=== ps2_rx_ctrl ===
Fig. 1: ps2_rx_ctrl, routed metal per tile
Scale bar: 20 um. 13 x 13 tiles, from dark blue (low) to red (high), scaled to the fullest tile. Values are wire area over tile area, all layers added.
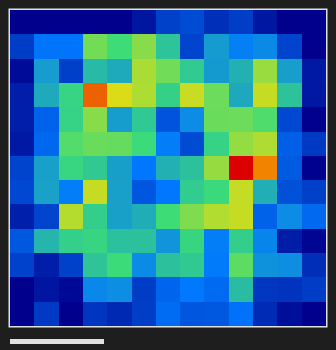
$ cat config.mk
export PLATFORM = sky130hd
export DESIGN_NAME = ps2_rx_ctrl
export DESIGN_NICKNAME = d
export VERILOG_FILES = /design/src/rtl/ps2_rx_ctrl.sv
export SDC_FILE = /design/constraint.sdc
export NUM_CORES = 1
export LEC_CHECK = 0
export CAP_MARGIN = 20
export CORE_MARGIN = 1
export CORE_UTILIZATION = 51
export CTS_CLUSTER_SIZE = 10
export DETAILED_ROUTE_END_ITERATION = 8
export GPL_TIMING_DRIVEN = 1
export PLACE_DENSITY_LB_ADDON = 0.12
export SYNTH_ARGS = -nofsm -noshare
export SYNTH_HDL_FRONTEND = slang
export SYNTH_SLANG_ARGS = --single-unit
$ cat constraint.sdc
create_clock -name clk -period 2.4 [get_ports clk]
set_input_delay 0.36 -clock clk [delete_from_list [all_inputs] [get_ports clk]]
set_output_delay 0.36 -clock clk [all_outputs]
set_load 0.01 [all_outputs]
$ cat src/rtl/ps2_rx_ctrl.sv
// PS/2 receive frame sequencer: assembles 11-bit frames from the debounced keyboard clock/data.
// Optional break/extended prefix folding is enabled by defining PS2_BREAK_DECODE_EN.
//
// state    | meaning
// ---------+-----------------------------------------------
// S_IDLE   | waiting for a start bit (falling edge, data=0)
// S_DATA   | shifting in 8 data bits, LSB first
// S_PARITY | capturing the odd-parity bit
// S_STOP   | checking stop bit and parity, reporting result
module ps2_rx_ctrl #(
   parameter int TIMEOUT_CYCLES = 100000,
   parameter int TO_W           = 17
) (
   input  logic       clk,
   input  logic       rst_n,
   input  logic       ps2_clk_db,
   input  logic       ps2_data_db,
   output logic [7:0] code,
   output logic       code_valid,
   output logic       parity_err,
   output logic       frame_err,
   output logic       busy,
   output logic       release_flag,
   output logic       extended_flag
);

   typedef enum logic [1:0] {S_IDLE, S_DATA, S_PARITY, S_STOP} state_t;

   localparam logic [TO_W-1:0] TO_LAST = TO_W'(TIMEOUT_CYCLES - 1);

   state_t            state_q, state_d;
   logic              clk_prev_q;
   logic [2:0]        bit_cnt_q, bit_cnt_d;
   logic [7:0]        shift_q, shift_d;
   logic              par_q, par_d;
   logic [TO_W-1:0]   to_cnt_q, to_cnt_d;
   logic [7:0]        code_q, code_d;
   logic              code_valid_q, code_valid_d;
   logic              parity_err_q, parity_err_d;
   logic              frame_err_q, frame_err_d;
   logic              busy_q, busy_d;
   logic              fall;
   logic              accept;

`ifdef PS2_BREAK_DECODE_EN
   logic rel_pend_q, rel_pend_d;
   logic ext_pend_q, ext_pend_d;
   logic release_flag_q, release_flag_d;
   logic extended_flag_q, extended_flag_d;
`endif

   assign fall = clk_prev_q & ~ps2_clk_db;

   always_comb begin
      state_d      = state_q;
      bit_cnt_d    = bit_cnt_q;
      shift_d      = shift_q;
      par_d        = par_q;
      to_cnt_d     = to_cnt_q;
      code_d       = code_q;
      code_valid_d = 1'b0;
      parity_err_d = 1'b0;
      frame_err_d  = 1'b0;
      accept       = 1'b0;
`ifdef PS2_BREAK_DECODE_EN
      rel_pend_d      = rel_pend_q;
      ext_pend_d      = ext_pend_q;
      release_flag_d  = 1'b0;
      extended_flag_d = 1'b0;
`endif

      if (state_q == S_IDLE) begin
         to_cnt_d = '0;
         if (fall && !ps2_data_db) begin
            state_d   = S_DATA;
            bit_cnt_d = 3'd0;
         end
      end else if (fall) begin
         to_cnt_d = '0;
         case (state_q)
            S_DATA: begin
               shift_d   = {ps2_data_db, shift_q[7:1]};
               bit_cnt_d = bit_cnt_q + 3'd1;
               if (bit_cnt_q == 3'd7) state_d = S_PARITY;
            end
            S_PARITY: begin
               par_d   = ps2_data_db;
               state_d = S_STOP;
            end
            default: begin
               // A bad stop bit outranks a parity failure.
               if (!ps2_data_db)            frame_err_d  = 1'b1;
               else if (^shift_q ^ par_q)   accept       = 1'b1;
               else                         parity_err_d = 1'b1;
               state_d = S_IDLE;
            end
         endcase
      end else if (to_cnt_q == TO_LAST) begin
         frame_err_d = 1'b1;
         state_d     = S_IDLE;
         to_cnt_d    = '0;
      end else begin
         to_cnt_d = to_cnt_q + 1'b1;
      end

`ifdef PS2_BREAK_DECODE_EN
      if (accept) begin
         if (shift_q == 8'hF0) begin
            rel_pend_d = 1'b1;
         end else if (shift_q == 8'hE0) begin
            ext_pend_d = 1'b1;
         end else begin
            code_d          = shift_q;
            code_valid_d    = 1'b1;
            release_flag_d  = rel_pend_q;
            extended_flag_d = ext_pend_q;
            rel_pend_d      = 1'b0;
            ext_pend_d      = 1'b0;
         end
      end
      if (parity_err_d || frame_err_d) begin
         rel_pend_d = 1'b0;
         ext_pend_d = 1'b0;
      end
`else
      if (accept) begin
         code_d       = shift_q;
         code_valid_d = 1'b1;
      end
`endif

      busy_d = (state_d != S_IDLE);
   end

   always_ff @(posedge clk or negedge rst_n) begin
      if (!rst_n) begin
         state_q      <= S_IDLE;
         clk_prev_q   <= 1'b1;
         bit_cnt_q    <= 3'd0;
         shift_q      <= 8'h00;
         par_q        <= 1'b0;
         to_cnt_q     <= '0;
         code_q       <= 8'h00;
         code_valid_q <= 1'b0;
         parity_err_q <= 1'b0;
         frame_err_q  <= 1'b0;
         busy_q       <= 1'b0;
`ifdef PS2_BREAK_DECODE_EN
         rel_pend_q      <= 1'b0;
         ext_pend_q      <= 1'b0;
         release_flag_q  <= 1'b0;
         extended_flag_q <= 1'b0;
`endif
      end else begin
         state_q      <= state_d;
         clk_prev_q   <= ps2_clk_db;
         bit_cnt_q    <= bit_cnt_d;
         shift_q      <= shift_d;
         par_q        <= par_d;
         to_cnt_q     <= to_cnt_d;
         code_q       <= code_d;
         code_valid_q <= code_valid_d;
         parity_err_q <= parity_err_d;
         frame_err_q  <= frame_err_d;
         busy_q       <= busy_d;
`ifdef PS2_BREAK_DECODE_EN
         rel_pend_q      <= rel_pend_d;
         ext_pend_q      <= ext_pend_d;
         release_flag_q  <= release_flag_d;
         extended_flag_q <= extended_flag_d;
`endif
      end
   end

   assign code       = code_q;
   assign code_valid = code_valid_q;
   assign parity_err = parity_err_q;
   assign frame_err  = frame_err_q;
   assign busy       = busy_q;
`ifdef PS2_BREAK_DECODE_EN
   assign release_flag  = release_flag_q;
   assign extended_flag = extended_flag_q;
`else
   assign release_flag  = 1'b0;
   assign extended_flag = 1'b0;
`endif

endmodule
==> impl_metrics.toml <==
# synthesis and place-and-route metrics
[final_layout]
final_cell_area_sq_mm = 0.00256
largest_reg_flops = 17
instances_no_fill = 270
area_delta_synth_final_pct = 17.7
utilization = 0.631
filler_cell_count = 318
final-clk-cell-share = 0.0474
antenna_cells = 0
dominant_cells = "registers"
seq_share = 0.431
nNetsFinal = 229
logic_gates = 136
n_all_buffers = 24

[synthesis]
fa_ha_area_frac = 0.0345
synth-async-reset-ratio = 1.00
most_common_cell = "dfrtp_1"
synth_flops = 44
syn_area_sq_mm = 0.00217
synthAoiAreaFrac = 0.0696
top_area_frac = 0.495
ys_chip_area_sq_mm = 0.00217
ys_seq_frac = 0.507
topCombFamilyByArea = "simple AND/OR/NAND/NOR gates"
ys_sh_simple = 0.168
synthCells = 196
ys_cells = 196

[cts]
hold_buffers = 0
clock-root-buffer = "clkbuf_8"
post-cts-setup-buffers = 3
cts_buffer_depth = 2

[detailed_routing]
drt-total-wl_um = 3940
viasPerCell = 5.37
drt_pass1_iterations = 4
antenna_left = 0
met2_wirelength_um = 2010

[global_routing]
grt_usage = 0.201
grt_pass1_wl_um = 6660
grt_util_met1 = 0.247
grt_pass1_vias = 1458

[setup_path]
startpoint_type = "register"
worstSetupEndpointType = "register"
critPathBufInv = 2
crit_cells = 7
crit_path_end = "code[6]"
slowest_delay_ns = 0.50
crit_family = "simple AND/OR/NAND/NOR gates"
r2r-start = "state_q[0]"
crit_required_ns = 2.58
cp_max_fo = 5

[power_and_ir_drop]
seq_power_mw = 0.980
clkPwrFrac = 0.254
p_sw_frac = 0.311

[final_timing]
fin_tns_setup_ns = 0
finalClockPeriodUsage = 0.948
holdWs_ns = 0.0146
worst_slack_ns = 0.124
finalClockSkew_ns = 0.0106
min_period_ns = 2.28
maxSlewHeadroom = 0.630
rsz0062_at_grt = "false"
finalHoldViolCount = 0

[min_path]
hold_path.class = "in2async"

[floorplan]
die_w_um = 67.3
rows = 23
floorplan.core_util = 0.536

[status]
status = "finished clean"

[placed_design]
placed_area_sq_mm = 0.00238
About Fig. 1:
fullest tile	0.43
tiles over half the peak	19%
nearly empty tiles	9.5%
mean over tiles	0.13


=== rider_detect ===
Fig. 2: rider_detect, the metal 1 layer
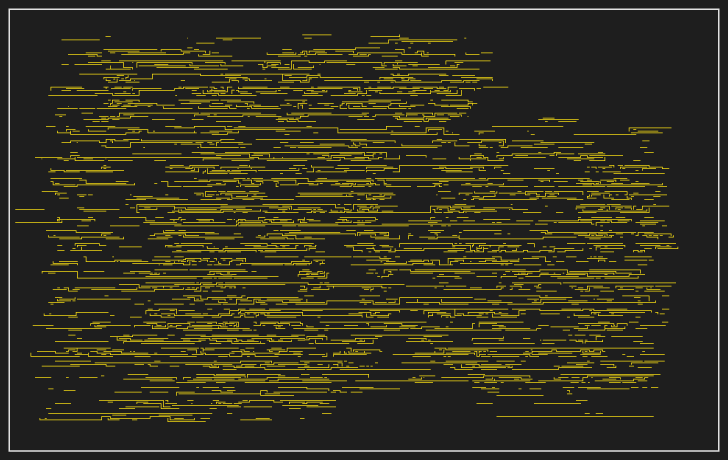
Fig. 3: rider_detect, signal wires on met3
Scale bar: 50 um.
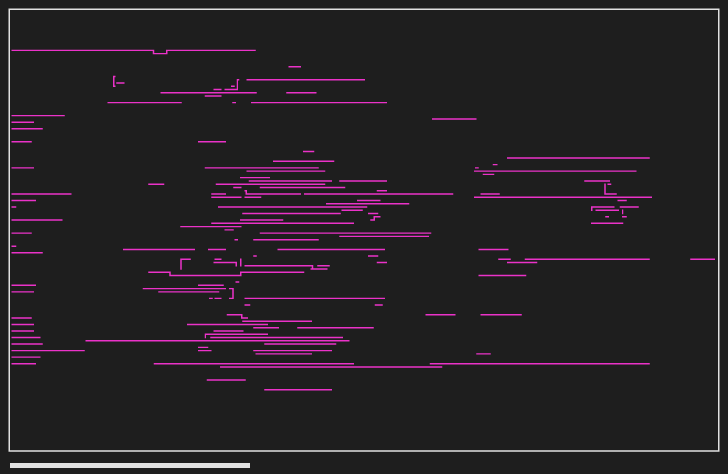
==> config.mk <==
export PLATFORM = sky130hd
export DESIGN_NAME = rider_detect
export DESIGN_NICKNAME = d
export VERILOG_FILES = /design/src/rtl/rider_detect.sv
export SDC_FILE = /design/constraint.sdc
export NUM_CORES = 1
export LEC_CHECK = 0
export CAP_MARGIN = 30
export CORE_ASPECT_RATIO = 0.6
export CORE_MARGIN = 4
export CORE_UTILIZATION = 53
export DETAILED_ROUTE_END_ITERATION = 7
export PLACE_DENSITY = 0.77
export SLEW_MARGIN = 20
export SYNTH_ARGS = -nofsm -noshare
export SYNTH_HDL_FRONTEND = slang
export SYNTH_SLANG_ARGS = --single-unit
==> constraint.sdc <==
create_clock -name clk -period 7.3 [get_ports clk]
set_input_delay 1.095 -clock clk [delete_from_list [all_inputs] [get_ports clk]]
set_output_delay 1.095 -clock clk [all_outputs]
set_load 0.02 [all_outputs]
==> src/rtl/rider_detect.sv <==
// rtl/rider_detect.sv - rider presence and steering-enable qualifier
// Weight threshold with hysteresis, balance checks and a settle timer gate en_steer.
module rider_detect #(
    parameter logic [11:0] MIN_RIDER_WT = 12'h200,
    parameter logic [11:0] WT_HYST      = 12'h040,
    parameter logic [26:0] SETTLE_CNT   = 27'd67_000_000
) (
    input  logic        clk,
    input  logic        rst,
    input  logic [11:0] lft_ld,
    input  logic [11:0] rght_ld,
    input  logic        vld,
    output logic        rider_off,
    output logic        en_steer
);

    typedef enum logic [1:0] {
        S_NORIDER  = 2'b00,
        S_WAIT     = 2'b01,
        S_STEER_EN = 2'b10
    } state_t;

    state_t      state_q, state_d;
    logic [11:0] lft_q, rght_q;
    logic [26:0] cnt_q, cnt_d;

    logic [16:0] sum, diff, on_thr, off_thr;
    logic        present_hi, present_lo, imbal_small, imbal_large, tmr_full;

    always_ff @(posedge clk) begin
        if (rst) begin
            lft_q  <= '0;
            rght_q <= '0;
        end else if (vld) begin
            lft_q  <= lft_ld;
            rght_q <= rght_ld;
        end
    end

    // Everything is widened to 17 bits so the scaled compares cannot wrap.
    always_comb begin
        sum         = 17'(lft_q) + 17'(rght_q);
        diff        = (lft_q >= rght_q) ? 17'(lft_q - rght_q) : 17'(rght_q - lft_q);
        on_thr      = 17'(MIN_RIDER_WT) + 17'(WT_HYST);
        off_thr     = 17'(MIN_RIDER_WT) - 17'(WT_HYST);
        present_hi  = sum > on_thr;
        present_lo  = sum < off_thr;
        imbal_small = (diff << 2) > sum;
        imbal_large = (diff << 4) > (sum * 17'd15);
    end

    assign tmr_full = (cnt_q == SETTLE_CNT);

    always_ff @(posedge clk) begin
        if (rst) begin
            state_q <= S_NORIDER;
            cnt_q   <= '0;
        end else begin
            state_q <= state_d;
            cnt_q   <= cnt_d;
        end
    end

    // The timer only runs in WAIT; holding it at zero elsewhere clears it on every entry.
    always_comb begin
        state_d = state_q;
        cnt_d   = '0;
        case (state_q)
            S_NORIDER: begin
                if (present_hi) state_d = S_WAIT;
            end
            S_WAIT: begin
                if (present_lo) begin
                    state_d = S_NORIDER;
                end else if (imbal_small) begin
                    cnt_d = '0;
                end else if (tmr_full) begin
                    state_d = S_STEER_EN;
                    cnt_d   = cnt_q;
                end else begin
                    cnt_d = cnt_q + 27'd1;
                end
            end
            S_STEER_EN: begin
                if (present_lo)       state_d = S_NORIDER;
                else if (imbal_large) state_d = S_WAIT;
            end
            default: state_d = S_NORIDER;
        endcase
    end

    assign rider_off = (state_q == S_NORIDER);
    assign en_steer  = (state_q == S_STEER_EN);

endmodule

==> impl_metrics.toml <==
# synthesis and place-and-route metrics
[final_layout]
largest_reg_flops = 27
final_cell_area_sq_mm = 0.00682
nNonClkInverters = 83
final-clk-cell-share = 0.0226
layout.cells.most_common_list = "ha_1, inv_1, nor2_1"
logic_gates = 614
clkbuf_count = 5
area_delta_synth_final_pct = 10.2
ff_count = 53
utilization = 0.600
regArea_sq_mm = 0.00106
n_all_buffers = 42

[synthesis]
topCombFamilyByArea = "adder cells"
synthAoiAreaFrac = 0.182
synth-edff-count = 0
synthCells = 780
most_common_cell = "ha_1"
xor_area_frac = 0.0976
ys_cells = 780
syn_area_sq_mm = 0.00619
fa_ha_area_frac = 0.234
synthTopCellsByArea = "ha_1, dfxtp_1, xnor2_1"

[final_timing]
slew_violations = 0
fmax_mhz = 144
worst_slew_pin_slew_ns = 0.949

[setup_path]
critPathBufInv = 5
crit_path_end = "state_q[0]"
cp_data_arrival_time_ns = 7.21
crit_required_ns = 7.55
slowest_delay_ns = 0.51
r2r_slack_ns = 0.34
startpoint = "lft_q[0]"
cp_common_cell = "ha_1"
startpoint_type = "register"
worst_r2r_path_depth = 29

[cts]
cts_tree = "yes"
cts-resized-gates = 0
h-tree-depth = 2
cts_sinks = 53
hold_buffers = 0
post-cts-setup-buffers = 0

[floorplan]
die_h_um = 91.7
taps = 160
rows = 30
die_w_um = 148

[job]
warning_count = 58

[placed_design]
dp.cells = 948
preCtsSetupSlack_ns = 0.308
dp_hpwl_um = 13000

[global_routing]
antenna_found_initial = 0
grt-ovfl-total = 0
top_usage_layer = "met2"
grt_usage = 0.241

[detailed_routing]
met3_length_um = 1440
top_layer_used = "met4"
met2_wirelength_um = 6720
drt_pass1_iterations = 7
drcViolationCount = 0
antenna_left = 0
avgRoutedWirePerCell_um = 17.0
drtIter0Drc = 519

[min_path]
hold_path.class = "reg2reg"
hold_end = "rght_q[6]"

[power_and_ir_drop]
total_power_mw = 1.97
p_sw_mw = 0.963
maxPowerGroup = "combinational cells"
pg_comb_mw = 1.41
ir_drop_uv = 152

[status]
status = "finished clean"
## Picture notes: Fig. 2
share of all routed wire	49%
longest straight run	49.7 um
GR Layer Usage met1: 0.356
Total Routed Length: 16400 um
vias: 5760

## Picture notes: Fig. 3
nets with wire on the layer	112
longest straight run	54.7 um
share of all routed wire	8.8%
met3 GRT Util: 0.0430


=== char_conv ===
Fig. 4: char_conv, the metal 1 layer
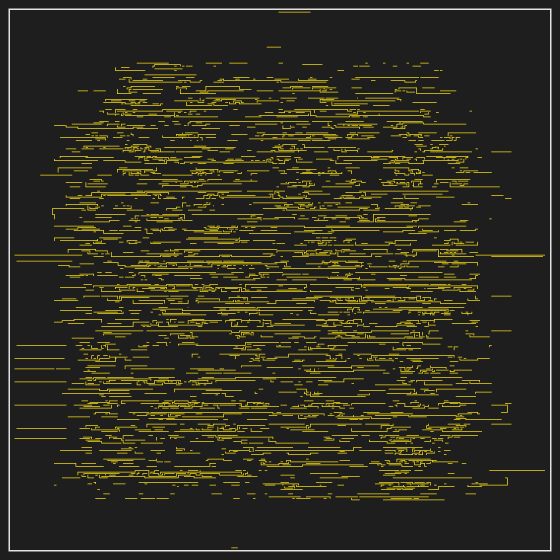
Fig. 5: char_conv, routed metal per tile
Scale bar: 50 um. 25 x 25 tiles, from dark blue (low) to red (high), scaled to the fullest tile. Values are wire area over tile area, all layers added.
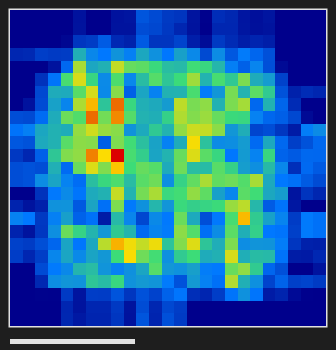
===== src/rtl/char_conv.sv =====
// char_conv: MIX CHAR instruction datapath.
// Converts an unsigned WIDTH-bit magnitude into DIGITS MIX character codes
// by iterative shift-add-3 (double-dabble), one input bit per clock.
// out byte k (bits 6k+5:6k) holds decimal digit k (k=0 least significant).
module char_conv #(
  parameter int WIDTH  = 30,
  parameter int DIGITS = 10,
  parameter int CHAR0  = 30
) (
  input  logic                  clk,
  input  logic                  rst_n,
  input  logic                  start,
  input  logic [WIDTH-1:0]      in,
  output logic [6*DIGITS-1:0]   out,
  output logic                  busy,
  output logic                  stop
);

  localparam int CW = (WIDTH > 1) ? $clog2(WIDTH) : 1;
  localparam logic [CW-1:0] LAST  = CW'(WIDTH - 1);
  localparam logic [5:0]    C0    = 6'(CHAR0);

  typedef enum logic {
    IDLE = 1'b0,
    RUN  = 1'b1
  } state_t;

  state_t                  r_state;
  state_t                  w_state_nxt;
  logic [WIDTH-1:0]        r_bin;
  logic [4*DIGITS-1:0]     r_bcd;
  logic [CW-1:0]           r_cnt;
  logic                    r_stop;
  logic [6*DIGITS-1:0]     r_out;

  logic [4*DIGITS-1:0]     w_adj;
  logic [4*DIGITS-1:0]     w_bcd_nxt;
  logic [WIDTH-1:0]        w_bin_nxt;
  logic [6*DIGITS-1:0]     w_enc;
  logic                    w_last;
  logic                    w_done;

  // Add-3 correction on every nibble >= 5, then shift {bcd,bin} left by one.
  always_comb begin
    w_adj = r_bcd;
    for (int unsigned k = 0; k < DIGITS; k++) begin
      if (r_bcd[4*k +: 4] >= 4'd5)
        w_adj[4*k +: 4] = r_bcd[4*k +: 4] + 4'd3;
    end
    w_bcd_nxt = {w_adj[4*DIGITS-2:0], r_bin[WIDTH-1]};
    w_bin_nxt = {r_bin[WIDTH-2:0], 1'b0};
  end

  // Byte-encode the post-shift BCD value: digit d becomes CHAR0+d.
  always_comb begin
    w_enc = '0;
    for (int unsigned k = 0; k < DIGITS; k++)
      w_enc[6*k +: 6] = C0 + {2'b00, w_bcd_nxt[4*k +: 4]};
  end

  assign w_last = (r_cnt == LAST);
  // A start on the final iteration restarts instead of completing.
  assign w_done = (r_state == RUN) && w_last && !start;

  // State register.
  always_ff @(posedge clk or negedge rst_n) begin
    if (!rst_n) r_state <= IDLE;
    else        r_state <= w_state_nxt;
  end

  // Next-state: start (re)launches from any state; last iteration returns to IDLE.
  always_comb begin
    w_state_nxt = r_state;
    case (r_state)
      IDLE:    if (start) w_state_nxt = RUN;
      RUN:     if (!start && w_last) w_state_nxt = IDLE;
      default: w_state_nxt = IDLE;
    endcase
  end

  // Datapath: load on start, shift while running, publish result on completion.
  always_ff @(posedge clk or negedge rst_n) begin
    if (!rst_n) begin
      r_bin  <= '0;
      r_bcd  <= '0;
      r_cnt  <= '0;
      r_stop <= 1'b0;
      r_out  <= '0;
    end else begin
      r_stop <= w_done;
      if (start) begin
        r_bin <= in;
        r_bcd <= '0;
        r_cnt <= '0;
      end else if (r_state == RUN) begin
        r_bin <= w_bin_nxt;
        r_bcd <= w_bcd_nxt;
        r_cnt <= r_cnt + 1'b1;
      end
      if (w_done) r_out <= w_enc;
    end
  end

  assign busy = (r_state == RUN);
  assign stop = r_stop;
  assign out  = r_out;

endmodule


===== config.mk =====
export PLATFORM = sky130hd
export DESIGN_NAME = char_conv
export DESIGN_NICKNAME = d
export VERILOG_FILES = /design/src/rtl/char_conv.sv
export SDC_FILE = /design/constraint.sdc
export NUM_CORES = 1
export LEC_CHECK = 0
export ABC_AREA = 1
export CORE_MARGIN = 10
export CORE_UTILIZATION = 59
export CTS_BUF_LIST = sky130_fd_sc_hd__clkbuf_8 sky130_fd_sc_hd__clkbuf_16
export CTS_CLUSTER_DIAMETER = 150
export CTS_CLUSTER_SIZE = 14
export DETAILED_ROUTE_END_ITERATION = 8
export GPL_TIMING_DRIVEN = 0
export PLACE_DENSITY_LB_ADDON = 0.12
export SETUP_SLACK_MARGIN = 0.02
export SYNTH_ARGS = -nofsm -noshare
export SYNTH_HDL_FRONTEND = slang
export SYNTH_SLANG_ARGS = --single-unit
export TNS_END_PERCENT = 30

===== constraint.sdc =====
create_clock -name clk -period 2.77 [get_ports clk]
set_input_delay 0.4155 -clock clk [delete_from_list [all_inputs] [get_ports clk]]
set_output_delay 0.4155 -clock clk [all_outputs]
set_load 0.01 [all_outputs]

==> impl_metrics.toml <==
# synthesis and place-and-route metrics
[setup_path]
cpMaxStageDelayCell = "dfrtp_1"
cp_max_fo = 5
critical_path_class = "reg2reg"
reg2reg_to = "out[21]"
crit_path_end = "out[21]"
worstSetupEndpointType = "register"

[floorplan]
floorplan.core_util = 0.608
rows = 38
num_io_pins = 95
die_h_um = 126

[final_layout]
ff_count = 137
dominant_cells = "registers"
final-clk-cell-share = 0.0773

[synthesis]
synthTopCellsByArea = "dfrtp_1, nand2_1, o21ai_0"
fa_ha_area_frac = 0.0602
ys_seq_frac = 0.516
synthAoiAreaFrac = 0.129
xor_area_frac = 0.0119
ys_types = 30

[cts]
cts_sinks = 137
cts-buffers-inserted = 17
hold_buffers = 1
path_clk_slew_ns = 0.06
cts_tree = "yes"

[detailed_routing]
met3_length_um = 1380
met2_wirelength_um = 9390

[global_routing]
grt_start_max_net_pins = 81
top_usage_layer = "met2"
grt-ovfl-total = 0
met3_usage = 0.0671

[final_timing]
min_period_ns = 2.13
finalHoldViolCount = 0

[status]
status = "finished clean"

[power_and_ir_drop]
clkPwrFrac = 0.509
p_sw_frac = 0.216
total_power_mw = 4.93
power.share.sequential = 0.429

[placed_design]
port_buffers = 93
placed_area_sq_mm = 0.00778
dp_hpwl_um = 12600

[min_path]
min_from = "start"
hold_path.class = "in2reg"
hold_end = "r_cnt[2]"

[job]
maxCapViolCount = 0
## Picture notes: Fig. 4
main direction	horizontal
longest straight run	28.5 um
share of all routed wire	39%

## Picture notes: Fig. 5
fullest tile	0.70
densest ninth of the die	centre
emptiest ninth of the die	upper right
tiles over half the peak	18%
nearly empty tiles	16%
vias: 5939
gr usage total: 0.236
Total Routed Length: 18500 um
wire per inst: 17.5 um


=== gost89_cfb_decrypt ===
Fig. 6: gost89_cfb_decrypt, the metal 1 layer
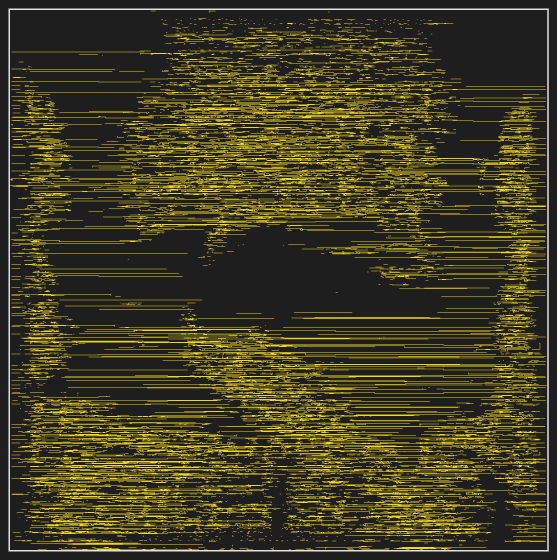
Fig. 7: gost89_cfb_decrypt, routed metal per tile
Scale bar: 100 um. 38 x 38 tiles, from dark blue (low) to red (high), scaled to the fullest tile. Values are wire area over tile area, all layers added.
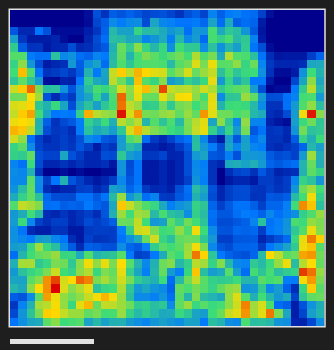
--- config.mk ---
export PLATFORM = sky130hd
export DESIGN_NAME = gost89_cfb_decrypt
export DESIGN_NICKNAME = d
export VERILOG_FILES = /design/src/rtl/gost89_pkg.sv /design/src/rtl/gost89_round.sv /design/src/rtl/gost89_cfb_decrypt.sv
export SDC_FILE = /design/constraint.sdc
export NUM_CORES = 1
export LEC_CHECK = 0
export ABC_AREA = 1
export CORE_AREA = 5 5 371 373
export DETAILED_ROUTE_END_ITERATION = 8
export DIE_AREA = 0 0 376 378
export GPL_TIMING_DRIVEN = 0
export HOLD_SLACK_MARGIN = 0.02
export PLACE_DENSITY_LB_ADDON = 0.25
export SLEW_MARGIN = 10
export SYNTH_ARGS = -nofsm -noshare
export SYNTH_HDL_FRONTEND = slang
export SYNTH_HIERARCHICAL = 1
export SYNTH_SLANG_ARGS = --single-unit
--- constraint.sdc ---
create_clock -name clk -period 3.6 [get_ports clk]
set_input_delay 0.72 -clock clk [delete_from_list [all_inputs] [get_ports clk]]
set_output_delay 0.72 -clock clk [all_outputs]
set_load 0.03 [all_outputs]
--- src/rtl/gost89_pkg.sv ---
// gost89_pkg: shared GOST 28147-89 widths, FSM states and key/sbox helpers
package gost89_pkg;
  localparam int GOST89_ROUNDS = 32;
  localparam int BLOCK_W = 64;
  localparam int KEY_W = 256;
  localparam int SBOX_W = 512;
  typedef enum logic [1:0] {IDLE, ROUND, DONE} state_t;
  // Encrypt direction: K0..K7 three times, then K7..K0
  function automatic logic [2:0] key_idx(input logic [4:0] i);
    return (i < 5'd24) ? i[2:0] : ~i[2:0];
  endfunction
  // Row r entry v lives at bits (r*16+v)*4 +: 4
  function automatic logic [3:0] sbox_nib(input logic [SBOX_W-1:0] sbox, input logic [2:0] row, input logic [3:0] v);
    return sbox[{row, v, 2'b00} +: 4];
  endfunction
endpackage

--- src/rtl/gost89_round.sv ---
// gost89_round: one combinational GOST Feistel round; the final round keeps the halves in place
module gost89_round
  import gost89_pkg::*;
(
  input  logic [31:0]       n1,
  input  logic [31:0]       n2,
  input  logic [31:0]       k,
  input  logic [SBOX_W-1:0] sbox,
  input  logic              last,
  output logic [31:0]       n1_next,
  output logic [31:0]       n2_next
);
  logic [31:0] sum, sub, f;
  assign sum = n1 + k;
  for (genvar i = 0; i < 8; i++) begin : g_sbox
    assign sub[4*i +: 4] = sbox_nib(sbox, 3'(i), sum[4*i +: 4]);
  end
  assign f = {sub[20:0], sub[31:21]};
  assign n1_next = last ? n1 : n2 ^ f;
  assign n2_next = last ? n2 ^ f : n1;
endmodule

--- src/rtl/gost89_cfb_decrypt.sv ---
// gost89_cfb_decrypt: GOST 28147-89 CFB decryptor, one Feistel round per cycle
module gost89_cfb_decrypt
  import gost89_pkg::*;
#(
  parameter int ROUNDS = GOST89_ROUNDS
) (
  input  logic               clk,
  input  logic               reset,
  input  logic               load_iv,
  input  logic [BLOCK_W-1:0] iv,
  input  logic               load_data,
  input  logic [SBOX_W-1:0]  sbox,
  input  logic [KEY_W-1:0]   key,
  input  logic [BLOCK_W-1:0] in,
  output logic [BLOCK_W-1:0] out,
  output logic               busy,
  output logic               valid
);
  localparam logic [4:0] LAST = 5'(ROUNDS - 1);
  state_t state, state_n;
  logic [4:0] cnt;
  logic [31:0] n1, n2, n1_next, n2_next;
  logic [BLOCK_W-1:0] fb, ct;
  gost89_round u_round (
    .n1(n1),
    .n2(n2),
    .k(key[{key_idx(cnt), 5'b00000} +: 32]),
    .sbox(sbox),
    .last(cnt == LAST),
    .n1_next(n1_next),
    .n2_next(n2_next)
  );
  always_comb begin
    state_n = state;
    state_n = (state == IDLE && load_data) ? ROUND :
              (state == ROUND && cnt == LAST) ? DONE :
              (state == DONE) ? IDLE : state;
  end
  always_ff @(posedge clk or negedge reset) begin
    if (!reset) begin
      state <= IDLE;
      cnt <= '0;
      n1 <= '0;
      n2 <= '0;
      fb <= '0;
      ct <= '0;
      out <= '0;
      busy <= 1'b0;
      valid <= 1'b0;
    end else begin
      state <= state_n;
      busy <= state_n == ROUND;
      valid <= state == DONE;
      if (state == IDLE && load_iv) fb <= iv;
      // A same-edge iv load feeds the transform directly
      if (state == IDLE && load_data) begin
        {n1, n2} <= load_iv ? iv : fb;
        ct <= in;
        cnt <= '0;
      end
      if (state == ROUND) begin
        n1 <= n1_next;
        n2 <= n2_next;
        cnt <= cnt + 5'd1;
      end
      if (state == DONE) begin
        out <= {n1, n2} ^ ct;
        fb <= ct;
      end
    end
  end
endmodule

==> impl_metrics.toml <==
# synthesis and place-and-route metrics
[final_layout]
ff_count = 265
reg_top3 = "ct x64, fb x64, out x64"
combGateArea_sq_mm = 0.0185
nNonClkInverters = 638
final-clk-cell-share = 0.0215
nNetsFinal = 6171

[setup_path]
slowest_delay_ns = 0.45
crit_family = "simple AND/OR/NAND/NOR gates"
crit_path_end = "n2[22]"
critPathBufInv = 7
cpMaxStageDelayCell = "dfrtp_2"
critical_path_class = "reg2reg"
cp_data_arrival_time_ns = 4.83

[status]
violations = "negative setup slack"
status = "finished with violations"

[cts]
hold_buffers = 0
worstSkewPairLatency_ns = 0.57
clock-root-buffer = "clkbuf_16"

[final_timing]
maxSlewHeadroom = 0.413
finalClockPeriodUsage = 1.22
worst_slack_ns = -0.798
fin_tns_setup_ns = -41.43
finalSetupViolations = 64
worst_slew_pin_slew_ns = 0.880

[synthesis]
mux_share = 0.0326
topCombFamilyByArea = "simple AND/OR/NAND/NOR gates"
fa_ha_area_frac = 0.0174
synthAoiAreaFrac = 0.164
syn-num-nets = 4970
ys_sh_simple = 0.337

[floorplan]
die_w_um = 376
rows = 135
num_io_pins = 966

[global_routing]
grt_util_met1 = 0.283
grt_pass1_vias = 32500

[detailed_routing]
drcViolationCount = 0
About Fig. 6:
longest straight run	223 um
nets with wire on the layer	5720

About Fig. 7:
nearly empty tiles	4.4%
tiles over half the peak	28%
densest ninth of the die	top centre
wire per inst: 24.3 um
gr usage total: 0.226
vias: 32400


=== i2c_bus_arbiter ===
Fig. 8: i2c_bus_arbiter, cell classes on the final placement
Fill, decap, tap and diode cells in grey.
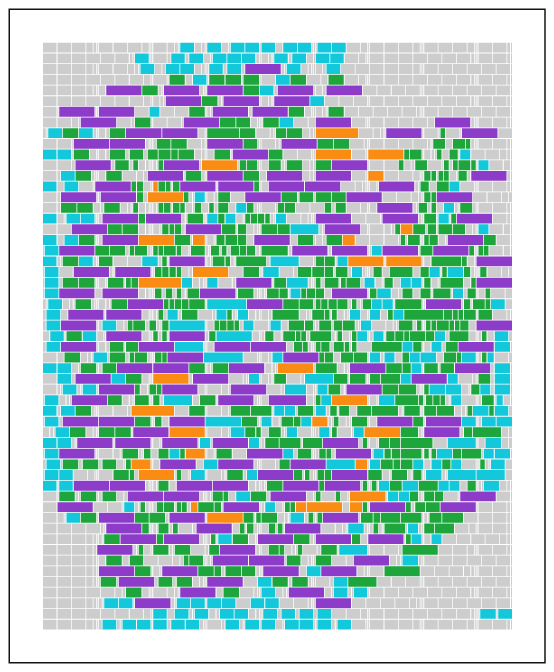
Fig. 9: i2c_bus_arbiter, clock wiring as the flow saved it
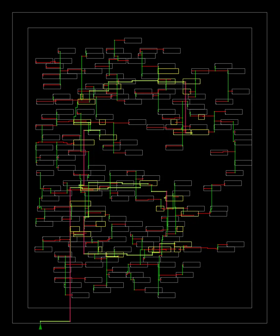
Fig. 10: i2c_bus_arbiter, signal wires on met3
Scale bar: 50 um.
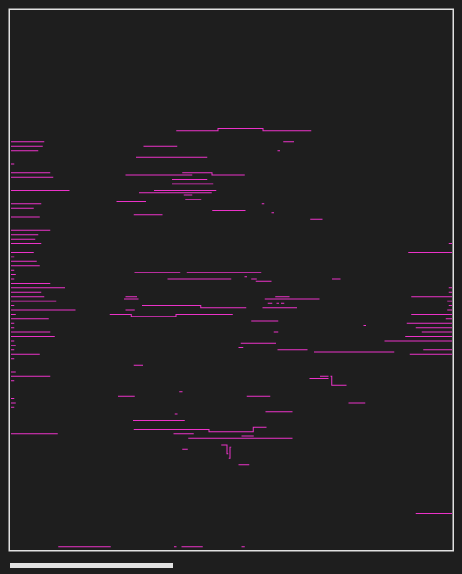
File: src/rtl/i2c_bus_arbiter.sv
// Round-robin arbiter sharing one I2C write master between NUM_REQ requesters.
// Tracks the PCA9548 mux channel and inserts a channel-select write when the granted requester needs one.
module i2c_bus_arbiter #(
    parameter int         NUM_REQ        = 3,
    parameter logic [6:0] MUX_ADDR       = 7'h74,
    parameter int         TIMEOUT_CYCLES = 1048576
) (
    input  logic                 clk,
    input  logic                 rst_n,
    input  logic [NUM_REQ*7-1:0] req_slave_addr,
    input  logic [NUM_REQ*8-1:0] req_reg_addr,
    input  logic [NUM_REQ*8-1:0] req_write_data,
    input  logic [NUM_REQ-1:0]   req_single_byte,
    input  logic [NUM_REQ*8-1:0] req_channel,
    input  logic [NUM_REQ-1:0]   req_write_req,
    output logic [NUM_REQ-1:0]   req_busy,
    output logic [NUM_REQ-1:0]   req_done,
    output logic [NUM_REQ-1:0]   req_ack_error,
    output logic [6:0]           i2c_slave_addr,
    output logic [7:0]           i2c_reg_addr,
    output logic [7:0]           i2c_write_data,
    output logic                 i2c_single_byte,
    output logic                 i2c_write_req,
    input  logic                 i2c_busy,
    input  logic                 i2c_done,
    input  logic                 i2c_ack_error
);

    localparam int GW   = (NUM_REQ > 1) ? $clog2(NUM_REQ) : 1;
    localparam int WD_W = $clog2(TIMEOUT_CYCLES) + 1;
    localparam logic [WD_W-1:0] WD_LIMIT = WD_W'(TIMEOUT_CYCLES - 1);

    typedef enum logic [3:0] {
        ST_IDLE,
        ST_ARB,
        ST_MUX_SEND,
        ST_MUX_WAIT_BUSY,
        ST_MUX_WAIT_DONE,
        ST_XFER_SEND,
        ST_XFER_WAIT_BUSY,
        ST_XFER_WAIT_DONE,
        ST_COMPLETE
    } state_t;

    state_t              state_q, state_d;
    logic [NUM_REQ-1:0]  pending_q, pending_d;
    logic [GW-1:0]       grant_q, grant_d;
    logic [GW-1:0]       rr_ptr_q, rr_ptr_d;
    logic [GW-1:0]       rr_pick;
    logic                rr_found;
    logic [7:0]          cur_chan_q, cur_chan_d;
    logic                chan_valid_q, chan_valid_d;
    logic [WD_W-1:0]     watchdog_q, watchdog_d;
    logic                error_q, error_d;

    logic [6:0]          out_slave_q, out_slave_d;
    logic [7:0]          out_reg_q, out_reg_d;
    logic [7:0]          out_data_q, out_data_d;
    logic                out_single_q, out_single_d;
    logic                out_wreq_q, out_wreq_d;

    logic [6:0]          lat_slave_q  [NUM_REQ];
    logic [6:0]          lat_slave_d  [NUM_REQ];
    logic [7:0]          lat_reg_q    [NUM_REQ];
    logic [7:0]          lat_reg_d    [NUM_REQ];
    logic [7:0]          lat_data_q   [NUM_REQ];
    logic [7:0]          lat_data_d   [NUM_REQ];
    logic [7:0]          lat_chan_q   [NUM_REQ];
    logic [7:0]          lat_chan_d   [NUM_REQ];
    logic [NUM_REQ-1:0]  lat_single_q, lat_single_d;

    logic [6:0]          sel_slave;
    logic [7:0]          sel_reg;
    logic [7:0]          sel_data;
    logic [7:0]          sel_chan;
    logic                sel_single;
    logic                mux_needed;
    logic                wd_expired;
    logic [NUM_REQ-1:0]  grant_onehot;
    logic [GW:0]         cand;

    assign grant_onehot = {{(NUM_REQ-1){1'b0}}, 1'b1} << grant_q;

    // Completion status is decoded straight from the state so busy drops in the done cycle.
    assign req_done      = (state_q == ST_COMPLETE) ? grant_onehot : '0;
    assign req_ack_error = (state_q == ST_COMPLETE && error_q) ? grant_onehot : '0;
    assign req_busy      = pending_q & ~req_done;

    assign i2c_slave_addr  = out_slave_q;
    assign i2c_reg_addr    = out_reg_q;
    assign i2c_write_data  = out_data_q;
    assign i2c_single_byte = out_single_q;
    assign i2c_write_req   = out_wreq_q;

    assign sel_slave  = lat_slave_q[grant_q];
    assign sel_reg    = lat_reg_q[grant_q];
    assign sel_data   = lat_data_q[grant_q];
    assign sel_chan   = lat_chan_q[grant_q];
    assign sel_single = lat_single_q[grant_q];

    assign mux_needed = (sel_slave != MUX_ADDR) && (!chan_valid_q || cur_chan_q != sel_chan);
    assign wd_expired = (watchdog_q == WD_LIMIT);

    always_comb begin
        rr_pick  = '0;
        rr_found = 1'b0;
        cand     = '0;
        for (int k = 0; k < NUM_REQ; k++) begin
            cand = {1'b0, rr_ptr_q} + (GW+1)'(k);
            if (cand >= (GW+1)'(NUM_REQ)) begin
                cand = cand - (GW+1)'(NUM_REQ);
            end
            if (!rr_found && pending_q[cand[GW-1:0]]) begin
                rr_found = 1'b1;
                rr_pick  = cand[GW-1:0];
            end
        end
    end

    // Capture is evaluated after the completion clear so a same-cycle re-request survives.
    always_comb begin
        pending_d    = pending_q;
        lat_slave_d  = lat_slave_q;
        lat_reg_d    = lat_reg_q;
        lat_data_d   = lat_data_q;
        lat_chan_d   = lat_chan_q;
        lat_single_d = lat_single_q;
        if (state_q == ST_COMPLETE) begin
            pending_d[grant_q] = 1'b0;
        end
        for (int i = 0; i < NUM_REQ; i++) begin
            if (req_write_req[i] && !req_busy[i]) begin
                pending_d[i]    = 1'b1;
                lat_slave_d[i]  = req_slave_addr[7*i +: 7];
                lat_reg_d[i]    = req_reg_addr[8*i +: 8];
                lat_data_d[i]   = req_write_data[8*i +: 8];
                lat_chan_d[i]   = req_channel[8*i +: 8];
                lat_single_d[i] = req_single_byte[i];
            end
        end
    end

    always_comb begin
        state_d      = state_q;
        grant_d      = grant_q;
        rr_ptr_d     = rr_ptr_q;
        cur_chan_d   = cur_chan_q;
        chan_valid_d = chan_valid_q;
        watchdog_d   = watchdog_q;
        error_d      = error_q;
        out_slave_d  = out_slave_q;
        out_reg_d    = out_reg_q;
        out_data_d   = out_data_q;
        out_single_d = out_single_q;
        out_wreq_d   = 1'b0;

        case (state_q)
            ST_IDLE: begin
                if (rr_found) begin
                    grant_d  = rr_pick;
                    rr_ptr_d = (rr_pick == GW'(NUM_REQ - 1)) ? '0 : rr_pick + 1'b1;
                    state_d  = ST_ARB;
                end
            end
            ST_ARB: begin
                error_d = 1'b0;
                state_d = mux_needed ? ST_MUX_SEND : ST_XFER_SEND;
            end
            ST_MUX_SEND: begin
                watchdog_d = '0;
                if (!i2c_busy) begin
                    out_slave_d  = MUX_ADDR;
                    out_reg_d    = 8'h00;
                    out_data_d   = sel_chan;
                    out_single_d = 1'b1;
                    out_wreq_d   = 1'b1;
                    state_d      = ST_MUX_WAIT_BUSY;
                end
            end
            ST_MUX_WAIT_BUSY: begin
                if (wd_expired) begin
                    error_d      = 1'b1;
                    chan_valid_d = 1'b0;
                    state_d      = ST_COMPLETE;
                end else begin
                    watchdog_d = watchdog_q + 1'b1;
                    if (i2c_busy) begin
                        state_d = ST_MUX_WAIT_DONE;
                    end
                end
            end
            ST_MUX_WAIT_DONE: begin
                watchdog_d = watchdog_q + 1'b1;
                if (i2c_done) begin
                    if (i2c_ack_error) begin
                        error_d      = 1'b1;
                        chan_valid_d = 1'b0;
                        state_d      = ST_COMPLETE;
                    end else begin
                        cur_chan_d   = sel_chan;
                        chan_valid_d = 1'b1;
                        state_d      = ST_XFER_SEND;
                    end
                end else if (wd_expired) begin
                    error_d      = 1'b1;
                    chan_valid_d = 1'b0;
                    state_d      = ST_COMPLETE;
                end
            end
            ST_XFER_SEND: begin
                watchdog_d = '0;
                if (!i2c_busy) begin
                    out_slave_d  = sel_slave;
                    out_reg_d    = sel_reg;
                    out_data_d   = sel_data;
                    out_single_d = sel_single;
                    out_wreq_d   = 1'b1;
                    state_d      = ST_XFER_WAIT_BUSY;
                end
            end
            ST_XFER_WAIT_BUSY: begin
                if (wd_expired) begin
                    error_d      = 1'b1;
                    chan_valid_d = 1'b0;
                    state_d      = ST_COMPLETE;
                end else begin
                    watchdog_d = watchdog_q + 1'b1;
                    if (i2c_busy) begin
                        state_d = ST_XFER_WAIT_DONE;
                    end
                end
            end
            ST_XFER_WAIT_DONE: begin
                watchdog_d = watchdog_q + 1'b1;
                if (i2c_done) begin
                    error_d = i2c_ack_error;
                    // A requester writing the mux directly also moves the tracked channel.
                    if (sel_slave == MUX_ADDR) begin
                        if (i2c_ack_error) begin
                            chan_valid_d = 1'b0;
                        end else begin
                            cur_chan_d   = sel_data;
                            chan_valid_d = 1'b1;
                        end
                    end
                    state_d = ST_COMPLETE;
                end else if (wd_expired) begin
                    error_d      = 1'b1;
                    chan_valid_d = 1'b0;
                    state_d      = ST_COMPLETE;
                end
            end
            ST_COMPLETE: begin
                state_d = ST_IDLE;
            end
            default: begin
                state_d = ST_IDLE;
            end
        endcase
    end

    always_ff @(posedge clk or negedge rst_n) begin
        if (!rst_n) begin
            state_q      <= ST_IDLE;
            pending_q    <= '0;
            grant_q      <= '0;
            rr_ptr_q     <= '0;
            cur_chan_q   <= 8'h00;
            chan_valid_q <= 1'b0;
            watchdog_q   <= '0;
            error_q      <= 1'b0;
            out_slave_q  <= '0;
            out_reg_q    <= '0;
            out_data_q   <= '0;
            out_single_q <= 1'b0;
            out_wreq_q   <= 1'b0;
            lat_single_q <= '0;
            for (int i = 0; i < NUM_REQ; i++) begin
                lat_slave_q[i] <= '0;
                lat_reg_q[i]   <= '0;
                lat_data_q[i]  <= '0;
                lat_chan_q[i]  <= '0;
            end
        end else begin
            state_q      <= state_d;
            pending_q    <= pending_d;
            grant_q      <= grant_d;
            rr_ptr_q     <= rr_ptr_d;
            cur_chan_q   <= cur_chan_d;
            chan_valid_q <= chan_valid_d;
            watchdog_q   <= watchdog_d;
            error_q      <= error_d;
            out_slave_q  <= out_slave_d;
            out_reg_q    <= out_reg_d;
            out_data_q   <= out_data_d;
            out_single_q <= out_single_d;
            out_wreq_q   <= out_wreq_d;
            lat_single_q <= lat_single_d;
            lat_slave_q  <= lat_slave_d;
            lat_reg_q    <= lat_reg_d;
            lat_data_q   <= lat_data_d;
            lat_chan_q   <= lat_chan_d;
        end
    end

endmodule

File: config.mk
export PLATFORM = sky130hd
export DESIGN_NAME = i2c_bus_arbiter
export DESIGN_NICKNAME = d
export VERILOG_FILES = /design/src/rtl/i2c_bus_arbiter.sv
export SDC_FILE = /design/constraint.sdc
export NUM_CORES = 1
export LEC_CHECK = 0
export CORE_ASPECT_RATIO = 1.25
export CORE_MARGIN = 8
export CORE_UTILIZATION = 44
export DETAILED_ROUTE_END_ITERATION = 10
export PLACE_DENSITY = 0.71
export SLEW_MARGIN = 0
export SYNTH_ARGS = -nofsm -noshare
export SYNTH_HDL_FRONTEND = slang
export SYNTH_SLANG_ARGS = --single-unit
File: constraint.sdc
create_clock -name clk -period 2 [get_ports clk]
set_input_delay 0.3 -clock clk [delete_from_list [all_inputs] [get_ports clk]]
set_output_delay 0.3 -clock clk [all_outputs]
set_load 0.01 [all_outputs]
==> impl_metrics.toml <==
# synthesis and place-and-route metrics
[status]
status = "finished with violations"
violations = "negative setup slack"

[setup_path]
slowest_delay_ns = 0.43
critical_path_class = "reg2reg"
crit_path_end = "cur_chan_q[1]"

[cts]
clock-root-buffer = "clkbuf_16"

[synthesis]
synth_flops = 163
ys_warn_count = 0
syn-num-nets = 823
fa_ha_area_frac = 0.00790
avgSynthCellArea_sq_um = 11.1

[detailed_routing]
avgRoutedWirePerCell_um = 19.2
wl_met1_um = 9020
drt_pass1_iterations = 4
viasPerCell = 5.34

[final_timing]
worst_slack_ns = -0.142
fin_tns_setup_ns = -2.50
finalSetupViolations = 50

[global_routing]
grt_pass1_wl_um = 34600
grt_usage = 0.196
antenna_found_initial = 0
grt-ovfl-total = 0

[floorplan]
die_w_um = 136

[final_layout]
seq_share = 0.353
comb_share = 0.347
buffer_area_frac = 0.216
Notes on Fig. 8 above:
class	colour	cells	share of their area
sequential cells	purple	163	36%
remaining logic cells	green	513	36%
clock drivers and dummy loads	orange	32	5.5%
remaining buffers and delay cells	cyan	249	22%

Notes on Fig. 9 above:
Clk power: 3.49 mW
CTS buffer count: 17
Late-Pin Clk Latency: 0.43 ns

Notes on Fig. 10 above:
share of all routed wire	4.8%
nets with wire on the layer	103
wire length on this layer	1090 um
longest straight run	31.7 um
main direction	horizontal
met3 GRT Util: 0.0463
Total Routed Length: 22700 um
vias: 6328


=== spi_regfile_periph ===
Fig. 11: spi_regfile_periph, clock wiring as the flow saved it
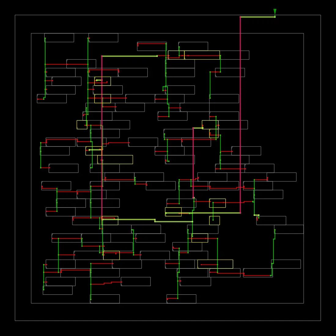
--- src/rtl/spi_regfile_pkg.sv ---
// Shared types and constants for the SPI register-file peripheral.
package spi_regfile_pkg;

  typedef enum logic [2:0] {
    IDLE,
    CMD,
    ADDR,
    DATA,
    COMMIT,
    WAIT_CS
  } state_t;

  localparam logic RW_WRITE = 1'b1;
  localparam logic RW_READ  = 1'b0;

  function automatic int unsigned frame_len(input int unsigned addr_w, input int unsigned data_w);
    return 1 + addr_w + data_w;
  endfunction

  localparam int unsigned FRAME_LEN_DEFAULT = frame_len(7, 8);

endpackage

--- src/rtl/spi_sync_edge.sv ---
// One-bit synchroniser with rising/falling edge pulses taken from the last
// synchroniser stage and its delayed copy.
module spi_sync_edge #(
  parameter int unsigned SYNC_STAGES = 2,
  parameter logic        RST_VAL     = 1'b0
) (
  input  logic clk,
  input  logic rst_n,
  input  logic i_pin,
  output logic o_level,
  output logic o_rise,
  output logic o_fall
);

  // [SYNC_STAGES-1:0] is the synchroniser chain, [SYNC_STAGES] the previous value
  logic [SYNC_STAGES:0] r_sync;

  always_ff @(posedge clk or negedge rst_n) begin
    if (!rst_n) r_sync <= {(SYNC_STAGES + 1){RST_VAL}};
    else        r_sync <= {r_sync[SYNC_STAGES-1:0], i_pin};
  end

  assign o_level = r_sync[SYNC_STAGES-1];
  assign o_rise  = r_sync[SYNC_STAGES-1] & ~r_sync[SYNC_STAGES];
  assign o_fall  = ~r_sync[SYNC_STAGES-1] & r_sync[SYNC_STAGES];

endmodule

--- src/rtl/spi_regfile_periph.sv ---
// SPI mode-0 peripheral giving read/write access to a bank of control registers.
// Define SPI_BURST_EN to continue into address+1 after each commit within one nCS frame.
module spi_regfile_periph
  import spi_regfile_pkg::*;
#(
  parameter int unsigned NUM_REGS    = 5,
  parameter int unsigned DATA_W      = 8,
  parameter int unsigned ADDR_W      = 7,
  parameter int unsigned SYNC_STAGES = 2
) (
  input  logic                         clk,
  input  logic                         rst_n,
  input  logic                         ncs,
  input  logic                         copi,
  input  logic                         sclk,
  output logic                         cipo,
  output logic                         cipo_oe,
  output logic [NUM_REGS*DATA_W-1:0]   regs_flat,
  output logic                         wr_strobe,
  output logic [ADDR_W-1:0]            wr_addr
);

  localparam int unsigned FRAME_LEN = frame_len(ADDR_W, DATA_W);
  localparam int unsigned CNT_W     = $clog2(ADDR_W + DATA_W + 1);
  localparam logic [CNT_W-1:0] CNT_ADDR_LAST = CNT_W'(ADDR_W - 1);
  localparam logic [CNT_W-1:0] CNT_DATA_LAST = CNT_W'(FRAME_LEN - 2);

  logic w_ncs_lvl, w_ncs_rise, w_ncs_fall;
  logic w_sclk_lvl, w_sclk_rise, w_sclk_fall;
  logic w_copi, w_copi_rise, w_copi_fall;
  logic w_unused;

  spi_sync_edge #(.SYNC_STAGES(SYNC_STAGES), .RST_VAL(1'b1)) u_sync_ncs (
    .clk(clk), .rst_n(rst_n), .i_pin(ncs),
    .o_level(w_ncs_lvl), .o_rise(w_ncs_rise), .o_fall(w_ncs_fall)
  );
  spi_sync_edge #(.SYNC_STAGES(SYNC_STAGES), .RST_VAL(1'b0)) u_sync_sclk (
    .clk(clk), .rst_n(rst_n), .i_pin(sclk),
    .o_level(w_sclk_lvl), .o_rise(w_sclk_rise), .o_fall(w_sclk_fall)
  );
  spi_sync_edge #(.SYNC_STAGES(SYNC_STAGES), .RST_VAL(1'b0)) u_sync_copi (
    .clk(clk), .rst_n(rst_n), .i_pin(copi),
    .o_level(w_copi), .o_rise(w_copi_rise), .o_fall(w_copi_fall)
  );

  assign w_unused = &{1'b0, w_sclk_lvl, w_copi_rise, w_copi_fall};

  state_t              r_state, w_state_nxt;
  logic                r_rw;
  logic [ADDR_W-1:0]   r_addr;
  logic [DATA_W-1:0]   r_wdata;
  logic [DATA_W-1:0]   r_shadow;
  logic [CNT_W-1:0]    r_bitcnt;
  logic [DATA_W-1:0]   r_regs [NUM_REGS];
  logic                r_cipo;
  logic                r_wr_strobe;
  logic [ADDR_W-1:0]   r_wr_addr;

  logic [ADDR_W-1:0]   w_addr_next;
  logic [ADDR_W-1:0]   w_rd_sel;
  logic [DATA_W-1:0]   w_rd_val;
  logic [CNT_W-1:0]    w_cnt_inc;
  logic                w_commit_wr;
  logic                w_addr_last;
  logic                w_rd_data;

  always_ff @(posedge clk or negedge rst_n) begin
    if (!rst_n) r_state <= IDLE;
    else        r_state <= w_state_nxt;
  end

  always_comb begin
    w_state_nxt = r_state;
    case (r_state)
      IDLE:    if (w_ncs_fall) w_state_nxt = CMD;
      CMD:     if (w_ncs_rise) w_state_nxt = IDLE;
               else if (w_sclk_rise) w_state_nxt = ADDR;
      ADDR:    if (w_ncs_rise) w_state_nxt = IDLE;
               else if (w_sclk_rise && r_bitcnt == CNT_ADDR_LAST) w_state_nxt = DATA;
      DATA:    if (w_ncs_rise) w_state_nxt = IDLE;
               else if (w_sclk_rise && r_bitcnt == CNT_DATA_LAST) w_state_nxt = COMMIT;
      // ncs release coinciding with COMMIT: commit still happens, release is not lost
      COMMIT:  if (w_ncs_rise) w_state_nxt = IDLE;
`ifdef SPI_BURST_EN
               else w_state_nxt = DATA;
`else
               else w_state_nxt = WAIT_CS;
`endif
      WAIT_CS: if (w_ncs_rise) w_state_nxt = IDLE;
      default: w_state_nxt = IDLE;
    endcase
  end

  always_comb begin
    w_addr_next = {r_addr[ADDR_W-2:0], w_copi};
    w_cnt_inc   = (r_bitcnt == '1) ? r_bitcnt : r_bitcnt + CNT_W'(1);
    w_commit_wr = (r_state == COMMIT) && (r_rw == RW_WRITE) && (32'(r_addr) < NUM_REGS);
    w_addr_last = (r_state == ADDR) && w_sclk_rise && (r_bitcnt == CNT_ADDR_LAST);
    w_rd_data   = (r_state == DATA) && (r_rw == RW_READ);
`ifdef SPI_BURST_EN
    w_rd_sel    = (r_state == COMMIT) ? ((r_addr == '1) ? r_addr : r_addr + ADDR_W'(1))
                                      : w_addr_next;
`else
    w_rd_sel    = w_addr_next;
`endif
    w_rd_val    = '0;
    for (int unsigned i = 0; i < NUM_REGS; i++)
      if (w_rd_sel == ADDR_W'(i)) w_rd_val = r_regs[i];
  end

  always_ff @(posedge clk or negedge rst_n) begin
    if (!rst_n) begin
      r_rw        <= 1'b0;
      r_addr      <= '0;
      r_wdata     <= '0;
      r_shadow    <= '0;
      r_bitcnt    <= '0;
      r_cipo      <= 1'b0;
      r_wr_strobe <= 1'b0;
      r_wr_addr   <= '0;
      for (int unsigned i = 0; i < NUM_REGS; i++) r_regs[i] <= '0;
    end else begin
      r_wr_strobe <= w_commit_wr;
      if (w_commit_wr) r_wr_addr <= r_addr;
      for (int unsigned i = 0; i < NUM_REGS; i++)
        if (w_commit_wr && r_addr == ADDR_W'(i)) r_regs[i] <= r_wdata;

      if (!w_rd_data)       r_cipo <= 1'b0;
      else if (w_sclk_fall) r_cipo <= r_shadow[DATA_W-1];

      case (r_state)
        IDLE: r_bitcnt <= '0;
        CMD:  if (w_sclk_rise) r_rw <= w_copi;
        ADDR: if (w_sclk_rise) begin
          r_addr   <= w_addr_next;
          r_bitcnt <= w_cnt_inc;
          if (w_addr_last && r_rw == RW_READ) r_shadow <= w_rd_val;
        end
        DATA: begin
          if (w_sclk_rise) begin
            r_bitcnt <= w_cnt_inc;
            if (r_rw == RW_WRITE) r_wdata <= {r_wdata[DATA_W-2:0], w_copi};
          end
          if (w_sclk_fall && r_rw == RW_READ) r_shadow <= {r_shadow[DATA_W-2:0], 1'b0};
        end
`ifdef SPI_BURST_EN
        // next word restarts the data-phase count; address saturates instead of wrapping
        COMMIT: begin
          r_bitcnt <= CNT_W'(ADDR_W);
          r_addr   <= w_rd_sel;
          if (r_rw == RW_READ) r_shadow <= w_rd_val;
        end
`endif
        default: ;
      endcase
    end
  end

  for (genvar g = 0; g < NUM_REGS; g++) begin : g_flat
    assign regs_flat[g*DATA_W +: DATA_W] = r_regs[g];
  end

  assign cipo      = r_cipo;
  assign cipo_oe   = ~w_ncs_lvl;
  assign wr_strobe = r_wr_strobe;
  assign wr_addr   = r_wr_addr;

endmodule

--- config.mk ---
export PLATFORM = sky130hd
export DESIGN_NAME = spi_regfile_periph
export DESIGN_NICKNAME = d
export VERILOG_FILES = /design/src/rtl/spi_regfile_pkg.sv /design/src/rtl/spi_sync_edge.sv /design/src/rtl/spi_regfile_periph.sv
export SDC_FILE = /design/constraint.sdc
export NUM_CORES = 1
export LEC_CHECK = 0
export CORE_MARGIN = 5
export CORE_UTILIZATION = 54
export DETAILED_ROUTE_END_ITERATION = 16
export PLACE_DENSITY = 0.85
export REMOVE_ABC_BUFFERS = 1
export SETUP_SLACK_MARGIN = 0.15
export SYNTH_ARGS = -nofsm -noshare
export SYNTH_HDL_FRONTEND = slang
export SYNTH_SLANG_ARGS = --single-unit
export TNS_END_PERCENT = 10
--- constraint.sdc ---
create_clock -name clk -period 2.2 [get_ports clk]
set_input_delay 0.22 -clock clk [delete_from_list [all_inputs] [get_ports clk]]
set_output_delay 0.22 -clock clk [all_outputs]
set_load 0.02 [all_outputs]
==> impl_metrics.toml <==
# synthesis and place-and-route metrics
[final_layout]
comb_share = 0.337
drive_gt1_frac = 0.315
regArea_sq_mm = 0.00221
ff_count = 88
n_all_buffers = 70

[power_and_ir_drop]
p_sw_mw = 1.19
total_power_mw = 4.11
p_sw_frac = 0.289
powerDensity_mw_per_mm2 = 833

[placed_design]
routabilityCongestion = 0.761
port_buffers = 54
preCtsSetupSlack_ns = 0.115

[floorplan]
die_h_um = 95.5

[synthesis]
synth_top_cell_by_area = "dfrtp_1"
top_area_frac = 0.539
ys_types = 55
ys_warn_count = 0
ys_sh_simple = 0.107

[status]
status = "finished clean"

[cts]
h-tree-depth = 3
cts_buffer_depth = 2

[detailed_routing]
vias = 2721
antenna_left = 0

[final_timing]
rsz0062_at_grt = "true"
worst_slew_pin_slew_ns = 0.824
fmax_mhz = 497

[min_path]
hold_path.class = "in2reg"

[global_routing]
met2_usage = 0.356

[setup_path]
cp_data_arrival_time_ns = 2.31
cpMaxStageDelayCell = "nor3_1"
## Picture notes: Fig. 11
Clk power: 1.37 mW
clk_buf instances: 10
Worst Skew: 0.00913 ns


=== fetch_stage_ctrl ===
Fig. 12: fetch_stage_ctrl, clock wiring as the flow saved it
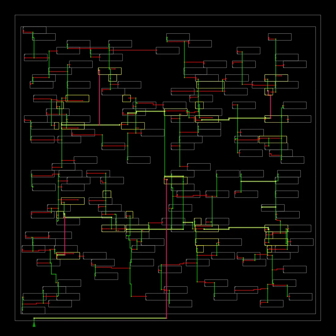
[config.mk]
export PLATFORM = sky130hd
export DESIGN_NAME = fetch_stage_ctrl
export DESIGN_NICKNAME = d
export VERILOG_FILES = /design/src/rtl/fetch_stage_ctrl.sv
export SDC_FILE = /design/constraint.sdc
export NUM_CORES = 1
export LEC_CHECK = 0
export CORE_MARGIN = 2
export CORE_UTILIZATION = 52
export CTS_CLUSTER_DIAMETER = 80
export DETAILED_ROUTE_END_ITERATION = 12
export HOLD_SLACK_MARGIN = 0.1
export PLACE_DENSITY = 0.87
export SYNTH_ARGS = -nofsm -noshare
export SYNTH_HDL_FRONTEND = slang
export SYNTH_SLANG_ARGS = --single-unit
[constraint.sdc]
create_clock -name clk_i -period 6.13 [get_ports clk_i]
set_input_delay 0.613 -clock clk_i [delete_from_list [all_inputs] [get_ports clk_i]]
set_output_delay 0.613 -clock clk_i [all_outputs]
set_load 0.01 [all_outputs]
[src/rtl/fetch_stage_ctrl.sv]
// Purpose : owns the PC and the IF/ID register and applies hold/flush/redirect requests from the hazard unit.
//           It also keeps saturating stall/flush statistics, a stall watchdog and a sticky illegal-request flag.
// Latency : one cycle. Requests sampled on an edge are visible on the (registered) outputs right after it.
// Backpres: PCWrite=0 holds the PC; IF_ID_Write=0 holds IF/ID; IF_ID_flush loads a NOP and wins over IF_ID_Write.
//
// Ports
//   clk_i, rst_ni       rising-edge clock, asynchronous active-low reset
//   pc_write_i          1 = PC may advance/redirect, 0 = hold
//   if_id_write_i       1 = IF/ID captures the current fetch, 0 = hold
//   if_id_flush_i       1 = IF/ID becomes a NOP (overrides if_id_write_i)
//   redirect_valid_i    jump / jr / taken branch resolved in ID this cycle
//   redirect_pc_i       redirect target (low two bits ignored)
//   imem_rdata_i        instruction at imem_addr_o (combinational memory)
//   clr_stats_i         synchronous clear of counters and sticky flags
//   imem_addr_o         current PC
//   if_id_instr_o       IF/ID instruction
//   if_id_pc4_o         IF/ID PC+4
//   if_id_valid_o       IF/ID holds a real instruction
//   stall_cnt_o         saturating stall-cycle count
//   flush_cnt_o         saturating flush-cycle count
//   stall_timeout_o     sticky: a stall run reached WDOG_LIMIT cycles
//   protocol_err_o      sticky: IF/ID was written while the PC was held
module fetch_stage_ctrl #(
  parameter int                 ADDR_W     = 32,
  parameter logic [ADDR_W-1:0]  RESET_PC   = '0,
  parameter int                 WDOG_LIMIT = 16,
  parameter int                 CNT_W      = 16
) (
  input  logic              clk_i,
  input  logic              rst_ni,
  input  logic              pc_write_i,
  input  logic              if_id_write_i,
  input  logic              if_id_flush_i,
  input  logic              redirect_valid_i,
  input  logic [ADDR_W-1:0] redirect_pc_i,
  input  logic [31:0]       imem_rdata_i,
  input  logic              clr_stats_i,
  output logic [ADDR_W-1:0] imem_addr_o,
  output logic [31:0]       if_id_instr_o,
  output logic [ADDR_W-1:0] if_id_pc4_o,
  output logic              if_id_valid_o,
  output logic [CNT_W-1:0]  stall_cnt_o,
  output logic [CNT_W-1:0]  flush_cnt_o,
  output logic              stall_timeout_o,
  output logic              protocol_err_o
);

  localparam int                RUN_W   = $clog2(WDOG_LIMIT + 1);
  localparam logic [RUN_W-1:0]  RUN_MAX = RUN_W'(WDOG_LIMIT);
  localparam logic [31:0]       NOP     = 32'h0000_0000;

  logic [ADDR_W-1:0] pc_q, pc_d;
  logic [31:0]       instr_q, instr_d;
  logic [ADDR_W-1:0] pc4_q, pc4_d;
  logic              valid_q, valid_d;
  logic [CNT_W-1:0]  stall_cnt_q, stall_cnt_d;
  logic [CNT_W-1:0]  flush_cnt_q, flush_cnt_d;
  logic [RUN_W-1:0]  run_q, run_d;
  logic              timeout_q, timeout_d;
  logic              perr_q, perr_d;

  logic [ADDR_W-1:0] pc_plus4;
  logic [ADDR_W-1:0] redirect_aligned;
  logic              stall_cycle;
  logic              bad_request;

  // Adder wraps naturally modulo 2^ADDR_W.
  assign pc_plus4         = pc_q + ADDR_W'(4);
  // Masking (rather than slicing) keeps every redirect_pc_i bit in use.
  assign redirect_aligned = redirect_pc_i & ~ADDR_W'(3);
  assign stall_cycle      = !pc_write_i && !if_id_write_i && !if_id_flush_i;
  // Writing IF/ID while the PC is frozen re-captures the same instruction.
  assign bad_request      = (if_id_write_i && !pc_write_i) ||
                            (if_id_flush_i && !pc_write_i && if_id_write_i);

  // PC and IF/ID next state
  always_comb begin
    pc_d    = pc_q;
    instr_d = instr_q;
    pc4_d   = pc4_q;
    valid_d = valid_q;

    // A redirect without PCWrite is dropped; the hazard unit re-presents it.
    if (pc_write_i) begin
      if (redirect_valid_i) pc_d = redirect_aligned;
      else                  pc_d = pc_plus4;
    end

    if (if_id_flush_i) begin
      instr_d = NOP;
      pc4_d   = '0;
      valid_d = 1'b0;
    end else if (if_id_write_i) begin
      instr_d = imem_rdata_i;
      pc4_d   = pc_plus4;
      valid_d = 1'b1;
    end
  end

  // Statistics, watchdog and error flag next state
  always_comb begin
    stall_cnt_d = stall_cnt_q;
    flush_cnt_d = flush_cnt_q;
    run_d       = run_q;
    timeout_d   = timeout_q;
    perr_d      = perr_q;

    if (stall_cycle && (stall_cnt_q != '1)) stall_cnt_d = stall_cnt_q + 1'b1;
    if (if_id_flush_i && (flush_cnt_q != '1)) flush_cnt_d = flush_cnt_q + 1'b1;

    if (stall_cycle) begin
      if (run_q != RUN_MAX) run_d = run_q + 1'b1;
      if (run_d == RUN_MAX) timeout_d = 1'b1;
    end else begin
      run_d = '0;
    end

    if (bad_request) perr_d = 1'b1;

    // Clear has priority over any same-cycle increment or set.
    if (clr_stats_i) begin
      stall_cnt_d = '0;
      flush_cnt_d = '0;
      run_d       = '0;
      timeout_d   = 1'b0;
      perr_d      = 1'b0;
    end
  end

  always_ff @(posedge clk_i or negedge rst_ni) begin
    if (!rst_ni) begin
      pc_q        <= RESET_PC;
      instr_q     <= NOP;
      pc4_q       <= '0;
      valid_q     <= 1'b0;
      stall_cnt_q <= '0;
      flush_cnt_q <= '0;
      run_q       <= '0;
      timeout_q   <= 1'b0;
      perr_q      <= 1'b0;
    end else begin
      pc_q        <= pc_d;
      instr_q     <= instr_d;
      pc4_q       <= pc4_d;
      valid_q     <= valid_d;
      stall_cnt_q <= stall_cnt_d;
      flush_cnt_q <= flush_cnt_d;
      run_q       <= run_d;
      timeout_q   <= timeout_d;
      perr_q      <= perr_d;
    end
  end

  assign imem_addr_o     = pc_q;
  assign if_id_instr_o   = instr_q;
  assign if_id_pc4_o     = pc4_q;
  assign if_id_valid_o   = valid_q;
  assign stall_cnt_o     = stall_cnt_q;
  assign flush_cnt_o     = flush_cnt_q;
  assign stall_timeout_o = timeout_q;
  assign protocol_err_o  = perr_q;

endmodule

==> impl_metrics.toml <==
# synthesis and place-and-route metrics
[status]
status = "finished clean"

[final_timing]
finalHoldViolCount = 0
worst_slew_pin_slew_ns = 0.944
holdWs_ns = 0.195
slew_violations = 0

[synthesis]
xor_area_frac = 0.0146
ys_seq_frac = 0.463
synth_top_cell_by_area = "dfrtp_1"
top_area_frac = 0.463

[setup_path]
crit_cells = 5
worst_r2r_path_depth = 5
r2r_slack_ns = 3.33

[final_layout]
largest_reg_flops = 32
layout.cells.most_common = "clkdlybuf4s50_1"

[floorplan]
die_h_um = 122
num_io_pins = 202
Notes on Fig. 12 above:
CTS buffer count: 17
flop count: 133
clk_buf instances: 17
Late-Pin Clk Latency: 0.42 ns


=== dmem_arbiter ===
$ cat src/rtl/dmem_pkg.sv
// Shared types for the data-memory arbiter: owner tags, FSM states, request bundle.
// Latency: n/a (types only).
// Backpressure: n/a (types only).
package dmem_pkg;

  localparam int DMEM_AW = 32;
  localparam int DMEM_DW = 32;

  // Who owns the read response returning from memory next cycle.
  typedef enum logic [1:0] {
    OWN_NONE = 2'b00,
    OWN_D    = 2'b01,
    OWN_I    = 2'b10
  } owner_e;

  // Arbitration priority state.
  typedef enum logic {
    PRIO_D = 1'b0,
    PRIO_I = 1'b1
  } prio_state_e;

  // One requester's access fields. The top-level AW/DW parameters must
  // match DMEM_AW/DMEM_DW because these fields carry the full bus.
  typedef struct packed {
    logic               we;
    logic               half;
    logic               byte_op;
    logic [DMEM_AW-1:0] addr;
    logic [DMEM_DW-1:0] wdata;
  } req_t;

endpackage

$ cat src/rtl/dmem_arb_prio.sv
// Priority pick between port D and port I with a starvation guard for port I.
// Latency: grants are combinational in the request cycle; state updates at the edge.
// Backpressure: a denied requester simply holds its request; no queuing here.
//
// Ports: clk, rst_n (async active-low), d_req/i_req in, d_gnt/i_gnt out,
//        state out (current priority, exposed for observability).
module dmem_arb_prio
  import dmem_pkg::*;
#(
  parameter int STARVE_MAX = 4
) (
  input  logic        clk,
  input  logic        rst_n,
  input  logic        d_req,
  input  logic        i_req,
  output logic        d_gnt,
  output logic        i_gnt,
  output prio_state_e state
);

  localparam logic [3:0] CNT_MAX = 4'(STARVE_MAX - 1);

  logic [3:0] starve_cnt;
  logic       i_denied;
  logic       starved;

  // Grants are suppressed while reset is asserted so every output reads 0
  // during reset even if requesters keep their lines high.
  always_comb begin
    d_gnt = 1'b0;
    i_gnt = 1'b0;
    if (rst_n) begin
      if (state == PRIO_D) begin
        if (d_req)      d_gnt = 1'b1;
        else if (i_req) i_gnt = 1'b1;
      end else begin
        if (i_req)      i_gnt = 1'b1;
        else if (d_req) d_gnt = 1'b1;
      end
    end
  end

  assign i_denied = i_req && !i_gnt;
  assign starved  = i_denied && (starve_cnt == CNT_MAX);

  always_ff @(posedge clk or negedge rst_n) begin
    if (!rst_n) begin
      state      <= PRIO_D;
      starve_cnt <= 4'd0;
    end else begin
      case (state)
        PRIO_D:  if (starved) state <= PRIO_I;
        default: state <= PRIO_D;  // PRIO_I lasts exactly one cycle
      endcase

      // Counts consecutive denials; any grant or a dropped request clears it.
      if (i_denied) begin
        if (starve_cnt != CNT_MAX) starve_cnt <= starve_cnt + 4'd1;
      end else begin
        starve_cnt <= 4'd0;
      end
    end
  end

endmodule

$ cat src/rtl/dmem_arbiter.sv
// Two-port arbiter in front of the single-ported data memory with read-response routing.
// Latency: grant and memory drive combinational; read data returns one cycle after grant.
// Backpressure: losing port holds req until granted; responses cannot be stalled.
//
// Ports: clk, rst_n (async active-low);
//        port D / port I: *_req, *_we, *_half, *_byte, *_addr, *_wdata in;
//                         *_gnt, *_rvalid, *_rdata out;
//        memory: mem_addr, mem_write, mem_read, mem_half, mem_byte, mem_wdata out,
//                mem_rdata in; err out (granted request with half and byte both set).
module dmem_arbiter
  import dmem_pkg::*;
#(
  parameter int AW         = DMEM_AW,
  parameter int DW         = DMEM_DW,
  parameter int STARVE_MAX = 4
) (
  input  logic          clk,
  input  logic          rst_n,

  input  logic          d_req,
  input  logic          d_we,
  input  logic          d_half,
  input  logic          d_byte,
  input  logic [AW-1:0] d_addr,
  input  logic [DW-1:0] d_wdata,
  output logic          d_gnt,
  output logic          d_rvalid,
  output logic [DW-1:0] d_rdata,

  input  logic          i_req,
  input  logic          i_we,
  input  logic          i_half,
  input  logic          i_byte,
  input  logic [AW-1:0] i_addr,
  input  logic [DW-1:0] i_wdata,
  output logic          i_gnt,
  output logic          i_rvalid,
  output logic [DW-1:0] i_rdata,

  output logic [AW-1:0] mem_addr,
  output logic          mem_write,
  output logic          mem_read,
  output logic          mem_half,
  output logic          mem_byte,
  output logic [DW-1:0] mem_wdata,
  input  logic [DW-1:0] mem_rdata,

  output logic          err
);

  req_t        d_r;
  req_t        i_r;
  req_t        win;
  logic        any_gnt;
  owner_e      rd_owner;
  prio_state_e prio_state;

  dmem_arb_prio #(
    .STARVE_MAX (STARVE_MAX)
  ) u_prio (
    .clk   (clk),
    .rst_n (rst_n),
    .d_req (d_req),
    .i_req (i_req),
    .d_gnt (d_gnt),
    .i_gnt (i_gnt),
    .state (prio_state)
  );

  assign d_r = '{we: d_we, half: d_half, byte_op: d_byte, addr: d_addr, wdata: d_wdata};
  assign i_r = '{we: i_we, half: i_half, byte_op: i_byte, addr: i_addr, wdata: i_wdata};

  // Zero fields when nobody is granted keeps the memory bus quiet.
  always_comb begin
    win = '0;
    if (d_gnt)      win = d_r;
    else if (i_gnt) win = i_r;
  end

  assign any_gnt   = d_gnt | i_gnt;
  assign mem_addr  = win.addr;
  assign mem_wdata = win.wdata;
  assign mem_write = any_gnt &  win.we;
  assign mem_read  = any_gnt & ~win.we;
  // half&&byte is illegal; half wins so the access width stays well defined.
  assign mem_half  = win.half;
  assign mem_byte  = win.byte_op & ~win.half;
  assign err       = any_gnt & win.half & win.byte_op;

  // Remember who issued this cycle's read so next cycle's data goes home.
  always_ff @(posedge clk or negedge rst_n) begin
    if (!rst_n) begin
      rd_owner <= OWN_NONE;
    end else if (mem_read) begin
      rd_owner <= d_gnt ? OWN_D : OWN_I;
    end else begin
      rd_owner <= OWN_NONE;
    end
  end

  assign d_rvalid = (rd_owner == OWN_D);
  assign i_rvalid = (rd_owner == OWN_I);
  assign d_rdata  = d_rvalid ? mem_rdata : '0;
  assign i_rdata  = i_rvalid ? mem_rdata : '0;

endmodule

$ cat config.mk
export PLATFORM = sky130hd
export DESIGN_NAME = dmem_arbiter
export DESIGN_NICKNAME = d
export VERILOG_FILES = /design/src/rtl/dmem_pkg.sv /design/src/rtl/dmem_arb_prio.sv /design/src/rtl/dmem_arbiter.sv
export SDC_FILE = /design/constraint.sdc
export NUM_CORES = 1
export LEC_CHECK = 0
export CAP_MARGIN = 0
export CORE_AREA = 2 2 118 120
export CTS_CLUSTER_SIZE = 28
export DETAILED_ROUTE_END_ITERATION = 7
export DIE_AREA = 0 0 120 122
export GPL_TIMING_DRIVEN = 0
export PLACE_DENSITY_LB_ADDON = 0.25
export SLEW_MARGIN = 20
export SYNTH_ARGS = -nofsm -noshare
export SYNTH_HDL_FRONTEND = slang
export SYNTH_SLANG_ARGS = --single-unit
$ cat constraint.sdc
create_clock -name clk -period 1.25 [get_ports clk]
set_input_delay 0.125 -clock clk [delete_from_list [all_inputs] [get_ports clk]]
set_output_delay 0.125 -clock clk [all_outputs]
set_load 0.1 [all_outputs]
Fig. 13: dmem_arbiter, clock wiring as the flow saved it
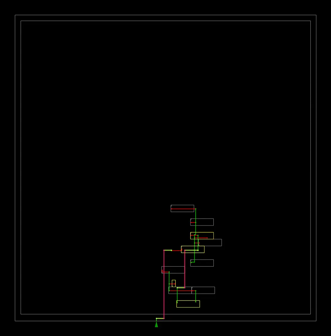
CTS buffer count: 3
Late-Pin Clk Latency: 0.23 ns
Worst Skew: 0.00193 ns

==> impl_metrics.toml <==
# synthesis and place-and-route metrics
[detailed_routing]
drcViolationCount = 0
avgRoutedWirePerCell_um = 18.1

[setup_path]
slowest_delay_ns = 0.39
cp_data_arrival_time_ns = 1.68

[final_timing]
worst_slack_ns = -0.559
finalSetupViolations = 137

[power_and_ir_drop]
seq_power_mw = 0.245

[synthesis]
synthCells = 188

[floorplan]
die_h_um = 122

[status]
violations = "negative setup slack"
status = "finished with violations"

[placed_design]
port_buffers = 306

[final_layout]
filler_cell_count = 1049
logic_gates = 158
clkbuf_count = 4

=== imem_lsu_port_arbiter_flat ===
Fig. 14: imem_lsu_port_arbiter_flat, routed metal per tile
Scale bar: 20 um. 18 x 17 tiles, from dark blue (low) to red (high), scaled to the fullest tile. Values are wire area over tile area, all layers added.
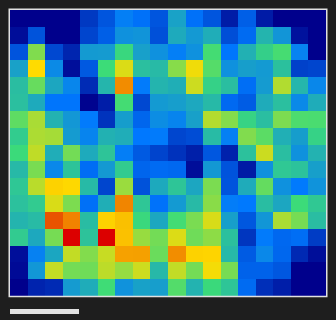
Fig. 15: imem_lsu_port_arbiter_flat, the metal 1 layer
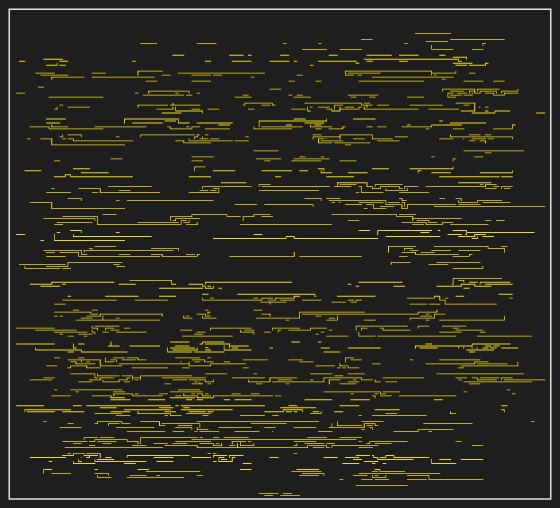
**src/rtl/imem_lsu_port_arbiter_pkg.sv**
```systemverilog
// Shared types for the fetch/LSU memory port arbiter: FSM states, owner ids, default widths.
package mem_arb_pkg;

  localparam int ADDR_W_DEF = 16;
  localparam int DATA_W_DEF = 16;

  typedef enum logic [1:0] {
    IDLE    = 2'd0,
    BUSY_IF = 2'd1,
    BUSY_LS = 2'd2
  } state_e;

  typedef enum logic {
    OWN_IF = 1'b0,
    OWN_LS = 1'b1
  } owner_e;

endpackage

```
**src/rtl/imem_lsu_port_arbiter_if.sv**
```systemverilog
// Bundle of fetch, LSU and memory-port signals around the arbiter.
// Handshake: req is a level held until a 1-cycle gnt pulse; each grant yields exactly one
// 1-cycle rvalid pulse; mem_req is held until mem_valid, which carries mem_rdata that cycle.
interface imem_lsu_port_arbiter_if #(
  parameter int ADDR_W = 16,
  parameter int DATA_W = 16
);
  localparam int BE_W = DATA_W / 8;

  logic              if_req_i;
  logic [ADDR_W-1:0] if_addr_i;
  logic              if_flush_i;
  logic              if_gnt_o;
  logic              if_rvalid_o;
  logic [DATA_W-1:0] if_rdata_o;

  logic              ls_req_i;
  logic              ls_we_i;
  logic [ADDR_W-1:0] ls_addr_i;
  logic [DATA_W-1:0] ls_wdata_i;
  logic [BE_W-1:0]   ls_be_i;
  logic              ls_gnt_o;
  logic              ls_rvalid_o;
  logic [DATA_W-1:0] ls_rdata_o;

  logic              mem_req_o;
  logic              mem_we_o;
  logic [ADDR_W-1:0] mem_addr_o;
  logic [DATA_W-1:0] mem_wdata_o;
  logic [BE_W-1:0]   mem_be_o;
  logic              mem_valid_i;
  logic [DATA_W-1:0] mem_rdata_i;
  logic              spurious_o;

  // Arbiter side.
  modport master (
    input  if_req_i, if_addr_i, if_flush_i,
    output if_gnt_o, if_rvalid_o, if_rdata_o,
    input  ls_req_i, ls_we_i, ls_addr_i, ls_wdata_i, ls_be_i,
    output ls_gnt_o, ls_rvalid_o, ls_rdata_o,
    output mem_req_o, mem_we_o, mem_addr_o, mem_wdata_o, mem_be_o,
    input  mem_valid_i, mem_rdata_i,
    output spurious_o
  );

  // Requesters and memory side.
  modport slave (
    output if_req_i, if_addr_i, if_flush_i,
    input  if_gnt_o, if_rvalid_o, if_rdata_o,
    output ls_req_i, ls_we_i, ls_addr_i, ls_wdata_i, ls_be_i,
    input  ls_gnt_o, ls_rvalid_o, ls_rdata_o,
    input  mem_req_o, mem_we_o, mem_addr_o, mem_wdata_o, mem_be_o,
    output mem_valid_i, mem_rdata_i,
    input  spurious_o
  );
endinterface

```
**src/rtl/imem_lsu_port_arbiter_pick.sv**
```systemverilog
// Combinational 2-way owner picker. MEM_ARB_RR_EN defined: round-robin against last_owner;
// undefined: fixed priority with the LSU winning.
module mem_arb_pick
  import mem_arb_pkg::*;
(
`ifdef MEM_ARB_RR_EN
  input  owner_e last_owner,
`endif
  input  logic   if_req,
  input  logic   ls_req,
  output owner_e owner
);

  always_comb begin
    owner = OWN_IF;
    if (if_req && ls_req) begin
`ifdef MEM_ARB_RR_EN
      owner = (last_owner == OWN_IF) ? OWN_LS : OWN_IF;
`else
      owner = OWN_LS;
`endif
    end else if (ls_req) begin
      owner = OWN_LS;
    end
  end

endmodule

```
**src/rtl/imem_lsu_port_arbiter.sv**
```systemverilog
// Non-pipelined arbiter sharing one memory port between fetch and LSU; one transaction in flight.
// MEM_ARB_RR_EN selects round-robin arbitration on simultaneous requests (default: LSU priority).
module imem_lsu_port_arbiter
  import mem_arb_pkg::*;
#(
  parameter int ADDR_W = ADDR_W_DEF,
  parameter int DATA_W = DATA_W_DEF
) (
  input  logic   clk_i,
  input  logic   rst_i,
  imem_lsu_port_arbiter_if.master bus,
  output state_e state_o
);
  localparam int BE_W = DATA_W / 8;

  state_e state_q, state_d;
  owner_e pick_owner;
  logic   if_gnt, ls_gnt, grant, done;

  logic              mem_req_q, mem_we_q;
  logic [ADDR_W-1:0] mem_addr_q;
  logic [DATA_W-1:0] mem_wdata_q;
  logic [BE_W-1:0]   mem_be_q;
  logic              if_rvalid_q, ls_rvalid_q, spurious_q, drop_q;
  logic [DATA_W-1:0] if_rdata_q, ls_rdata_q;

`ifdef MEM_ARB_RR_EN
  owner_e last_owner_q;

  always_ff @(posedge clk_i or posedge rst_i) begin
    if (rst_i)      last_owner_q <= OWN_IF;
    else if (grant) last_owner_q <= pick_owner;
  end
`endif

  mem_arb_pick u_pick (
`ifdef MEM_ARB_RR_EN
    .last_owner (last_owner_q),
`endif
    .if_req     (bus.if_req_i),
    .ls_req     (bus.ls_req_i),
    .owner      (pick_owner)
  );

  assign grant = if_gnt | ls_gnt;
  assign done  = (state_q != IDLE) && bus.mem_valid_i;

  always_ff @(posedge clk_i or posedge rst_i) begin
    if (rst_i) state_q <= IDLE;
    else       state_q <= state_d;
  end

  always_comb begin
    state_d = state_q;
    if_gnt  = 1'b0;
    ls_gnt  = 1'b0;
    case (state_q)
      IDLE: begin
        if (bus.if_req_i || bus.ls_req_i) begin
          if (pick_owner == OWN_LS) begin
            ls_gnt  = 1'b1;
            state_d = BUSY_LS;
          end else begin
            if_gnt  = 1'b1;
            state_d = BUSY_IF;
          end
        end
      end
      BUSY_IF, BUSY_LS: if (bus.mem_valid_i) state_d = IDLE;
      default: state_d = IDLE;
    endcase
  end

  always_ff @(posedge clk_i or posedge rst_i) begin
    if (rst_i) begin
      mem_req_q   <= 1'b0;
      mem_we_q    <= 1'b0;
      mem_addr_q  <= '0;
      mem_wdata_q <= '0;
      mem_be_q    <= '0;
      if_rvalid_q <= 1'b0;
      ls_rvalid_q <= 1'b0;
      if_rdata_q  <= '0;
      ls_rdata_q  <= '0;
      spurious_q  <= 1'b0;
      drop_q      <= 1'b0;
    end else begin
      if (grant)     mem_req_q <= 1'b1;
      else if (done) mem_req_q <= 1'b0;

      if (if_gnt) begin
        mem_we_q    <= 1'b0;
        mem_addr_q  <= bus.if_addr_i;
        mem_wdata_q <= '0;
        mem_be_q    <= '1;
      end else if (ls_gnt) begin
        mem_we_q    <= bus.ls_we_i;
        mem_addr_q  <= bus.ls_addr_i;
        mem_wdata_q <= bus.ls_wdata_i;
        mem_be_q    <= bus.ls_be_i;
      end

      // A flush seen before or alongside completion silences the fetch response.
      if_rvalid_q <= (state_q == BUSY_IF) && bus.mem_valid_i && !(drop_q || bus.if_flush_i);
      if ((state_q == BUSY_IF) && bus.mem_valid_i && !(drop_q || bus.if_flush_i))
        if_rdata_q <= bus.mem_rdata_i;

      ls_rvalid_q <= (state_q == BUSY_LS) && bus.mem_valid_i;
      if ((state_q == BUSY_LS) && bus.mem_valid_i)
        ls_rdata_q <= mem_we_q ? '0 : bus.mem_rdata_i;

      if (state_q == BUSY_IF && !bus.mem_valid_i && bus.if_flush_i) drop_q <= 1'b1;
      else if (state_q != BUSY_IF || bus.mem_valid_i)               drop_q <= 1'b0;

      spurious_q <= (state_q == IDLE) && bus.mem_valid_i;
    end
  end

  assign bus.if_gnt_o    = if_gnt;
  assign bus.ls_gnt_o    = ls_gnt;
  assign bus.if_rvalid_o = if_rvalid_q;
  assign bus.if_rdata_o  = if_rdata_q;
  assign bus.ls_rvalid_o = ls_rvalid_q;
  assign bus.ls_rdata_o  = ls_rdata_q;
  assign bus.mem_req_o   = mem_req_q;
  assign bus.mem_we_o    = mem_we_q;
  assign bus.mem_addr_o  = mem_addr_q;
  assign bus.mem_wdata_o = mem_wdata_q;
  assign bus.mem_be_o    = mem_be_q;
  assign bus.spurious_o  = spurious_q;
  assign state_o         = state_q;

endmodule

```
**src/flat_wrapper.sv**
```systemverilog
// flat-port wrapper written by rule: the top's interface ports become plain ports
module imem_lsu_port_arbiter_flat import mem_arb_pkg::*;
#(
  parameter int ADDR_W = ADDR_W_DEF,
  parameter int DATA_W = DATA_W_DEF
)
  (clk_i, rst_i, state_o, bus_if_req_i, bus_if_addr_i, bus_if_flush_i, bus_if_gnt_o, bus_if_rvalid_o, bus_if_rdata_o, bus_ls_req_i, bus_ls_we_i, bus_ls_addr_i, bus_ls_wdata_i, bus_ls_be_i, bus_ls_gnt_o, bus_ls_rvalid_o, bus_ls_rdata_o, bus_mem_req_o, bus_mem_we_o, bus_mem_addr_o, bus_mem_wdata_o, bus_mem_be_o, bus_mem_valid_i, bus_mem_rdata_i, bus_spurious_o);
  imem_lsu_port_arbiter_if #(.ADDR_W(ADDR_W), .DATA_W(DATA_W)) bus_i ();
  input  logic clk_i;
  input  logic rst_i;
  output state_e state_o;
  input wire logic [$bits(bus_i.if_req_i)-1:0] bus_if_req_i;
  input wire logic [$bits(bus_i.if_addr_i)-1:0] bus_if_addr_i;
  input wire logic [$bits(bus_i.if_flush_i)-1:0] bus_if_flush_i;
  output wire logic [$bits(bus_i.if_gnt_o)-1:0] bus_if_gnt_o;
  output wire logic [$bits(bus_i.if_rvalid_o)-1:0] bus_if_rvalid_o;
  output wire logic [$bits(bus_i.if_rdata_o)-1:0] bus_if_rdata_o;
  input wire logic [$bits(bus_i.ls_req_i)-1:0] bus_ls_req_i;
  input wire logic [$bits(bus_i.ls_we_i)-1:0] bus_ls_we_i;
  input wire logic [$bits(bus_i.ls_addr_i)-1:0] bus_ls_addr_i;
  input wire logic [$bits(bus_i.ls_wdata_i)-1:0] bus_ls_wdata_i;
  input wire logic [$bits(bus_i.ls_be_i)-1:0] bus_ls_be_i;
  output wire logic [$bits(bus_i.ls_gnt_o)-1:0] bus_ls_gnt_o;
  output wire logic [$bits(bus_i.ls_rvalid_o)-1:0] bus_ls_rvalid_o;
  output wire logic [$bits(bus_i.ls_rdata_o)-1:0] bus_ls_rdata_o;
  output wire logic [$bits(bus_i.mem_req_o)-1:0] bus_mem_req_o;
  output wire logic [$bits(bus_i.mem_we_o)-1:0] bus_mem_we_o;
  output wire logic [$bits(bus_i.mem_addr_o)-1:0] bus_mem_addr_o;
  output wire logic [$bits(bus_i.mem_wdata_o)-1:0] bus_mem_wdata_o;
  output wire logic [$bits(bus_i.mem_be_o)-1:0] bus_mem_be_o;
  input wire logic [$bits(bus_i.mem_valid_i)-1:0] bus_mem_valid_i;
  input wire logic [$bits(bus_i.mem_rdata_i)-1:0] bus_mem_rdata_i;
  output wire logic [$bits(bus_i.spurious_o)-1:0] bus_spurious_o;
  assign bus_i.if_req_i = bus_if_req_i;
  assign bus_i.if_addr_i = bus_if_addr_i;
  assign bus_i.if_flush_i = bus_if_flush_i;
  assign bus_if_gnt_o = bus_i.if_gnt_o;
  assign bus_if_rvalid_o = bus_i.if_rvalid_o;
  assign bus_if_rdata_o = bus_i.if_rdata_o;
  assign bus_i.ls_req_i = bus_ls_req_i;
  assign bus_i.ls_we_i = bus_ls_we_i;
  assign bus_i.ls_addr_i = bus_ls_addr_i;
  assign bus_i.ls_wdata_i = bus_ls_wdata_i;
  assign bus_i.ls_be_i = bus_ls_be_i;
  assign bus_ls_gnt_o = bus_i.ls_gnt_o;
  assign bus_ls_rvalid_o = bus_i.ls_rvalid_o;
  assign bus_ls_rdata_o = bus_i.ls_rdata_o;
  assign bus_mem_req_o = bus_i.mem_req_o;
  assign bus_mem_we_o = bus_i.mem_we_o;
  assign bus_mem_addr_o = bus_i.mem_addr_o;
  assign bus_mem_wdata_o = bus_i.mem_wdata_o;
  assign bus_mem_be_o = bus_i.mem_be_o;
  assign bus_i.mem_valid_i = bus_mem_valid_i;
  assign bus_i.mem_rdata_i = bus_mem_rdata_i;
  assign bus_spurious_o = bus_i.spurious_o;
  imem_lsu_port_arbiter #(.ADDR_W(ADDR_W), .DATA_W(DATA_W)) u_core (.clk_i(clk_i), .rst_i(rst_i), .bus(bus_i), .state_o(state_o));
endmodule
```
**config.mk**
```make
export PLATFORM = sky130hd
export DESIGN_NAME = imem_lsu_port_arbiter_flat
export DESIGN_NICKNAME = d
export VERILOG_FILES = /design/src/rtl/imem_lsu_port_arbiter_pkg.sv /design/src/rtl/imem_lsu_port_arbiter_if.sv /design/src/rtl/imem_lsu_port_arbiter_pick.sv /design/src/rtl/imem_lsu_port_arbiter.sv /design/src/flat_wrapper.sv
export SDC_FILE = /design/constraint.sdc
export NUM_CORES = 1
export LEC_CHECK = 0
export CAP_MARGIN = 20
export CORE_ASPECT_RATIO = 0.9
export CORE_MARGIN = 2
export CORE_UTILIZATION = 44
export DETAILED_ROUTE_END_ITERATION = 8
export GPL_ROUTABILITY_DRIVEN = 0
export PLACE_DENSITY = 0.89
export SYNTH_ARGS = -nofsm -noshare
export SYNTH_HDL_FRONTEND = slang
export SYNTH_SLANG_ARGS = --single-unit
```
**constraint.sdc**
```tcl
create_clock -name clk_i -period 6 [get_ports clk_i]
set_input_delay 1.2 -clock clk_i [delete_from_list [all_inputs] [get_ports clk_i]]
set_output_delay 1.2 -clock clk_i [all_outputs]
set_load 0.005 [all_outputs]
```
==> impl_metrics.toml <==
# synthesis and place-and-route metrics
[cts]
clock-root-buffer = "clkbuf_8"
cts_tree = "yes"
hold_buffers = 0

[floorplan]
die_area_sq_mm = 0.00769
num_io_pins = 148
floorplan.core_util = 0.460
core_sq_mm = 0.00669

[synthesis]
ys_seq_frac = 0.601
topCombFamilyByArea = "simple AND/OR/NAND/NOR gates"
yosys-top-cells-count = "dfrtp_1, a22o_1, nand2b_1"
syn_area_sq_mm = 0.00308
ff_type = "dfrtp_1"
ys_cells = 263
most_common_cell = "dfrtp_1"
top_area_frac = 0.601
ys_types = 31

[detailed_routing]
antenna_left = 0
avgRoutedWirePerCell_um = 15.9

[final_timing]
finalHoldViolCount = 0
fmax_mhz = 240
finalClockPeriodUsage = 0.695

[power_and_ir_drop]
pg_clk_mw = 0.440
clkPwrFrac = 0.194
p_leak_nw = 2.12
p_sw_frac = 0.298

[placed_design]
dp_hpwl_um = 5740

[setup_path]
startpoint = "bus_ls_req_i"
crit_path_end = "bus_ls_gnt_o"
cp_data_arrival_time_ns = 2.97
worstSetupEndpointType = "output port"
r2r_slack_ns = 4.06
slowest_delay_ns = 0.58
cpMaxStageDelayCell = "clkdlybuf4s50_1"
critPathBufInv = 3
cp_max_fo = 19
cp_common_cell = "clkdlybuf4s50_1"
critical_path_class = "in2out"

[global_routing]
grt_util_met1 = 0.259
met2_usage = 0.370
antenna_found_initial = 0
grt_usage = 0.215

[final_layout]
clkbuf_count = 12
combGateArea_sq_mm = 0.00111
antenna_cells = 0
utilization = 0.721
comb_share = 0.230
logic_gates = 166
seq_share = 0.384
layout.cells.most_common_list = "clkdlybuf4s50_1, dfrtp_1, a22o_1, nand2b_1"
final-clk-cell-share = 0.0492
layout.cells.most_common = "clkdlybuf4s50_1"

[status]
status = "finished clean"

[min_path]
holdPathStages = 2
## Picture notes: Fig. 14
mean over tiles	0.16
fullest tile	0.45
tiles over half the peak	25%

## Picture notes: Fig. 15
share of all routed wire	41%
longest straight run	28.1 um


=== mmio_mailbox ===
Fig. 16: mmio_mailbox, signal wires on met3
Scale bar: 50 um.
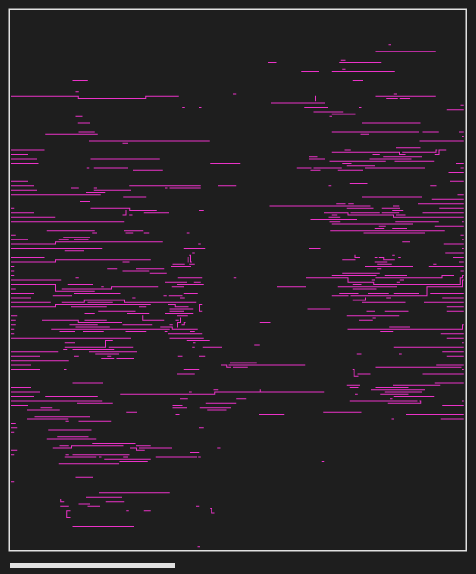
File: config.mk
export PLATFORM = sky130hd
export DESIGN_NAME = mmio_mailbox
export DESIGN_NICKNAME = d
export VERILOG_FILES = /design/src/rtl/mmio_mailbox.sv
export SDC_FILE = /design/constraint.sdc
export NUM_CORES = 1
export LEC_CHECK = 0
export ABC_AREA = 1
export CAP_MARGIN = 20
export CORE_ASPECT_RATIO = 1.2
export CORE_MARGIN = 5
export CORE_UTILIZATION = 59
export DETAILED_ROUTE_END_ITERATION = 10
export GPL_TIMING_DRIVEN = 0
export PLACE_DENSITY = 0.95
export SLEW_MARGIN = 40
export SYNTH_ARGS = -nofsm -noshare
export SYNTH_HDL_FRONTEND = slang
export SYNTH_SLANG_ARGS = --single-unit
File: constraint.sdc
create_clock -name clk -period 5.75 [get_ports clk]
set_input_delay 1.15 -clock clk [delete_from_list [all_inputs] [get_ports clk]]
set_output_delay 1.15 -clock clk [all_outputs]
set_load 0.01 [all_outputs]
File: src/rtl/mmio_mailbox.sv
// Memory-mapped host<->CPU mailbox: rx/tx FIFOs, STATUS and DONE registers on the data-memory port.
// Optional registered interrupt output enabled by defining MAILBOX_IRQ_EN.
module mmio_mailbox #(
    parameter int unsigned DEPTH     = 4,
    parameter logic [31:0] BASE_ADDR = 32'h0000_1000
) (
    input  logic        clk,
    input  logic        reset,
    input  logic        memRead,
    input  logic        memWrite,
    input  logic [31:0] address,
    input  logic [31:0] writeData,
    output logic [31:0] readData,
    output logic        hit,
    input  logic        in_valid,
    output logic        in_ready,
    input  logic [31:0] in_data,
    output logic        out_valid,
    input  logic        out_ready,
    output logic [31:0] out_data,
    output logic        done
`ifdef MAILBOX_IRQ_EN
    ,
    output logic        irq
`endif
);

    localparam int unsigned PW   = (DEPTH > 1) ? $clog2(DEPTH) : 1;
    localparam logic [4:0]  FULL = 5'(DEPTH);

    typedef enum logic [1:0] {
        REG_STATUS = 2'd0,
        REG_RXDATA = 2'd1,
        REG_TXDATA = 2'd2,
        REG_DONE   = 2'd3
    } reg_sel_e;

    reg_sel_e sel;
    logic     wr;
    logic     rd;

    logic [31:0]   rx_mem [DEPTH];
    logic [PW-1:0] rx_wptr;
    logic [PW-1:0] rx_rptr;
    logic [4:0]    rx_count;
    logic          rx_push;
    logic          rx_pop;
    logic          rx_under_set;
    logic          rx_underflow;

    logic [31:0]   tx_mem [DEPTH];
    logic [PW-1:0] tx_wptr;
    logic [PW-1:0] tx_rptr;
    logic [4:0]    tx_count;
    logic          tx_store;
    logic          tx_push;
    logic          tx_pop;
    logic          tx_ovf_set;
    logic          tx_overflow;
    logic          tx_full;

    logic          status_wr;
    logic [31:0]   status;

    assign hit = (address >= BASE_ADDR) && (address <= (BASE_ADDR + 32'd15));
    assign sel = reg_sel_e'(address[3:2]);
    // A cycle with both strobes is a store; the load side is suppressed entirely.
    assign wr  = hit && memWrite;
    assign rd  = hit && memRead && !memWrite;

    assign in_ready     = (rx_count != FULL);
    assign rx_push      = in_valid && in_ready;
    assign rx_pop       = rd && (sel == REG_RXDATA) && (rx_count != '0);
    assign rx_under_set = rd && (sel == REG_RXDATA) && (rx_count == '0);

    assign out_valid  = (tx_count != '0);
    assign tx_full    = (tx_count == FULL);
    assign tx_pop     = out_valid && out_ready;
    assign tx_store   = wr && (sel == REG_TXDATA);
    // A host pop in the same cycle frees a slot, so a store to a full FIFO still lands.
    assign tx_push    = tx_store && (!tx_full || tx_pop);
    assign tx_ovf_set = tx_store && tx_full && !tx_pop;
    assign out_data   = out_valid ? tx_mem[tx_rptr] : '0;

    assign status_wr = wr && (sel == REG_STATUS);
    assign status    = {18'd0, tx_count, rx_count, rx_underflow, tx_overflow, tx_full,
                        (rx_count != '0)};

    always_ff @(posedge clk) begin
        if (rx_push) begin
            rx_mem[rx_wptr] <= in_data;
        end
        if (tx_push) begin
            tx_mem[tx_wptr] <= writeData;
        end
    end

    always_ff @(posedge clk) begin
        if (reset) begin
            rx_wptr  <= '0;
            rx_rptr  <= '0;
            rx_count <= '0;
        end else begin
            if (rx_push) begin
                rx_wptr <= rx_wptr + PW'(1);
            end
            if (rx_pop) begin
                rx_rptr <= rx_rptr + PW'(1);
            end
            case ({rx_push, rx_pop})
                2'b10:   rx_count <= rx_count + 5'd1;
                2'b01:   rx_count <= rx_count - 5'd1;
                default: rx_count <= rx_count;
            endcase
        end
    end

    always_ff @(posedge clk) begin
        if (reset) begin
            tx_wptr  <= '0;
            tx_rptr  <= '0;
            tx_count <= '0;
        end else begin
            if (tx_push) begin
                tx_wptr <= tx_wptr + PW'(1);
            end
            if (tx_pop) begin
                tx_rptr <= tx_rptr + PW'(1);
            end
            case ({tx_push, tx_pop})
                2'b10:   tx_count <= tx_count + 5'd1;
                2'b01:   tx_count <= tx_count - 5'd1;
                default: tx_count <= tx_count;
            endcase
        end
    end

    // Sticky status bits: a set event in the same cycle beats a W1C clear.
    always_ff @(posedge clk) begin
        if (reset) begin
            tx_overflow  <= 1'b0;
            rx_underflow <= 1'b0;
            done         <= 1'b0;
        end else begin
            tx_overflow  <= tx_ovf_set ||
                            (tx_overflow && !(status_wr && writeData[2]));
            rx_underflow <= rx_under_set ||
                            (rx_underflow && !(status_wr && writeData[3]));
            if (wr && (sel == REG_DONE)) begin
                done <= writeData[0];
            end
        end
    end

    always_comb begin
        readData = '0;
        if (rd) begin
            case (sel)
                REG_STATUS: readData = status;
                REG_RXDATA: readData = (rx_count != '0) ? rx_mem[rx_rptr] : '0;
                REG_TXDATA: readData = '0;
                REG_DONE:   readData = {31'd0, done};
                default:    readData = '0;
            endcase
        end
    end

`ifdef MAILBOX_IRQ_EN
    always_ff @(posedge clk) begin
        if (reset) begin
            irq <= 1'b0;
        end else begin
            irq <= (rx_count != '0) || tx_overflow;
        end
    end
`endif

endmodule

==> impl_metrics.toml <==
# synthesis and place-and-route metrics
[synthesis]
ys_types = 33
synth_top_cell_by_area = "edfxtp_1"
synthCells = 1025
topCombFamilyByArea = "simple AND/OR/NAND/NOR gates"

[power_and_ir_drop]
power.share.sequential = 0.406
p_sw_mw = 1.74

[final_timing]
maxSlewHeadroom = 0.597
rsz0062_at_grt = "false"
fin_tns_setup_ns = 0
finalClockPeriodUsage = 0.827

[final_layout]
final_cell_area_sq_mm = 0.0148
filler_cell_count = 1095
comb_share = 0.209
nNonClkInverters = 54

[setup_path]
reg2reg_to = "tx_count[4]"
worst_r2r_path_depth = 15

[detailed_routing]
met2_wirelength_um = 16800
vias = 8941
antenna_left = 0
drt_pass1_iterations = 6

[cts]
worstSkewPairLatency_ns = 0.53
cts_sinks = 281

[floorplan]
floorplan.core_util = 0.598

[global_routing]
antenna_found_initial = 1

[status]
status = "finished clean"
About Fig. 16:
wire length on this layer	3200 um
share of all routed wire	10%
longest straight run	36.3 um
main direction	horizontal


=== fetch_prefetch_queue ===
Fig. 17: fetch_prefetch_queue, signal wires on met3
Scale bar: 100 um.
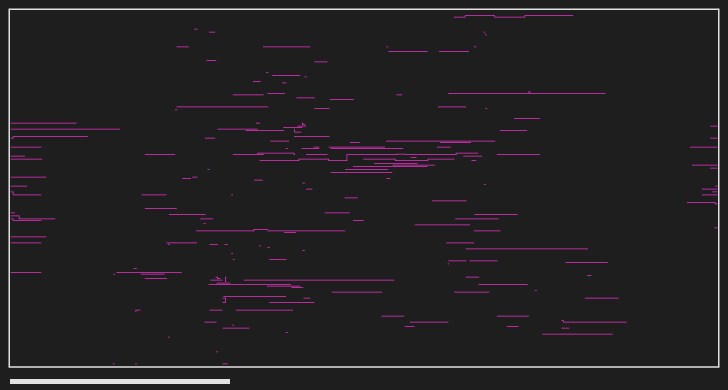
Fig. 18: fetch_prefetch_queue, cell classes on the final placement
Fill, decap, tap and diode cells in grey.
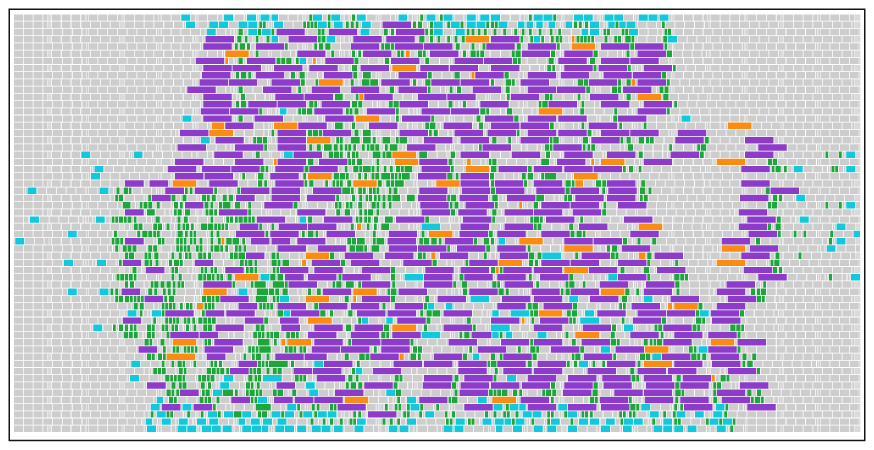
===== src/rtl/fetch_prefetch_queue_pkg.sv =====
`default_nettype none
// ============================================================================
// Module      : fetch_pkg
// Description : Default sizing and queue-entry layout shared by the prefetch
//               queue top level and its FIFO.
// Revision    : 1.0  initial release
// ============================================================================
package fetch_pkg;

   localparam int           DEF_XLEN     = 32;
   localparam int           DEF_ILEN     = 32;
   localparam int           DEF_DEPTH    = 4;
   localparam logic [31:0]  DEF_RESET_PC = 32'h0000_0000;

   // Entry layout, MSB to LSB: {instr, pc, pc_plus4}
   localparam int           DEF_INSTR_W  = DEF_ILEN;
   localparam int           DEF_PC_W     = DEF_XLEN;
   localparam int           DEF_PC4_W    = DEF_XLEN;

   // Total entry width for a given PC / instruction width.
   function automatic int entry_width(input int xlen, input int ilen);
      return ilen + 2 * xlen;
   endfunction

endpackage
`default_nettype wire


===== src/rtl/fetch_prefetch_queue_fifo.sv =====
`default_nettype none
// ============================================================================
// Module      : fetch_fifo
// Description : Show-ahead FIFO with synchronous flush. Storage is not reset;
//               only the pointers and the entry count are.
// Revision    : 1.0  initial release
// ============================================================================
module fetch_fifo
   import fetch_pkg::*;
#(
   parameter int WIDTH = entry_width(DEF_XLEN, DEF_ILEN),
   parameter int DEPTH = DEF_DEPTH
) (
   input  logic                       clk,
   input  logic                       rst,
   input  logic                       push_i,
   input  logic                       pop_i,
   input  logic                       flush_i,
   input  logic [WIDTH-1:0]           data_i,
   output logic [WIDTH-1:0]           head_o,
   output logic [$clog2(DEPTH+1)-1:0] count_o
);

   localparam int AW = $clog2(DEPTH);
   localparam int CW = $clog2(DEPTH+1);

   logic [WIDTH-1:0] mem_q [DEPTH];
   logic [AW-1:0]    wptr_q, wptr_d;
   logic [AW-1:0]    rptr_q, rptr_d;
   logic [CW-1:0]    count_q, count_d;

   // Next pointers and count; flush beats any simultaneous push or pop.
   always_comb begin
      wptr_d  = wptr_q;
      rptr_d  = rptr_q;
      count_d = count_q;
      if (flush_i) begin
         wptr_d  = '0;
         rptr_d  = '0;
         count_d = '0;
      end else begin
         if (push_i) wptr_d = wptr_q + AW'(1);
         if (pop_i)  rptr_d = rptr_q + AW'(1);
         case ({push_i, pop_i})
            2'b10:   count_d = count_q + CW'(1);
            2'b01:   count_d = count_q - CW'(1);
            default: count_d = count_q;
         endcase
      end
   end

   // Pointer and count registers.
   always_ff @(posedge clk) begin
      if (rst) begin
         wptr_q  <= '0;
         rptr_q  <= '0;
         count_q <= '0;
      end else begin
         wptr_q  <= wptr_d;
         rptr_q  <= rptr_d;
         count_q <= count_d;
      end
   end

   // Entry storage; a write during flush is harmless since the pointers reset.
   always_ff @(posedge clk) begin
      if (push_i) mem_q[wptr_q] <= data_i;
   end

   assign head_o  = mem_q[rptr_q];
   assign count_o = count_q;

endmodule
`default_nettype wire


===== src/rtl/fetch_prefetch_queue.sv =====
`default_nettype none
// ============================================================================
// Module      : fetch_prefetch_queue
// Description : Instruction fetch unit: PC register, credit-based request
//               throttling, redirect/kill handling and a show-ahead queue of
//               {instr, pc, pc+4} entries feeding decode.
// Revision    : 1.0  initial release
// ============================================================================
module fetch_prefetch_queue
   import fetch_pkg::*;
#(
   parameter int              XLEN     = DEF_XLEN,
   parameter int              ILEN     = DEF_ILEN,
   parameter int              DEPTH    = DEF_DEPTH,
   parameter logic [XLEN-1:0] RESET_PC = XLEN'(DEF_RESET_PC)
) (
   input  logic                       clk,
   input  logic                       rst,
   input  logic                       redirect_e,
   input  logic [XLEN-1:0]            redirect_pc_e,
   output logic                       imem_req,
   output logic [XLEN-1:0]            imem_addr,
   input  logic [ILEN-1:0]            imem_rdata,
   output logic                       valid_d,
   input  logic                       ready_d,
   output logic [ILEN-1:0]            instr_d,
   output logic [XLEN-1:0]            pc_d,
   output logic [XLEN-1:0]            pc_plus4_d,
   output logic [$clog2(DEPTH+1)-1:0] occupancy
);

   localparam int CW = $clog2(DEPTH+1);
   localparam int EW = entry_width(XLEN, ILEN);

   logic [XLEN-1:0] fetch_pc_q, fetch_pc_d;
   logic [XLEN-1:0] req_pc_q,   req_pc_d;
   logic            inflight_q, inflight_d;

   logic            fifo_push;
   logic            fifo_pop;
   logic [EW-1:0]   fifo_wdata;
   logic [EW-1:0]   fifo_head;
   logic [CW-1:0]   fifo_count;
   logic [CW:0]     credit_used;

   // Credit: never have more queued plus outstanding than the queue can hold.
   always_comb begin
      credit_used = {1'b0, fifo_count} + {{CW{1'b0}}, inflight_q};
      imem_req    = !rst && !redirect_e && (credit_used < (CW+1)'(DEPTH));
   end

   // Next fetch PC, outstanding-request flag and the PC of that request.
   always_comb begin
      fetch_pc_d = fetch_pc_q;
      if (redirect_e)    fetch_pc_d = redirect_pc_e;
      else if (imem_req) fetch_pc_d = fetch_pc_q + XLEN'(4);
      inflight_d = imem_req;
      req_pc_d   = imem_req ? fetch_pc_q : req_pc_q;
   end

   // Fetch PC and inflight flag; reset and redirect both drop any response.
   always_ff @(posedge clk) begin
      if (rst) begin
         fetch_pc_q <= RESET_PC;
         inflight_q <= 1'b0;
      end else begin
         fetch_pc_q <= fetch_pc_d;
         inflight_q <= inflight_d;
      end
   end

   // PC of the outstanding request; only meaningful while inflight_q is set.
   always_ff @(posedge clk) begin
      req_pc_q <= req_pc_d;
   end

   // A response arriving in a redirect cycle is killed; that cycle's pop is
   // discarded because the flush empties the queue anyway.
   assign fifo_push  = inflight_q && !redirect_e && !rst;
   assign fifo_pop   = valid_d && ready_d && !redirect_e;
   assign fifo_wdata = {imem_rdata, req_pc_q, req_pc_q + XLEN'(4)};

   fetch_fifo #(
      .WIDTH (EW),
      .DEPTH (DEPTH)
   ) u_fifo (
      .clk     (clk),
      .rst     (rst),
      .push_i  (fifo_push),
      .pop_i   (fifo_pop),
      .flush_i (redirect_e),
      .data_i  (fifo_wdata),
      .head_o  (fifo_head),
      .count_o (fifo_count)
   );

   assign imem_addr  = fetch_pc_q;
   assign occupancy  = rst ? '0 : fifo_count;
   assign valid_d    = !rst && (fifo_count != '0);
   assign instr_d    = valid_d ? fifo_head[EW-1 -: ILEN]     : '0;
   assign pc_d       = valid_d ? fifo_head[2*XLEN-1 -: XLEN] : '0;
   assign pc_plus4_d = valid_d ? fifo_head[XLEN-1:0]         : '0;

endmodule
`default_nettype wire


===== config.mk =====
export PLATFORM = sky130hd
export DESIGN_NAME = fetch_prefetch_queue
export DESIGN_NICKNAME = d
export VERILOG_FILES = /design/src/rtl/fetch_prefetch_queue_pkg.sv /design/src/rtl/fetch_prefetch_queue_fifo.sv /design/src/rtl/fetch_prefetch_queue.sv
export SDC_FILE = /design/constraint.sdc
export NUM_CORES = 1
export LEC_CHECK = 0
export ABC_AREA = 1
export CAP_MARGIN = 30
export CORE_ASPECT_RATIO = 0.5
export CORE_UTILIZATION = 38
export CTS_CLUSTER_SIZE = 25
export DETAILED_ROUTE_END_ITERATION = 12
export PLACE_DENSITY = 0.66
export SETUP_SLACK_MARGIN = 0.15
export SLEW_MARGIN = 10
export SYNTH_ARGS = -nofsm -noshare
export SYNTH_HDL_FRONTEND = slang
export SYNTH_HIERARCHICAL = 1
export SYNTH_SLANG_ARGS = --single-unit

===== constraint.sdc =====
create_clock -name clk -period 4.5 [get_ports clk]
set_input_delay 0.9 -clock clk [delete_from_list [all_inputs] [get_ports clk]]
set_output_delay 0.9 -clock clk [all_outputs]
set_load 0.03 [all_outputs]

==> impl_metrics.toml <==
# synthesis and place-and-route metrics
[final_timing]
finalHoldViolCount = 0
worst_slack_ns = 0.416

[power_and_ir_drop]
p_sw_frac = 0.208
p_int_mw = 6.92
seq_power_mw = 4.76
clkPwrFrac = 0.413

[final_layout]
utilization = 0.465
instances_no_fill = 2658
area_delta_synth_final_pct = 20.3
nNonClkInverters = 191

[synthesis]
synthAoiAreaFrac = 0.0989
ys_types = 36
ys_sh_simple = 0.129

[status]
status = "finished clean"

[floorplan]
die_w_um = 322
rows = 58

[global_routing]
grt_start_max_net_pins = 99
grt-ovfl-total = 0

[cts]
cts_sinks = 458

[setup_path]
critPathBufInv = 3
r2r_slack_ns = 2.15

[min_path]
min_from = "u_fifo/rptr_q[1]"

[detailed_routing]
antenna_left = 0

[placed_design]
dp_hpwl_um = 29900
Notes on Fig. 17 above:
share of all routed wire	4.5%
longest straight run	71.3 um
wire length on this layer	2140 um
Total Routed Length: 47100 um
vias: 13100

Notes on Fig. 18 above:
class	colour	cells	share of their area
sequential cells	purple	458	59%
remaining buffers and delay cells	cyan	226	10%
remaining logic cells	green	1209	25%
clock drivers and dummy loads	orange	75	6.1%


=== pc_seq_unit ===
### config.mk
export PLATFORM = sky130hd
export DESIGN_NAME = pc_seq_unit
export DESIGN_NICKNAME = d
export VERILOG_FILES = /design/src/rtl/pc_pkg.sv /design/src/rtl/ras_stack.sv /design/src/rtl/pc_seq_unit.sv
export SDC_FILE = /design/constraint.sdc
export NUM_CORES = 1
export LEC_CHECK = 0
export CAP_MARGIN = 10
export CORE_UTILIZATION = 25
export DETAILED_ROUTE_END_ITERATION = 6
export GPL_TIMING_DRIVEN = 0
export PLACE_DENSITY = 0.54
export SYNTH_ARGS = -nofsm -noshare
export SYNTH_HDL_FRONTEND = slang
export SYNTH_SLANG_ARGS = --single-unit
### constraint.sdc
create_clock -name clk -period 11.9 [get_ports clk]
set_clock_uncertainty 0.15 [all_clocks]
set_input_delay 2.975 -clock clk [delete_from_list [all_inputs] [get_ports clk]]
set_output_delay 2.975 -clock clk [all_outputs]
set_load 0.02 [all_outputs]
### src/rtl/pc_pkg.sv
// Shared types and target computation for the program-counter unit.
// The target function works at 64 bits; callers truncate to their address width.
package pc_pkg;

  typedef enum logic {SEQ, SLOT} pc_state_e;

  localparam int RAS_DEPTH_DEF = 4;
  localparam int RAS_PTR_W     = $clog2(RAS_DEPTH_DEF);

  // Priority: jr, then jump/jal, then branch offset from pc+4.
  function automatic logic [63:0] calc_target(
    input logic        jr_sel,
    input logic        jump_sel,
    input logic [63:0] rs_val,
    input logic [63:0] pc_plus4,
    input logic [25:0] imm26
  );
    logic [63:0] br_off;
    br_off = {{46{imm26[15]}}, imm26[15:0], 2'b00};
    if (jr_sel) begin
      calc_target = rs_val & ~64'd3;
    end else if (jump_sel) begin
      calc_target = {pc_plus4[63:28], imm26, 2'b00};
    end else begin
      calc_target = pc_plus4 + br_off;
    end
  endfunction

endpackage

### src/rtl/ras_stack.sv
// Return-address stack: circular storage that overwrites its oldest entry when
// full, with a count register and a sticky overflow flag.
module ras_stack #(
  parameter int DEPTH = 4,
  parameter int WIDTH = 32
) (
  input  logic             clk,
  input  logic             rst_n,
  input  logic             push,
  input  logic             pop,
  input  logic [WIDTH-1:0] din,
  output logic [WIDTH-1:0] top,
  output logic             empty,
  output logic             overflow
);

  localparam int PTR_W = $clog2(DEPTH);

  logic [WIDTH-1:0] mem_q [DEPTH];
  logic [WIDTH-1:0] mem_d [DEPTH];
  logic [PTR_W-1:0] ptr_q, ptr_d, top_idx;
  logic [PTR_W:0]   count_q, count_d;
  logic             overflow_q, overflow_d;

  assign top_idx  = ptr_q - PTR_W'(1);
  assign top      = mem_q[top_idx];
  assign empty    = (count_q == '0);
  assign overflow = overflow_q;

  always_comb begin
    mem_d      = mem_q;
    ptr_d      = ptr_q;
    count_d    = count_q;
    overflow_d = overflow_q;
    if (push) begin
      mem_d[ptr_q] = din;
      ptr_d        = ptr_q + PTR_W'(1);
      if (count_q == (PTR_W+1)'(DEPTH)) begin
        overflow_d = 1'b1;
      end else begin
        count_d = count_q + (PTR_W+1)'(1);
      end
    end else if (pop && !empty) begin
      ptr_d   = top_idx;
      count_d = count_q - (PTR_W+1)'(1);
    end
  end

  always_ff @(posedge clk) begin
    mem_q <= mem_d;
  end

  always_ff @(posedge clk) begin
    if (!rst_n) begin
      ptr_q      <= '0;
      count_q    <= '0;
      overflow_q <= 1'b0;
    end else begin
      ptr_q      <= ptr_d;
      count_q    <= count_d;
      overflow_q <= overflow_d;
    end
  end

endmodule

### src/rtl/pc_seq_unit.sv
// Program-counter register with branch/jump/jr redirection, optional
// branch-delay-slot sequencing and a return-address stack cross-check on jr $ra.
module pc_seq_unit
  import pc_pkg::*;
#(
  parameter int                ADDR_W     = 32,
  parameter logic [ADDR_W-1:0] RESET_PC   = ADDR_W'(32'h0000_3000),
  parameter int                RAS_DEPTH  = 4,
  parameter int                DELAY_SLOT = 0
) (
  input  logic              clk,
  input  logic              rst_n,
  input  logic              stall,
  input  logic              jump,
  input  logic              jal,
  input  logic              jr,
  input  logic              jr_ra,
  input  logic              beq,
  input  logic              bne,
  input  logic              bgt,
  input  logic              blt,
  input  logic              zero,
  input  logic              positive,
  input  logic              negative,
  input  logic [25:0]       imm26,
  input  logic [ADDR_W-1:0] rs_val,
  output logic [ADDR_W-1:0] pc,
  output logic [ADDR_W-1:0] pc_plus4,
  output logic [ADDR_W-1:0] link_addr,
  output logic              redirect,
  output logic              ras_mismatch,
  output logic              ras_overflow,
  output logic              ras_empty
);

  logic [ADDR_W-1:0] pc_q, pc_d, pend_pc_q, pend_pc_d;
  logic [ADDR_W-1:0] target, rs_aligned, ras_top;
  pc_state_e         state_q, state_d;
  logic              ras_mismatch_q, ras_mismatch_d;
  logic              in_slot, jr_sel, jump_sel, taken, accept, push, pop;

  assign in_slot    = (DELAY_SLOT != 0) && (state_q == SLOT);
  assign jr_sel     = jr | jr_ra;
  assign jump_sel   = jump | jal;
  assign taken      = jr_sel | jump_sel | (beq & zero) | (bne & ~zero)
                    | (bgt & positive) | (blt & negative);
  assign accept     = ~stall & ~in_slot;
  assign push       = accept & jal & ~jr_sel;
  assign pop        = accept & jr_ra;
  assign rs_aligned = rs_val & ~ADDR_W'(3);

  assign pc           = pc_q;
  assign pc_plus4     = pc_q + ADDR_W'(4);
  assign link_addr    = (DELAY_SLOT != 0) ? pc_q + ADDR_W'(8) : pc_plus4;
  assign redirect     = taken & ~in_slot;
  assign ras_mismatch = ras_mismatch_q;
  assign target       = ADDR_W'(calc_target(jr_sel, jump_sel, 64'(rs_val),
                                            64'(pc_plus4), imm26));

  ras_stack #(
    .DEPTH (RAS_DEPTH),
    .WIDTH (ADDR_W)
  ) u_ras (
    .clk      (clk),
    .rst_n    (rst_n),
    .push     (push),
    .pop      (pop),
    .din      (link_addr),
    .top      (ras_top),
    .empty    (ras_empty),
    .overflow (ras_overflow)
  );

  // In delay-slot mode a taken transfer parks its target until the slot retires.
  always_comb begin
    pc_d           = pc_q;
    pend_pc_d      = pend_pc_q;
    state_d        = state_q;
    ras_mismatch_d = pop & (ras_empty | (ras_top != rs_aligned));
    if (!stall) begin
      if (in_slot) begin
        pc_d    = pend_pc_q;
        state_d = SEQ;
      end else if (taken && (DELAY_SLOT != 0)) begin
        pend_pc_d = target;
        pc_d      = pc_plus4;
        state_d   = SLOT;
      end else if (taken) begin
        pc_d = target;
      end else begin
        pc_d = pc_plus4;
      end
    end
  end

  always_ff @(posedge clk) begin
    if (!rst_n) begin
      pc_q           <= RESET_PC;
      pend_pc_q      <= '0;
      state_q        <= SEQ;
      ras_mismatch_q <= 1'b0;
    end else begin
      pc_q           <= pc_d;
      pend_pc_q      <= pend_pc_d;
      state_q        <= state_d;
      ras_mismatch_q <= ras_mismatch_d;
    end
  end

endmodule

Fig. 19: pc_seq_unit, the metal 1 layer
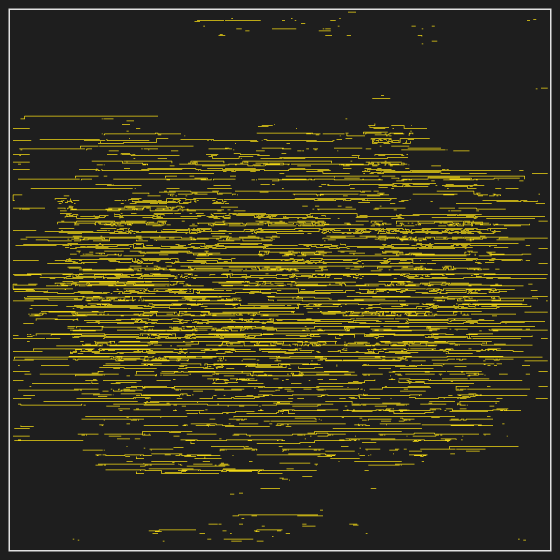
main direction	horizontal
nets with wire on the layer	1056
wire length on this layer	15900 um
GR Layer Usage met1: 0.261
vias: 7951
Total Routed Length: 34600 um

==> impl_metrics.toml <==
# synthesis and place-and-route metrics
[final_timing]
holdWs_ns = 0.324

[status]
status = "finished clean"

[final_layout]
top_register = "u_ras.mem_q"

[setup_path]
crit_cells = 7
crit_chain = "clkdlybuf4s50_1 -> nor2_1 -> nand2_1 -> nor2_1 -> inv_1 -> clkbuf_1 -> clkdlybuf4s50_1"

[power_and_ir_drop]
pg_clk_mw = 0.533
seq_power_mw = 0.623

[global_routing]
met3_usage = 0.0328
grt_pass1_wl_um = 50000

[detailed_routing]
viasPerCell = 5.15

[placed_design]
placed_area_sq_mm = 0.0117

[min_path]
min_from = "u_ras.overflow"

[synthesis]
fa_ha_area_frac = 0.0576
syn_area_sq_mm = 0.00938

[floorplan]
num_io_pins = 172
taps = 468

=== cdb_scheduler ===
Fig. 20: cdb_scheduler, the metal 1 layer
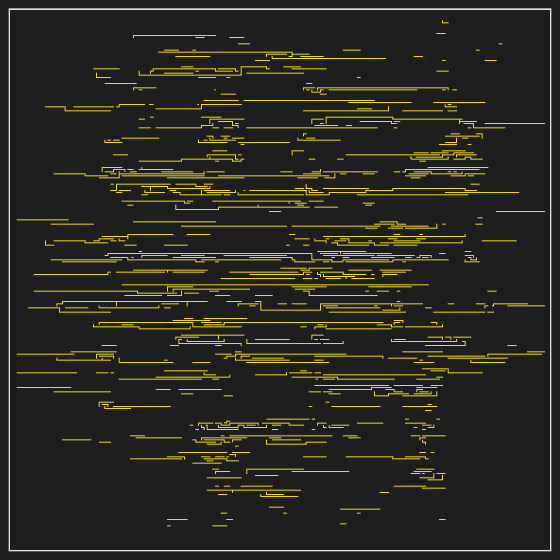
Fig. 21: cdb_scheduler, signal wires on met3
Scale bar: 20 um.
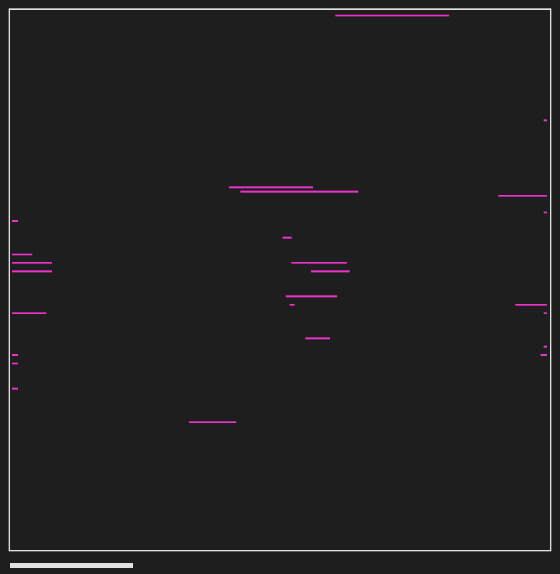
Fig. 22: cdb_scheduler, cell classes on the final placement
Fill, decap, tap and diode cells in grey.
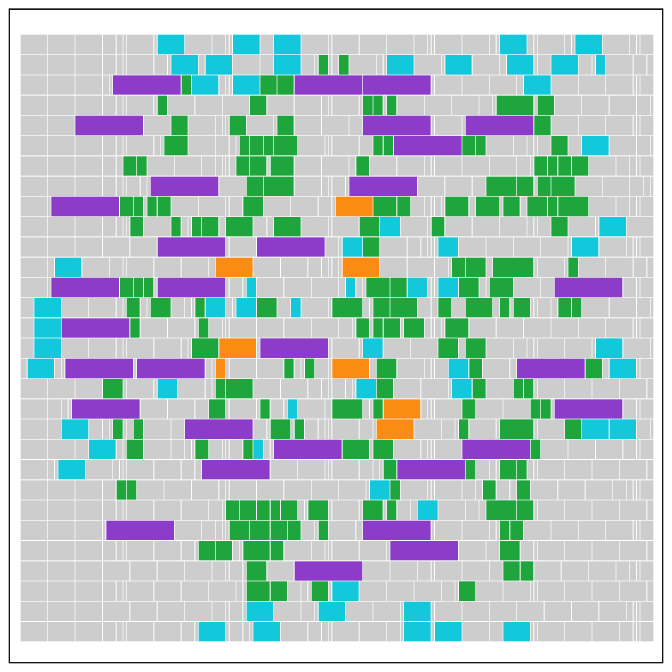
**config.mk**
```make
export PLATFORM = sky130hd
export DESIGN_NAME = cdb_scheduler
export DESIGN_NICKNAME = d
export VERILOG_FILES = /design/src/rtl/cdb_pkg.sv /design/src/rtl/rr_arbiter4.sv /design/src/rtl/cdb_scheduler.sv
export SDC_FILE = /design/constraint.sdc
export NUM_CORES = 1
export LEC_CHECK = 0
export ABC_AREA = 0
export CAP_MARGIN = 20
export CORE_UTILIZATION = 25
export CTS_CLUSTER_DIAMETER = 30
export DETAILED_ROUTE_END_ITERATION = 8
export GPL_ROUTABILITY_DRIVEN = 0
export PLACE_DENSITY = 0.44
export RECOVER_POWER = 100
export SYNTH_ARGS = -nofsm -noshare
export SYNTH_HDL_FRONTEND = slang
export SYNTH_SLANG_ARGS = --single-unit
```
**constraint.sdc**
```tcl
create_clock -name clock_IN -period 3.66 [get_ports clock_IN]
set_input_delay 0.732 -clock clock_IN [delete_from_list [all_inputs] [get_ports clock_IN]]
set_output_delay 0.732 -clock clock_IN [all_outputs]
set_load 0.02 [all_outputs]
```
**src/rtl/cdb_pkg.sv**
```systemverilog
// Shared sizing constants for the CDB write-back scheduler.
// 16 requesters arranged as 4 groups of 4, 4-bit winner index.
package cdb_pkg;

    localparam int NUM_REQ    = 16;
    localparam int GROUP_SIZE = 4;
    localparam int NUM_GROUPS = 4;
    localparam int IDX_W      = 4;
    localparam int GRP_W      = 2;

endpackage

```
**src/rtl/rr_arbiter4.sv**
```systemverilog
// One 4-way round-robin search level (combinational).
// Ports: i_req[3:0], i_ptr[1:0] in; o_gnt one-hot, o_idx, o_any out.
module rr_arbiter4 (
    input  logic [3:0] i_req,
    input  logic [1:0] i_ptr,
    output logic [3:0] o_gnt,
    output logic [1:0] o_idx,
    output logic       o_any
);

    logic [1:0] w_idx;

    // Walk from farthest to nearest slot so the slot at i_ptr,
    // visited last, has the highest priority.
    always_comb begin
        o_idx = '0;
        w_idx = '0;
        for (int k = 3; k >= 0; k--) begin
            w_idx = i_ptr + 2'(k);
            if (i_req[w_idx]) begin
                o_idx = w_idx;
            end
        end
    end

    assign o_any = |i_req;

    always_comb begin
        o_gnt = '0;
        if (o_any) begin
            o_gnt[o_idx] = 1'b1;
        end
    end

endmodule

```
**src/rtl/cdb_scheduler.sv**
```systemverilog
// Registered two-level round-robin CDB grant over 16 requesters.
// Ports: clock_IN, reset_n_IN, requests_IN[15:0], stall_IN in;
// grants_OUT[15:0], grant_valid_OUT, grant_index_OUT[3:0] out.
module cdb_scheduler
    import cdb_pkg::*;
(
    input  logic               clock_IN,
    input  logic               reset_n_IN,
    input  logic [NUM_REQ-1:0] requests_IN,
    input  logic               stall_IN,
    output logic [NUM_REQ-1:0] grants_OUT,
    output logic               grant_valid_OUT,
    output logic [IDX_W-1:0]   grant_index_OUT
);

    logic [GRP_W-1:0]      r_group_ptr;
    logic [GRP_W-1:0]      r_local_ptr [NUM_GROUPS];

    logic [NUM_REQ-1:0]    w_eff;
    logic [NUM_GROUPS-1:0] w_grp_req;
    logic [3:0]            w_loc_gnt [NUM_GROUPS];
    logic [GRP_W-1:0]      w_loc_idx [NUM_GROUPS];
    logic [NUM_GROUPS-1:0] w_base_gnt;
    logic [GRP_W-1:0]      w_base_idx;
    logic                  w_any;
    logic [GRP_W-1:0]      w_sel_j;
    logic [IDX_W-1:0]      w_win_idx;
    logic [NUM_REQ-1:0]    w_next_grant;

    // The current holder sits out the next arbitration.
    assign w_eff = requests_IN & ~grants_OUT;

    for (genvar g = 0; g < NUM_GROUPS; g++) begin : g_grp
        rr_arbiter4 u_grp (
            .i_req (w_eff[GROUP_SIZE*g +: GROUP_SIZE]),
            .i_ptr (r_local_ptr[g]),
            .o_gnt (w_loc_gnt[g]),
            .o_idx (w_loc_idx[g]),
            .o_any (w_grp_req[g])
        );
        assign w_next_grant[GROUP_SIZE*g +: GROUP_SIZE] =
            w_loc_gnt[g] & {GROUP_SIZE{w_base_gnt[g]}};
    end

    rr_arbiter4 u_base (
        .i_req (w_grp_req),
        .i_ptr (r_group_ptr),
        .o_gnt (w_base_gnt),
        .o_idx (w_base_idx),
        .o_any (w_any)
    );

    assign w_sel_j   = w_loc_idx[w_base_idx];
    assign w_win_idx = {w_base_idx, w_sel_j};

    always_ff @(posedge clock_IN or negedge reset_n_IN) begin
        if (!reset_n_IN) begin
            grants_OUT      <= '0;
            grant_valid_OUT <= 1'b0;
            grant_index_OUT <= '0;
            r_group_ptr     <= '0;
            for (int g = 0; g < NUM_GROUPS; g++) begin
                r_local_ptr[g] <= '0;
            end
        end else if (!stall_IN) begin
            if (w_any) begin
                grants_OUT              <= w_next_grant;
                grant_valid_OUT         <= 1'b1;
                grant_index_OUT         <= w_win_idx;
                r_local_ptr[w_base_idx] <= w_sel_j + 2'd1;
                r_group_ptr             <= w_base_idx + 2'd1;
            end else begin
                grants_OUT      <= '0;
                grant_valid_OUT <= 1'b0;
                grant_index_OUT <= '0;
            end
        end
    end

endmodule

```
==> impl_metrics.toml <==
# synthesis and place-and-route metrics
[synthesis]
synthAoiAreaFrac = 0.186
top_area_frac = 0.423
ys_seq_frac = 0.423
fa_ha_area_frac = 0
xor_area_frac = 0.00478
yosys-top-cells-count = "nand2_1, dfrtp_1, nand2b_1"
synth-edff-count = 0
ys_sh_simple = 0.325
ys_types = 48
avgSynthCellArea_sq_um = 8.98
ff_type = "dfrtp_1"

[cts]
path_clk_slew_ns = 0.07
cts_buffer_depth = 2

[final_layout]
top_register = "grants_OUT"
drive_gt1_frac = 0.112
regArea_sq_um = 776
seq_share = 0.306
nNonClkInverters = 1
instances_no_fill = 363
filler_cell_count = 718
combGateArea_sq_mm = 0.00102
buffer_area_frac = 0.204

[status]
violations = "max-capacitance violations, max-slew violations"
status = "finished with violations"

[placed_design]
dp_hpwl_um = 4070
dp.cells = 355

[setup_path]
slowest_delay_ns = 0.57
cp_max_fo = 6
critPathBufInv = 2
crit_required_ns = 3.87
crit_cells = 9
critical_path_class = "in2reg"

[power_and_ir_drop]
clkPwrFrac = 0.135
pg_comb_mw = 1.29
p_int_mw = 1.24
p_leak_nw = 1.14
maxPowerGroup = "combinational cells"
combPwrFrac = 0.586

[detailed_routing]
top_layer_used = "met4"
drtIter0Drc = 105
drcViolationCount = 0

[job]
maxCapViolCount = 1
warning_count = 26

[global_routing]
grt-ovfl-total = 0
antenna_found_initial = 0
top_usage_layer = "met2"
grt_pass1_wl_um = 8890

[min_path]
holdPathStages = 2
min_from = "grant_valid_OUT"

[final_timing]
worst_slew_pin_slew_ns = 1.77
fmax_mhz = 298
slew_violations = 32

[floorplan]
floorplan.core_util = 0.264
## Picture notes: Fig. 20
longest straight run	49.7 um
main direction	horizontal
nets with wire on the layer	256
wire length on this layer	2730 um
vias: 1761
Total Routed Length: 5340 um

## Picture notes: Fig. 21
main direction	horizontal
longest straight run	18.9 um
nets with wire on the layer	22

## Picture notes: Fig. 22
class	colour	cells	share of their area
remaining buffers and delay cells	cyan	59	21%
remaining logic cells	green	169	42%
sequential cells	purple	31	32%
clock drivers and dummy loads	orange	8	4.1%


=== vpu_fp_cmp_arbiter ===
Fig. 23: vpu_fp_cmp_arbiter, routed metal per tile
Scale bar: 50 um. 28 x 28 tiles, from dark blue (low) to red (high), scaled to the fullest tile. Values are wire area over tile area, all layers added.
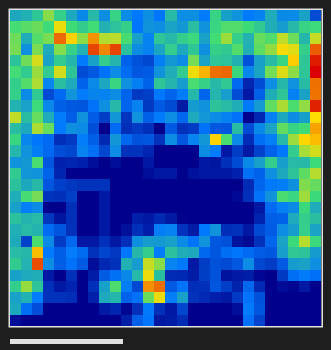
Fig. 24: vpu_fp_cmp_arbiter, the metal 1 layer
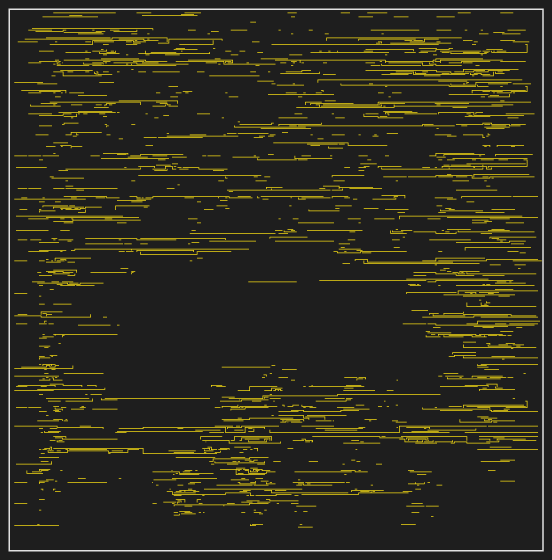
--- config.mk ---
export PLATFORM = sky130hd
export DESIGN_NAME = vpu_fp_cmp_arbiter
export DESIGN_NICKNAME = d
export VERILOG_FILES = /design/src/rtl/vpu_fp_cmp_arbiter.sv
export SDC_FILE = /design/constraint.sdc
export NUM_CORES = 1
export LEC_CHECK = 0
export CORE_AREA = 4 4 134 136
export DETAILED_ROUTE_END_ITERATION = 10
export DIE_AREA = 0 0 138 140
export GPL_ROUTABILITY_DRIVEN = 0
export GPL_TIMING_DRIVEN = 1
export PLACE_DENSITY_LB_ADDON = 0.12
export SYNTH_ARGS = -nofsm -noshare
export SYNTH_HDL_FRONTEND = slang
export SYNTH_SLANG_ARGS = --single-unit
--- constraint.sdc ---
create_clock -name clk -period 3.88 [get_ports clk]
set_input_delay 0.388 -clock clk [delete_from_list [all_inputs] [get_ports clk]]
set_output_delay 0.388 -clock clk [all_outputs]
set_load 0.05 [all_outputs]
--- src/rtl/vpu_fp_cmp_arbiter.sv ---
// Round-robin arbiter sharing one fixed-latency FP comparator among NUM_REQ requesters.
// A tag FIFO records grant order so each in-order result is steered back to its owner.
module vpu_fp_cmp_arbiter #(
    parameter int NUM_REQ       = 4,
    parameter int OPERAND_WIDTH = 32,
    parameter int TAG_DEPTH     = 4
) (
    input  logic                               clk,
    input  logic                               rst_n,
    input  logic [NUM_REQ-1:0]                 req_valid_i,
    input  logic [NUM_REQ*OPERAND_WIDTH-1:0]   req_a_i,
    input  logic [NUM_REQ*OPERAND_WIDTH-1:0]   req_b_i,
    output logic [NUM_REQ-1:0]                 req_ready_o,
    output logic                               cmp_valid_o,
    output logic [OPERAND_WIDTH-1:0]           cmp_a_o,
    output logic [OPERAND_WIDTH-1:0]           cmp_b_o,
    input  logic                               cmp_result_valid_i,
    input  logic [3:0]                         cmp_result_i,
    output logic [NUM_REQ-1:0]                 rsp_valid_o,
    output logic [3:0]                         rsp_result_o,
    output logic                               busy_o,
    output logic                               err_o
);

    localparam int IDX_W = (NUM_REQ > 1) ? $clog2(NUM_REQ) : 1;
    localparam int PTR_W = $clog2(TAG_DEPTH);
    localparam int CNT_W = PTR_W + 1;

    logic [IDX_W-1:0] r_last_grant;
    logic [IDX_W-1:0] r_tag_mem [TAG_DEPTH];
    logic [PTR_W-1:0] r_wr_ptr;
    logic [PTR_W-1:0] r_rd_ptr;
    logic [CNT_W-1:0] r_count;
    logic             r_err;

    logic                     w_empty;
    logic                     w_full;
    logic                     w_pop;
    logic                     w_can_grant;
    logic                     w_grant_any;
    logic [IDX_W-1:0]         w_grant_idx;
    logic [IDX_W-1:0]         w_head_idx;
    logic [OPERAND_WIDTH-1:0] w_a_slice [NUM_REQ];
    logic [OPERAND_WIDTH-1:0] w_b_slice [NUM_REQ];

    assign w_empty    = (r_count == '0);
    assign w_full     = (r_count == CNT_W'(TAG_DEPTH));
    assign w_head_idx = r_tag_mem[r_rd_ptr];

    // A result with nothing outstanding is a protocol error and must not disturb the FIFO.
    assign w_pop       = rst_n && cmp_result_valid_i && !w_empty;
    assign w_can_grant = rst_n && (!w_full || w_pop);

    // Walk offsets from farthest to nearest so the nearest valid requester is the last write.
    always_comb begin
        int               sum;
        logic [IDX_W-1:0] cand;
        w_grant_any = 1'b0;
        w_grant_idx = '0;
        sum         = 0;
        cand        = '0;
        for (int k = NUM_REQ; k >= 1; k--) begin
            sum = int'(r_last_grant) + k;
            if (sum >= NUM_REQ) begin
                sum = sum - NUM_REQ;
            end
            cand = IDX_W'(sum);
            if (req_valid_i[cand]) begin
                w_grant_any = 1'b1;
                w_grant_idx = cand;
            end
        end
        if (!w_can_grant) begin
            w_grant_any = 1'b0;
            w_grant_idx = '0;
        end
    end

    genvar gi;
    generate
        for (gi = 0; gi < NUM_REQ; gi++) begin : g_req
            assign w_a_slice[gi]   = req_a_i[gi*OPERAND_WIDTH +: OPERAND_WIDTH];
            assign w_b_slice[gi]   = req_b_i[gi*OPERAND_WIDTH +: OPERAND_WIDTH];
            assign req_ready_o[gi] = w_grant_any && (w_grant_idx == IDX_W'(gi));
            assign rsp_valid_o[gi] = w_pop && (w_head_idx == IDX_W'(gi));
        end
    endgenerate

    assign cmp_valid_o  = w_grant_any;
    assign cmp_a_o      = w_grant_any ? w_a_slice[w_grant_idx] : '0;
    assign cmp_b_o      = w_grant_any ? w_b_slice[w_grant_idx] : '0;
    assign rsp_result_o = w_pop ? cmp_result_i : 4'b0000;
    assign busy_o       = rst_n && !w_empty;
    assign err_o        = r_err;

    always_ff @(posedge clk) begin
        if (w_grant_any) begin
            r_tag_mem[r_wr_ptr] <= w_grant_idx;
        end
    end

    always_ff @(posedge clk) begin
        if (!rst_n) begin
            r_last_grant <= IDX_W'(NUM_REQ - 1);
            r_wr_ptr     <= '0;
            r_rd_ptr     <= '0;
            r_count      <= '0;
            r_err        <= 1'b0;
        end else begin
            if (w_grant_any) begin
                r_wr_ptr     <= r_wr_ptr + PTR_W'(1);
                r_last_grant <= w_grant_idx;
            end
            if (w_pop) begin
                r_rd_ptr <= r_rd_ptr + PTR_W'(1);
            end
            case ({w_grant_any, w_pop})
                2'b10:   r_count <= r_count + CNT_W'(1);
                2'b01:   r_count <= r_count - CNT_W'(1);
                default: r_count <= r_count;
            endcase
            if (cmp_result_valid_i && w_empty) begin
                r_err <= 1'b1;
            end
        end
    end

endmodule

==> impl_metrics.toml <==
# synthesis and place-and-route metrics
[final_timing]
finalClockSkew_ns = 0.00380
rsz0062_at_grt = "false"
fin_tns_setup_ns = 0

[detailed_routing]
viasPerCell = 4.45
drcViolationCount = 0
met2_wirelength_um = 9470
antenna_left = 0
met3_length_um = 1570

[final_layout]
utilization = 0.426
area_delta_synth_final_pct = 149
top_register = "r_tag_mem"
n_all_buffers = 352
seq_share = 0.0666
logic_gates = 266
regArea_sq_um = 480
final_cell_area_sq_mm = 0.00722
layout.cells.most_common_list = "clkdlybuf4s50_1, mux2i_1, buf_12"
combGateArea_sq_mm = 0.00218
nNetsFinal = 926

[floorplan]
die_w_um = 138
floorplan.core_util = 0.171
core_sq_mm = 0.0169

[power_and_ir_drop]
p_sw_mw = 1.06
seq_power_mw = 0.272
p_int_mw = 1.35
power.share.sequential = 0.113
maxPowerGroup = "combinational cells"
pg_comb_mw = 1.86
ir_drop_uv = 172
total_power_mw = 2.41

[global_routing]
antenna_found_initial = 8
met2_usage = 0.318
grt_pass1_wl_um = 25600
grt_start_max_net_pins = 67
grt-ovfl-total = 0

[synthesis]
ys_warn_count = 0
most_common_cell = "mux2i_1"
topCombFamilyByArea = "AND-OR/OR-AND gates"
yosys-top-cells-count = "mux2i_1, o21ai_1, a22oi_1"
synth-edff-count = 8
xor_area_frac = 0.0151
top_area_frac = 0.221
syn-num-nets = 600
mux_share = 0.236
syn_area_sq_mm = 0.00290
synthCells = 327
synthTopCellsByArea = "mux2i_1, a22oi_2, o21ai_1"
synth_top_cell_by_area = "mux2i_1"

[setup_path]
reg2reg_to = "r_count[2]"
worst_r2r_path_depth = 8
cp_common_cell = "clkdlybuf4s50_1"
crit_cells = 5
slowest_delay_ns = 0.97
crit_chain = "clkdlybuf4s50_1 -> nor2_1 -> o21a_1 -> o211a_4 -> clkdlybuf4s50_1"

[placed_design]
dp.cells = 873
port_buffers = 345
dp_hpwl_um = 15100

[cts]
cts_buffer_depth = 2
cts_tree = "yes"

[status]
status = "finished clean"
## Picture notes: Fig. 23
fullest tile	0.57
emptiest ninth of the die	centre
tiles over half the peak	13%
mean over tiles	0.15
nearly empty tiles	16%

## Picture notes: Fig. 24
longest straight run	52.9 um
nets with wire on the layer	804
wire length on this layer	6550 um
main direction	horizontal
Total Routed Length: 17900 um
vias: 3919
GR Layer Usage met1: 0.181


=== playfield_line_clear ===
Fig. 25: playfield_line_clear, signal wires on met3
Scale bar: 100 um.
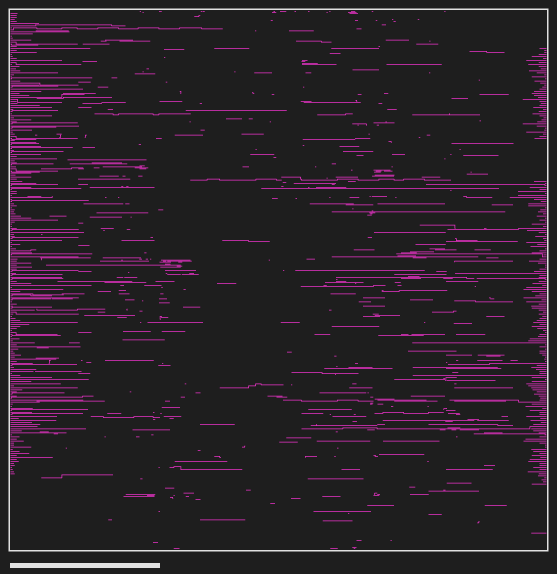
File: src/rtl/playfield_line_clear.sv
// -----------------------------------------------------------------------------
// playfield_line_clear
//
// Multi-cycle line-clear engine for a Tetris playfield. When start arrives it
// takes a snapshot of the settled field. It then scans that snapshot one row
// per cycle, from the bottom row (ROWS-1) up to the top row (0). Full rows are
// dropped and the remaining rows are compacted toward the bottom, keeping
// their order. The vacated top rows are zero-filled. Results appear with a
// one-cycle done pulse, exactly ROWS+1 edges after the accepting edge.
//
// Optional build macro:
//   PLAYFIELD_SCORE_TABLE_EN - when defined, score_plus uses the weighted table
//                              0,1,3,5,8,... (8+2*(n-4) for n>=5, saturating
//                              at 255). When undefined, score_plus equals
//                              lines_cleared.
//
// Ports:
//   clk           in   system clock
//   rst_n         in   asynchronous active-low reset (aborts any operation)
//   start         in   one-cycle request, accepted only while idle
//   field_in      in   settled field, row r = bits [r*COLS +: COLS]
//   total_clr     in   synchronous clear of total_lines
//   busy          out  operation in progress
//   done          out  one-cycle pulse, results valid
//   field_out     out  compacted field, held until the next done
//   lines_cleared out  full rows removed by the last operation
//   score_plus    out  score increment of the last operation
//   total_lines   out  saturating running sum of lines_cleared
// -----------------------------------------------------------------------------
module playfield_line_clear #(
    parameter int ROWS  = 20,
    parameter int COLS  = 20,
    parameter int CNT_W = 5,
    parameter int TOT_W = 16
) (
    input  logic                 clk,
    input  logic                 rst_n,
    input  logic                 start,
    input  logic [ROWS*COLS-1:0] field_in,
    input  logic                 total_clr,
    output logic                 busy,
    output logic                 done,
    output logic [ROWS*COLS-1:0] field_out,
    output logic [CNT_W-1:0]     lines_cleared,
    output logic [7:0]           score_plus,
    output logic [TOT_W-1:0]     total_lines
);

    localparam int IDX_W = (ROWS > 1) ? $clog2(ROWS) : 1;

    typedef enum logic [1:0] {
        S_IDLE,
        S_SCAN,
        S_FILL,
        S_DONE
    } state_t;

    state_t                     r_state;
    state_t                     w_next;

    // Packed [row][col] layout matches the flat port layout bit for bit.
    logic [ROWS-1:0][COLS-1:0]  r_work;       // snapshot, read-only during SCAN
    logic [ROWS-1:0][COLS-1:0]  r_dest;       // compaction target
    logic [ROWS-1:0][COLS-1:0]  w_filled;     // dest with vacated rows zeroed
    logic [IDX_W-1:0]           r_rd;
    logic [IDX_W-1:0]           r_wr;
    logic [CNT_W-1:0]           r_cnt;

    logic [ROWS*COLS-1:0]       r_field_out;
    logic [CNT_W-1:0]           r_lines;
    logic [7:0]                 r_score;
    logic [TOT_W-1:0]           r_total;

    logic                       w_row_full;
    logic [TOT_W-1:0]           w_tot_base;
    logic [TOT_W:0]             w_tot_sum;
    logic [TOT_W-1:0]           w_tot_next;

    // -------------------------------------------------------------------------
    // Score increment for n cleared lines
    // -------------------------------------------------------------------------
    function automatic logic [7:0] f_score(input logic [CNT_W-1:0] n);
`ifdef PLAYFIELD_SCORE_TABLE_EN
        int v;
        case (int'(n))
            0:       v = 0;
            1:       v = 1;
            2:       v = 3;
            3:       v = 5;
            default: v = 8 + 2 * (int'(n) - 4);
        endcase
        if (v > 255) v = 255;
        return 8'(v);
`else
        return 8'(n);
`endif
    endfunction

    // -------------------------------------------------------------------------
    // FSM: state register
    // -------------------------------------------------------------------------
    always_ff @(posedge clk or negedge rst_n) begin
        if (!rst_n) begin
            r_state <= S_IDLE;
        end else begin
            // NOTE: sequential state uses non-blocking assignments so every
            // register samples pre-edge values regardless of block ordering.
            r_state <= w_next;
        end
    end

    // -------------------------------------------------------------------------
    // FSM: next state
    // -------------------------------------------------------------------------
    always_comb begin
        // NOTE: default first, so no path leaves w_next unassigned (no latch).
        w_next = r_state;
        case (r_state)
            S_IDLE:  if (start) w_next = S_SCAN;
            S_SCAN:  if (r_rd == '0) w_next = S_FILL;   // row 0 processed this edge
            S_FILL:  w_next = S_DONE;
            S_DONE:  w_next = S_IDLE;                   // start ignored here
            default: w_next = S_IDLE;
        endcase
    end

    assign busy = (r_state == S_SCAN) || (r_state == S_FILL);
    assign done = (r_state == S_DONE);

    // -------------------------------------------------------------------------
    // Scan datapath
    // -------------------------------------------------------------------------
    assign w_row_full = &r_work[r_rd];

    // Writes go to rows ROWS-1 down to cnt. That leaves rows 0..cnt-1
    // (i.e. 0..wr) unwritten, and they are exactly the ones to zero.
    always_comb begin
        w_filled = r_dest;
        for (int r = 0; r < ROWS; r++) begin
            if (r < int'(r_cnt)) w_filled[r] = '0;
        end
    end

    always_ff @(posedge clk or negedge rst_n) begin
        if (!rst_n) begin
            // NOTE: the row arrays are plain flops, not RAM, so they are
            // reset along with everything else and an abort leaves no stale data.
            r_work      <= '0;
            r_dest      <= '0;
            r_rd        <= '0;
            r_wr        <= '0;
            r_cnt       <= '0;
            r_field_out <= '0;
            r_lines     <= '0;
            r_score     <= '0;
        end else begin
            case (r_state)
                S_IDLE: begin
                    if (start) begin
                        r_work <= field_in;
                        r_rd   <= IDX_W'(ROWS - 1);
                        r_wr   <= IDX_W'(ROWS - 1);
                        r_cnt  <= '0;
                    end
                end
                S_SCAN: begin
                    if (w_row_full) begin
                        r_cnt <= r_cnt + CNT_W'(1);
                    end else begin
                        r_dest[r_wr] <= r_work[r_rd];
                        r_wr         <= r_wr - IDX_W'(1);
                    end
                    r_rd <= r_rd - IDX_W'(1);
                end
                S_FILL: begin
                    r_field_out <= w_filled;
                    r_lines     <= r_cnt;
                    r_score     <= f_score(r_cnt);
                end
                default: ;
            endcase
        end
    end

    // -------------------------------------------------------------------------
    // Running line total: a clear on the FILL edge takes effect before the add
    // -------------------------------------------------------------------------
    assign w_tot_base = total_clr ? '0 : r_total;
    assign w_tot_sum  = {1'b0, w_tot_base} + (TOT_W + 1)'(r_cnt);
    assign w_tot_next = w_tot_sum[TOT_W] ? '1 : w_tot_sum[TOT_W-1:0];

    always_ff @(posedge clk or negedge rst_n) begin
        if (!rst_n) begin
            r_total <= '0;
        end else if (r_state == S_FILL) begin
            r_total <= w_tot_next;
        end else if (total_clr) begin
            r_total <= '0;
        end
    end

    assign field_out     = r_field_out;
    assign lines_cleared = r_lines;
    assign score_plus    = r_score;
    assign total_lines   = r_total;

endmodule

File: config.mk
export PLATFORM = sky130hd
export DESIGN_NAME = playfield_line_clear
export DESIGN_NICKNAME = d
export VERILOG_FILES = /design/src/rtl/playfield_line_clear.sv
export SDC_FILE = /design/constraint.sdc
export NUM_CORES = 2
export LEC_CHECK = 0
export ABC_CLOCK_PERIOD_IN_PS = 6900
export CELL_PAD_IN_SITES_DETAIL_PLACEMENT = 0
export CELL_PAD_IN_SITES_GLOBAL_PLACEMENT = 2
export CORE_AREA = 2 2 355 357
export DETAILED_ROUTE_END_ITERATION = 16
export DIE_AREA = 0 0 357 359
export GPL_TIMING_DRIVEN = 0
export PLACE_DENSITY = 0.82
export SLEW_MARGIN = 20
export SYNTH_ARGS = -nofsm -noshare
export SYNTH_HDL_FRONTEND = slang
export SYNTH_SLANG_ARGS = --single-unit
File: constraint.sdc
create_clock -name clk -period 6.9 [get_ports clk]
set_clock_uncertainty 0.2 [all_clocks]
set_input_delay 1.38 -clock clk [delete_from_list [all_inputs] [get_ports clk]]
set_output_delay 1.38 -clock clk [all_outputs]
set_load 0.01 [all_outputs]
==> impl_metrics.toml <==
# synthesis and place-and-route metrics
[final_layout]
area_delta_synth_final_pct = 31.2
comb_share = 0.263
antenna_cells = 16
nNetsFinal = 4771
final_cell_area_sq_mm = 0.0650
final-clk-cell-share = 0.0714
drive_gt1_frac = 0.224

[synthesis]
mux_share = 0.174
ys_warn_count = 0
avgSynthCellArea_sq_um = 14.7
synth_flops = 1238
yosys-top-cells-count = "dfrtp_1, mux2_2, a22o_1"

[global_routing]
antenna_found_initial = 40
top_usage_layer = "met2"
grt_pass1_vias = 35100

[min_path]
min_from = "r_dest[395]"

[power_and_ir_drop]
combPwrFrac = 0.392

[final_timing]
finalHoldViolCount = 0

[cts]
worstSkewPairLatency_ns = 0.76
h-tree-depth = 4

[setup_path]
critical_path_class = "reg2reg"
r2r-start = "r_rd[2]"

[status]
status = "finished clean"
Notes on Fig. 25 above:
wire length on this layer	12300 um
main direction	horizontal
nets with wire on the layer	675
share of all routed wire	6.7%
vias: 33900
Total Routed Length: 183000 um
met3 GRT Util: 0.0687


=== button_anim ===
## src/rtl/button_anim.sv

```systemverilog
// Animated pressure-plate sprite: pixel hit test, ROM address, and a
// frame-ticked sink/rise FSM driven by a level press input.
// Ports: Clk, Reset_n (async low), frame_clk (vsync level), DrawX/DrawY,
//   press, clear (latch release) -> is_button, button_address (registered),
//   pressed, press_evt, sink.
// Optional: define BUTTON_LATCH_EN so DOWN holds until clear on a tick.
module button_anim #(
  parameter int X0       = 172,
  parameter int Y0       = 241,
  parameter int W        = 20,
  parameter int H        = 10,
  parameter int SINK_MAX = 4,
  parameter int ADDR_W   = 8
) (
  input  logic                          Clk,
  input  logic                          Reset_n,
  input  logic                          frame_clk,
  input  logic [9:0]                    DrawX,
  input  logic [9:0]                    DrawY,
  input  logic                          press,
  input  logic                          clear,
  output logic                          is_button,
  output logic [ADDR_W-1:0]             button_address,
  output logic                          pressed,
  output logic                          press_evt,
  output logic [$clog2(SINK_MAX+1)-1:0] sink
);

  localparam int SW = $clog2(SINK_MAX + 1);
  localparam int CW = 12 + ADDR_W;
  localparam logic [SW-1:0] SMAX = SW'(SINK_MAX);
  localparam logic [SW-1:0] ONE  = SW'(1);

  typedef enum logic [1:0] {
    UP,
    SINKING,
    DOWN,
    RISING
  } state_t;

  state_t          state_q, state_d;
  logic [SW-1:0]   sink_q, sink_d;
  logic            fclk_q;
  logic            evt_q, evt_d;
  logic            hit_q, hit_d;
  logic [ADDR_W-1:0] addr_q, addr_d;

  logic tick;
  logic release_c;
  logic go_up;
  logic go_dn;

  assign tick = frame_clk & ~fclk_q;

`ifdef BUTTON_LATCH_EN
  assign release_c = clear;
`else
  assign release_c = ~press;
  logic unused_clear;
  assign unused_clear = clear;
`endif

  // Sink one step while pressed (any state but DOWN); rise one step
  // when released, except that UP has nowhere left to rise.
  assign go_up = tick & press & (state_q != DOWN);
  assign go_dn = tick & ((state_q == DOWN) ? release_c
                                           : (~press & (state_q != UP)));

  always_comb begin
    state_d = state_q;
    sink_d  = sink_q;
    unique case (1'b1)
      go_up: begin
        if (sink_q < SMAX) sink_d = sink_q + ONE;
        state_d = (sink_d == SMAX) ? DOWN : SINKING;
      end
      go_dn: begin
        if (sink_q != '0) sink_d = sink_q - ONE;
        state_d = (sink_d == '0) ? UP : RISING;
      end
      default: ;
    endcase
    evt_d = (state_d == DOWN) && (state_q != DOWN);
  end

  // Pixel path uses the registered sink; visible rows are the top H-sink
  // rows of the sprite shifted down by sink, bottom clipped at Y0+H.
  logic [CW-1:0] px, py, top;
  always_comb begin
    px    = CW'(DrawX);
    py    = CW'(DrawY);
    top   = CW'(Y0) + CW'(sink_q);
    hit_d = (px >= CW'(X0)) && (px < CW'(X0 + W)) &&
            (py >= top) && (py < CW'(Y0 + H));
    addr_d = '0;
    if (hit_d)
      addr_d = ADDR_W'((px - CW'(X0)) + (py - top) * CW'(W));
  end

  always_ff @(posedge Clk or negedge Reset_n) begin
    if (!Reset_n) begin
      state_q <= UP;
      sink_q  <= '0;
      fclk_q  <= 1'b0;
      evt_q   <= 1'b0;
      hit_q   <= 1'b0;
      addr_q  <= '0;
    end else begin
      state_q <= state_d;
      sink_q  <= sink_d;
      fclk_q  <= frame_clk;
      evt_q   <= evt_d;
      hit_q   <= hit_d;
      addr_q  <= addr_d;
    end
  end

  assign is_button      = hit_q;
  assign button_address = addr_q;
  assign pressed        = (state_q == DOWN);
  assign press_evt      = evt_q;
  assign sink           = sink_q;

endmodule

```

## config.mk

```make
export PLATFORM = sky130hd
export DESIGN_NAME = button_anim
export DESIGN_NICKNAME = d
export VERILOG_FILES = /design/src/rtl/button_anim.sv
export SDC_FILE = /design/constraint.sdc
export NUM_CORES = 1
export LEC_CHECK = 0
export ABC_AREA = 1
export CAP_MARGIN = 20
export CORE_AREA = 2 2 73 75
export DETAILED_ROUTE_END_ITERATION = 10
export DIE_AREA = 0 0 75 77
export PLACE_DENSITY = 0.62
export SKIP_LAST_GASP = 1
export SLEW_MARGIN = 20
export SYNTH_ARGS = -nofsm -noshare
export SYNTH_HDL_FRONTEND = slang
export SYNTH_SLANG_ARGS = --single-unit
export TNS_END_PERCENT = 50
```

## constraint.sdc

```tcl
create_clock -name Clk -period 6.6 [get_ports Clk]
set_input_delay 1.32 -clock Clk [delete_from_list [all_inputs] [get_ports Clk]]
set_output_delay 1.32 -clock Clk [all_outputs]
set_load 0.005 [all_outputs]
```

Fig. 26: button_anim, signal wires on met3
Scale bar: 20 um.
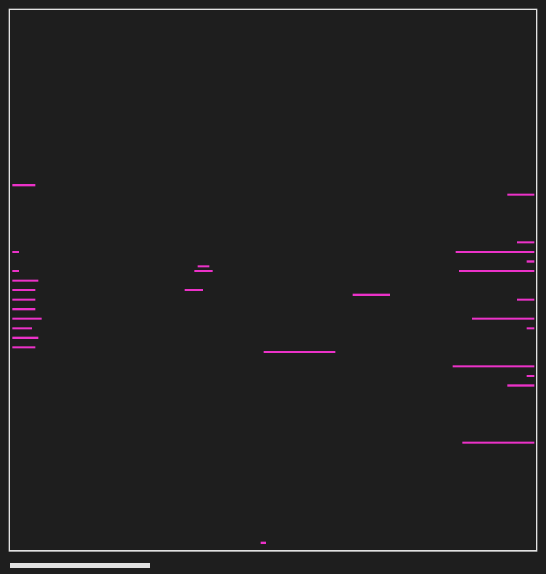
wire length on this layer	116 um
longest straight run	11.3 um
main direction	horizontal
nets with wire on the layer	28
vias: 1248
Total Routed Length: 2670 um
met3 GRT Util: 0.00788

==> impl_metrics.toml <==
# synthesis and place-and-route metrics
[synthesis]
avgSynthCellArea_sq_um = 7.60
syn_area_sq_mm = 0.00144
topCombFamilyByArea = "simple AND/OR/NAND/NOR gates"

[final_layout]
dominant_cells = "multi-input combinational cells"
layout.cells.most_common_list = "inv_1, clkdlybuf4s50_1, nand2_1"
ff_count = 16
instances_no_fill = 298
clkbuf_count = 3

[job]
warning_count = 29

[setup_path]
crit_path_end = "button_address[7]"
cp_common_cell = "inv_1"
cpMaxStageDelayCell = "fa_1"
reg2reg_to = "button_address[7]"
startpoint = "DrawY[0]"

[global_routing]
grt_start_max_net_pins = 17

[detailed_routing]
met3_length_um = 115
drt_pass1_iterations = 4
top_layer_used = "met4"

[floorplan]
num_io_pins = 39

[placed_design]
dp_hpwl_um = 2350

[final_timing]
finalSetupViolations = 0

[status]
status = "finished clean"

=== status_array_writer ===
Fig. 27: status_array_writer, routed metal per tile
Scale bar: 20 um. 10 x 10 tiles, from dark blue (low) to red (high), scaled to the fullest tile. Values are wire area over tile area, all layers added.
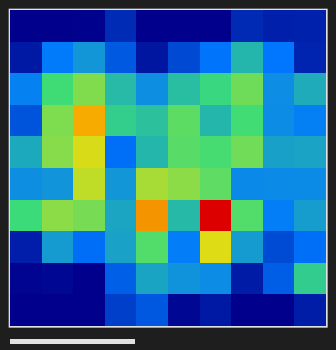
===== src/rtl/status_array_writer.sv =====
// Purpose: write-side controller for the I-cache status (valid-bit) array; post-reset zero sweep,
//          then fill / inval-block / inval-row / flush requests turned into masked row writes.
// Latency: an accepted request appears on o_sa_* at the accepting edge; flush sweeps one row per cycle.
// Backpressure: o_sa_* holds while i_sa_ready is low; o_req_ready drops, so requests stall upstream.
//
// Ports:
//   clk, srst                 clock, synchronous active-high reset
//   i_req_valid/op/addr/blk   request from cache controller (op 00 fill, 01 inval blk, 10 inval row, 11 flush)
//   o_req_ready               request accepted when i_req_valid & o_req_ready
//   i_sa_ready                status array can take a write this cycle
//   o_sa_valid/wen/addr/data/wmask  registered write command to the status array
//   o_init_done               sticky once the post-reset sweep finished
//   o_busy                    sweeping, or a command still pending
module status_array_writer #(
  parameter int ADDR_WIDTH = 4,
  parameter int NUM_BLOCKS = 8,
  parameter int BLK_WIDTH  = 3
) (
  input  logic                  clk,
  input  logic                  srst,
  input  logic                  i_req_valid,
  input  logic [1:0]            i_req_op,
  input  logic [ADDR_WIDTH-1:0] i_req_addr,
  input  logic [BLK_WIDTH-1:0]  i_req_blk,
  output logic                  o_req_ready,
  input  logic                  i_sa_ready,
  output logic                  o_sa_valid,
  output logic                  o_sa_wen,
  output logic [ADDR_WIDTH-1:0] o_sa_addr,
  output logic [NUM_BLOCKS-1:0] o_sa_data,
  output logic [NUM_BLOCKS-1:0] o_sa_wmask,
  output logic                  o_init_done,
  output logic                  o_busy
);

  typedef enum logic [1:0] {
    ST_INIT  = 2'd0,
    ST_IDLE  = 2'd1,
    ST_FLUSH = 2'd2
  } state_t;

  localparam logic [1:0] OP_FILL      = 2'b00;
  localparam logic [1:0] OP_INVAL_BLK = 2'b01;
  localparam logic [1:0] OP_INVAL_ROW = 2'b10;

  state_t                  state_q, state_d;
  logic [ADDR_WIDTH-1:0]   cnt_q, cnt_d;
  logic                    sa_valid_q, sa_valid_d;
  logic [ADDR_WIDTH-1:0]   sa_addr_q, sa_addr_d;
  logic [NUM_BLOCKS-1:0]   sa_data_q, sa_data_d;
  logic [NUM_BLOCKS-1:0]   sa_wmask_q, sa_wmask_d;
  logic                    init_done_q, init_done_d;

  logic                    adv;
  logic [NUM_BLOCKS-1:0]   blk_onehot;

  // The output register may load whenever it is empty or being drained this edge.
  assign adv = ~sa_valid_q | i_sa_ready;

  // Out-of-range block indices give an all-zero mask, making the write a no-op.
  always_comb begin
    blk_onehot = '0;
    for (int i = 0; i < NUM_BLOCKS; i++) begin
      blk_onehot[i] = (int'(i_req_blk) == i);
    end
  end

  always_comb begin
    state_d     = state_q;
    cnt_d       = cnt_q;
    sa_valid_d  = sa_valid_q;
    sa_addr_d   = sa_addr_q;
    sa_data_d   = sa_data_q;
    sa_wmask_d  = sa_wmask_q;
    init_done_d = init_done_q;

    if (adv) begin
      case (state_q)
        ST_INIT, ST_FLUSH: begin
          sa_valid_d = 1'b1;
          sa_addr_d  = cnt_q;
          sa_data_d  = '0;
          sa_wmask_d = '1;
          if (cnt_q == {ADDR_WIDTH{1'b1}}) begin
            state_d = ST_IDLE;
            cnt_d   = '0;
            if (state_q == ST_INIT) init_done_d = 1'b1;
          end else begin
            cnt_d = cnt_q + 1'b1;
          end
        end
        default: begin
          // Idle: the previous command has drained; addr/data/mask keep their last values.
          sa_valid_d = 1'b0;
          if (i_req_valid) begin
            case (i_req_op)
              OP_FILL: begin
                sa_valid_d = 1'b1;
                sa_addr_d  = i_req_addr;
                sa_data_d  = '1;
                sa_wmask_d = blk_onehot;
              end
              OP_INVAL_BLK: begin
                sa_valid_d = 1'b1;
                sa_addr_d  = i_req_addr;
                sa_data_d  = '0;
                sa_wmask_d = blk_onehot;
              end
              OP_INVAL_ROW: begin
                sa_valid_d = 1'b1;
                sa_addr_d  = i_req_addr;
                sa_data_d  = '0;
                sa_wmask_d = '1;
              end
              default: begin
                // Flush: no write on the accept edge; the sweep begins next edge from row 0.
                state_d = ST_FLUSH;
                cnt_d   = '0;
              end
            endcase
          end
        end
      endcase
    end
  end

  always_ff @(posedge clk) begin
    if (srst) begin
      state_q     <= ST_INIT;
      cnt_q       <= '0;
      sa_valid_q  <= 1'b0;
      sa_addr_q   <= '0;
      sa_data_q   <= '0;
      sa_wmask_q  <= '0;
      init_done_q <= 1'b0;
    end else begin
      state_q     <= state_d;
      cnt_q       <= cnt_d;
      sa_valid_q  <= sa_valid_d;
      sa_addr_q   <= sa_addr_d;
      sa_data_q   <= sa_data_d;
      sa_wmask_q  <= sa_wmask_d;
      init_done_q <= init_done_d;
    end
  end

  assign o_req_ready = (state_q == ST_IDLE) & adv;
  assign o_sa_valid  = sa_valid_q;
  assign o_sa_wen    = sa_valid_q;
  assign o_sa_addr   = sa_addr_q;
  assign o_sa_data   = sa_data_q;
  assign o_sa_wmask  = sa_wmask_q;
  assign o_init_done = init_done_q;
  assign o_busy      = (state_q != ST_IDLE) | sa_valid_q;

endmodule


===== config.mk =====
export PLATFORM = sky130hd
export DESIGN_NAME = status_array_writer
export DESIGN_NICKNAME = d
export VERILOG_FILES = /design/src/rtl/status_array_writer.sv
export SDC_FILE = /design/constraint.sdc
export NUM_CORES = 1
export LEC_CHECK = 0
export CAP_MARGIN = 10
export CORE_MARGIN = 1
export CORE_UTILIZATION = 45
export DETAILED_ROUTE_END_ITERATION = 7
export PLACE_DENSITY = 0.8
export SYNTH_ARGS = -nofsm -noshare
export SYNTH_HDL_FRONTEND = slang
export SYNTH_SLANG_ARGS = --single-unit

===== constraint.sdc =====
create_clock -name clk -period 4.1 [get_ports clk]
set_input_delay 0.82 -clock clk [delete_from_list [all_inputs] [get_ports clk]]
set_output_delay 0.82 -clock clk [all_outputs]
set_load 0.02 [all_outputs]

==> impl_metrics.toml <==
# synthesis and place-and-route metrics
[setup_path]
reg2reg_to = "o_sa_wmask[7]"
crit_chain = "clkdlybuf4s50_1 -> or2b_1 -> nand2_1 -> nor2_1 -> clkdlybuf4s50_1"
r2r_slack_ns = 2.44
critPathBufInv = 2
crit_path_end = "o_req_ready"

[cts]
cts_sinks = 21
worstSkewPairLatency_ns = 0.30

[detailed_routing]
met2_wirelength_um = 986

[final_timing]
holdWs_ns = 0.506
finalHoldViolCount = 0
fmax_mhz = 316

[power_and_ir_drop]
pg_comb_mw = 0.0774
p_sw_mw = 0.107

[synthesis]
synthTopCellsByArea = "dfxtp_1, nor2_1, buf_4"
syn_area_sq_mm = 0.00106

[floorplan]
rows = 17
num_io_pins = 38

[final_layout]
instances_no_fill = 179
dominant_cells = "multi-input combinational cells"
buffer_area_frac = 0.267

[global_routing]
antenna_found_initial = 0

[status]
status = "finished clean"
Notes on Fig. 27 above:
nearly empty tiles	15%
tiles over half the peak	23%
mean over tiles	0.13
fullest tile	0.43
emptiest ninth of the die	lower left
vias: 935
wire per inst: 11.6 um
gr usage total: 0.181
Total Routed Length: 2080 um


=== pe_unroll_kernel_ctrl ===
Fig. 28: pe_unroll_kernel_ctrl, signal wires on met3
Scale bar: 20 um.
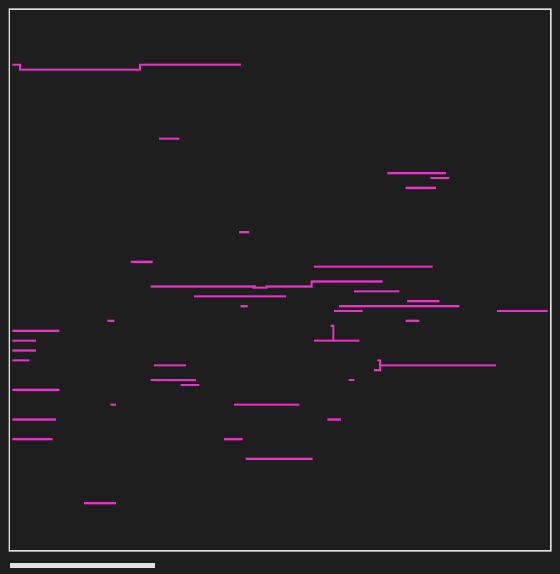
$ cat src/rtl/pe_unroll_kernel_ctrl_pkg.sv
// Shared definitions for the unrolled-kernel PE controller: state encoding and
// counter width helpers.
package pe_ctrl_pkg;

  typedef enum logic [1:0] {
    IDLE     = 2'd0,
    WAIT_WIN = 2'd1,
    RUN      = 2'd2,
    DRAIN    = 2'd3
  } ctrl_state_t;

  // Width of an index counter that runs 0..n-1 (never narrower than one bit).
  function automatic int idxWidth(input int n);
    return (n > 1) ? $clog2(n) : 1;
  endfunction

  // Width of a counter that must be able to hold the value n itself (0..n).
  function automatic int countWidth(input int n);
    return (n > 0) ? $clog2(n + 1) : 1;
  endfunction

endpackage

$ cat src/rtl/pe_unroll_kernel_ctrl_credit_counter.sv
// Downstream credit tracker. Starts full, drops by one per consumed slot and
// rises by one per returned word. A return while already full is dropped and
// flagged, since the downstream buffer cannot hold more than MAX words.
module credit_counter
  import pe_ctrl_pkg::*;
#(
  parameter int MAX = 4
) (
  input  logic                       clk,
  input  logic                       rst,
  input  logic                       consume,
  input  logic                       ret,
  output logic [countWidth(MAX)-1:0] count,
  output logic                       overflow_err
);

  localparam int CW = countWidth(MAX);
  localparam logic [CW-1:0] FULL = CW'(MAX);

  logic [CW-1:0] r_count;
  logic          w_take;
  logic          w_retOk;

  assign w_take       = consume && (r_count != '0);
  assign w_retOk      = ret && (r_count != FULL);
  assign overflow_err = ret && (r_count == FULL);
  assign count        = r_count;

  // Credit register: simultaneous take and return cancel out.
  always_ff @(posedge clk) begin
    if (rst) begin
      r_count <= FULL;
    end else if (w_take && !w_retOk) begin
      r_count <= r_count - CW'(1);
    end else if (!w_take && w_retOk) begin
      r_count <= r_count + CW'(1);
    end
  end

endmodule

$ cat src/rtl/pe_unroll_kernel_ctrl.sv
// Sequencer for one unrolled-kernel PE datapath: accepts im2col windows,
// issues data_latch and the IN*OUT-cycle cnt_en burst per window, throttles
// each output channel against downstream credits and reports frame completion.
module pe_unroll_kernel_ctrl
  import pe_ctrl_pkg::*;
#(
  parameter int IN_CHANNEL  = 16,
  parameter int OUT_CHANNEL = 32,
  parameter int NUM_WINDOWS = 1024,
  parameter int OUT_CREDITS = 4
) (
  input  logic                               clk,
  input  logic                               rst,
  input  logic                               start,
  input  logic                               weights_ready,
  input  logic                               win_valid,
  output logic                               win_ready,
  output logic                               dp_data_latch,
  output logic                               dp_cnt_en,
  input  logic                               dp_cnt_limit,
  input  logic                               dp_o_valid,
  input  logic                               out_pop,
  output logic [$clog2(OUT_CREDITS+1)-1:0]   credit_cnt,
  output logic                               busy,
  output logic                               frame_done,
  output logic                               seq_err
);

  localparam int IC_W  = idxWidth(IN_CHANNEL);
  localparam int OC_W  = idxWidth(OUT_CHANNEL);
  localparam int WC_W  = idxWidth(NUM_WINDOWS);
  localparam int OUT_W = countWidth(NUM_WINDOWS * OUT_CHANNEL);

  localparam logic [IC_W-1:0]  IC_LAST   = IC_W'(IN_CHANNEL - 1);
  localparam logic [OC_W-1:0]  OC_LAST   = OC_W'(OUT_CHANNEL - 1);
  localparam logic [WC_W-1:0]  WC_LAST   = WC_W'(NUM_WINDOWS - 1);
  localparam logic [OUT_W-1:0] OUT_TOTAL = OUT_W'(NUM_WINDOWS * OUT_CHANNEL);

  ctrl_state_t       r_state;
  ctrl_state_t       w_nextState;
  logic [IC_W-1:0]   r_ic;
  logic [OC_W-1:0]   r_oc;
  logic [WC_W-1:0]   r_winCnt;
  logic [OUT_W-1:0]  r_outCnt;
  logic              r_seqErr;
  logic              r_wrPrev;

  logic              w_winReady;
  logic              w_cntEn;
  logic              w_frameDone;
  logic              w_winAccept;
  logic              w_frameAccept;
  logic              w_lastPos;
  logic              w_winLast;
  logic              w_consume;
  logic              w_creditErr;
  logic              w_errEvent;

  assign w_winAccept   = win_valid && w_winReady;
  assign w_frameAccept = (r_state == IDLE) && start && weights_ready;
  assign w_lastPos     = (r_ic == IC_LAST) && (r_oc == OC_LAST);
  assign w_winLast     = w_cntEn && w_lastPos;
  assign w_consume     = w_cntEn && (r_ic == '0);

  assign w_errEvent = ((r_state == IDLE) && start && !weights_ready)
                    || (w_winLast && !dp_cnt_limit)
                    || (w_cntEn && !w_lastPos && dp_cnt_limit)
                    || w_creditErr
                    || (r_wrPrev && !weights_ready && busy);

  assign win_ready     = w_winReady;
  assign dp_data_latch = w_winAccept;
  assign dp_cnt_en     = w_cntEn;
  assign frame_done    = w_frameDone;
  assign busy          = (r_state != IDLE);
  assign seq_err       = r_seqErr;

  credit_counter #(
    .MAX(OUT_CREDITS)
  ) u_credit (
    .clk         (clk),
    .rst         (rst),
    .consume     (w_consume),
    .ret         (out_pop),
    .count       (credit_cnt),
    .overflow_err(w_creditErr)
  );

  // State register.
  always_ff @(posedge clk) begin
    if (rst) begin
      r_state <= IDLE;
    end else begin
      r_state <= w_nextState;
    end
  end

  // Next state plus the strobes decoded from registered state and counters;
  // a RUN cycle at the start of an output channel stalls when no credit is free.
  always_comb begin
    w_nextState = r_state;
    w_winReady  = 1'b0;
    w_cntEn     = 1'b0;
    w_frameDone = 1'b0;
    case (r_state)
      IDLE: begin
        if (start && weights_ready) begin
          w_nextState = WAIT_WIN;
        end
      end
      WAIT_WIN: begin
        w_winReady = (credit_cnt != '0);
        if (win_valid && w_winReady) begin
          w_nextState = RUN;
        end
      end
      RUN: begin
        w_cntEn = !((r_ic == '0) && (credit_cnt == '0));
        if (w_cntEn && w_lastPos) begin
          w_nextState = (r_winCnt == WC_LAST) ? DRAIN : WAIT_WIN;
        end
      end
      DRAIN: begin
        if (r_outCnt == OUT_TOTAL) begin
          w_frameDone = 1'b1;
          w_nextState = IDLE;
        end
      end
      default: begin
        w_nextState = IDLE;
      end
    endcase
  end

  // Input/output channel indices: cleared on window accept, stepped per cnt_en.
  always_ff @(posedge clk) begin
    if (rst) begin
      r_ic <= '0;
      r_oc <= '0;
    end else if (w_winAccept) begin
      r_ic <= '0;
      r_oc <= '0;
    end else if (w_cntEn) begin
      if (r_ic == IC_LAST) begin
        r_ic <= '0;
        r_oc <= (r_oc == OC_LAST) ? '0 : r_oc + OC_W'(1);
      end else begin
        r_ic <= r_ic + IC_W'(1);
      end
    end
  end

  // Window counter: one step per completed window, restarted per frame.
  always_ff @(posedge clk) begin
    if (rst) begin
      r_winCnt <= '0;
    end else if (w_frameAccept) begin
      r_winCnt <= '0;
    end else if (w_winLast) begin
      r_winCnt <= (r_winCnt == WC_LAST) ? '0 : r_winCnt + WC_W'(1);
    end
  end

  // Datapath output counter: counts o_valid in any state, saturating at the frame total.
  always_ff @(posedge clk) begin
    if (rst) begin
      r_outCnt <= '0;
    end else if (w_frameAccept) begin
      r_outCnt <= '0;
    end else if (dp_o_valid && (r_outCnt != OUT_TOTAL)) begin
      r_outCnt <= r_outCnt + OUT_W'(1);
    end
  end

  // Sticky sequencing error plus the previous weights_ready level for edge detection.
  always_ff @(posedge clk) begin
    if (rst) begin
      r_seqErr <= 1'b0;
      r_wrPrev <= 1'b0;
    end else begin
      r_wrPrev <= weights_ready;
      if (w_errEvent) begin
        r_seqErr <= 1'b1;
      end
    end
  end

endmodule

$ cat config.mk
export PLATFORM = sky130hd
export DESIGN_NAME = pe_unroll_kernel_ctrl
export DESIGN_NICKNAME = d
export VERILOG_FILES = /design/src/rtl/pe_unroll_kernel_ctrl_pkg.sv /design/src/rtl/pe_unroll_kernel_ctrl_credit_counter.sv /design/src/rtl/pe_unroll_kernel_ctrl.sv
export SDC_FILE = /design/constraint.sdc
export NUM_CORES = 1
export LEC_CHECK = 0
export ABC_AREA = 1
export CAP_MARGIN = 40
export CORE_MARGIN = 2
export CORE_UTILIZATION = 51
export CTS_CLUSTER_DIAMETER = 100
export DETAILED_ROUTE_END_ITERATION = 10
export PLACE_DENSITY = 0.84
export SLEW_MARGIN = 5
export SYNTH_ARGS = -nofsm -noshare
export SYNTH_HDL_FRONTEND = slang
export SYNTH_SLANG_ARGS = --single-unit
$ cat constraint.sdc
create_clock -name clk -period 2.1 [get_ports clk]
set_clock_uncertainty 0.1 [all_clocks]
set_input_delay 0.315 -clock clk [delete_from_list [all_inputs] [get_ports clk]]
set_output_delay 0.315 -clock clk [all_outputs]
set_load 0.02 [all_outputs]
==> impl_metrics.toml <==
# synthesis and place-and-route metrics
[synthesis]
mux_share = 0
topCombFamilyByArea = "simple AND/OR/NAND/NOR gates"
synthAoiAreaFrac = 0.0966

[status]
status = "finished with violations"
violations = "negative setup slack"

[final_layout]
nNetsFinal = 438
comb_share = 0.496
clkbuf_count = 6

[power_and_ir_drop]
seq_power_mw = 0.943
total_power_mw = 2.64
p_sw_frac = 0.351
power.share.sequential = 0.357

[setup_path]
worstSetupEndpointType = "register"
crit_path_end = "u_credit.count[2]"

[floorplan]
floorplan.core_util = 0.534
core_sq_mm = 0.00475

[min_path]
min_from = "r_outCnt[15]"

[final_timing]
finalSetupViolations = 1
worst_slack_ns = -0.0304

[cts]
cts-resized-gates = 16

[placed_design]
routabilityCongestion = 0.881
## Picture notes: Fig. 28
longest straight run	16.6 um
main direction	horizontal
wire length on this layer	251 um
share of all routed wire	4.5%


=== mem_arbiter_flat ===
**src/rtl/mem_arbiter_if.sv**
```systemverilog
// Bus bundle between the IF/MEM pipeline stages, the arbiter and the unified memory.
interface mem_arbiter_if #(
    parameter int unsigned ADDR_W = 32,
    parameter int unsigned DATA_W = 32
);
    // Instruction-fetch port
    logic              if_req;
    logic [ADDR_W-1:0] if_addr;
    logic [DATA_W-1:0] if_rdata;
    logic              if_ready;
    logic              if_stall;

    // Data-memory port
    logic              dm_read;
    logic              dm_write;
    logic [ADDR_W-1:0] dm_addr;
    logic [DATA_W-1:0] dm_wdata;
    logic [DATA_W-1:0] dm_rdata;
    logic              dm_ready;
    logic              dm_stall;

    // Memory side
    logic              mem_en;
    logic              mem_we;
    logic [ADDR_W-1:0] mem_addr;
    logic [DATA_W-1:0] mem_wdata;
    logic [DATA_W-1:0] mem_rdata;

    logic              arb_busy;

    // Arbiter view
    modport slave (
        input  if_req, if_addr, dm_read, dm_write, dm_addr, dm_wdata, mem_rdata,
        output if_rdata, if_ready, if_stall, dm_rdata, dm_ready, dm_stall,
        output mem_en, mem_we, mem_addr, mem_wdata, arb_busy
    );

    // Pipeline/memory environment view
    modport master (
        output if_req, if_addr, dm_read, dm_write, dm_addr, dm_wdata, mem_rdata,
        input  if_rdata, if_ready, if_stall, dm_rdata, dm_ready, dm_stall,
        input  mem_en, mem_we, mem_addr, mem_wdata, arb_busy
    );
endinterface

```
**src/rtl/mem_arbiter.sv**
```systemverilog
// Arbiter sharing a single-port fixed-latency memory between IF and MEM stages.
// MEM stage has priority; one access in flight at a time; ready pulses and
// stalls are combinational so the pipeline freezes for exactly the right cycles.
module mem_arbiter #(
    parameter int unsigned ADDR_W  = 32,
    parameter int unsigned DATA_W  = 32,
    parameter int unsigned MEM_LAT = 2
) (
    input  logic          clk,
    input  logic          rst,
    mem_arbiter_if.slave  bus
);

    localparam int unsigned CNT_W = $clog2(MEM_LAT + 1);
    localparam logic [CNT_W-1:0] CNT_INIT = CNT_W'(MEM_LAT - 1);
    localparam logic [CNT_W-1:0] CNT_ONE  = CNT_W'(1);

    localparam logic [1:0] IDLE    = 2'd0;
    localparam logic [1:0] BUSY_IF = 2'd1;
    localparam logic [1:0] BUSY_DM = 2'd2;

    logic [1:0]        state;
    logic [1:0]        state_nxt;
    logic [CNT_W-1:0]  cnt;
    logic [CNT_W-1:0]  cnt_nxt;
    logic              own_we;
    logic              own_we_nxt;

    logic              dm_req_c;
    logic [DATA_W-1:0] if_rdata_c;
    logic              if_ready_c;
    logic [DATA_W-1:0] dm_rdata_c;
    logic              dm_ready_c;
    logic              mem_en_c;
    logic              mem_we_c;
    logic [ADDR_W-1:0] mem_addr_c;
    logic [DATA_W-1:0] mem_wdata_c;
    logic              busy_c;

    // A simultaneous read+write request is a store.
    assign dm_req_c = bus.dm_read | bus.dm_write;

    // State, latency counter and owner write flag.
    always_ff @(posedge clk) begin
        if (rst) begin
            state  <= IDLE;
            cnt    <= '0;
            own_we <= 1'b0;
        end else begin
            state  <= state_nxt;
            cnt    <= cnt_nxt;
            own_we <= own_we_nxt;
        end
    end

    // Grant, latency countdown and completion decode; all outputs forced low in reset.
    always_comb begin
        state_nxt   = state;
        cnt_nxt     = cnt;
        own_we_nxt  = own_we;
        if_rdata_c  = '0;
        if_ready_c  = 1'b0;
        dm_rdata_c  = '0;
        dm_ready_c  = 1'b0;
        mem_en_c    = 1'b0;
        mem_we_c    = 1'b0;
        mem_addr_c  = '0;
        mem_wdata_c = '0;
        busy_c      = 1'b0;

        case (state)
            IDLE: begin
                if (dm_req_c) begin
                    mem_en_c    = 1'b1;
                    mem_we_c    = bus.dm_write;
                    mem_addr_c  = bus.dm_addr;
                    mem_wdata_c = bus.dm_wdata;
                    cnt_nxt     = CNT_INIT;
                    own_we_nxt  = bus.dm_write;
                    state_nxt   = BUSY_DM;
                end else if (bus.if_req) begin
                    mem_en_c    = 1'b1;
                    mem_addr_c  = bus.if_addr;
                    cnt_nxt     = CNT_INIT;
                    own_we_nxt  = 1'b0;
                    state_nxt   = BUSY_IF;
                end
            end
            BUSY_IF: begin
                busy_c = 1'b1;
                if (cnt != '0) begin
                    cnt_nxt = cnt - CNT_ONE;
                end else begin
                    // A flushed fetch still drains; only the ready is suppressed.
                    if (bus.if_req) begin
                        if_ready_c = 1'b1;
                        if_rdata_c = bus.mem_rdata;
                    end
                    state_nxt = IDLE;
                end
            end
            BUSY_DM: begin
                busy_c = 1'b1;
                if (cnt != '0) begin
                    cnt_nxt = cnt - CNT_ONE;
                end else begin
                    if (dm_req_c) begin
                        dm_ready_c = 1'b1;
                        dm_rdata_c = own_we ? '0 : bus.mem_rdata;
                    end
                    state_nxt = IDLE;
                end
            end
            default: begin
                state_nxt = IDLE;
            end
        endcase

        if (rst) begin
            if_rdata_c  = '0;
            if_ready_c  = 1'b0;
            dm_rdata_c  = '0;
            dm_ready_c  = 1'b0;
            mem_en_c    = 1'b0;
            mem_we_c    = 1'b0;
            mem_addr_c  = '0;
            mem_wdata_c = '0;
            busy_c      = 1'b0;
        end
    end

    assign bus.if_rdata  = if_rdata_c;
    assign bus.if_ready  = if_ready_c;
    assign bus.if_stall  = bus.if_req & ~if_ready_c;
    assign bus.dm_rdata  = dm_rdata_c;
    assign bus.dm_ready  = dm_ready_c;
    assign bus.dm_stall  = dm_req_c & ~dm_ready_c;
    assign bus.mem_en    = mem_en_c;
    assign bus.mem_we    = mem_we_c;
    assign bus.mem_addr  = mem_addr_c;
    assign bus.mem_wdata = mem_wdata_c;
    assign bus.arb_busy  = busy_c;

endmodule

```
**src/flat_wrapper.sv**
```systemverilog
// flat-port wrapper written by rule: the top's interface ports become plain ports
module mem_arbiter_flat 
#(
    parameter int unsigned ADDR_W  = 32,
    parameter int unsigned DATA_W  = 32,
    parameter int unsigned MEM_LAT = 2
)
  (clk, rst, bus_if_req, bus_if_addr, bus_dm_read, bus_dm_write, bus_dm_addr, bus_dm_wdata, bus_mem_rdata, bus_if_rdata, bus_if_ready, bus_if_stall, bus_dm_rdata, bus_dm_ready, bus_dm_stall, bus_mem_en, bus_mem_we, bus_mem_addr, bus_mem_wdata, bus_arb_busy);
  mem_arbiter_if #(.ADDR_W(ADDR_W), .DATA_W(DATA_W)) bus_i ();
  input  logic clk;
  input  logic rst;
  input wire logic [$bits(bus_i.if_req)-1:0] bus_if_req;
  input wire logic [$bits(bus_i.if_addr)-1:0] bus_if_addr;
  input wire logic [$bits(bus_i.dm_read)-1:0] bus_dm_read;
  input wire logic [$bits(bus_i.dm_write)-1:0] bus_dm_write;
  input wire logic [$bits(bus_i.dm_addr)-1:0] bus_dm_addr;
  input wire logic [$bits(bus_i.dm_wdata)-1:0] bus_dm_wdata;
  input wire logic [$bits(bus_i.mem_rdata)-1:0] bus_mem_rdata;
  output wire logic [$bits(bus_i.if_rdata)-1:0] bus_if_rdata;
  output wire logic [$bits(bus_i.if_ready)-1:0] bus_if_ready;
  output wire logic [$bits(bus_i.if_stall)-1:0] bus_if_stall;
  output wire logic [$bits(bus_i.dm_rdata)-1:0] bus_dm_rdata;
  output wire logic [$bits(bus_i.dm_ready)-1:0] bus_dm_ready;
  output wire logic [$bits(bus_i.dm_stall)-1:0] bus_dm_stall;
  output wire logic [$bits(bus_i.mem_en)-1:0] bus_mem_en;
  output wire logic [$bits(bus_i.mem_we)-1:0] bus_mem_we;
  output wire logic [$bits(bus_i.mem_addr)-1:0] bus_mem_addr;
  output wire logic [$bits(bus_i.mem_wdata)-1:0] bus_mem_wdata;
  output wire logic [$bits(bus_i.arb_busy)-1:0] bus_arb_busy;
  assign bus_i.if_req = bus_if_req;
  assign bus_i.if_addr = bus_if_addr;
  assign bus_i.dm_read = bus_dm_read;
  assign bus_i.dm_write = bus_dm_write;
  assign bus_i.dm_addr = bus_dm_addr;
  assign bus_i.dm_wdata = bus_dm_wdata;
  assign bus_i.mem_rdata = bus_mem_rdata;
  assign bus_if_rdata = bus_i.if_rdata;
  assign bus_if_ready = bus_i.if_ready;
  assign bus_if_stall = bus_i.if_stall;
  assign bus_dm_rdata = bus_i.dm_rdata;
  assign bus_dm_ready = bus_i.dm_ready;
  assign bus_dm_stall = bus_i.dm_stall;
  assign bus_mem_en = bus_i.mem_en;
  assign bus_mem_we = bus_i.mem_we;
  assign bus_mem_addr = bus_i.mem_addr;
  assign bus_mem_wdata = bus_i.mem_wdata;
  assign bus_arb_busy = bus_i.arb_busy;
  mem_arbiter #(.ADDR_W(ADDR_W), .DATA_W(DATA_W), .MEM_LAT(MEM_LAT)) u_core (.clk(clk), .rst(rst), .bus(bus_i));
endmodule
```
**config.mk**
```make
export PLATFORM = sky130hd
export DESIGN_NAME = mem_arbiter_flat
export DESIGN_NICKNAME = d
export VERILOG_FILES = /design/src/rtl/mem_arbiter_if.sv /design/src/rtl/mem_arbiter.sv /design/src/flat_wrapper.sv
export SDC_FILE = /design/constraint.sdc
export NUM_CORES = 1
export LEC_CHECK = 0
export ABC_AREA = 1
export CAP_MARGIN = 20
export CORE_AREA = 3 3 104 106
export CTS_BUF_LIST = sky130_fd_sc_hd__clkbuf_4 sky130_fd_sc_hd__clkbuf_8
export CTS_CLUSTER_DIAMETER = 200
export CTS_CLUSTER_SIZE = 24
export DETAILED_ROUTE_END_ITERATION = 8
export DIE_AREA = 0 0 107 109
export PLACE_DENSITY = 0.67
export SKIP_LAST_GASP = 1
export SYNTH_ARGS = -nofsm -noshare
export SYNTH_HDL_FRONTEND = slang
export SYNTH_SLANG_ARGS = --single-unit
```
**constraint.sdc**
```tcl
create_clock -name clk -period 1.8 [get_ports clk]
set_clock_uncertainty 0.15 [all_clocks]
set_input_delay 0.36 -clock clk [delete_from_list [all_inputs] [get_ports clk]]
set_output_delay 0.36 -clock clk [all_outputs]
set_load 0.02 [all_outputs]
```
Fig. 29: mem_arbiter_flat, signal wires on met3
Scale bar: 20 um.
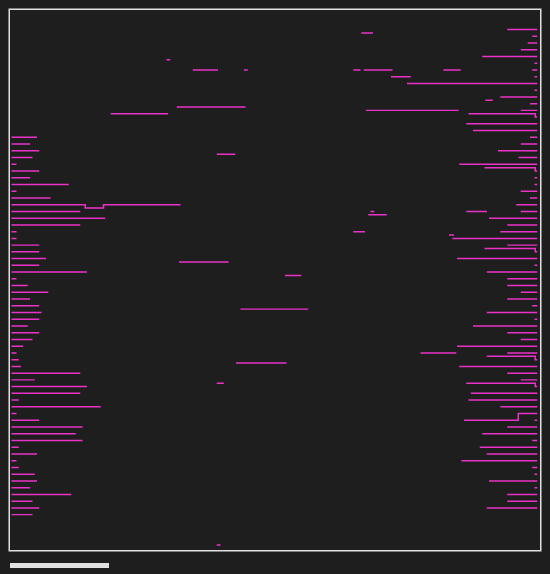
share of all routed wire	7.8%
nets with wire on the layer	142
longest straight run	26.0 um
met3 GRT Util: 0.0432
Total Routed Length: 12700 um

Fig. 30: mem_arbiter_flat, clock wiring as the flow saved it
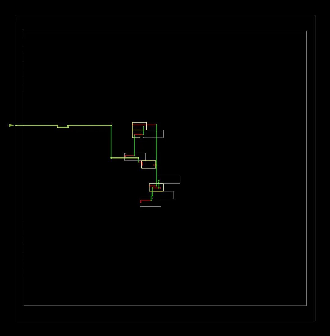
CTS buffer count: 3
flop count: 5
CTS Sinks: 5

==> impl_metrics.toml <==
# synthesis and place-and-route metrics
[status]
status = "finished with violations"
violations = "negative setup slack"

[placed_design]
preCtsSetupSlack_ns = -1.00
dp.cells = 744

[synthesis]
avgSynthCellArea_sq_um = 4.91
ys_types = 23

[final_timing]
finalSetupViolations = 133
slew_violations = 0
min_period_ns = 2.10
fin_tns_setup_ns = -31.59
worst_slew_pin_slew_ns = 0.367
worst_slack_ns = -0.304

[setup_path]
worstSetupEndpointType = "output port"
r2r_slack_ns = 0.19
worst_r2r_path_depth = 10
slowest_delay_ns = 0.32

[global_routing]
grt_pass1_wl_um = 15800

[detailed_routing]
antenna_left = 0

[final_layout]
drive_gt1_frac = 0.618

[power_and_ir_drop]
powerDensity_mw_per_mm2 = 741

=== proc_datapath_flat ===
Fig. 31: proc_datapath_flat, routed metal per tile
Scale bar: 20 um. 23 x 23 tiles, from dark blue (low) to red (high), scaled to the fullest tile. Values are wire area over tile area, all layers added.
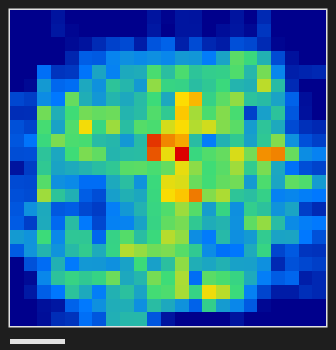
Fig. 32: proc_datapath_flat, cell classes on the final placement
Fill, decap, tap and diode cells in grey.
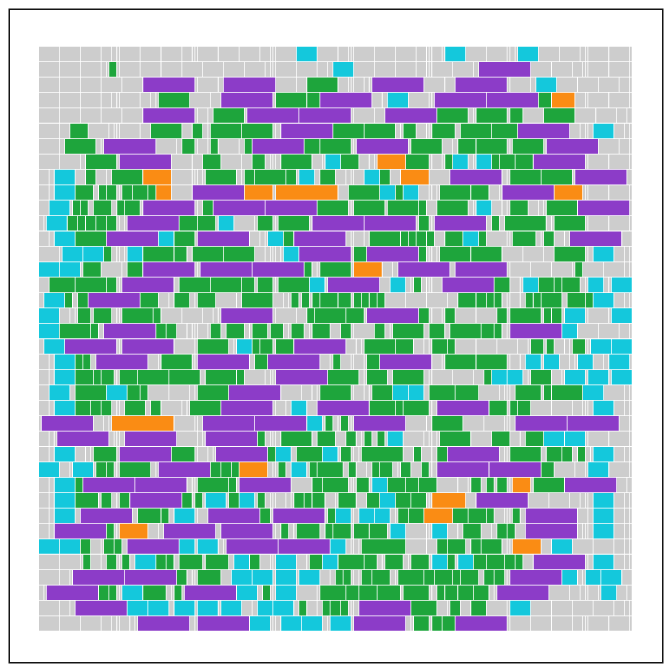
===== src/rtl/proc_datapath_if.sv =====
// proc_datapath_if: control/data bundle between the processor control FSM
// (master) and the register-file/ALU datapath (slave).
//   run         global enable; no datapath register changes while low
//   DIN         memory read data
//   R0in..R7in  load Rn from bus        R0out..R7out  drive Rn onto bus
//   Gout/DINout drive G / DIN onto bus  Ain/Gin       load A / G
//   AddSub      0 = A+bus, 1 = A-bus    Address_in/Dout_in  load ADDR / DOUT
//   W_D         memory write request    incr_pc       increment R7
//   BusWires, G, ADDR, DOUT, W, PC, bus_err  datapath outputs
interface proc_datapath_if #(
    parameter int WIDTH = 9
);
    logic             run;
    logic [WIDTH-1:0] DIN;
    logic             R0in, R1in, R2in, R3in, R4in, R5in, R6in, R7in;
    logic             R0out, R1out, R2out, R3out, R4out, R5out, R6out, R7out;
    logic             Gout, DINout, Ain, Gin, AddSub;
    logic             Address_in, Dout_in, W_D, incr_pc;
    logic [WIDTH-1:0] BusWires, G, ADDR, DOUT, PC;
    logic             W, bus_err;

    modport master (
        output run, DIN,
        output R0in, R1in, R2in, R3in, R4in, R5in, R6in, R7in,
        output R0out, R1out, R2out, R3out, R4out, R5out, R6out, R7out,
        output Gout, DINout, Ain, Gin, AddSub, Address_in, Dout_in, W_D, incr_pc,
        input  BusWires, G, ADDR, DOUT, W, PC, bus_err
    );

    modport slave (
        input  run, DIN,
        input  R0in, R1in, R2in, R3in, R4in, R5in, R6in, R7in,
        input  R0out, R1out, R2out, R3out, R4out, R5out, R6out, R7out,
        input  Gout, DINout, Ain, Gin, AddSub, Address_in, Dout_in, W_D, incr_pc,
        output BusWires, G, ADDR, DOUT, W, PC, bus_err
    );
endinterface


===== src/rtl/proc_datapath.sv =====
// proc_datapath: register file R0-R7 (R7 = PC), A/G ALU registers, shared
// priority bus and memory-interface registers (ADDR, DOUT, W). Driven one
// enable per control line by the processor control FSM.
// Ports:
//   clk     clock
//   rst     asynchronous, active-low reset
//   bus_if  proc_datapath_if.slave (controls in, BusWires/G/ADDR/DOUT/W/PC/bus_err out)
// Parameters: WIDTH (datapath width), PC_RESET (R7 value after reset).
// Optional: define PROC_DATAPATH_BUS_CHECK_EN to build the sticky bus_err
// flag that records any cycle with two or more bus drivers.

// One general-purpose register with load enable and reset value.
module proc_datapath_reg #(
    parameter int               WIDTH   = 9,
    parameter logic [WIDTH-1:0] RST_VAL = '0
) (
    input  logic             clk,
    input  logic             rst,
    input  logic             en,
    input  logic [WIDTH-1:0] d,
    output logic [WIDTH-1:0] q
);
    logic [WIDTH-1:0] val_d, val_q;

    always_comb begin
        val_d = val_q;
        if (en) val_d = d;
    end

    always_ff @(posedge clk or negedge rst) begin
        if (!rst) val_q <= RST_VAL;
        else      val_q <= val_d;
    end

    assign q = val_q;
endmodule

module proc_datapath #(
    parameter int               WIDTH    = 9,
    parameter logic [WIDTH-1:0] PC_RESET = '0
) (
    input  logic              clk,
    input  logic              rst,
    proc_datapath_if.slave    bus_if
);
    localparam int NREG = 8;

    logic [NREG-1:0]            r_in, r_out, r_en;
    logic [NREG-1:0][WIDTH-1:0] r_d, r_q;
    logic [WIDTH-1:0]           bus, alu;
    logic [WIDTH-1:0]           a_d, a_q, g_d, g_q, addr_d, addr_q, dout_d, dout_q;
    logic                       w_d, w_q;

    assign r_in  = {bus_if.R7in, bus_if.R6in, bus_if.R5in, bus_if.R4in,
                    bus_if.R3in, bus_if.R2in, bus_if.R1in, bus_if.R0in};
    assign r_out = {bus_if.R7out, bus_if.R6out, bus_if.R5out, bus_if.R4out,
                    bus_if.R3out, bus_if.R2out, bus_if.R1out, bus_if.R0out};

    // Priority mux: DIN, then G, then lowest-numbered register. The loop runs
    // high-to-low so the lowest asserted index is the last (winning) assignment.
    always_comb begin
        bus = '0;
        if (bus_if.DINout)    bus = bus_if.DIN;
        else if (bus_if.Gout) bus = g_q;
        else begin
            for (int i = NREG - 1; i >= 0; i--)
                if (r_out[i]) bus = r_q[i];
        end
    end

    assign alu = bus_if.AddSub ? (a_q - bus) : (a_q + bus);

    // R7 doubles as PC: a bus load beats the increment in the same cycle.
    for (genvar i = 0; i < NREG; i++) begin : g_reg
        if (i == NREG - 1) begin : g_pc
            assign r_d[i]  = r_in[i] ? bus : r_q[i] + 1'b1;
            assign r_en[i] = bus_if.run & (r_in[i] | bus_if.incr_pc);
        end else begin : g_gp
            assign r_d[i]  = bus;
            assign r_en[i] = bus_if.run & r_in[i];
        end
        proc_datapath_reg #(
            .WIDTH  (WIDTH),
            .RST_VAL((i == NREG - 1) ? PC_RESET : '0)
        ) u_reg (
            .clk(clk),
            .rst(rst),
            .en (r_en[i]),
            .d  (r_d[i]),
            .q  (r_q[i])
        );
    end

    always_comb begin
        a_d    = a_q;
        g_d    = g_q;
        addr_d = addr_q;
        dout_d = dout_q;
        w_d    = w_q;
        if (bus_if.run) begin
            if (bus_if.Ain)        a_d    = bus;
            if (bus_if.Gin)        g_d    = alu;
            if (bus_if.Address_in) addr_d = bus;
            if (bus_if.Dout_in)    dout_d = bus;
            w_d = bus_if.W_D;
        end
    end

    always_ff @(posedge clk or negedge rst) begin
        if (!rst) begin
            a_q    <= '0;
            g_q    <= '0;
            addr_q <= '0;
            dout_q <= '0;
            w_q    <= 1'b0;
        end else begin
            a_q    <= a_d;
            g_q    <= g_d;
            addr_q <= addr_d;
            dout_q <= dout_d;
            w_q    <= w_d;
        end
    end

`ifdef PROC_DATAPATH_BUS_CHECK_EN
    logic bus_err_d, bus_err_q;
    logic [3:0] n_drv;

    assign n_drv = 4'($countones({bus_if.DINout, bus_if.Gout, r_out}));

    always_comb begin
        bus_err_d = bus_err_q;
        if (bus_if.run && n_drv >= 4'd2) bus_err_d = 1'b1;
    end

    always_ff @(posedge clk or negedge rst) begin
        if (!rst) bus_err_q <= 1'b0;
        else      bus_err_q <= bus_err_d;
    end

    assign bus_if.bus_err = bus_err_q;
`else
    assign bus_if.bus_err = 1'b0;
`endif

    assign bus_if.BusWires = bus;
    assign bus_if.G        = g_q;
    assign bus_if.ADDR     = addr_q;
    assign bus_if.DOUT     = dout_q;
    assign bus_if.W        = w_q;
    assign bus_if.PC       = r_q[NREG-1];
endmodule


===== src/flat_wrapper.sv =====
// flat-port wrapper written by rule: the top's interface ports become plain ports
module proc_datapath_flat 
#(
    parameter int               WIDTH    = 9,
    parameter logic [WIDTH-1:0] PC_RESET = '0
)
  (clk, rst, bus_if_run, bus_if_DIN, bus_if_R0in, bus_if_R1in, bus_if_R2in, bus_if_R3in, bus_if_R4in, bus_if_R5in, bus_if_R6in, bus_if_R7in, bus_if_R0out, bus_if_R1out, bus_if_R2out, bus_if_R3out, bus_if_R4out, bus_if_R5out, bus_if_R6out, bus_if_R7out, bus_if_Gout, bus_if_DINout, bus_if_Ain, bus_if_Gin, bus_if_AddSub, bus_if_Address_in, bus_if_Dout_in, bus_if_W_D, bus_if_incr_pc, bus_if_BusWires, bus_if_G, bus_if_ADDR, bus_if_DOUT, bus_if_W, bus_if_PC, bus_if_bus_err);
  proc_datapath_if #(.WIDTH(WIDTH)) bus_if_i ();
  input  logic clk;
  input  logic rst;
  input wire logic [$bits(bus_if_i.run)-1:0] bus_if_run;
  input wire logic [$bits(bus_if_i.DIN)-1:0] bus_if_DIN;
  input wire logic [$bits(bus_if_i.R0in)-1:0] bus_if_R0in;
  input wire logic [$bits(bus_if_i.R1in)-1:0] bus_if_R1in;
  input wire logic [$bits(bus_if_i.R2in)-1:0] bus_if_R2in;
  input wire logic [$bits(bus_if_i.R3in)-1:0] bus_if_R3in;
  input wire logic [$bits(bus_if_i.R4in)-1:0] bus_if_R4in;
  input wire logic [$bits(bus_if_i.R5in)-1:0] bus_if_R5in;
  input wire logic [$bits(bus_if_i.R6in)-1:0] bus_if_R6in;
  input wire logic [$bits(bus_if_i.R7in)-1:0] bus_if_R7in;
  input wire logic [$bits(bus_if_i.R0out)-1:0] bus_if_R0out;
  input wire logic [$bits(bus_if_i.R1out)-1:0] bus_if_R1out;
  input wire logic [$bits(bus_if_i.R2out)-1:0] bus_if_R2out;
  input wire logic [$bits(bus_if_i.R3out)-1:0] bus_if_R3out;
  input wire logic [$bits(bus_if_i.R4out)-1:0] bus_if_R4out;
  input wire logic [$bits(bus_if_i.R5out)-1:0] bus_if_R5out;
  input wire logic [$bits(bus_if_i.R6out)-1:0] bus_if_R6out;
  input wire logic [$bits(bus_if_i.R7out)-1:0] bus_if_R7out;
  input wire logic [$bits(bus_if_i.Gout)-1:0] bus_if_Gout;
  input wire logic [$bits(bus_if_i.DINout)-1:0] bus_if_DINout;
  input wire logic [$bits(bus_if_i.Ain)-1:0] bus_if_Ain;
  input wire logic [$bits(bus_if_i.Gin)-1:0] bus_if_Gin;
  input wire logic [$bits(bus_if_i.AddSub)-1:0] bus_if_AddSub;
  input wire logic [$bits(bus_if_i.Address_in)-1:0] bus_if_Address_in;
  input wire logic [$bits(bus_if_i.Dout_in)-1:0] bus_if_Dout_in;
  input wire logic [$bits(bus_if_i.W_D)-1:0] bus_if_W_D;
  input wire logic [$bits(bus_if_i.incr_pc)-1:0] bus_if_incr_pc;
  output wire logic [$bits(bus_if_i.BusWires)-1:0] bus_if_BusWires;
  output wire logic [$bits(bus_if_i.G)-1:0] bus_if_G;
  output wire logic [$bits(bus_if_i.ADDR)-1:0] bus_if_ADDR;
  output wire logic [$bits(bus_if_i.DOUT)-1:0] bus_if_DOUT;
  output wire logic [$bits(bus_if_i.W)-1:0] bus_if_W;
  output wire logic [$bits(bus_if_i.PC)-1:0] bus_if_PC;
  output wire logic [$bits(bus_if_i.bus_err)-1:0] bus_if_bus_err;
  assign bus_if_i.run = bus_if_run;
  assign bus_if_i.DIN = bus_if_DIN;
  assign bus_if_i.R0in = bus_if_R0in;
  assign bus_if_i.R1in = bus_if_R1in;
  assign bus_if_i.R2in = bus_if_R2in;
  assign bus_if_i.R3in = bus_if_R3in;
  assign bus_if_i.R4in = bus_if_R4in;
  assign bus_if_i.R5in = bus_if_R5in;
  assign bus_if_i.R6in = bus_if_R6in;
  assign bus_if_i.R7in = bus_if_R7in;
  assign bus_if_i.R0out = bus_if_R0out;
  assign bus_if_i.R1out = bus_if_R1out;
  assign bus_if_i.R2out = bus_if_R2out;
  assign bus_if_i.R3out = bus_if_R3out;
  assign bus_if_i.R4out = bus_if_R4out;
  assign bus_if_i.R5out = bus_if_R5out;
  assign bus_if_i.R6out = bus_if_R6out;
  assign bus_if_i.R7out = bus_if_R7out;
  assign bus_if_i.Gout = bus_if_Gout;
  assign bus_if_i.DINout = bus_if_DINout;
  assign bus_if_i.Ain = bus_if_Ain;
  assign bus_if_i.Gin = bus_if_Gin;
  assign bus_if_i.AddSub = bus_if_AddSub;
  assign bus_if_i.Address_in = bus_if_Address_in;
  assign bus_if_i.Dout_in = bus_if_Dout_in;
  assign bus_if_i.W_D = bus_if_W_D;
  assign bus_if_i.incr_pc = bus_if_incr_pc;
  assign bus_if_BusWires = bus_if_i.BusWires;
  assign bus_if_G = bus_if_i.G;
  assign bus_if_ADDR = bus_if_i.ADDR;
  assign bus_if_DOUT = bus_if_i.DOUT;
  assign bus_if_W = bus_if_i.W;
  assign bus_if_PC = bus_if_i.PC;
  assign bus_if_bus_err = bus_if_i.bus_err;
  proc_datapath #(.WIDTH(WIDTH), .PC_RESET(PC_RESET)) u_core (.clk(clk), .rst(rst), .bus_if(bus_if_i));
endmodule

===== config.mk =====
export PLATFORM = sky130hd
export DESIGN_NAME = proc_datapath_flat
export DESIGN_NICKNAME = d
export VERILOG_FILES = /design/src/rtl/proc_datapath_if.sv /design/src/rtl/proc_datapath.sv /design/src/flat_wrapper.sv
export SDC_FILE = /design/constraint.sdc
export NUM_CORES = 1
export LEC_CHECK = 0
export ABC_CLOCK_PERIOD_IN_PS = 4800
export CAP_MARGIN = 15
export CORE_MARGIN = 5
export CORE_UTILIZATION = 55
export CTS_CLUSTER_DIAMETER = 60
export DETAILED_ROUTE_END_ITERATION = 6
export HOLD_SLACK_MARGIN = 0.05
export PLACE_DENSITY = 0.8
export SYNTH_ARGS = -nofsm -noshare
export SYNTH_HDL_FRONTEND = slang
export SYNTH_HIERARCHICAL = 1
export SYNTH_SLANG_ARGS = --single-unit

===== constraint.sdc =====
create_clock -name clk -period 4.8 [get_ports clk]
set_input_delay 0.96 -clock clk [delete_from_list [all_inputs] [get_ports clk]]
set_output_delay 0.96 -clock clk [all_outputs]
set_load 0.03 [all_outputs]

==> impl_metrics.toml <==
# synthesis and place-and-route metrics
[setup_path]
crit_family = "buffers and inverters"
crit_cells = 7
cpMaxStageDelayCell = "clkdlybuf4s50_1"

[final_timing]
rsz0062_at_grt = "false"
finalSetupViolations = 0
holdWs_ns = 0.494
fmax_mhz = 217
finalClockSkew_ns = 0.0169

[cts]
cts_tree = "yes"
cts_sinks = 109
hold_buffers = 0
h-tree-depth = 3
cts-resized-gates = 0

[detailed_routing]
wl_met1_um = 7810
met2_wirelength_um = 7410

[placed_design]
preCtsSetupSlack_ns = -0.0569
placed_area_sq_mm = 0.00720

[global_routing]
grt-ovfl-total = 0
met3_usage = 0.0589

[synthesis]
ys_warn_count = 6
top_area_frac = 0.448
synthCells = 531
synth_flops = 109
ys_types = 63
ys_seq_frac = 0.448
ff_type = "dfrtp_1"
xor_area_frac = 0.0259

[final_layout]
buffer_area_frac = 0.158
logic_gates = 361
layout.cells.most_common = "dfrtp_1"

[floorplan]
num_io_pins = 84

[min_path]
min_from = "u_core/bus_if.ADDR[0]"
hold_path.class = "reg2reg"

[power_and_ir_drop]
p_leak_nw = 3.31

[status]
status = "finished clean"
Notes on Fig. 31 above:
densest ninth of the die	centre
mean over tiles	0.20
nearly empty tiles	15%
tiles over half the peak	20%

Notes on Fig. 32 above:
class	colour	cells	share of their area
clock drivers and dummy loads	orange	16	3.3%
remaining logic cells	green	386	43%
remaining buffers and delay cells	cyan	130	16%
sequential cells	purple	109	38%


=== mul_div_unit ===
--- config.mk ---
export PLATFORM = sky130hd
export DESIGN_NAME = mul_div_unit
export DESIGN_NICKNAME = d
export VERILOG_FILES = /design/src/rtl/mul_div_unit.sv
export SDC_FILE = /design/constraint.sdc
export NUM_CORES = 1
export LEC_CHECK = 0
export ABC_AREA = 1
export CELL_PAD_IN_SITES_DETAIL_PLACEMENT = 0
export CELL_PAD_IN_SITES_GLOBAL_PLACEMENT = 1
export CORE_MARGIN = 5
export CORE_UTILIZATION = 45
export DETAILED_ROUTE_END_ITERATION = 10
export GPL_TIMING_DRIVEN = 1
export MAX_ROUTING_LAYER = met4
export PLACE_DENSITY = 0.94
export SLEW_MARGIN = 20
export SYNTH_ARGS = -nofsm -noshare
export SYNTH_HDL_FRONTEND = slang
export SYNTH_SLANG_ARGS = --single-unit
--- constraint.sdc ---
create_clock -name clk -period 4.5 [get_ports clk]
set_input_delay 0.9 -clock clk [delete_from_list [all_inputs] [get_ports clk]]
set_output_delay 0.9 -clock clk [all_outputs]
set_load 0.1 [all_outputs]
--- src/rtl/mul_div_unit.sv ---
// mul_div_unit: iterative 32x32 multiply / divide unit with HI/LO result
// registers and MTHI/MTLO write ports.
// Sequence: IDLE -> PREP (operand magnitudes, result signs) -> RUN (one
// shift-add or restoring shift-subtract step per cycle) -> FIX (sign
// correction, HI/LO write, done pulse).
// Build option: define MUL_DIV_UNIT_DIV_EN to include the divider datapath.
// Without it, DIV/DIVU go PREP -> FIX, leave HI/LO untouched and still
// pulse done.
module mul_div_unit #(
    parameter int DATA_W = 32
) (
    input  logic              clk,
    input  logic              rst,
    input  logic              start,
    input  logic [1:0]        op,
    input  logic [DATA_W-1:0] a,
    input  logic [DATA_W-1:0] b,
    input  logic              wr_hi,
    input  logic              wr_lo,
    input  logic [DATA_W-1:0] wdata,
    output logic              busy,
    output logic              done,
    output logic [DATA_W-1:0] hi,
    output logic [DATA_W-1:0] lo
);

    localparam int CNT_W = $clog2(DATA_W);

    typedef enum logic [1:0] {
        IDLE = 2'd0,
        PREP = 2'd1,
        RUN  = 2'd2,
        FIX  = 2'd3
    } state_t;

    state_t state;
    state_t state_nxt;

    logic [CNT_W-1:0] cnt;

    // Operands captured at the accepting edge (op[0]=1 means unsigned)
    logic [1:0]               op_p0;
    logic signed [DATA_W-1:0] a_p0;
    logic signed [DATA_W-1:0] b_p0;

    // PREP results: the non-accumulator operand magnitude and result signs
    logic [DATA_W-1:0] mag_p1;
    logic              neg_res_p1;
`ifdef MUL_DIV_UNIT_DIV_EN
    logic              neg_rem_p1;
`endif

    // Iteration accumulator: {hi-part, lo-part}; for multiply this is
    // {partial sum, remaining multiplier bits}, for divide {remainder, quotient}
    logic [2*DATA_W-1:0] acc_p2;
    logic [2*DATA_W-1:0] acc_step;
    logic [DATA_W:0]     mul_sum;
`ifdef MUL_DIV_UNIT_DIV_EN
    logic [DATA_W:0]     div_trial;
`endif

    logic [2*DATA_W-1:0] prod;
    logic [DATA_W-1:0]   res_hi;
    logic [DATA_W-1:0]   res_lo;
    logic                res_wr;

    logic accept;
    logic sgn;

    function automatic logic [DATA_W-1:0] cond_neg(input logic [DATA_W-1:0] x,
                                                   input logic neg);
        cond_neg = neg ? -x : x;
    endfunction

    function automatic logic [2*DATA_W-1:0] cond_neg_wide(input logic [2*DATA_W-1:0] x,
                                                          input logic neg);
        cond_neg_wide = neg ? -x : x;
    endfunction

    function automatic logic [DATA_W-1:0] mag_of(input logic signed [DATA_W-1:0] x,
                                                 input logic is_signed);
        mag_of = cond_neg(x, is_signed & x[DATA_W-1]);
    endfunction

    assign busy   = (state != IDLE);
    assign accept = (state == IDLE) && start;
    assign sgn    = ~op_p0[0];

    // State register
    always_ff @(posedge clk) begin
        if (rst) begin
            state <= IDLE;
        end else begin
            state <= state_nxt;
        end
    end

    // Next-state logic
    always_comb begin
        state_nxt = state;
        case (state)
            IDLE: if (start) state_nxt = PREP;
`ifdef MUL_DIV_UNIT_DIV_EN
            PREP: state_nxt = RUN;
`else
            PREP: state_nxt = op_p0[1] ? FIX : RUN;
`endif
            RUN:  if (cnt == CNT_W'(DATA_W - 1)) state_nxt = FIX;
            FIX:  state_nxt = IDLE;
            default: state_nxt = IDLE;
        endcase
    end

    // Iteration counter, restarted on entry to RUN
    always_ff @(posedge clk) begin
        if (rst) begin
            cnt <= '0;
        end else if (state == PREP) begin
            cnt <= '0;
        end else if (state == RUN) begin
            cnt <= cnt + 1'b1;
        end
    end

    // One multiply (shift-add) or divide (restoring) step
    always_comb begin
        mul_sum  = {1'b0, acc_p2[2*DATA_W-1:DATA_W]} + (acc_p2[0] ? {1'b0, mag_p1} : '0);
        acc_step = {mul_sum, acc_p2[DATA_W-1:1]};
`ifdef MUL_DIV_UNIT_DIV_EN
        div_trial = {acc_p2[2*DATA_W-1:DATA_W], acc_p2[DATA_W-1]} - {1'b0, mag_p1};
        if (op_p0[1]) begin
            if (!div_trial[DATA_W]) begin
                acc_step = {div_trial[DATA_W-1:0], acc_p2[DATA_W-2:0], 1'b1};
            end else begin
                acc_step = {acc_p2[2*DATA_W-2:0], 1'b0};
            end
        end
`endif
    end

    // Datapath: operand capture, PREP setup, RUN iteration
    always_ff @(posedge clk) begin
        if (accept) begin
            op_p0 <= op;
            a_p0  <= a;
            b_p0  <= b;
        end
        if (state == PREP) begin
            mag_p1     <= op_p0[1] ? mag_of(b_p0, sgn) : mag_of(a_p0, sgn);
            neg_res_p1 <= sgn & (a_p0[DATA_W-1] ^ b_p0[DATA_W-1]);
`ifdef MUL_DIV_UNIT_DIV_EN
            neg_rem_p1 <= sgn & a_p0[DATA_W-1];
`endif
            acc_p2     <= {{DATA_W{1'b0}},
                           op_p0[1] ? mag_of(a_p0, sgn) : mag_of(b_p0, sgn)};
        end else if (state == RUN) begin
            acc_p2 <= acc_step;
        end
    end

    // Final sign correction and special divide cases
    always_comb begin
        prod   = cond_neg_wide(acc_p2, neg_res_p1);
        res_wr = 1'b1;
        res_hi = prod[2*DATA_W-1:DATA_W];
        res_lo = prod[DATA_W-1:0];
        if (op_p0[1]) begin
`ifdef MUL_DIV_UNIT_DIV_EN
            if (b_p0 == '0) begin
                res_lo = '1;
                res_hi = a_p0;
            end else begin
                res_lo = cond_neg(acc_p2[DATA_W-1:0], neg_res_p1);
                res_hi = cond_neg(acc_p2[2*DATA_W-1:DATA_W], neg_rem_p1);
            end
`else
            res_wr = 1'b0;
`endif
        end
    end

    // HI/LO registers: result write in FIX, MTHI/MTLO only when idle without start
    always_ff @(posedge clk) begin
        if (rst) begin
            hi <= '0;
            lo <= '0;
        end else if (state == FIX) begin
            if (res_wr) begin
                hi <= res_hi;
                lo <= res_lo;
            end
        end else if ((state == IDLE) && !start) begin
            if (wr_hi) hi <= wdata;
            if (wr_lo) lo <= wdata;
        end
    end

    // Done pulse, one cycle after FIX
    always_ff @(posedge clk) begin
        if (rst) begin
            done <= 1'b0;
        end else begin
            done <= (state == FIX);
        end
    end

endmodule

Fig. 33: mul_div_unit, routed metal per tile
Scale bar: 50 um. 39 x 39 tiles, from dark blue (low) to red (high), scaled to the fullest tile. Values are wire area over tile area, all layers added.
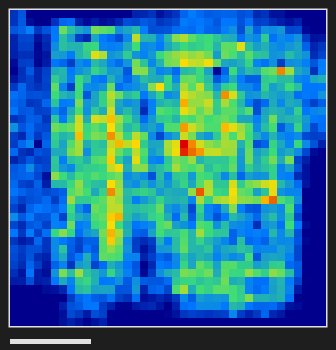
densest ninth of the die	centre
mean over tiles	0.24
tiles over half the peak	18%
fullest tile	0.77

==> impl_metrics.toml <==
# synthesis and place-and-route metrics
[detailed_routing]
met3_length_um = 3610
viasPerCell = 5.44
drtIter0Drc = 1398
drt_pass1_iterations = 5
wl_met1_um = 23200

[synthesis]
top_area_frac = 0.252
ys_sh_simple = 0.316
yosys-top-cells-count = "nand2_1, inv_1, nor2_1"
synthAoiAreaFrac = 0.136
synth-edff-count = 131
topCombFamilyByArea = "simple AND/OR/NAND/NOR gates"
avgSynthCellArea_sq_um = 6.90
ys_seq_frac = 0.385
mux_share = 0
fa_ha_area_frac = 0.0350
synthTopCellsByArea = "edfxtp_1, nand2_1, dfxtp_1"

[setup_path]
critical_path_class = "reg2out"
worst_r2r_path_depth = 15
critPathBufInv = 3
reg2reg_to = "acc_p2[57]"
crit_required_ns = 3.60
crit_family = "buffers and inverters"
r2r_slack_ns = 1.57

[final_timing]
finalClockPeriodUsage = 0.753
finalHoldViolCount = 0
worst_slack_ns = 1.11
fin_tns_setup_ns = 0
holdWs_ns = 0.475
slew_violations = 0
finalClockSkew_ns = 0.0130

[placed_design]
port_buffers = 168
placed_area_sq_mm = 0.0177
preCtsSetupSlack_ns = 1.31
dp.cells = 2826
routabilityCongestion = 0.995

[global_routing]
top_usage_layer = "met2"
grt_pass1_wl_um = 84900
grt_pass1_vias = 14900
grt_util_met1 = 0.369
grt-ovfl-total = 0

[floorplan]
taps = 455
num_io_pins = 169

[final_layout]
comb_share = 0.436
final_cell_area_sq_mm = 0.0186
ff_count = 235
clkbuf_count = 32
logic_gates = 1646

[cts]
cts_sinks = 235
cts-resized-gates = 0
h-tree-depth = 1

[min_path]
min_from = "cnt[4]"
hold_end = "cnt[4]"

[status]
status = "finished clean"

[power_and_ir_drop]
p_leak_nw = 8.15

=== shiftregister_universal ===
Fig. 34: shiftregister_universal, cell classes on the final placement
Fill, decap, tap and diode cells in grey.
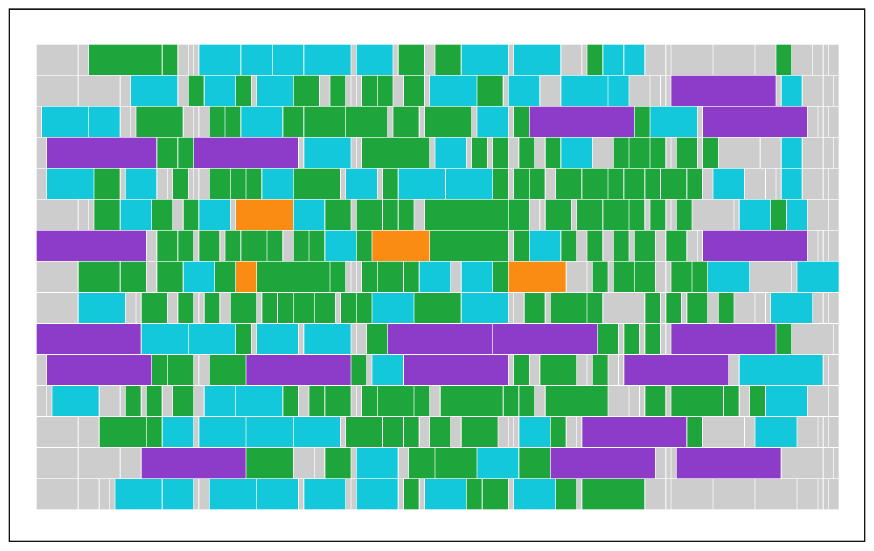
Fig. 35: shiftregister_universal, routed metal per tile
Scale bar: 20 um. 15 x 9 tiles, from dark blue (low) to red (high), scaled to the fullest tile. Values are wire area over tile area, all layers added.
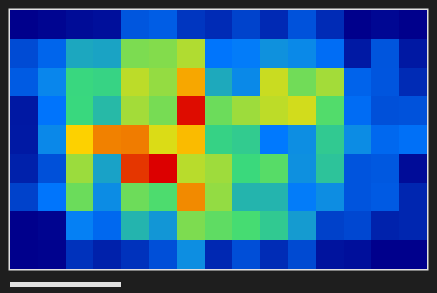
--- src/rtl/shiftregister_universal.sv ---
// shiftregister_universal: universal shift register with single-step operation and counted bursts.
// A burst latches mode, load value and count; serial inputs stay live while it runs.
module shiftregister_universal #(
    parameter int WIDTH       = 5,
    parameter int COUNT_WIDTH = 4
) (
    input  logic                   clockpulse,
    input  logic                   clear,
    input  logic                   enable,
    input  logic [2:0]             mode,
    input  logic [WIDTH-1:0]       load_data,
    input  logic                   serial_in_msb,
    input  logic                   serial_in_lsb,
    input  logic                   start,
    input  logic [COUNT_WIDTH-1:0] step_count,
    output logic [WIDTH-1:0]       signal_q,
    output logic [WIDTH-1:0]       signal_q_,
    output logic                   serial_out_msb,
    output logic                   serial_out_lsb,
    output logic                   busy,
    output logic                   done
);
    typedef enum logic {IDLE, BURST} state_t;

    state_t                 state_q, state_d;
    logic [WIDTH-1:0]       reg_q, reg_d, data_q, data_d;
    logic [2:0]             mode_q, mode_d;
    logic [COUNT_WIDTH-1:0] cnt_q, cnt_d;
    logic                   done_q, done_d;

    function automatic logic [WIDTH-1:0] apply(input logic [2:0] op, input logic [WIDTH-1:0] q,
                                               input logic [WIDTH-1:0] d);
        case (op)
            3'b001:  apply = {serial_in_msb, q[WIDTH-1:1]};
            3'b010:  apply = {q[WIDTH-2:0], serial_in_lsb};
            3'b011:  apply = {q[0], q[WIDTH-1:1]};
            3'b100:  apply = {q[WIDTH-2:0], q[WIDTH-1]};
            3'b101:  apply = d;
            3'b110:  apply = {q[WIDTH-1], q[WIDTH-1:1]};
            3'b111:  apply = '0;
            default: apply = q;
        endcase
    endfunction

    always_ff @(posedge clockpulse or posedge clear) begin
        if (clear) begin
            state_q <= IDLE;
            reg_q   <= '0;
            data_q  <= '0;
            mode_q  <= '0;
            cnt_q   <= '0;
            done_q  <= 1'b0;
        end else begin
            state_q <= state_d;
            reg_q   <= reg_d;
            data_q  <= data_d;
            mode_q  <= mode_d;
            cnt_q   <= cnt_d;
            done_q  <= done_d;
        end
    end

    always_comb begin
        state_d = state_q;
        if (state_q == IDLE)
            state_d = (start && step_count != '0) ? BURST : IDLE;
        else if (cnt_q == COUNT_WIDTH'(1))
            state_d = IDLE;
    end

    // A zero-count start never leaves IDLE but still reports completion.
    always_comb begin
        reg_d  = reg_q;
        data_d = data_q;
        mode_d = mode_q;
        cnt_d  = cnt_q;
        done_d = 1'b0;
        if (state_q == BURST) begin
            reg_d  = apply(mode_q, reg_q, data_q);
            cnt_d  = cnt_q - COUNT_WIDTH'(1);
            done_d = cnt_q == COUNT_WIDTH'(1);
        end else if (start) begin
            data_d = load_data;
            mode_d = mode;
            cnt_d  = step_count;
            done_d = step_count == '0;
        end else if (enable) begin
            reg_d = apply(mode, reg_q, load_data);
        end
    end

    always_comb begin
        signal_q       = reg_q;
        signal_q_      = ~reg_q;
        serial_out_msb = reg_q[WIDTH-1];
        serial_out_lsb = reg_q[0];
        busy           = state_q == BURST;
        done           = done_q;
    end
endmodule

--- config.mk ---
export PLATFORM = sky130hd
export DESIGN_NAME = shiftregister_universal
export DESIGN_NICKNAME = d
export VERILOG_FILES = /design/src/rtl/shiftregister_universal.sv
export SDC_FILE = /design/constraint.sdc
export NUM_CORES = 1
export LEC_CHECK = 0
export ABC_AREA = 1
export ABC_CLOCK_PERIOD_IN_PS = 1200
export CAP_MARGIN = 20
export CORE_ASPECT_RATIO = 0.6
export CORE_MARGIN = 2
export CORE_UTILIZATION = 44
export DETAILED_ROUTE_END_ITERATION = 8
export PLACE_DENSITY_LB_ADDON = 0.3
export SLEW_MARGIN = 20
export SYNTH_ARGS = -nofsm -noshare
export SYNTH_HDL_FRONTEND = slang
export SYNTH_SLANG_ARGS = --single-unit
--- constraint.sdc ---
create_clock -name clockpulse -period 1.2 [get_ports clockpulse]
set_clock_uncertainty 0.15 [all_clocks]
set_input_delay 0.12 -clock clockpulse [delete_from_list [all_inputs] [get_ports clockpulse]]
set_output_delay 0.12 -clock clockpulse [all_outputs]
set_load 0.01 [all_outputs]
==> impl_metrics.toml <==
# synthesis and place-and-route metrics
[final_layout]
area_delta_synth_final_pct = 67.4
final-clk-cell-share = 0.0209
dominant_cells = "multi-input combinational cells"
regArea_sq_um = 478
ff_count = 19

[setup_path]
critPathBufInv = 1
crit_path_end = "signal_q[4]"
crit_family = "simple AND/OR/NAND/NOR gates"
slowest_delay_ns = 0.47
cp_common_cell = "nand2_1"
cp_data_arrival_time_ns = 1.44
critical_path_class = "reg2reg"
crit_chain = "buf_6 -> nand4_1 -> nand2_1 -> nor2_1 -> nand2_1 -> nand2_1 -> nand2_1 -> nand2_1 -> nand2_1"
worst_r2r_path_depth = 9

[cts]
cts-resized-gates = 80
cts_buffer_depth = 2
path_clk_slew_ns = 0.08
cts_tree = "yes"

[final_timing]
maxSlewHeadroom = 0.824
worst_slack_ns = -0.239
fin_tns_setup_ns = -3.04
finalClockPeriodUsage = 1.20
finalSetupViolations = 23
slew_violations = 0

[global_routing]
grt-ovfl-total = 0
grt_util_met1 = 0.392
met2_usage = 0.386
grt_pass1_wl_um = 6760
top_usage_layer = "met1"

[power_and_ir_drop]
p_int_mw = 3.07
power.share.sequential = 0.217
seq_power_mw = 1.21

[synthesis]
ff_type = "dfrtp_1"
synthAoiAreaFrac = 0.110
synth_top_cell_by_area = "dfrtp_1"
synthTopCellsByArea = "dfrtp_1, nand2_1, inv_1"
top_area_frac = 0.358
syn_area_sq_mm = 0.00133
syn-num-nets = 211
most_common_cell = "nand2_1"
ys_chip_area_sq_mm = 0.00133

[status]
violations = "negative setup slack"
status = "finished with violations"

[floorplan]
taps = 42
die_area_sq_mm = 0.00348

[job]
warning_count = 30

[min_path]
hold_path.class = "in2async"

[placed_design]
placed_area_sq_mm = 0.00195
routabilityCongestion = 0.986
dp_hpwl_um = 3010

[detailed_routing]
top_layer_used = "met4"
viasPerCell = 5.36
drt_pass1_iterations = 6
drcViolationCount = 0
drtIter0Drc = 129
## Picture notes: Fig. 34
class	colour	cells	share of their area
sequential cells	purple	19	22%
clock drivers and dummy loads	orange	4	2.1%
remaining buffers and delay cells	cyan	76	32%
remaining logic cells	green	167	44%
post-route cell area: 0.00222 sq mm
Rows: 15

## Picture notes: Fig. 35
fullest tile	0.70
mean over tiles	0.23
densest ninth of the die	centre
wire per inst: 15.3 um
gr usage total: 0.266
vias: 1652
Total Routed Length: 4700 um


=== sobel_window_ctrl_flat ===
[config.mk]
export PLATFORM = sky130hd
export DESIGN_NAME = sobel_window_ctrl_flat
export DESIGN_NICKNAME = d
export VERILOG_FILES = /design/src/rtl/sobel_window_ctrl_if.sv /design/src/rtl/sobel_window_ctrl.sv /design/src/flat_wrapper.sv
export SDC_FILE = /design/constraint.sdc
export NUM_CORES = 1
export LEC_CHECK = 0
export CAP_MARGIN = 20
export CORE_ASPECT_RATIO = 1.4
export CORE_MARGIN = 2
export CORE_UTILIZATION = 55
export CTS_BUF_LIST = sky130_fd_sc_hd__clkbuf_8 sky130_fd_sc_hd__clkbuf_16
export DETAILED_ROUTE_END_ITERATION = 8
export HOLD_SLACK_MARGIN = 0.03
export PLACE_DENSITY_LB_ADDON = 0.2
export SYNTH_ARGS = -nofsm -noshare
export SYNTH_HDL_FRONTEND = slang
export SYNTH_SLANG_ARGS = --single-unit
export TNS_END_PERCENT = 1
[constraint.sdc]
create_clock -name clk -period 8.5 [get_ports clk]
set_clock_uncertainty 0.2 [all_clocks]
set_input_delay 1.7 -clock clk [delete_from_list [all_inputs] [get_ports clk]]
set_output_delay 1.7 -clock clk [all_outputs]
set_load 0.005 [all_outputs]
[src/rtl/sobel_window_ctrl_if.sv]
// Pixel-stream and line-buffer control bundle for the 3x3 Sobel window sequencer.
// The slave side is the sequencer; the master side is the pixel source and datapath.
interface sobel_window_ctrl_if #(
    parameter int ADDR_W = 10,
    parameter int CNT_W  = 13
) ();
    logic              pix_valid;
    logic              sof;
    logic [2:0]        row_we;
    logic [ADDR_W-1:0] wr_adr;
    logic [ADDR_W-1:0] rd_adr;
    logic              shift_en;
    logic [CNT_W-1:0]  col;
    logic [CNT_W-1:0]  row;
    logic              win_valid;
    logic              line_done;
    logic              frame_done;
    logic [1:0]        state;

    modport slave (
        input  pix_valid, sof,
        output row_we, wr_adr, rd_adr, shift_en, col, row,
               win_valid, line_done, frame_done, state
    );

    modport master (
        output pix_valid, sof,
        input  row_we, wr_adr, rd_adr, shift_en, col, row,
               win_valid, line_done, frame_done, state
    );
endinterface

[src/rtl/sobel_window_ctrl.sv]
// Sequencer for the 3x3 Sobel window: tracks pixel position and drives line-buffer
// write enables, addresses and the window shift enable, all registered one cycle after acceptance.
module sobel_window_ctrl #(
    parameter int IMG_W  = 640,
    parameter int IMG_H  = 480,
    parameter int ADDR_W = 10,
    parameter int CNT_W  = 13
) (
    input  logic              clk,
    input  logic              rst,
    sobel_window_ctrl_if.slave bus
);
    typedef enum logic [1:0] {
        IDLE = 2'd0,
        FILL = 2'd1,
        RUN  = 2'd2
    } state_e;

    localparam logic [CNT_W-1:0] LAST_COL = CNT_W'(IMG_W - 1);
    localparam logic [CNT_W-1:0] LAST_ROW = CNT_W'(IMG_H - 1);
    localparam logic [CNT_W-1:0] ONE      = CNT_W'(1);
    localparam logic [CNT_W-1:0] TWO      = CNT_W'(2);

    state_e            state_q, state_d;
    logic [CNT_W-1:0]  nxt_col_q, nxt_col_d, nxt_row_q, nxt_row_d;
    logic [CNT_W-1:0]  col_q, col_d, row_q, row_d;
    logic [2:0]        row_we_q, row_we_d;
    logic [ADDR_W-1:0] wr_adr_q, wr_adr_d, rd_adr_q, rd_adr_d;
    logic              shift_en_q, shift_en_d;
    logic              win_valid_q, win_valid_d;
    logic              line_done_q, line_done_d;
    logic              frame_done_q, frame_done_d;

    logic              accept, resync, eol, eof;
    logic [CNT_W-1:0]  pix_col, pix_row;

    // A sof pixel is always (0,0), regardless of where the counters were.
    assign resync  = bus.pix_valid && bus.sof;
    assign accept  = bus.pix_valid && (bus.sof || (state_q != IDLE));
    assign pix_col = resync ? '0 : nxt_col_q;
    assign pix_row = resync ? '0 : nxt_row_q;
    assign eol     = accept && !resync && (pix_col == LAST_COL);
    assign eof     = eol && (pix_row == LAST_ROW);

    always_ff @(posedge clk) begin
        if (rst) begin
            state_q <= IDLE;
        end else begin
            state_q <= state_d;
        end
    end

    always_comb begin
        state_d = state_q;
        if (resync) begin
            state_d = FILL;
        end else if (accept) begin
            if (eof) begin
                state_d = IDLE;
            end else if ((state_q == FILL) && eol && (pix_row == ONE)) begin
                state_d = RUN;
            end
        end
    end

    always_comb begin
        nxt_col_d    = nxt_col_q;
        nxt_row_d    = nxt_row_q;
        col_d        = col_q;
        row_d        = row_q;
        wr_adr_d     = wr_adr_q;
        rd_adr_d     = rd_adr_q;
        row_we_d     = 3'b000;
        shift_en_d   = 1'b0;
        win_valid_d  = 1'b0;
        line_done_d  = 1'b0;
        frame_done_d = 1'b0;
        if (accept) begin
            col_d        = pix_col;
            row_d        = pix_row;
            shift_en_d   = 1'b1;
            wr_adr_d     = ADDR_W'(pix_col);
            // Prefetch next column so the 1-cycle RAM read lines up with the next pixel.
            rd_adr_d     = (pix_col == LAST_COL) ? '0 : ADDR_W'(pix_col + ONE);
            row_we_d     = {pix_row >= TWO, pix_row >= ONE, 1'b1};
            win_valid_d  = (state_q == RUN) && !resync && (pix_row >= TWO) && (pix_col >= TWO);
            line_done_d  = eol;
            frame_done_d = eof;
            nxt_col_d    = eol ? '0 : pix_col + ONE;
            nxt_row_d    = eof ? '0 : (eol ? pix_row + ONE : pix_row);
        end
    end

    always_ff @(posedge clk) begin
        if (rst) begin
            nxt_col_q    <= '0;
            nxt_row_q    <= '0;
            col_q        <= '0;
            row_q        <= '0;
            wr_adr_q     <= '0;
            rd_adr_q     <= '0;
            row_we_q     <= 3'b000;
            shift_en_q   <= 1'b0;
            win_valid_q  <= 1'b0;
            line_done_q  <= 1'b0;
            frame_done_q <= 1'b0;
        end else begin
            nxt_col_q    <= nxt_col_d;
            nxt_row_q    <= nxt_row_d;
            col_q        <= col_d;
            row_q        <= row_d;
            wr_adr_q     <= wr_adr_d;
            rd_adr_q     <= rd_adr_d;
            row_we_q     <= row_we_d;
            shift_en_q   <= shift_en_d;
            win_valid_q  <= win_valid_d;
            line_done_q  <= line_done_d;
            frame_done_q <= frame_done_d;
        end
    end

    assign bus.row_we     = row_we_q;
    assign bus.wr_adr     = wr_adr_q;
    assign bus.rd_adr     = rd_adr_q;
    assign bus.shift_en   = shift_en_q;
    assign bus.col        = col_q;
    assign bus.row        = row_q;
    assign bus.win_valid  = win_valid_q;
    assign bus.line_done  = line_done_q;
    assign bus.frame_done = frame_done_q;
    assign bus.state      = state_q;
endmodule

[src/flat_wrapper.sv]
// flat-port wrapper written by rule: the top's interface ports become plain ports
module sobel_window_ctrl_flat 
#(
    parameter int IMG_W  = 640,
    parameter int IMG_H  = 480,
    parameter int ADDR_W = 10,
    parameter int CNT_W  = 13
)
  (clk, rst, bus_pix_valid, bus_sof, bus_row_we, bus_wr_adr, bus_rd_adr, bus_shift_en, bus_col, bus_row, bus_win_valid, bus_line_done, bus_frame_done, bus_state);
  sobel_window_ctrl_if #(.ADDR_W(ADDR_W), .CNT_W(CNT_W)) bus_i ();
  input  logic clk;
  input  logic rst;
  input wire logic [$bits(bus_i.pix_valid)-1:0] bus_pix_valid;
  input wire logic [$bits(bus_i.sof)-1:0] bus_sof;
  output wire logic [$bits(bus_i.row_we)-1:0] bus_row_we;
  output wire logic [$bits(bus_i.wr_adr)-1:0] bus_wr_adr;
  output wire logic [$bits(bus_i.rd_adr)-1:0] bus_rd_adr;
  output wire logic [$bits(bus_i.shift_en)-1:0] bus_shift_en;
  output wire logic [$bits(bus_i.col)-1:0] bus_col;
  output wire logic [$bits(bus_i.row)-1:0] bus_row;
  output wire logic [$bits(bus_i.win_valid)-1:0] bus_win_valid;
  output wire logic [$bits(bus_i.line_done)-1:0] bus_line_done;
  output wire logic [$bits(bus_i.frame_done)-1:0] bus_frame_done;
  output wire logic [$bits(bus_i.state)-1:0] bus_state;
  assign bus_i.pix_valid = bus_pix_valid;
  assign bus_i.sof = bus_sof;
  assign bus_row_we = bus_i.row_we;
  assign bus_wr_adr = bus_i.wr_adr;
  assign bus_rd_adr = bus_i.rd_adr;
  assign bus_shift_en = bus_i.shift_en;
  assign bus_col = bus_i.col;
  assign bus_row = bus_i.row;
  assign bus_win_valid = bus_i.win_valid;
  assign bus_line_done = bus_i.line_done;
  assign bus_frame_done = bus_i.frame_done;
  assign bus_state = bus_i.state;
  sobel_window_ctrl #(.IMG_W(IMG_W), .IMG_H(IMG_H), .ADDR_W(ADDR_W), .CNT_W(CNT_W)) u_core (.clk(clk), .rst(rst), .bus(bus_i));
endmodule
Fig. 36: sobel_window_ctrl_flat, cell classes on the final placement
Fill, decap, tap and diode cells in grey.
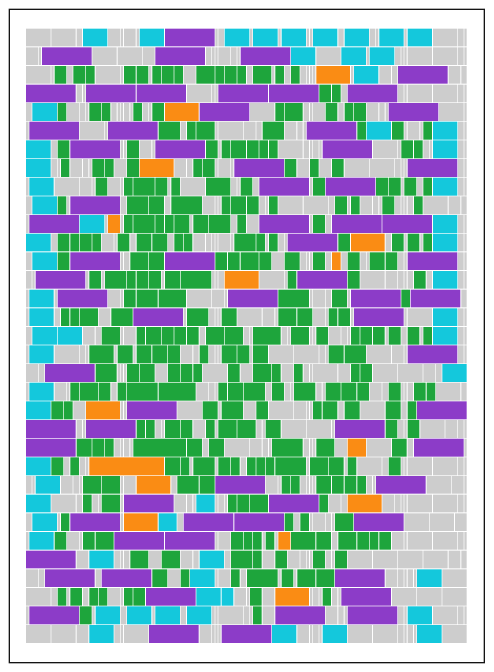
class	colour	cells	share of their area
clock drivers and dummy loads	orange	15	4.9%
remaining buffers and delay cells	cyan	60	15%
remaining logic cells	green	298	43%
sequential cells	purple	70	36%

==> impl_metrics.toml <==
# synthesis and place-and-route metrics
[job]
warning_count = 29
maxCapViolCount = 0

[placed_design]
placed_area_sq_mm = 0.00375
port_buffers = 58
routabilityCongestion = 0.922
preCtsSetupSlack_ns = 2.72

[setup_path]
slowest_delay_ns = 0.89
critical_path_class = "in2reg"
startpoint_type = "input pin"
r2r-start = "u_core.nxt_col_q[0]"
cp_max_fo = 30
cp_common_cell = "and4_1"
startpoint = "bus_sof"

[final_layout]
n_all_buffers = 60
clkbuf_count = 10
utilization = 0.682
ff_count = 70
nNonClkInverters = 8
buffer_area_frac = 0.150
nNetsFinal = 448

[global_routing]
met2_usage = 0.429
grt_start_max_net_pins = 60
top_usage_layer = "met2"
antenna_found_initial = 0

[synthesis]
synthCells = 405
synth-edff-count = 0
avgSynthCellArea_sq_um = 8.06
synth-async-reset-ratio = 0
ys_chip_area_sq_mm = 0.00326
syn_area_sq_mm = 0.00326
ff_type = "dfxtp_1"

[detailed_routing]
vias = 3087
drt_pass1_iterations = 5
met2_wirelength_um = 4040
avgRoutedWirePerCell_um = 16.0
drtIter0Drc = 190

[power_and_ir_drop]
combPwrFrac = 0.060
p_sw_frac = 0.237
p_int_mw = 0.482

[floorplan]
die_w_um = 69.1
rows = 33

[cts]
cts_sinks = 70
cts_tree = "yes"
clock-root-buffer = "clkbuf_8"
post-cts-setup-buffers = 0

[final_timing]
fmax_mhz = 181
fin_tns_setup_ns = 0

[status]
status = "finished clean"

[min_path]
hold_end = "u_core.bus.row[9]"
hold_path.class = "reg2reg"
holdPathStages = 2

=== instr_mem_loader ===
Fig. 37: instr_mem_loader, the metal 1 layer
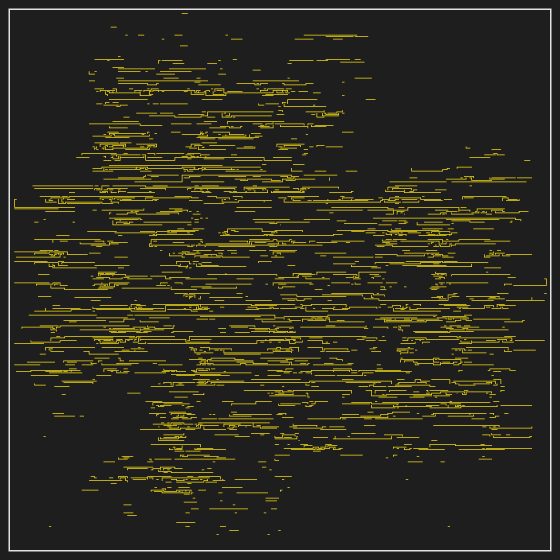
--- src/rtl/instr_mem_loader.sv ---
// ---------------------------------------------------------------------------
// instr_mem_loader
//
// Purpose:
//   Fills the instruction memory from a byte stream. The stream carries a
//   little-endian length (number of instruction words, two stream bytes)
//   followed by the instruction words themselves, each sent least
//   significant byte first. Every completed word is written to memory at
//   BASE_ADDR + 4*n as a single-cycle write. The CPU is held in reset until
//   the whole image has been written.
//
// Ports:
//   clk        in   1               clock, rising edge
//   rst        in   1               asynchronous, active-high reset
//   start      in   1               pulse: begin a (re)load
//   in_valid   in   1               stream byte valid
//   in_data    in   DATA_WIDTH      stream byte
//   in_ready   out  1               loader can accept a byte
//   mem_we     out  1               word write strobe, one cycle per word
//   mem_addr   out  ADDRESS_WIDTH   byte address of the write (word aligned)
//   mem_wdata  out  DATA_OUT_WIDTH  word to write
//   cpu_hold   out  1               keep the CPU in reset while 1
//   done       out  1               load completed successfully
//   err        out  1               requested length exceeds memory capacity
// ---------------------------------------------------------------------------
module instr_mem_loader #(
    parameter int ADDRESS_WIDTH      = 32,
    parameter int ADDRESS_REAL_WIDTH = 12,
    parameter int DATA_WIDTH         = 8,
    parameter int DATA_OUT_WIDTH     = 32,
    parameter logic [ADDRESS_WIDTH-1:0] BASE_ADDR = '0
) (
    input  logic                      clk,
    input  logic                      rst,
    input  logic                      start,
    input  logic                      in_valid,
    input  logic [DATA_WIDTH-1:0]     in_data,
    output logic                      in_ready,
    output logic                      mem_we,
    output logic [ADDRESS_WIDTH-1:0]  mem_addr,
    output logic [DATA_OUT_WIDTH-1:0] mem_wdata,
    output logic                      cpu_hold,
    output logic                      done,
    output logic                      err
);

    localparam int BYTES_PER_WORD = DATA_OUT_WIDTH / DATA_WIDTH;
    localparam int BYTE_IDX_W     = (BYTES_PER_WORD > 1) ? $clog2(BYTES_PER_WORD) : 1;
    localparam int LEN_W          = 2 * DATA_WIDTH;
    localparam int WORD_BYTES     = DATA_OUT_WIDTH / 8;

    localparam logic [63:0] CAPACITY_WORDS = 64'(1) << (ADDRESS_REAL_WIDTH - 2);
    localparam logic [BYTE_IDX_W-1:0] LAST_BYTE = BYTE_IDX_W'(BYTES_PER_WORD - 1);

    typedef enum logic [2:0] {
        S_IDLE,
        S_LEN_LO,
        S_LEN_HI,
        S_DATA,
        S_FLUSH,
        S_DONE,
        S_ERR
    } state_t;

    state_t                    state;
    logic [DATA_WIDTH-1:0]     len_lo;
    logic [LEN_W-1:0]          last_word;
    logic [LEN_W-1:0]          word_cnt;
    logic [BYTE_IDX_W-1:0]     byte_idx;
    logic [DATA_OUT_WIDTH-1:0] word_buf;

    logic                      accept;
    logic [LEN_W-1:0]          len_full;
    logic                      len_too_big;
    logic [DATA_OUT_WIDTH-1:0] next_word;
    logic [ADDRESS_WIDTH-1:0]  word_addr;

    assign accept   = in_valid && in_ready;
    assign len_full = {in_data, len_lo};

    // Widen to 64 bits so the capacity compare works for any parameter mix.
    assign len_too_big = 64'(len_full) > CAPACITY_WORDS;

    // Word-aligned address of the word being completed; wraps modulo
    // 2**ADDRESS_WIDTH by construction of the fixed-width sum.
    assign word_addr = BASE_ADDR + (ADDRESS_WIDTH'(word_cnt) * ADDRESS_WIDTH'(WORD_BYTES));

    // Assembly buffer with the incoming byte merged into its lane, so the
    // final byte of a word can be written out in the same edge it arrives.
    always_comb begin
        next_word = word_buf;
        next_word[byte_idx*DATA_WIDTH +: DATA_WIDTH] = in_data;
    end

    // Load sequencer. All outputs are registered here; mem_we defaults low
    // every cycle so each completed word produces exactly one write pulse.
    always_ff @(posedge clk or posedge rst) begin
        if (rst) begin
            state     <= S_IDLE;
            in_ready  <= 1'b0;
            mem_we    <= 1'b0;
            mem_addr  <= BASE_ADDR;
            mem_wdata <= '0;
            cpu_hold  <= 1'b1;
            done      <= 1'b0;
            err       <= 1'b0;
            len_lo    <= '0;
            last_word <= '0;
            word_cnt  <= '0;
            byte_idx  <= '0;
            word_buf  <= '0;
        end else begin
            mem_we <= 1'b0;
            case (state)
                S_IDLE, S_DONE, S_ERR: begin
                    if (start) begin
                        state    <= S_LEN_LO;
                        in_ready <= 1'b1;
                        cpu_hold <= 1'b1;
                        done     <= 1'b0;
                        err      <= 1'b0;
                        word_cnt <= '0;
                        byte_idx <= '0;
                        word_buf <= '0;
                    end
                end

                S_LEN_LO: begin
                    if (accept) begin
                        len_lo <= in_data;
                        state  <= S_LEN_HI;
                    end
                end

                S_LEN_HI: begin
                    if (accept) begin
                        if (len_full == '0) begin
                            state    <= S_DONE;
                            in_ready <= 1'b0;
                            done     <= 1'b1;
                            cpu_hold <= 1'b0;
                        end else if (len_too_big) begin
                            state    <= S_ERR;
                            in_ready <= 1'b0;
                            err      <= 1'b1;
                        end else begin
                            state     <= S_DATA;
                            last_word <= len_full - LEN_W'(1);
                        end
                    end
                end

                S_DATA: begin
                    if (accept) begin
                        if (byte_idx == LAST_BYTE) begin
                            // Output registers are separate from word_buf, so
                            // the next word can start assembling immediately.
                            mem_we    <= 1'b1;
                            mem_wdata <= next_word;
                            mem_addr  <= word_addr;
                            byte_idx  <= '0;
                            word_buf  <= '0;
                            if (word_cnt == last_word) begin
                                state    <= S_FLUSH;
                                in_ready <= 1'b0;
                            end else begin
                                word_cnt <= word_cnt + LEN_W'(1);
                            end
                        end else begin
                            word_buf <= next_word;
                            byte_idx <= byte_idx + BYTE_IDX_W'(1);
                        end
                    end
                end

                // The final write pulse is visible during this state.
                S_FLUSH: begin
                    state    <= S_DONE;
                    done     <= 1'b1;
                    cpu_hold <= 1'b0;
                end

                default: begin
                    state    <= S_IDLE;
                    in_ready <= 1'b0;
                end
            endcase
        end
    end

endmodule

--- config.mk ---
export PLATFORM = sky130hd
export DESIGN_NAME = instr_mem_loader
export DESIGN_NICKNAME = d
export VERILOG_FILES = /design/src/rtl/instr_mem_loader.sv
export SDC_FILE = /design/constraint.sdc
export NUM_CORES = 1
export LEC_CHECK = 0
export CAP_MARGIN = 25
export CORE_MARGIN = 1
export CORE_UTILIZATION = 35
export DETAILED_ROUTE_END_ITERATION = 10
export PLACE_DENSITY = 0.62
export SYNTH_ARGS = -nofsm -noshare
export SYNTH_HDL_FRONTEND = slang
export SYNTH_SLANG_ARGS = --single-unit
export TNS_END_PERCENT = 20
--- constraint.sdc ---
create_clock -name clk -period 5.1 [get_ports clk]
set_input_delay 0.765 -clock clk [delete_from_list [all_inputs] [get_ports clk]]
set_output_delay 0.765 -clock clk [all_outputs]
set_load 0.05 [all_outputs]
==> impl_metrics.toml <==
# synthesis and place-and-route metrics
[floorplan]
taps = 225
die_area_sq_mm = 0.0186
floorplan.core_util = 0.362
core_sq_mm = 0.0175

[final_layout]
instances_no_fill = 903
utilization = 0.434
combGateArea_sq_mm = 0.00271
filler_cell_count = 1637
antenna_cells = 0
final-clk-cell-share = 0.0771

[synthesis]
ys_seq_frac = 0.515
ys_chip_area_sq_mm = 0.00632
yosys-top-cells-count = "dfrtp_1, nand2_1, nor2_1"
ff_type = "dfrtp_1"
synth-async-reset-ratio = 1.00
topCombFamilyByArea = "simple AND/OR/NAND/NOR gates"
ys_types = 63
xor_area_frac = 0.0346
synth_flops = 130

[final_timing]
maxSlewHeadroom = 0.336
holdWs_ns = 0.473
fmax_mhz = 310
min_period_ns = 3.22
finalClockPeriodUsage = 0.632

[setup_path]
cpMaxStageDelayCell = "inv_2"
crit_family = "simple AND/OR/NAND/NOR gates"
r2r_slack_ns = 2.18
cp_max_fo = 49
worstSetupEndpointType = "register"

[power_and_ir_drop]
power.share.sequential = 0.343
p_leak_nw = 3.35
p_sw_frac = 0.413
powerDensity_mw_per_mm2 = 573

[detailed_routing]
antenna_left = 0
drt_pass1_iterations = 5
avgRoutedWirePerCell_um = 16.6
viasPerCell = 5.36
drcViolationCount = 0

[global_routing]
grt_pass1_wl_um = 24200
grt_start_max_net_pins = 75
met2_usage = 0.270
met3_usage = 0.0433
grt-ovfl-total = 0

[cts]
hold_buffers = 0
post-cts-setup-buffers = 0
cts_buffer_depth = 2
clock-root-buffer = "clkbuf_16"
cts_sinks = 130
cts-resized-gates = 0
worstSkewPairLatency_ns = 0.42

[status]
status = "finished clean"

[min_path]
hold_end = "mem_addr[13]"
Notes on Fig. 37 above:
longest straight run	44.6 um
main direction	horizontal
nets with wire on the layer	607


=== button_event ===
Fig. 38: button_event, routed metal per tile
Scale bar: 20 um. 14 x 14 tiles, from dark blue (low) to red (high), scaled to the fullest tile. Values are wire area over tile area, all layers added.
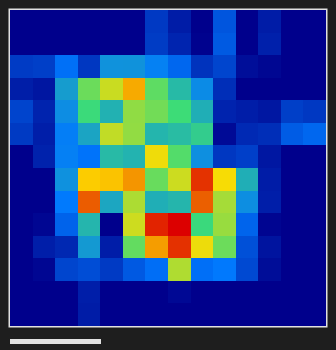
Fig. 39: button_event, clock wiring as the flow saved it
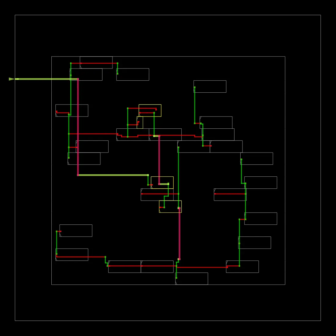
`src/rtl/button_event.sv`:
```
//------------------------------------------------------------------------------
// Module : button_event
// Brief  : Converts a debounced button level into press, release, long-press
//          and double-click pulses, and keeps a wrapping press counter.
//          Optional feature macro: BUTTON_EVENT_DOUBLE_CLICK_EN (GAP state and
//          double-click detection).
// Rev    : 1.0 - initial release
//------------------------------------------------------------------------------
`default_nettype none

module button_event #(
    parameter int CLK_FREQUENCY   = 100_000_000,
    parameter int LONG_PRESS_US   = 20,
    parameter int DOUBLE_CLICK_US = 10
) (
    input  logic       clk,
    input  logic       rst,
    input  logic       debounced,
    output logic       press_pulse,
    output logic       release_pulse,
    output logic       long_press,
    output logic       double_click,
    output logic [7:0] press_count
);

    localparam int LONG_CLOCKS = CLK_FREQUENCY / 1_000_000 * LONG_PRESS_US;
    localparam int DC_CLOCKS   = CLK_FREQUENCY / 1_000_000 * DOUBLE_CLICK_US;
    localparam int MAX_CLOCKS  = (LONG_CLOCKS > DC_CLOCKS) ? LONG_CLOCKS : DC_CLOCKS;
    localparam int CNT_W       = (MAX_CLOCKS > 1) ? $clog2(MAX_CLOCKS + 1) : 1;

    localparam logic [CNT_W-1:0] LONG_LAST = CNT_W'(LONG_CLOCKS - 1);

    typedef enum logic [1:0] {
        S_IDLE    = 2'd0,
        S_PRESSED = 2'd1,
        S_HELD    = 2'd2,
        S_GAP     = 2'd3
    } state_t;

    state_t           state_q;
    logic             prev_q;
    logic [CNT_W-1:0] cnt_q;
    logic             press_q;
    logic             release_q;
    logic             long_q;
    logic [7:0]       count_q;

    logic w_rise;
    logic w_fall;

    assign w_rise = debounced & ~prev_q;
    assign w_fall = ~debounced & prev_q;

`ifdef BUTTON_EVENT_DOUBLE_CLICK_EN
    localparam logic [CNT_W-1:0] DC_LAST = CNT_W'(DC_CLOCKS - 1);

    logic dc_q;
    // Set while the current press is itself the second click, so its release
    // cannot open another double-click window.
    logic from_dc_q;

    always_ff @(posedge clk) begin
        if (rst) begin
            state_q   <= S_IDLE;
            prev_q    <= 1'b0;
            cnt_q     <= '0;
            press_q   <= 1'b0;
            release_q <= 1'b0;
            long_q    <= 1'b0;
            dc_q      <= 1'b0;
            from_dc_q <= 1'b0;
            count_q   <= 8'd0;
        end else begin
            prev_q    <= debounced;
            press_q   <= 1'b0;
            release_q <= 1'b0;
            long_q    <= 1'b0;
            dc_q      <= 1'b0;
            case (state_q)
                S_IDLE: begin
                    if (w_rise) begin
                        state_q   <= S_PRESSED;
                        cnt_q     <= '0;
                        press_q   <= 1'b1;
                        from_dc_q <= 1'b0;
                        count_q   <= count_q + 8'd1;
                    end
                end
                S_PRESSED: begin
                    if (w_fall) begin
                        release_q <= 1'b1;
                        cnt_q     <= '0;
                        state_q   <= from_dc_q ? S_IDLE : S_GAP;
                    end else if (cnt_q == LONG_LAST) begin
                        long_q  <= 1'b1;
                        state_q <= S_HELD;
                    end else begin
                        cnt_q <= cnt_q + CNT_W'(1);
                    end
                end
                S_HELD: begin
                    if (w_fall) begin
                        release_q <= 1'b1;
                        state_q   <= S_IDLE;
                    end
                end
                S_GAP: begin
                    if (w_rise) begin
                        state_q   <= S_PRESSED;
                        cnt_q     <= '0;
                        press_q   <= 1'b1;
                        dc_q      <= 1'b1;
                        from_dc_q <= 1'b1;
                        count_q   <= count_q + 8'd1;
                    end else if (cnt_q == DC_LAST) begin
                        state_q <= S_IDLE;
                    end else begin
                        cnt_q <= cnt_q + CNT_W'(1);
                    end
                end
                default: state_q <= S_IDLE;
            endcase
        end
    end

    assign double_click = dc_q;
`else
    always_ff @(posedge clk) begin
        if (rst) begin
            state_q   <= S_IDLE;
            prev_q    <= 1'b0;
            cnt_q     <= '0;
            press_q   <= 1'b0;
            release_q <= 1'b0;
            long_q    <= 1'b0;
            count_q   <= 8'd0;
        end else begin
            prev_q    <= debounced;
            press_q   <= 1'b0;
            release_q <= 1'b0;
            long_q    <= 1'b0;
            case (state_q)
                S_IDLE: begin
                    if (w_rise) begin
                        state_q <= S_PRESSED;
                        cnt_q   <= '0;
                        press_q <= 1'b1;
                        count_q <= count_q + 8'd1;
                    end
                end
                S_PRESSED: begin
                    if (w_fall) begin
                        release_q <= 1'b1;
                        state_q   <= S_IDLE;
                    end else if (cnt_q == LONG_LAST) begin
                        long_q  <= 1'b1;
                        state_q <= S_HELD;
                    end else begin
                        cnt_q <= cnt_q + CNT_W'(1);
                    end
                end
                S_HELD: begin
                    if (w_fall) begin
                        release_q <= 1'b1;
                        state_q   <= S_IDLE;
                    end
                end
                default: state_q <= S_IDLE;
            endcase
        end
    end

    assign double_click = 1'b0;
`endif

    assign press_pulse   = press_q;
    assign release_pulse = release_q;
    assign long_press    = long_q;
    assign press_count   = count_q;

endmodule

`default_nettype wire

```
`config.mk`:
```
export PLATFORM = sky130hd
export DESIGN_NAME = button_event
export DESIGN_NICKNAME = d
export VERILOG_FILES = /design/src/rtl/button_event.sv
export SDC_FILE = /design/constraint.sdc
export NUM_CORES = 1
export LEC_CHECK = 0
export CAP_MARGIN = 20
export CORE_MARGIN = 8
export CORE_UTILIZATION = 50
export CTS_BUF_LIST = sky130_fd_sc_hd__clkbuf_8
export DETAILED_ROUTE_END_ITERATION = 10
export HOLD_SLACK_MARGIN = 0.15
export PLACE_DENSITY = 0.72
export SLEW_MARGIN = 20
export SYNTH_ARGS = -nofsm -noshare
export SYNTH_HDL_FRONTEND = slang
export SYNTH_SLANG_ARGS = --single-unit
```
`constraint.sdc`:
```
create_clock -name clk -period 3.47 [get_ports clk]
set_input_delay 0.694 -clock clk [delete_from_list [all_inputs] [get_ports clk]]
set_output_delay 0.694 -clock clk [all_outputs]
set_load 0.01 [all_outputs]
```
==> impl_metrics.toml <==
# synthesis and place-and-route metrics
[cts]
clock-root-buffer = "clkbuf_8"
cts-resized-gates = 0
post-cts-setup-buffers = 0
h-tree-depth = 1

[detailed_routing]
vias = 1202
viasPerCell = 6.10
antenna_left = 0
drtIter0Drc = 60
met3_length_um = 115
met2_wirelength_um = 1310
wl_met1_um = 1410
drt-total-wl_um = 2880

[global_routing]
grt_pass1_wl_um = 4970
met2_usage = 0.182

[final_layout]
nNonClkInverters = 5
drive_gt1_frac = 0.0783
instances_no_fill = 197
n_all_buffers = 14
layout.cells.most_common = "dfxtp_1"
nNetsFinal = 175

[setup_path]
crit_cells = 6
critPathBufInv = 2
crit_chain = "clkdlybuf4s50_1 -> nand2b_1 -> a311oi_2 -> buf_4 -> or3_1 -> a21oi_1"
cp_data_arrival_time_ns = 2.34
slowest_delay_ns = 0.62
worst_r2r_path_depth = 6

[final_timing]
finalClockPeriodUsage = 0.620
finalHoldViolCount = 0
rsz0062_at_grt = "false"
min_period_ns = 2.15

[power_and_ir_drop]
pg_comb_mw = 0.195
p_sw_frac = 0.323
pg_clk_mw = 0.167
p_sw_mw = 0.219
p_leak_nw = 0.567

[synthesis]
topCombFamilyByArea = "simple AND/OR/NAND/NOR gates"
ys_chip_area_sq_mm = 0.00142
fa_ha_area_frac = 0.0441
syn-num-nets = 166

[status]
status = "finished clean"

[min_path]
hold_end = "state_q[0]"
min_from = "state_q[0]"

[placed_design]
port_buffers = 13

[floorplan]
core_sq_mm = 0.00273
About Fig. 38:
emptiest ninth of the die	upper right
mean over tiles	0.094
densest ninth of the die	centre
nearly empty tiles	39%
fullest tile	0.46

About Fig. 39:
CTS Sinks: 25
Worst Skew: 0.00233 ns


=== axi4_lite_read_master ===
File: config.mk
export PLATFORM = sky130hd
export DESIGN_NAME = axi4_lite_read_master
export DESIGN_NICKNAME = d
export VERILOG_FILES = /design/src/rtl/axi4_lite_pkg.sv /design/src/rtl/axi4_lite_read_master.sv
export SDC_FILE = /design/constraint.sdc
export NUM_CORES = 1
export LEC_CHECK = 0
export ABC_AREA = 1
export ABC_CLOCK_PERIOD_IN_PS = 3200
export CORE_MARGIN = 2
export CORE_UTILIZATION = 42
export CTS_CLUSTER_SIZE = 20
export DETAILED_ROUTE_END_ITERATION = 16
export HOLD_SLACK_MARGIN = 0.02
export PLACE_DENSITY = 0.84
export REMOVE_ABC_BUFFERS = 1
export SETUP_SLACK_MARGIN = 0.2
export SYNTH_ARGS = -nofsm -noshare
export SYNTH_HDL_FRONTEND = slang
export SYNTH_SLANG_ARGS = --single-unit
File: constraint.sdc
create_clock -name clk -period 3.2 [get_ports clk]
set_input_delay 0.32 -clock clk [delete_from_list [all_inputs] [get_ports clk]]
set_output_delay 0.32 -clock clk [all_outputs]
set_load 0.02 [all_outputs]
File: src/rtl/axi4_lite_pkg.sv
// Shared AXI4-Lite definitions: read response codes and the read-master state type.
package axi4_lite_pkg;

  typedef enum logic [1:0] {
    RRESP_OKAY   = 2'b00,
    RRESP_EXOKAY = 2'b01,
    RRESP_SLVERR = 2'b10,
    RRESP_DECERR = 2'b11
  } rresp_e;

  typedef enum logic [1:0] {
    ST_IDLE = 2'b00,
    ST_ADDR = 2'b01,
    ST_DATA = 2'b10,
    ST_RESP = 2'b11
  } rd_state_e;

  localparam logic [2:0] ARPROT_DEFAULT = 3'b000;

endpackage

File: src/rtl/axi4_lite_read_master.sv
// Single-outstanding AXI4-Lite read master: one core request becomes one AR/R
// handshake pair and a one-cycle response pulse back to the core.
module axi4_lite_read_master
  import axi4_lite_pkg::*;
#(
  parameter int ADDR_WIDTH = 32,
  parameter int DATA_WIDTH = 32
) (
  input  logic                  clk,
  input  logic                  rst,
  input  logic                  req_valid,
  input  logic [ADDR_WIDTH-1:0] req_addr,
  output logic                  req_ready,
  output logic                  resp_valid,
  output logic [DATA_WIDTH-1:0] resp_data,
  output logic                  resp_err,
  output logic [ADDR_WIDTH-1:0] M_AXI_ARADDR,
  output logic [2:0]            M_AXI_ARPROT,
  output logic                  M_AXI_ARVALID,
  input  logic                  M_AXI_ARREADY,
  input  logic [DATA_WIDTH-1:0] M_AXI_RDATA,
  input  logic [1:0]            M_AXI_RRESP,
  input  logic                  M_AXI_RVALID,
  output logic                  M_AXI_RREADY
);

  rd_state_e             state_q;
  rd_state_e             state_d;
  logic [ADDR_WIDTH-1:0] addr_q;
  logic [DATA_WIDTH-1:0] data_q;
  rresp_e                resp_q;

  always_ff @(posedge clk or posedge rst) begin
    if (rst) begin
      state_q <= ST_IDLE;
    end else begin
      state_q <= state_d;
    end
  end

  always_comb begin
    state_d = ST_IDLE;
    case (state_q)
      ST_IDLE: state_d = req_valid     ? ST_ADDR : ST_IDLE;
      ST_ADDR: state_d = M_AXI_ARREADY ? ST_DATA : ST_ADDR;
      ST_DATA: state_d = M_AXI_RVALID  ? ST_RESP : ST_DATA;
      ST_RESP: state_d = ST_IDLE;
      default: state_d = ST_IDLE;
    endcase
  end

  // The address register only loads in IDLE, so ARADDR cannot move while ARVALID waits.
  always_ff @(posedge clk or posedge rst) begin
    if (rst) begin
      addr_q <= '0;
    end else if (state_q == ST_IDLE && req_valid) begin
      addr_q <= req_addr;
    end
  end

  always_ff @(posedge clk or posedge rst) begin
    if (rst) begin
      data_q <= '0;
      resp_q <= RRESP_OKAY;
    end else if (state_q == ST_DATA && M_AXI_RVALID) begin
      data_q <= M_AXI_RDATA;
      resp_q <= rresp_e'(M_AXI_RRESP);
    end
  end

  // Moore outputs: every handshake signal is a pure function of the state.
  always_comb begin
    req_ready     = 1'b0;
    resp_valid    = 1'b0;
    resp_err      = 1'b0;
    M_AXI_ARVALID = 1'b0;
    M_AXI_RREADY  = 1'b0;
    case (state_q)
      ST_IDLE: req_ready     = 1'b1;
      ST_ADDR: M_AXI_ARVALID = 1'b1;
      ST_DATA: M_AXI_RREADY  = 1'b1;
      ST_RESP: begin
        resp_valid = 1'b1;
        resp_err   = (resp_q == RRESP_SLVERR) || (resp_q == RRESP_DECERR);
      end
      default: req_ready = 1'b0;
    endcase
  end

  assign M_AXI_ARADDR = addr_q;
  assign M_AXI_ARPROT = ARPROT_DEFAULT;
  assign resp_data    = data_q;

endmodule
Fig. 40: axi4_lite_read_master, signal wires on met3
Scale bar: 20 um.
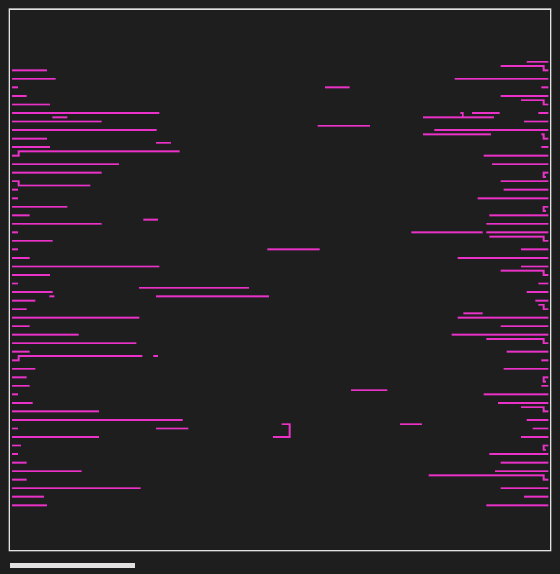
main direction	horizontal
wire length on this layer	900 um
longest straight run	26.9 um

==> impl_metrics.toml <==
# synthesis and place-and-route metrics
[status]
status = "finished clean"

[detailed_routing]
viasPerCell = 5.08
drt_pass1_iterations = 4
drt-total-wl_um = 7600
met3_length_um = 900
drtIter0Drc = 87

[placed_design]
preCtsSetupSlack_ns = 1.26
routabilityCongestion = 0.757
port_buffers = 138

[global_routing]
grt-ovfl-total = 0

[setup_path]
cp_data_arrival_time_ns = 1.98
cpMaxStageDelayCell = "clkdlybuf4s50_1"
startpoint_type = "register"
crit_chain = "buf_4 -> nand2_1 -> nor2_1 -> clkdlybuf4s50_1"

[power_and_ir_drop]
clkPwrFrac = 0.147
power.share.sequential = 0.340
p_sw_frac = 0.409
pg_clk_mw = 0.635
maxPowerGroup = "combinational cells"
p_leak_nw = 2.11

[final_timing]
maxSlewHeadroom = 0.533
fmax_mhz = 434
finalSetupViolations = 0
finalClockPeriodUsage = 0.720
finalClockSkew_ns = 0.00520
finalHoldViolCount = 0
slew_violations = 0

[synthesis]
mux_share = 0
synthAoiAreaFrac = 0.00177
ys_seq_frac = 0.592

[job]
maxCapViolCount = 0
warning_count = 26

[floorplan]
rows = 29
core_sq_mm = 0.00642
die_area_sq_mm = 0.00742

[final_layout]
seq_share = 0.385
regArea_sq_mm = 0.00168
dominant_cells = "registers"
layout.cells.most_common = "clkdlybuf4s50_1"
filler_cell_count = 531

[cts]
hold_buffers = 0
cts-resized-gates = 0
post-cts-setup-buffers = 0
cts_sinks = 67
cts-buffers-inserted = 9


==> screenshots <==
Signal wires on met3.
Plate I
Scale bar: 20 um.
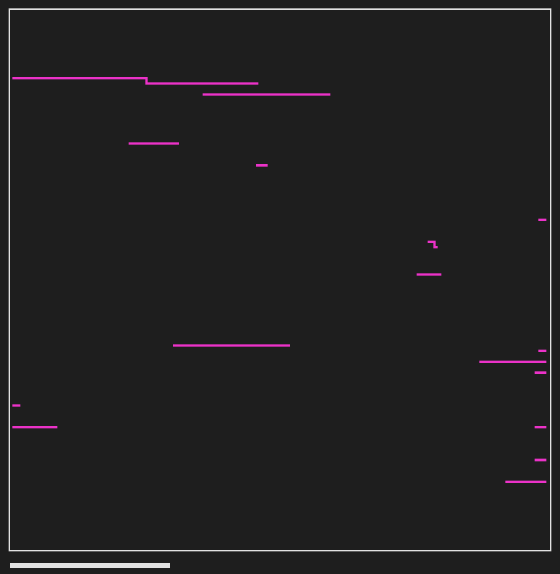
Plate II
Scale bar: 50 um.
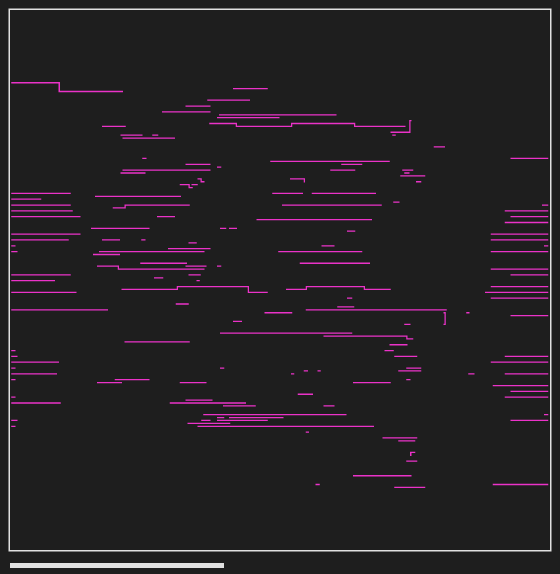
Plate III
Scale bar: 20 um.
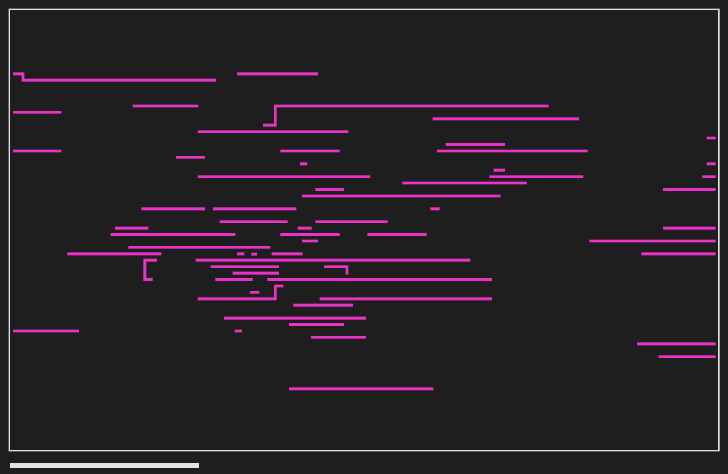
Plate IV
Scale bar: 50 um.
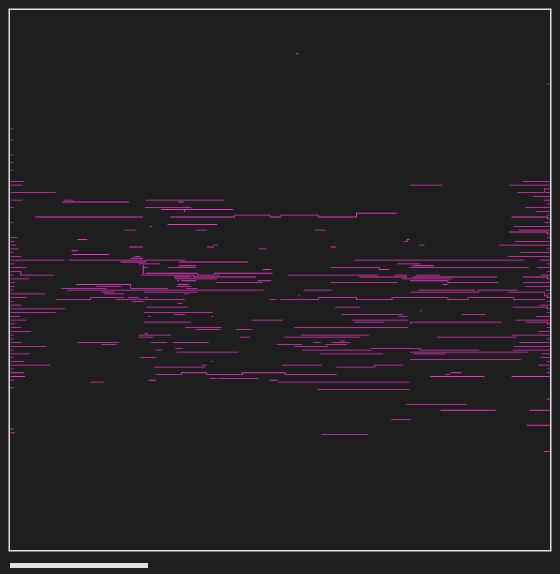
Plate V
Scale bar: 50 um.
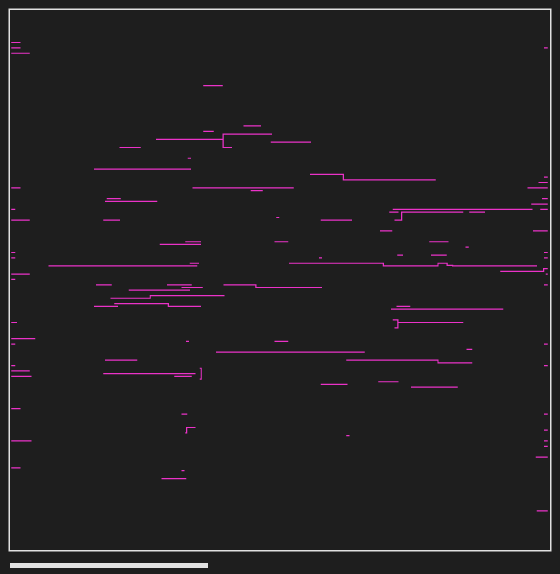
Plate VI
Scale bar: 20 um.
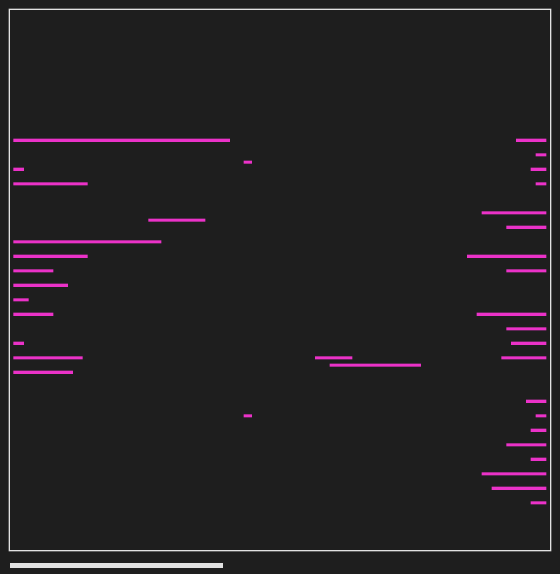
The one with the largest die is Plate IV.
status_array_writer -> Plate VI
char_conv -> Plate II
shiftregister_universal -> Plate III
pc_seq_unit -> Plate IV
instr_mem_loader -> Plate V
ps2_rx_ctrl -> Plate I


==> screenshots <==
The metal 1 layer.
picture 1
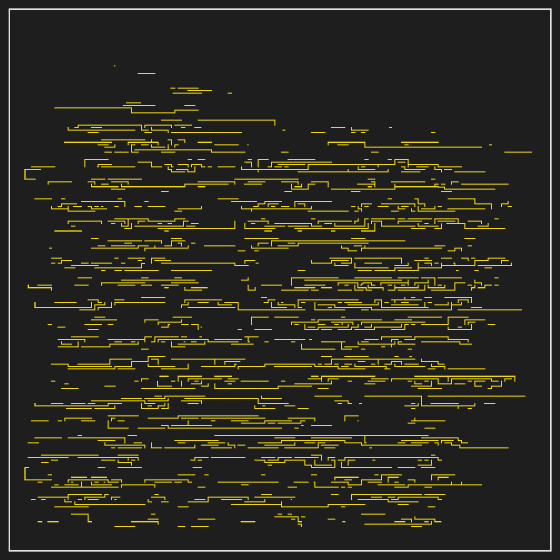
picture 2
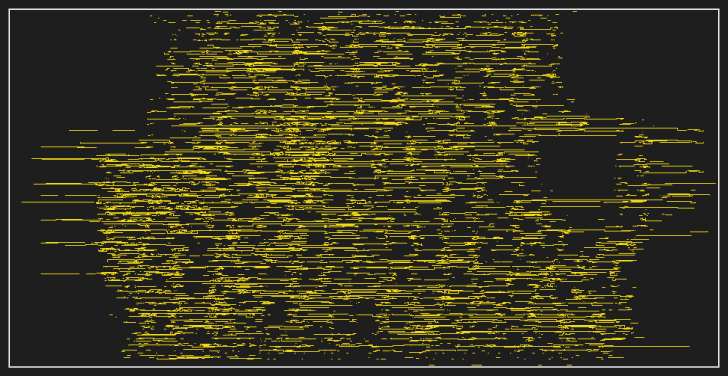
picture 3
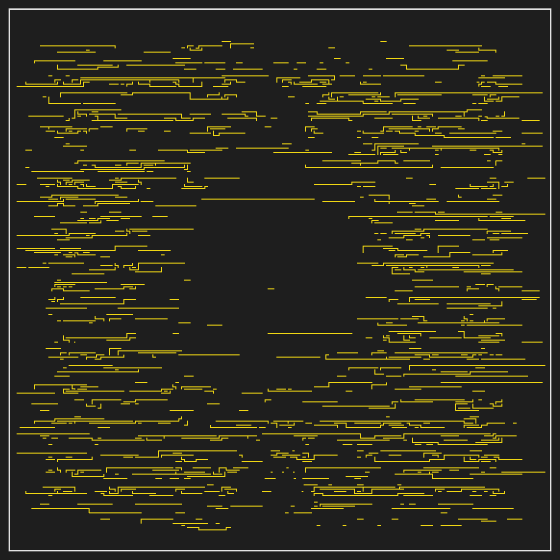
picture 4
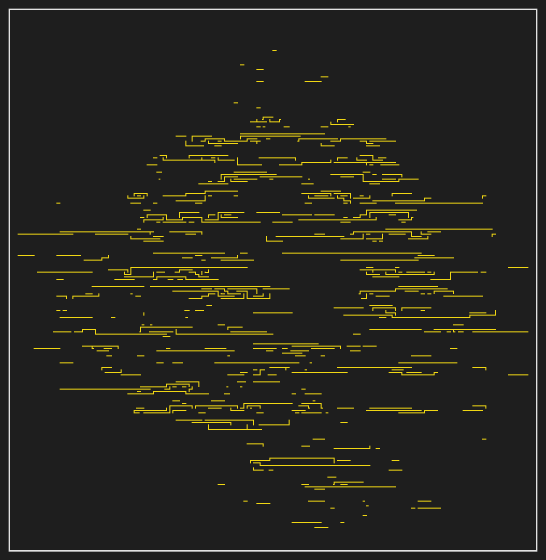
picture 5
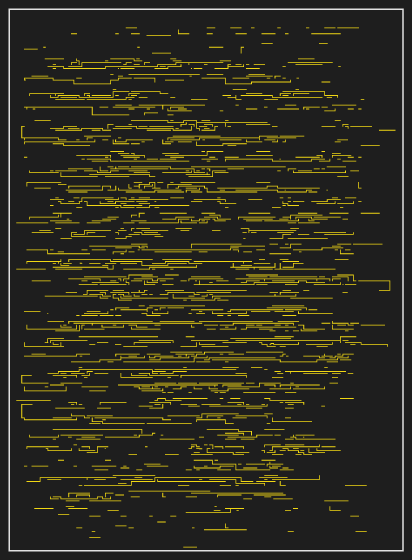
picture 6
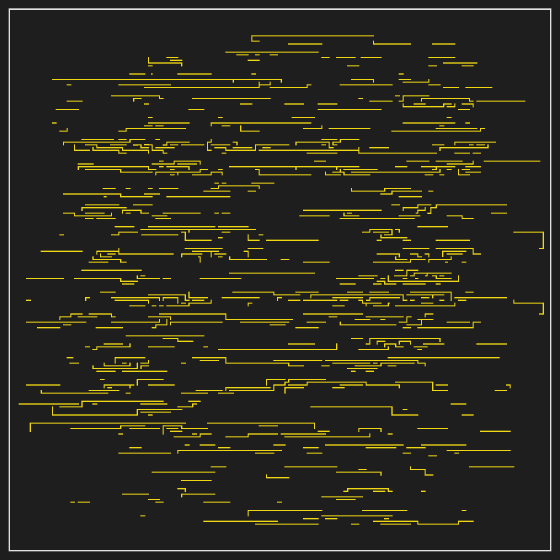
- fetch_prefetch_queue = picture 2
- sobel_window_ctrl_flat = picture 5
- pe_unroll_kernel_ctrl = picture 1
- button_anim = picture 4
- ps2_rx_ctrl = picture 6
- axi4_lite_read_master = picture 3

Key to picture 5:
longest straight run	22.5 um
share of all routed wire	42%
wire length on this layer	3460 um

No activity file was given, so power comes from the tool's default toggle rates.
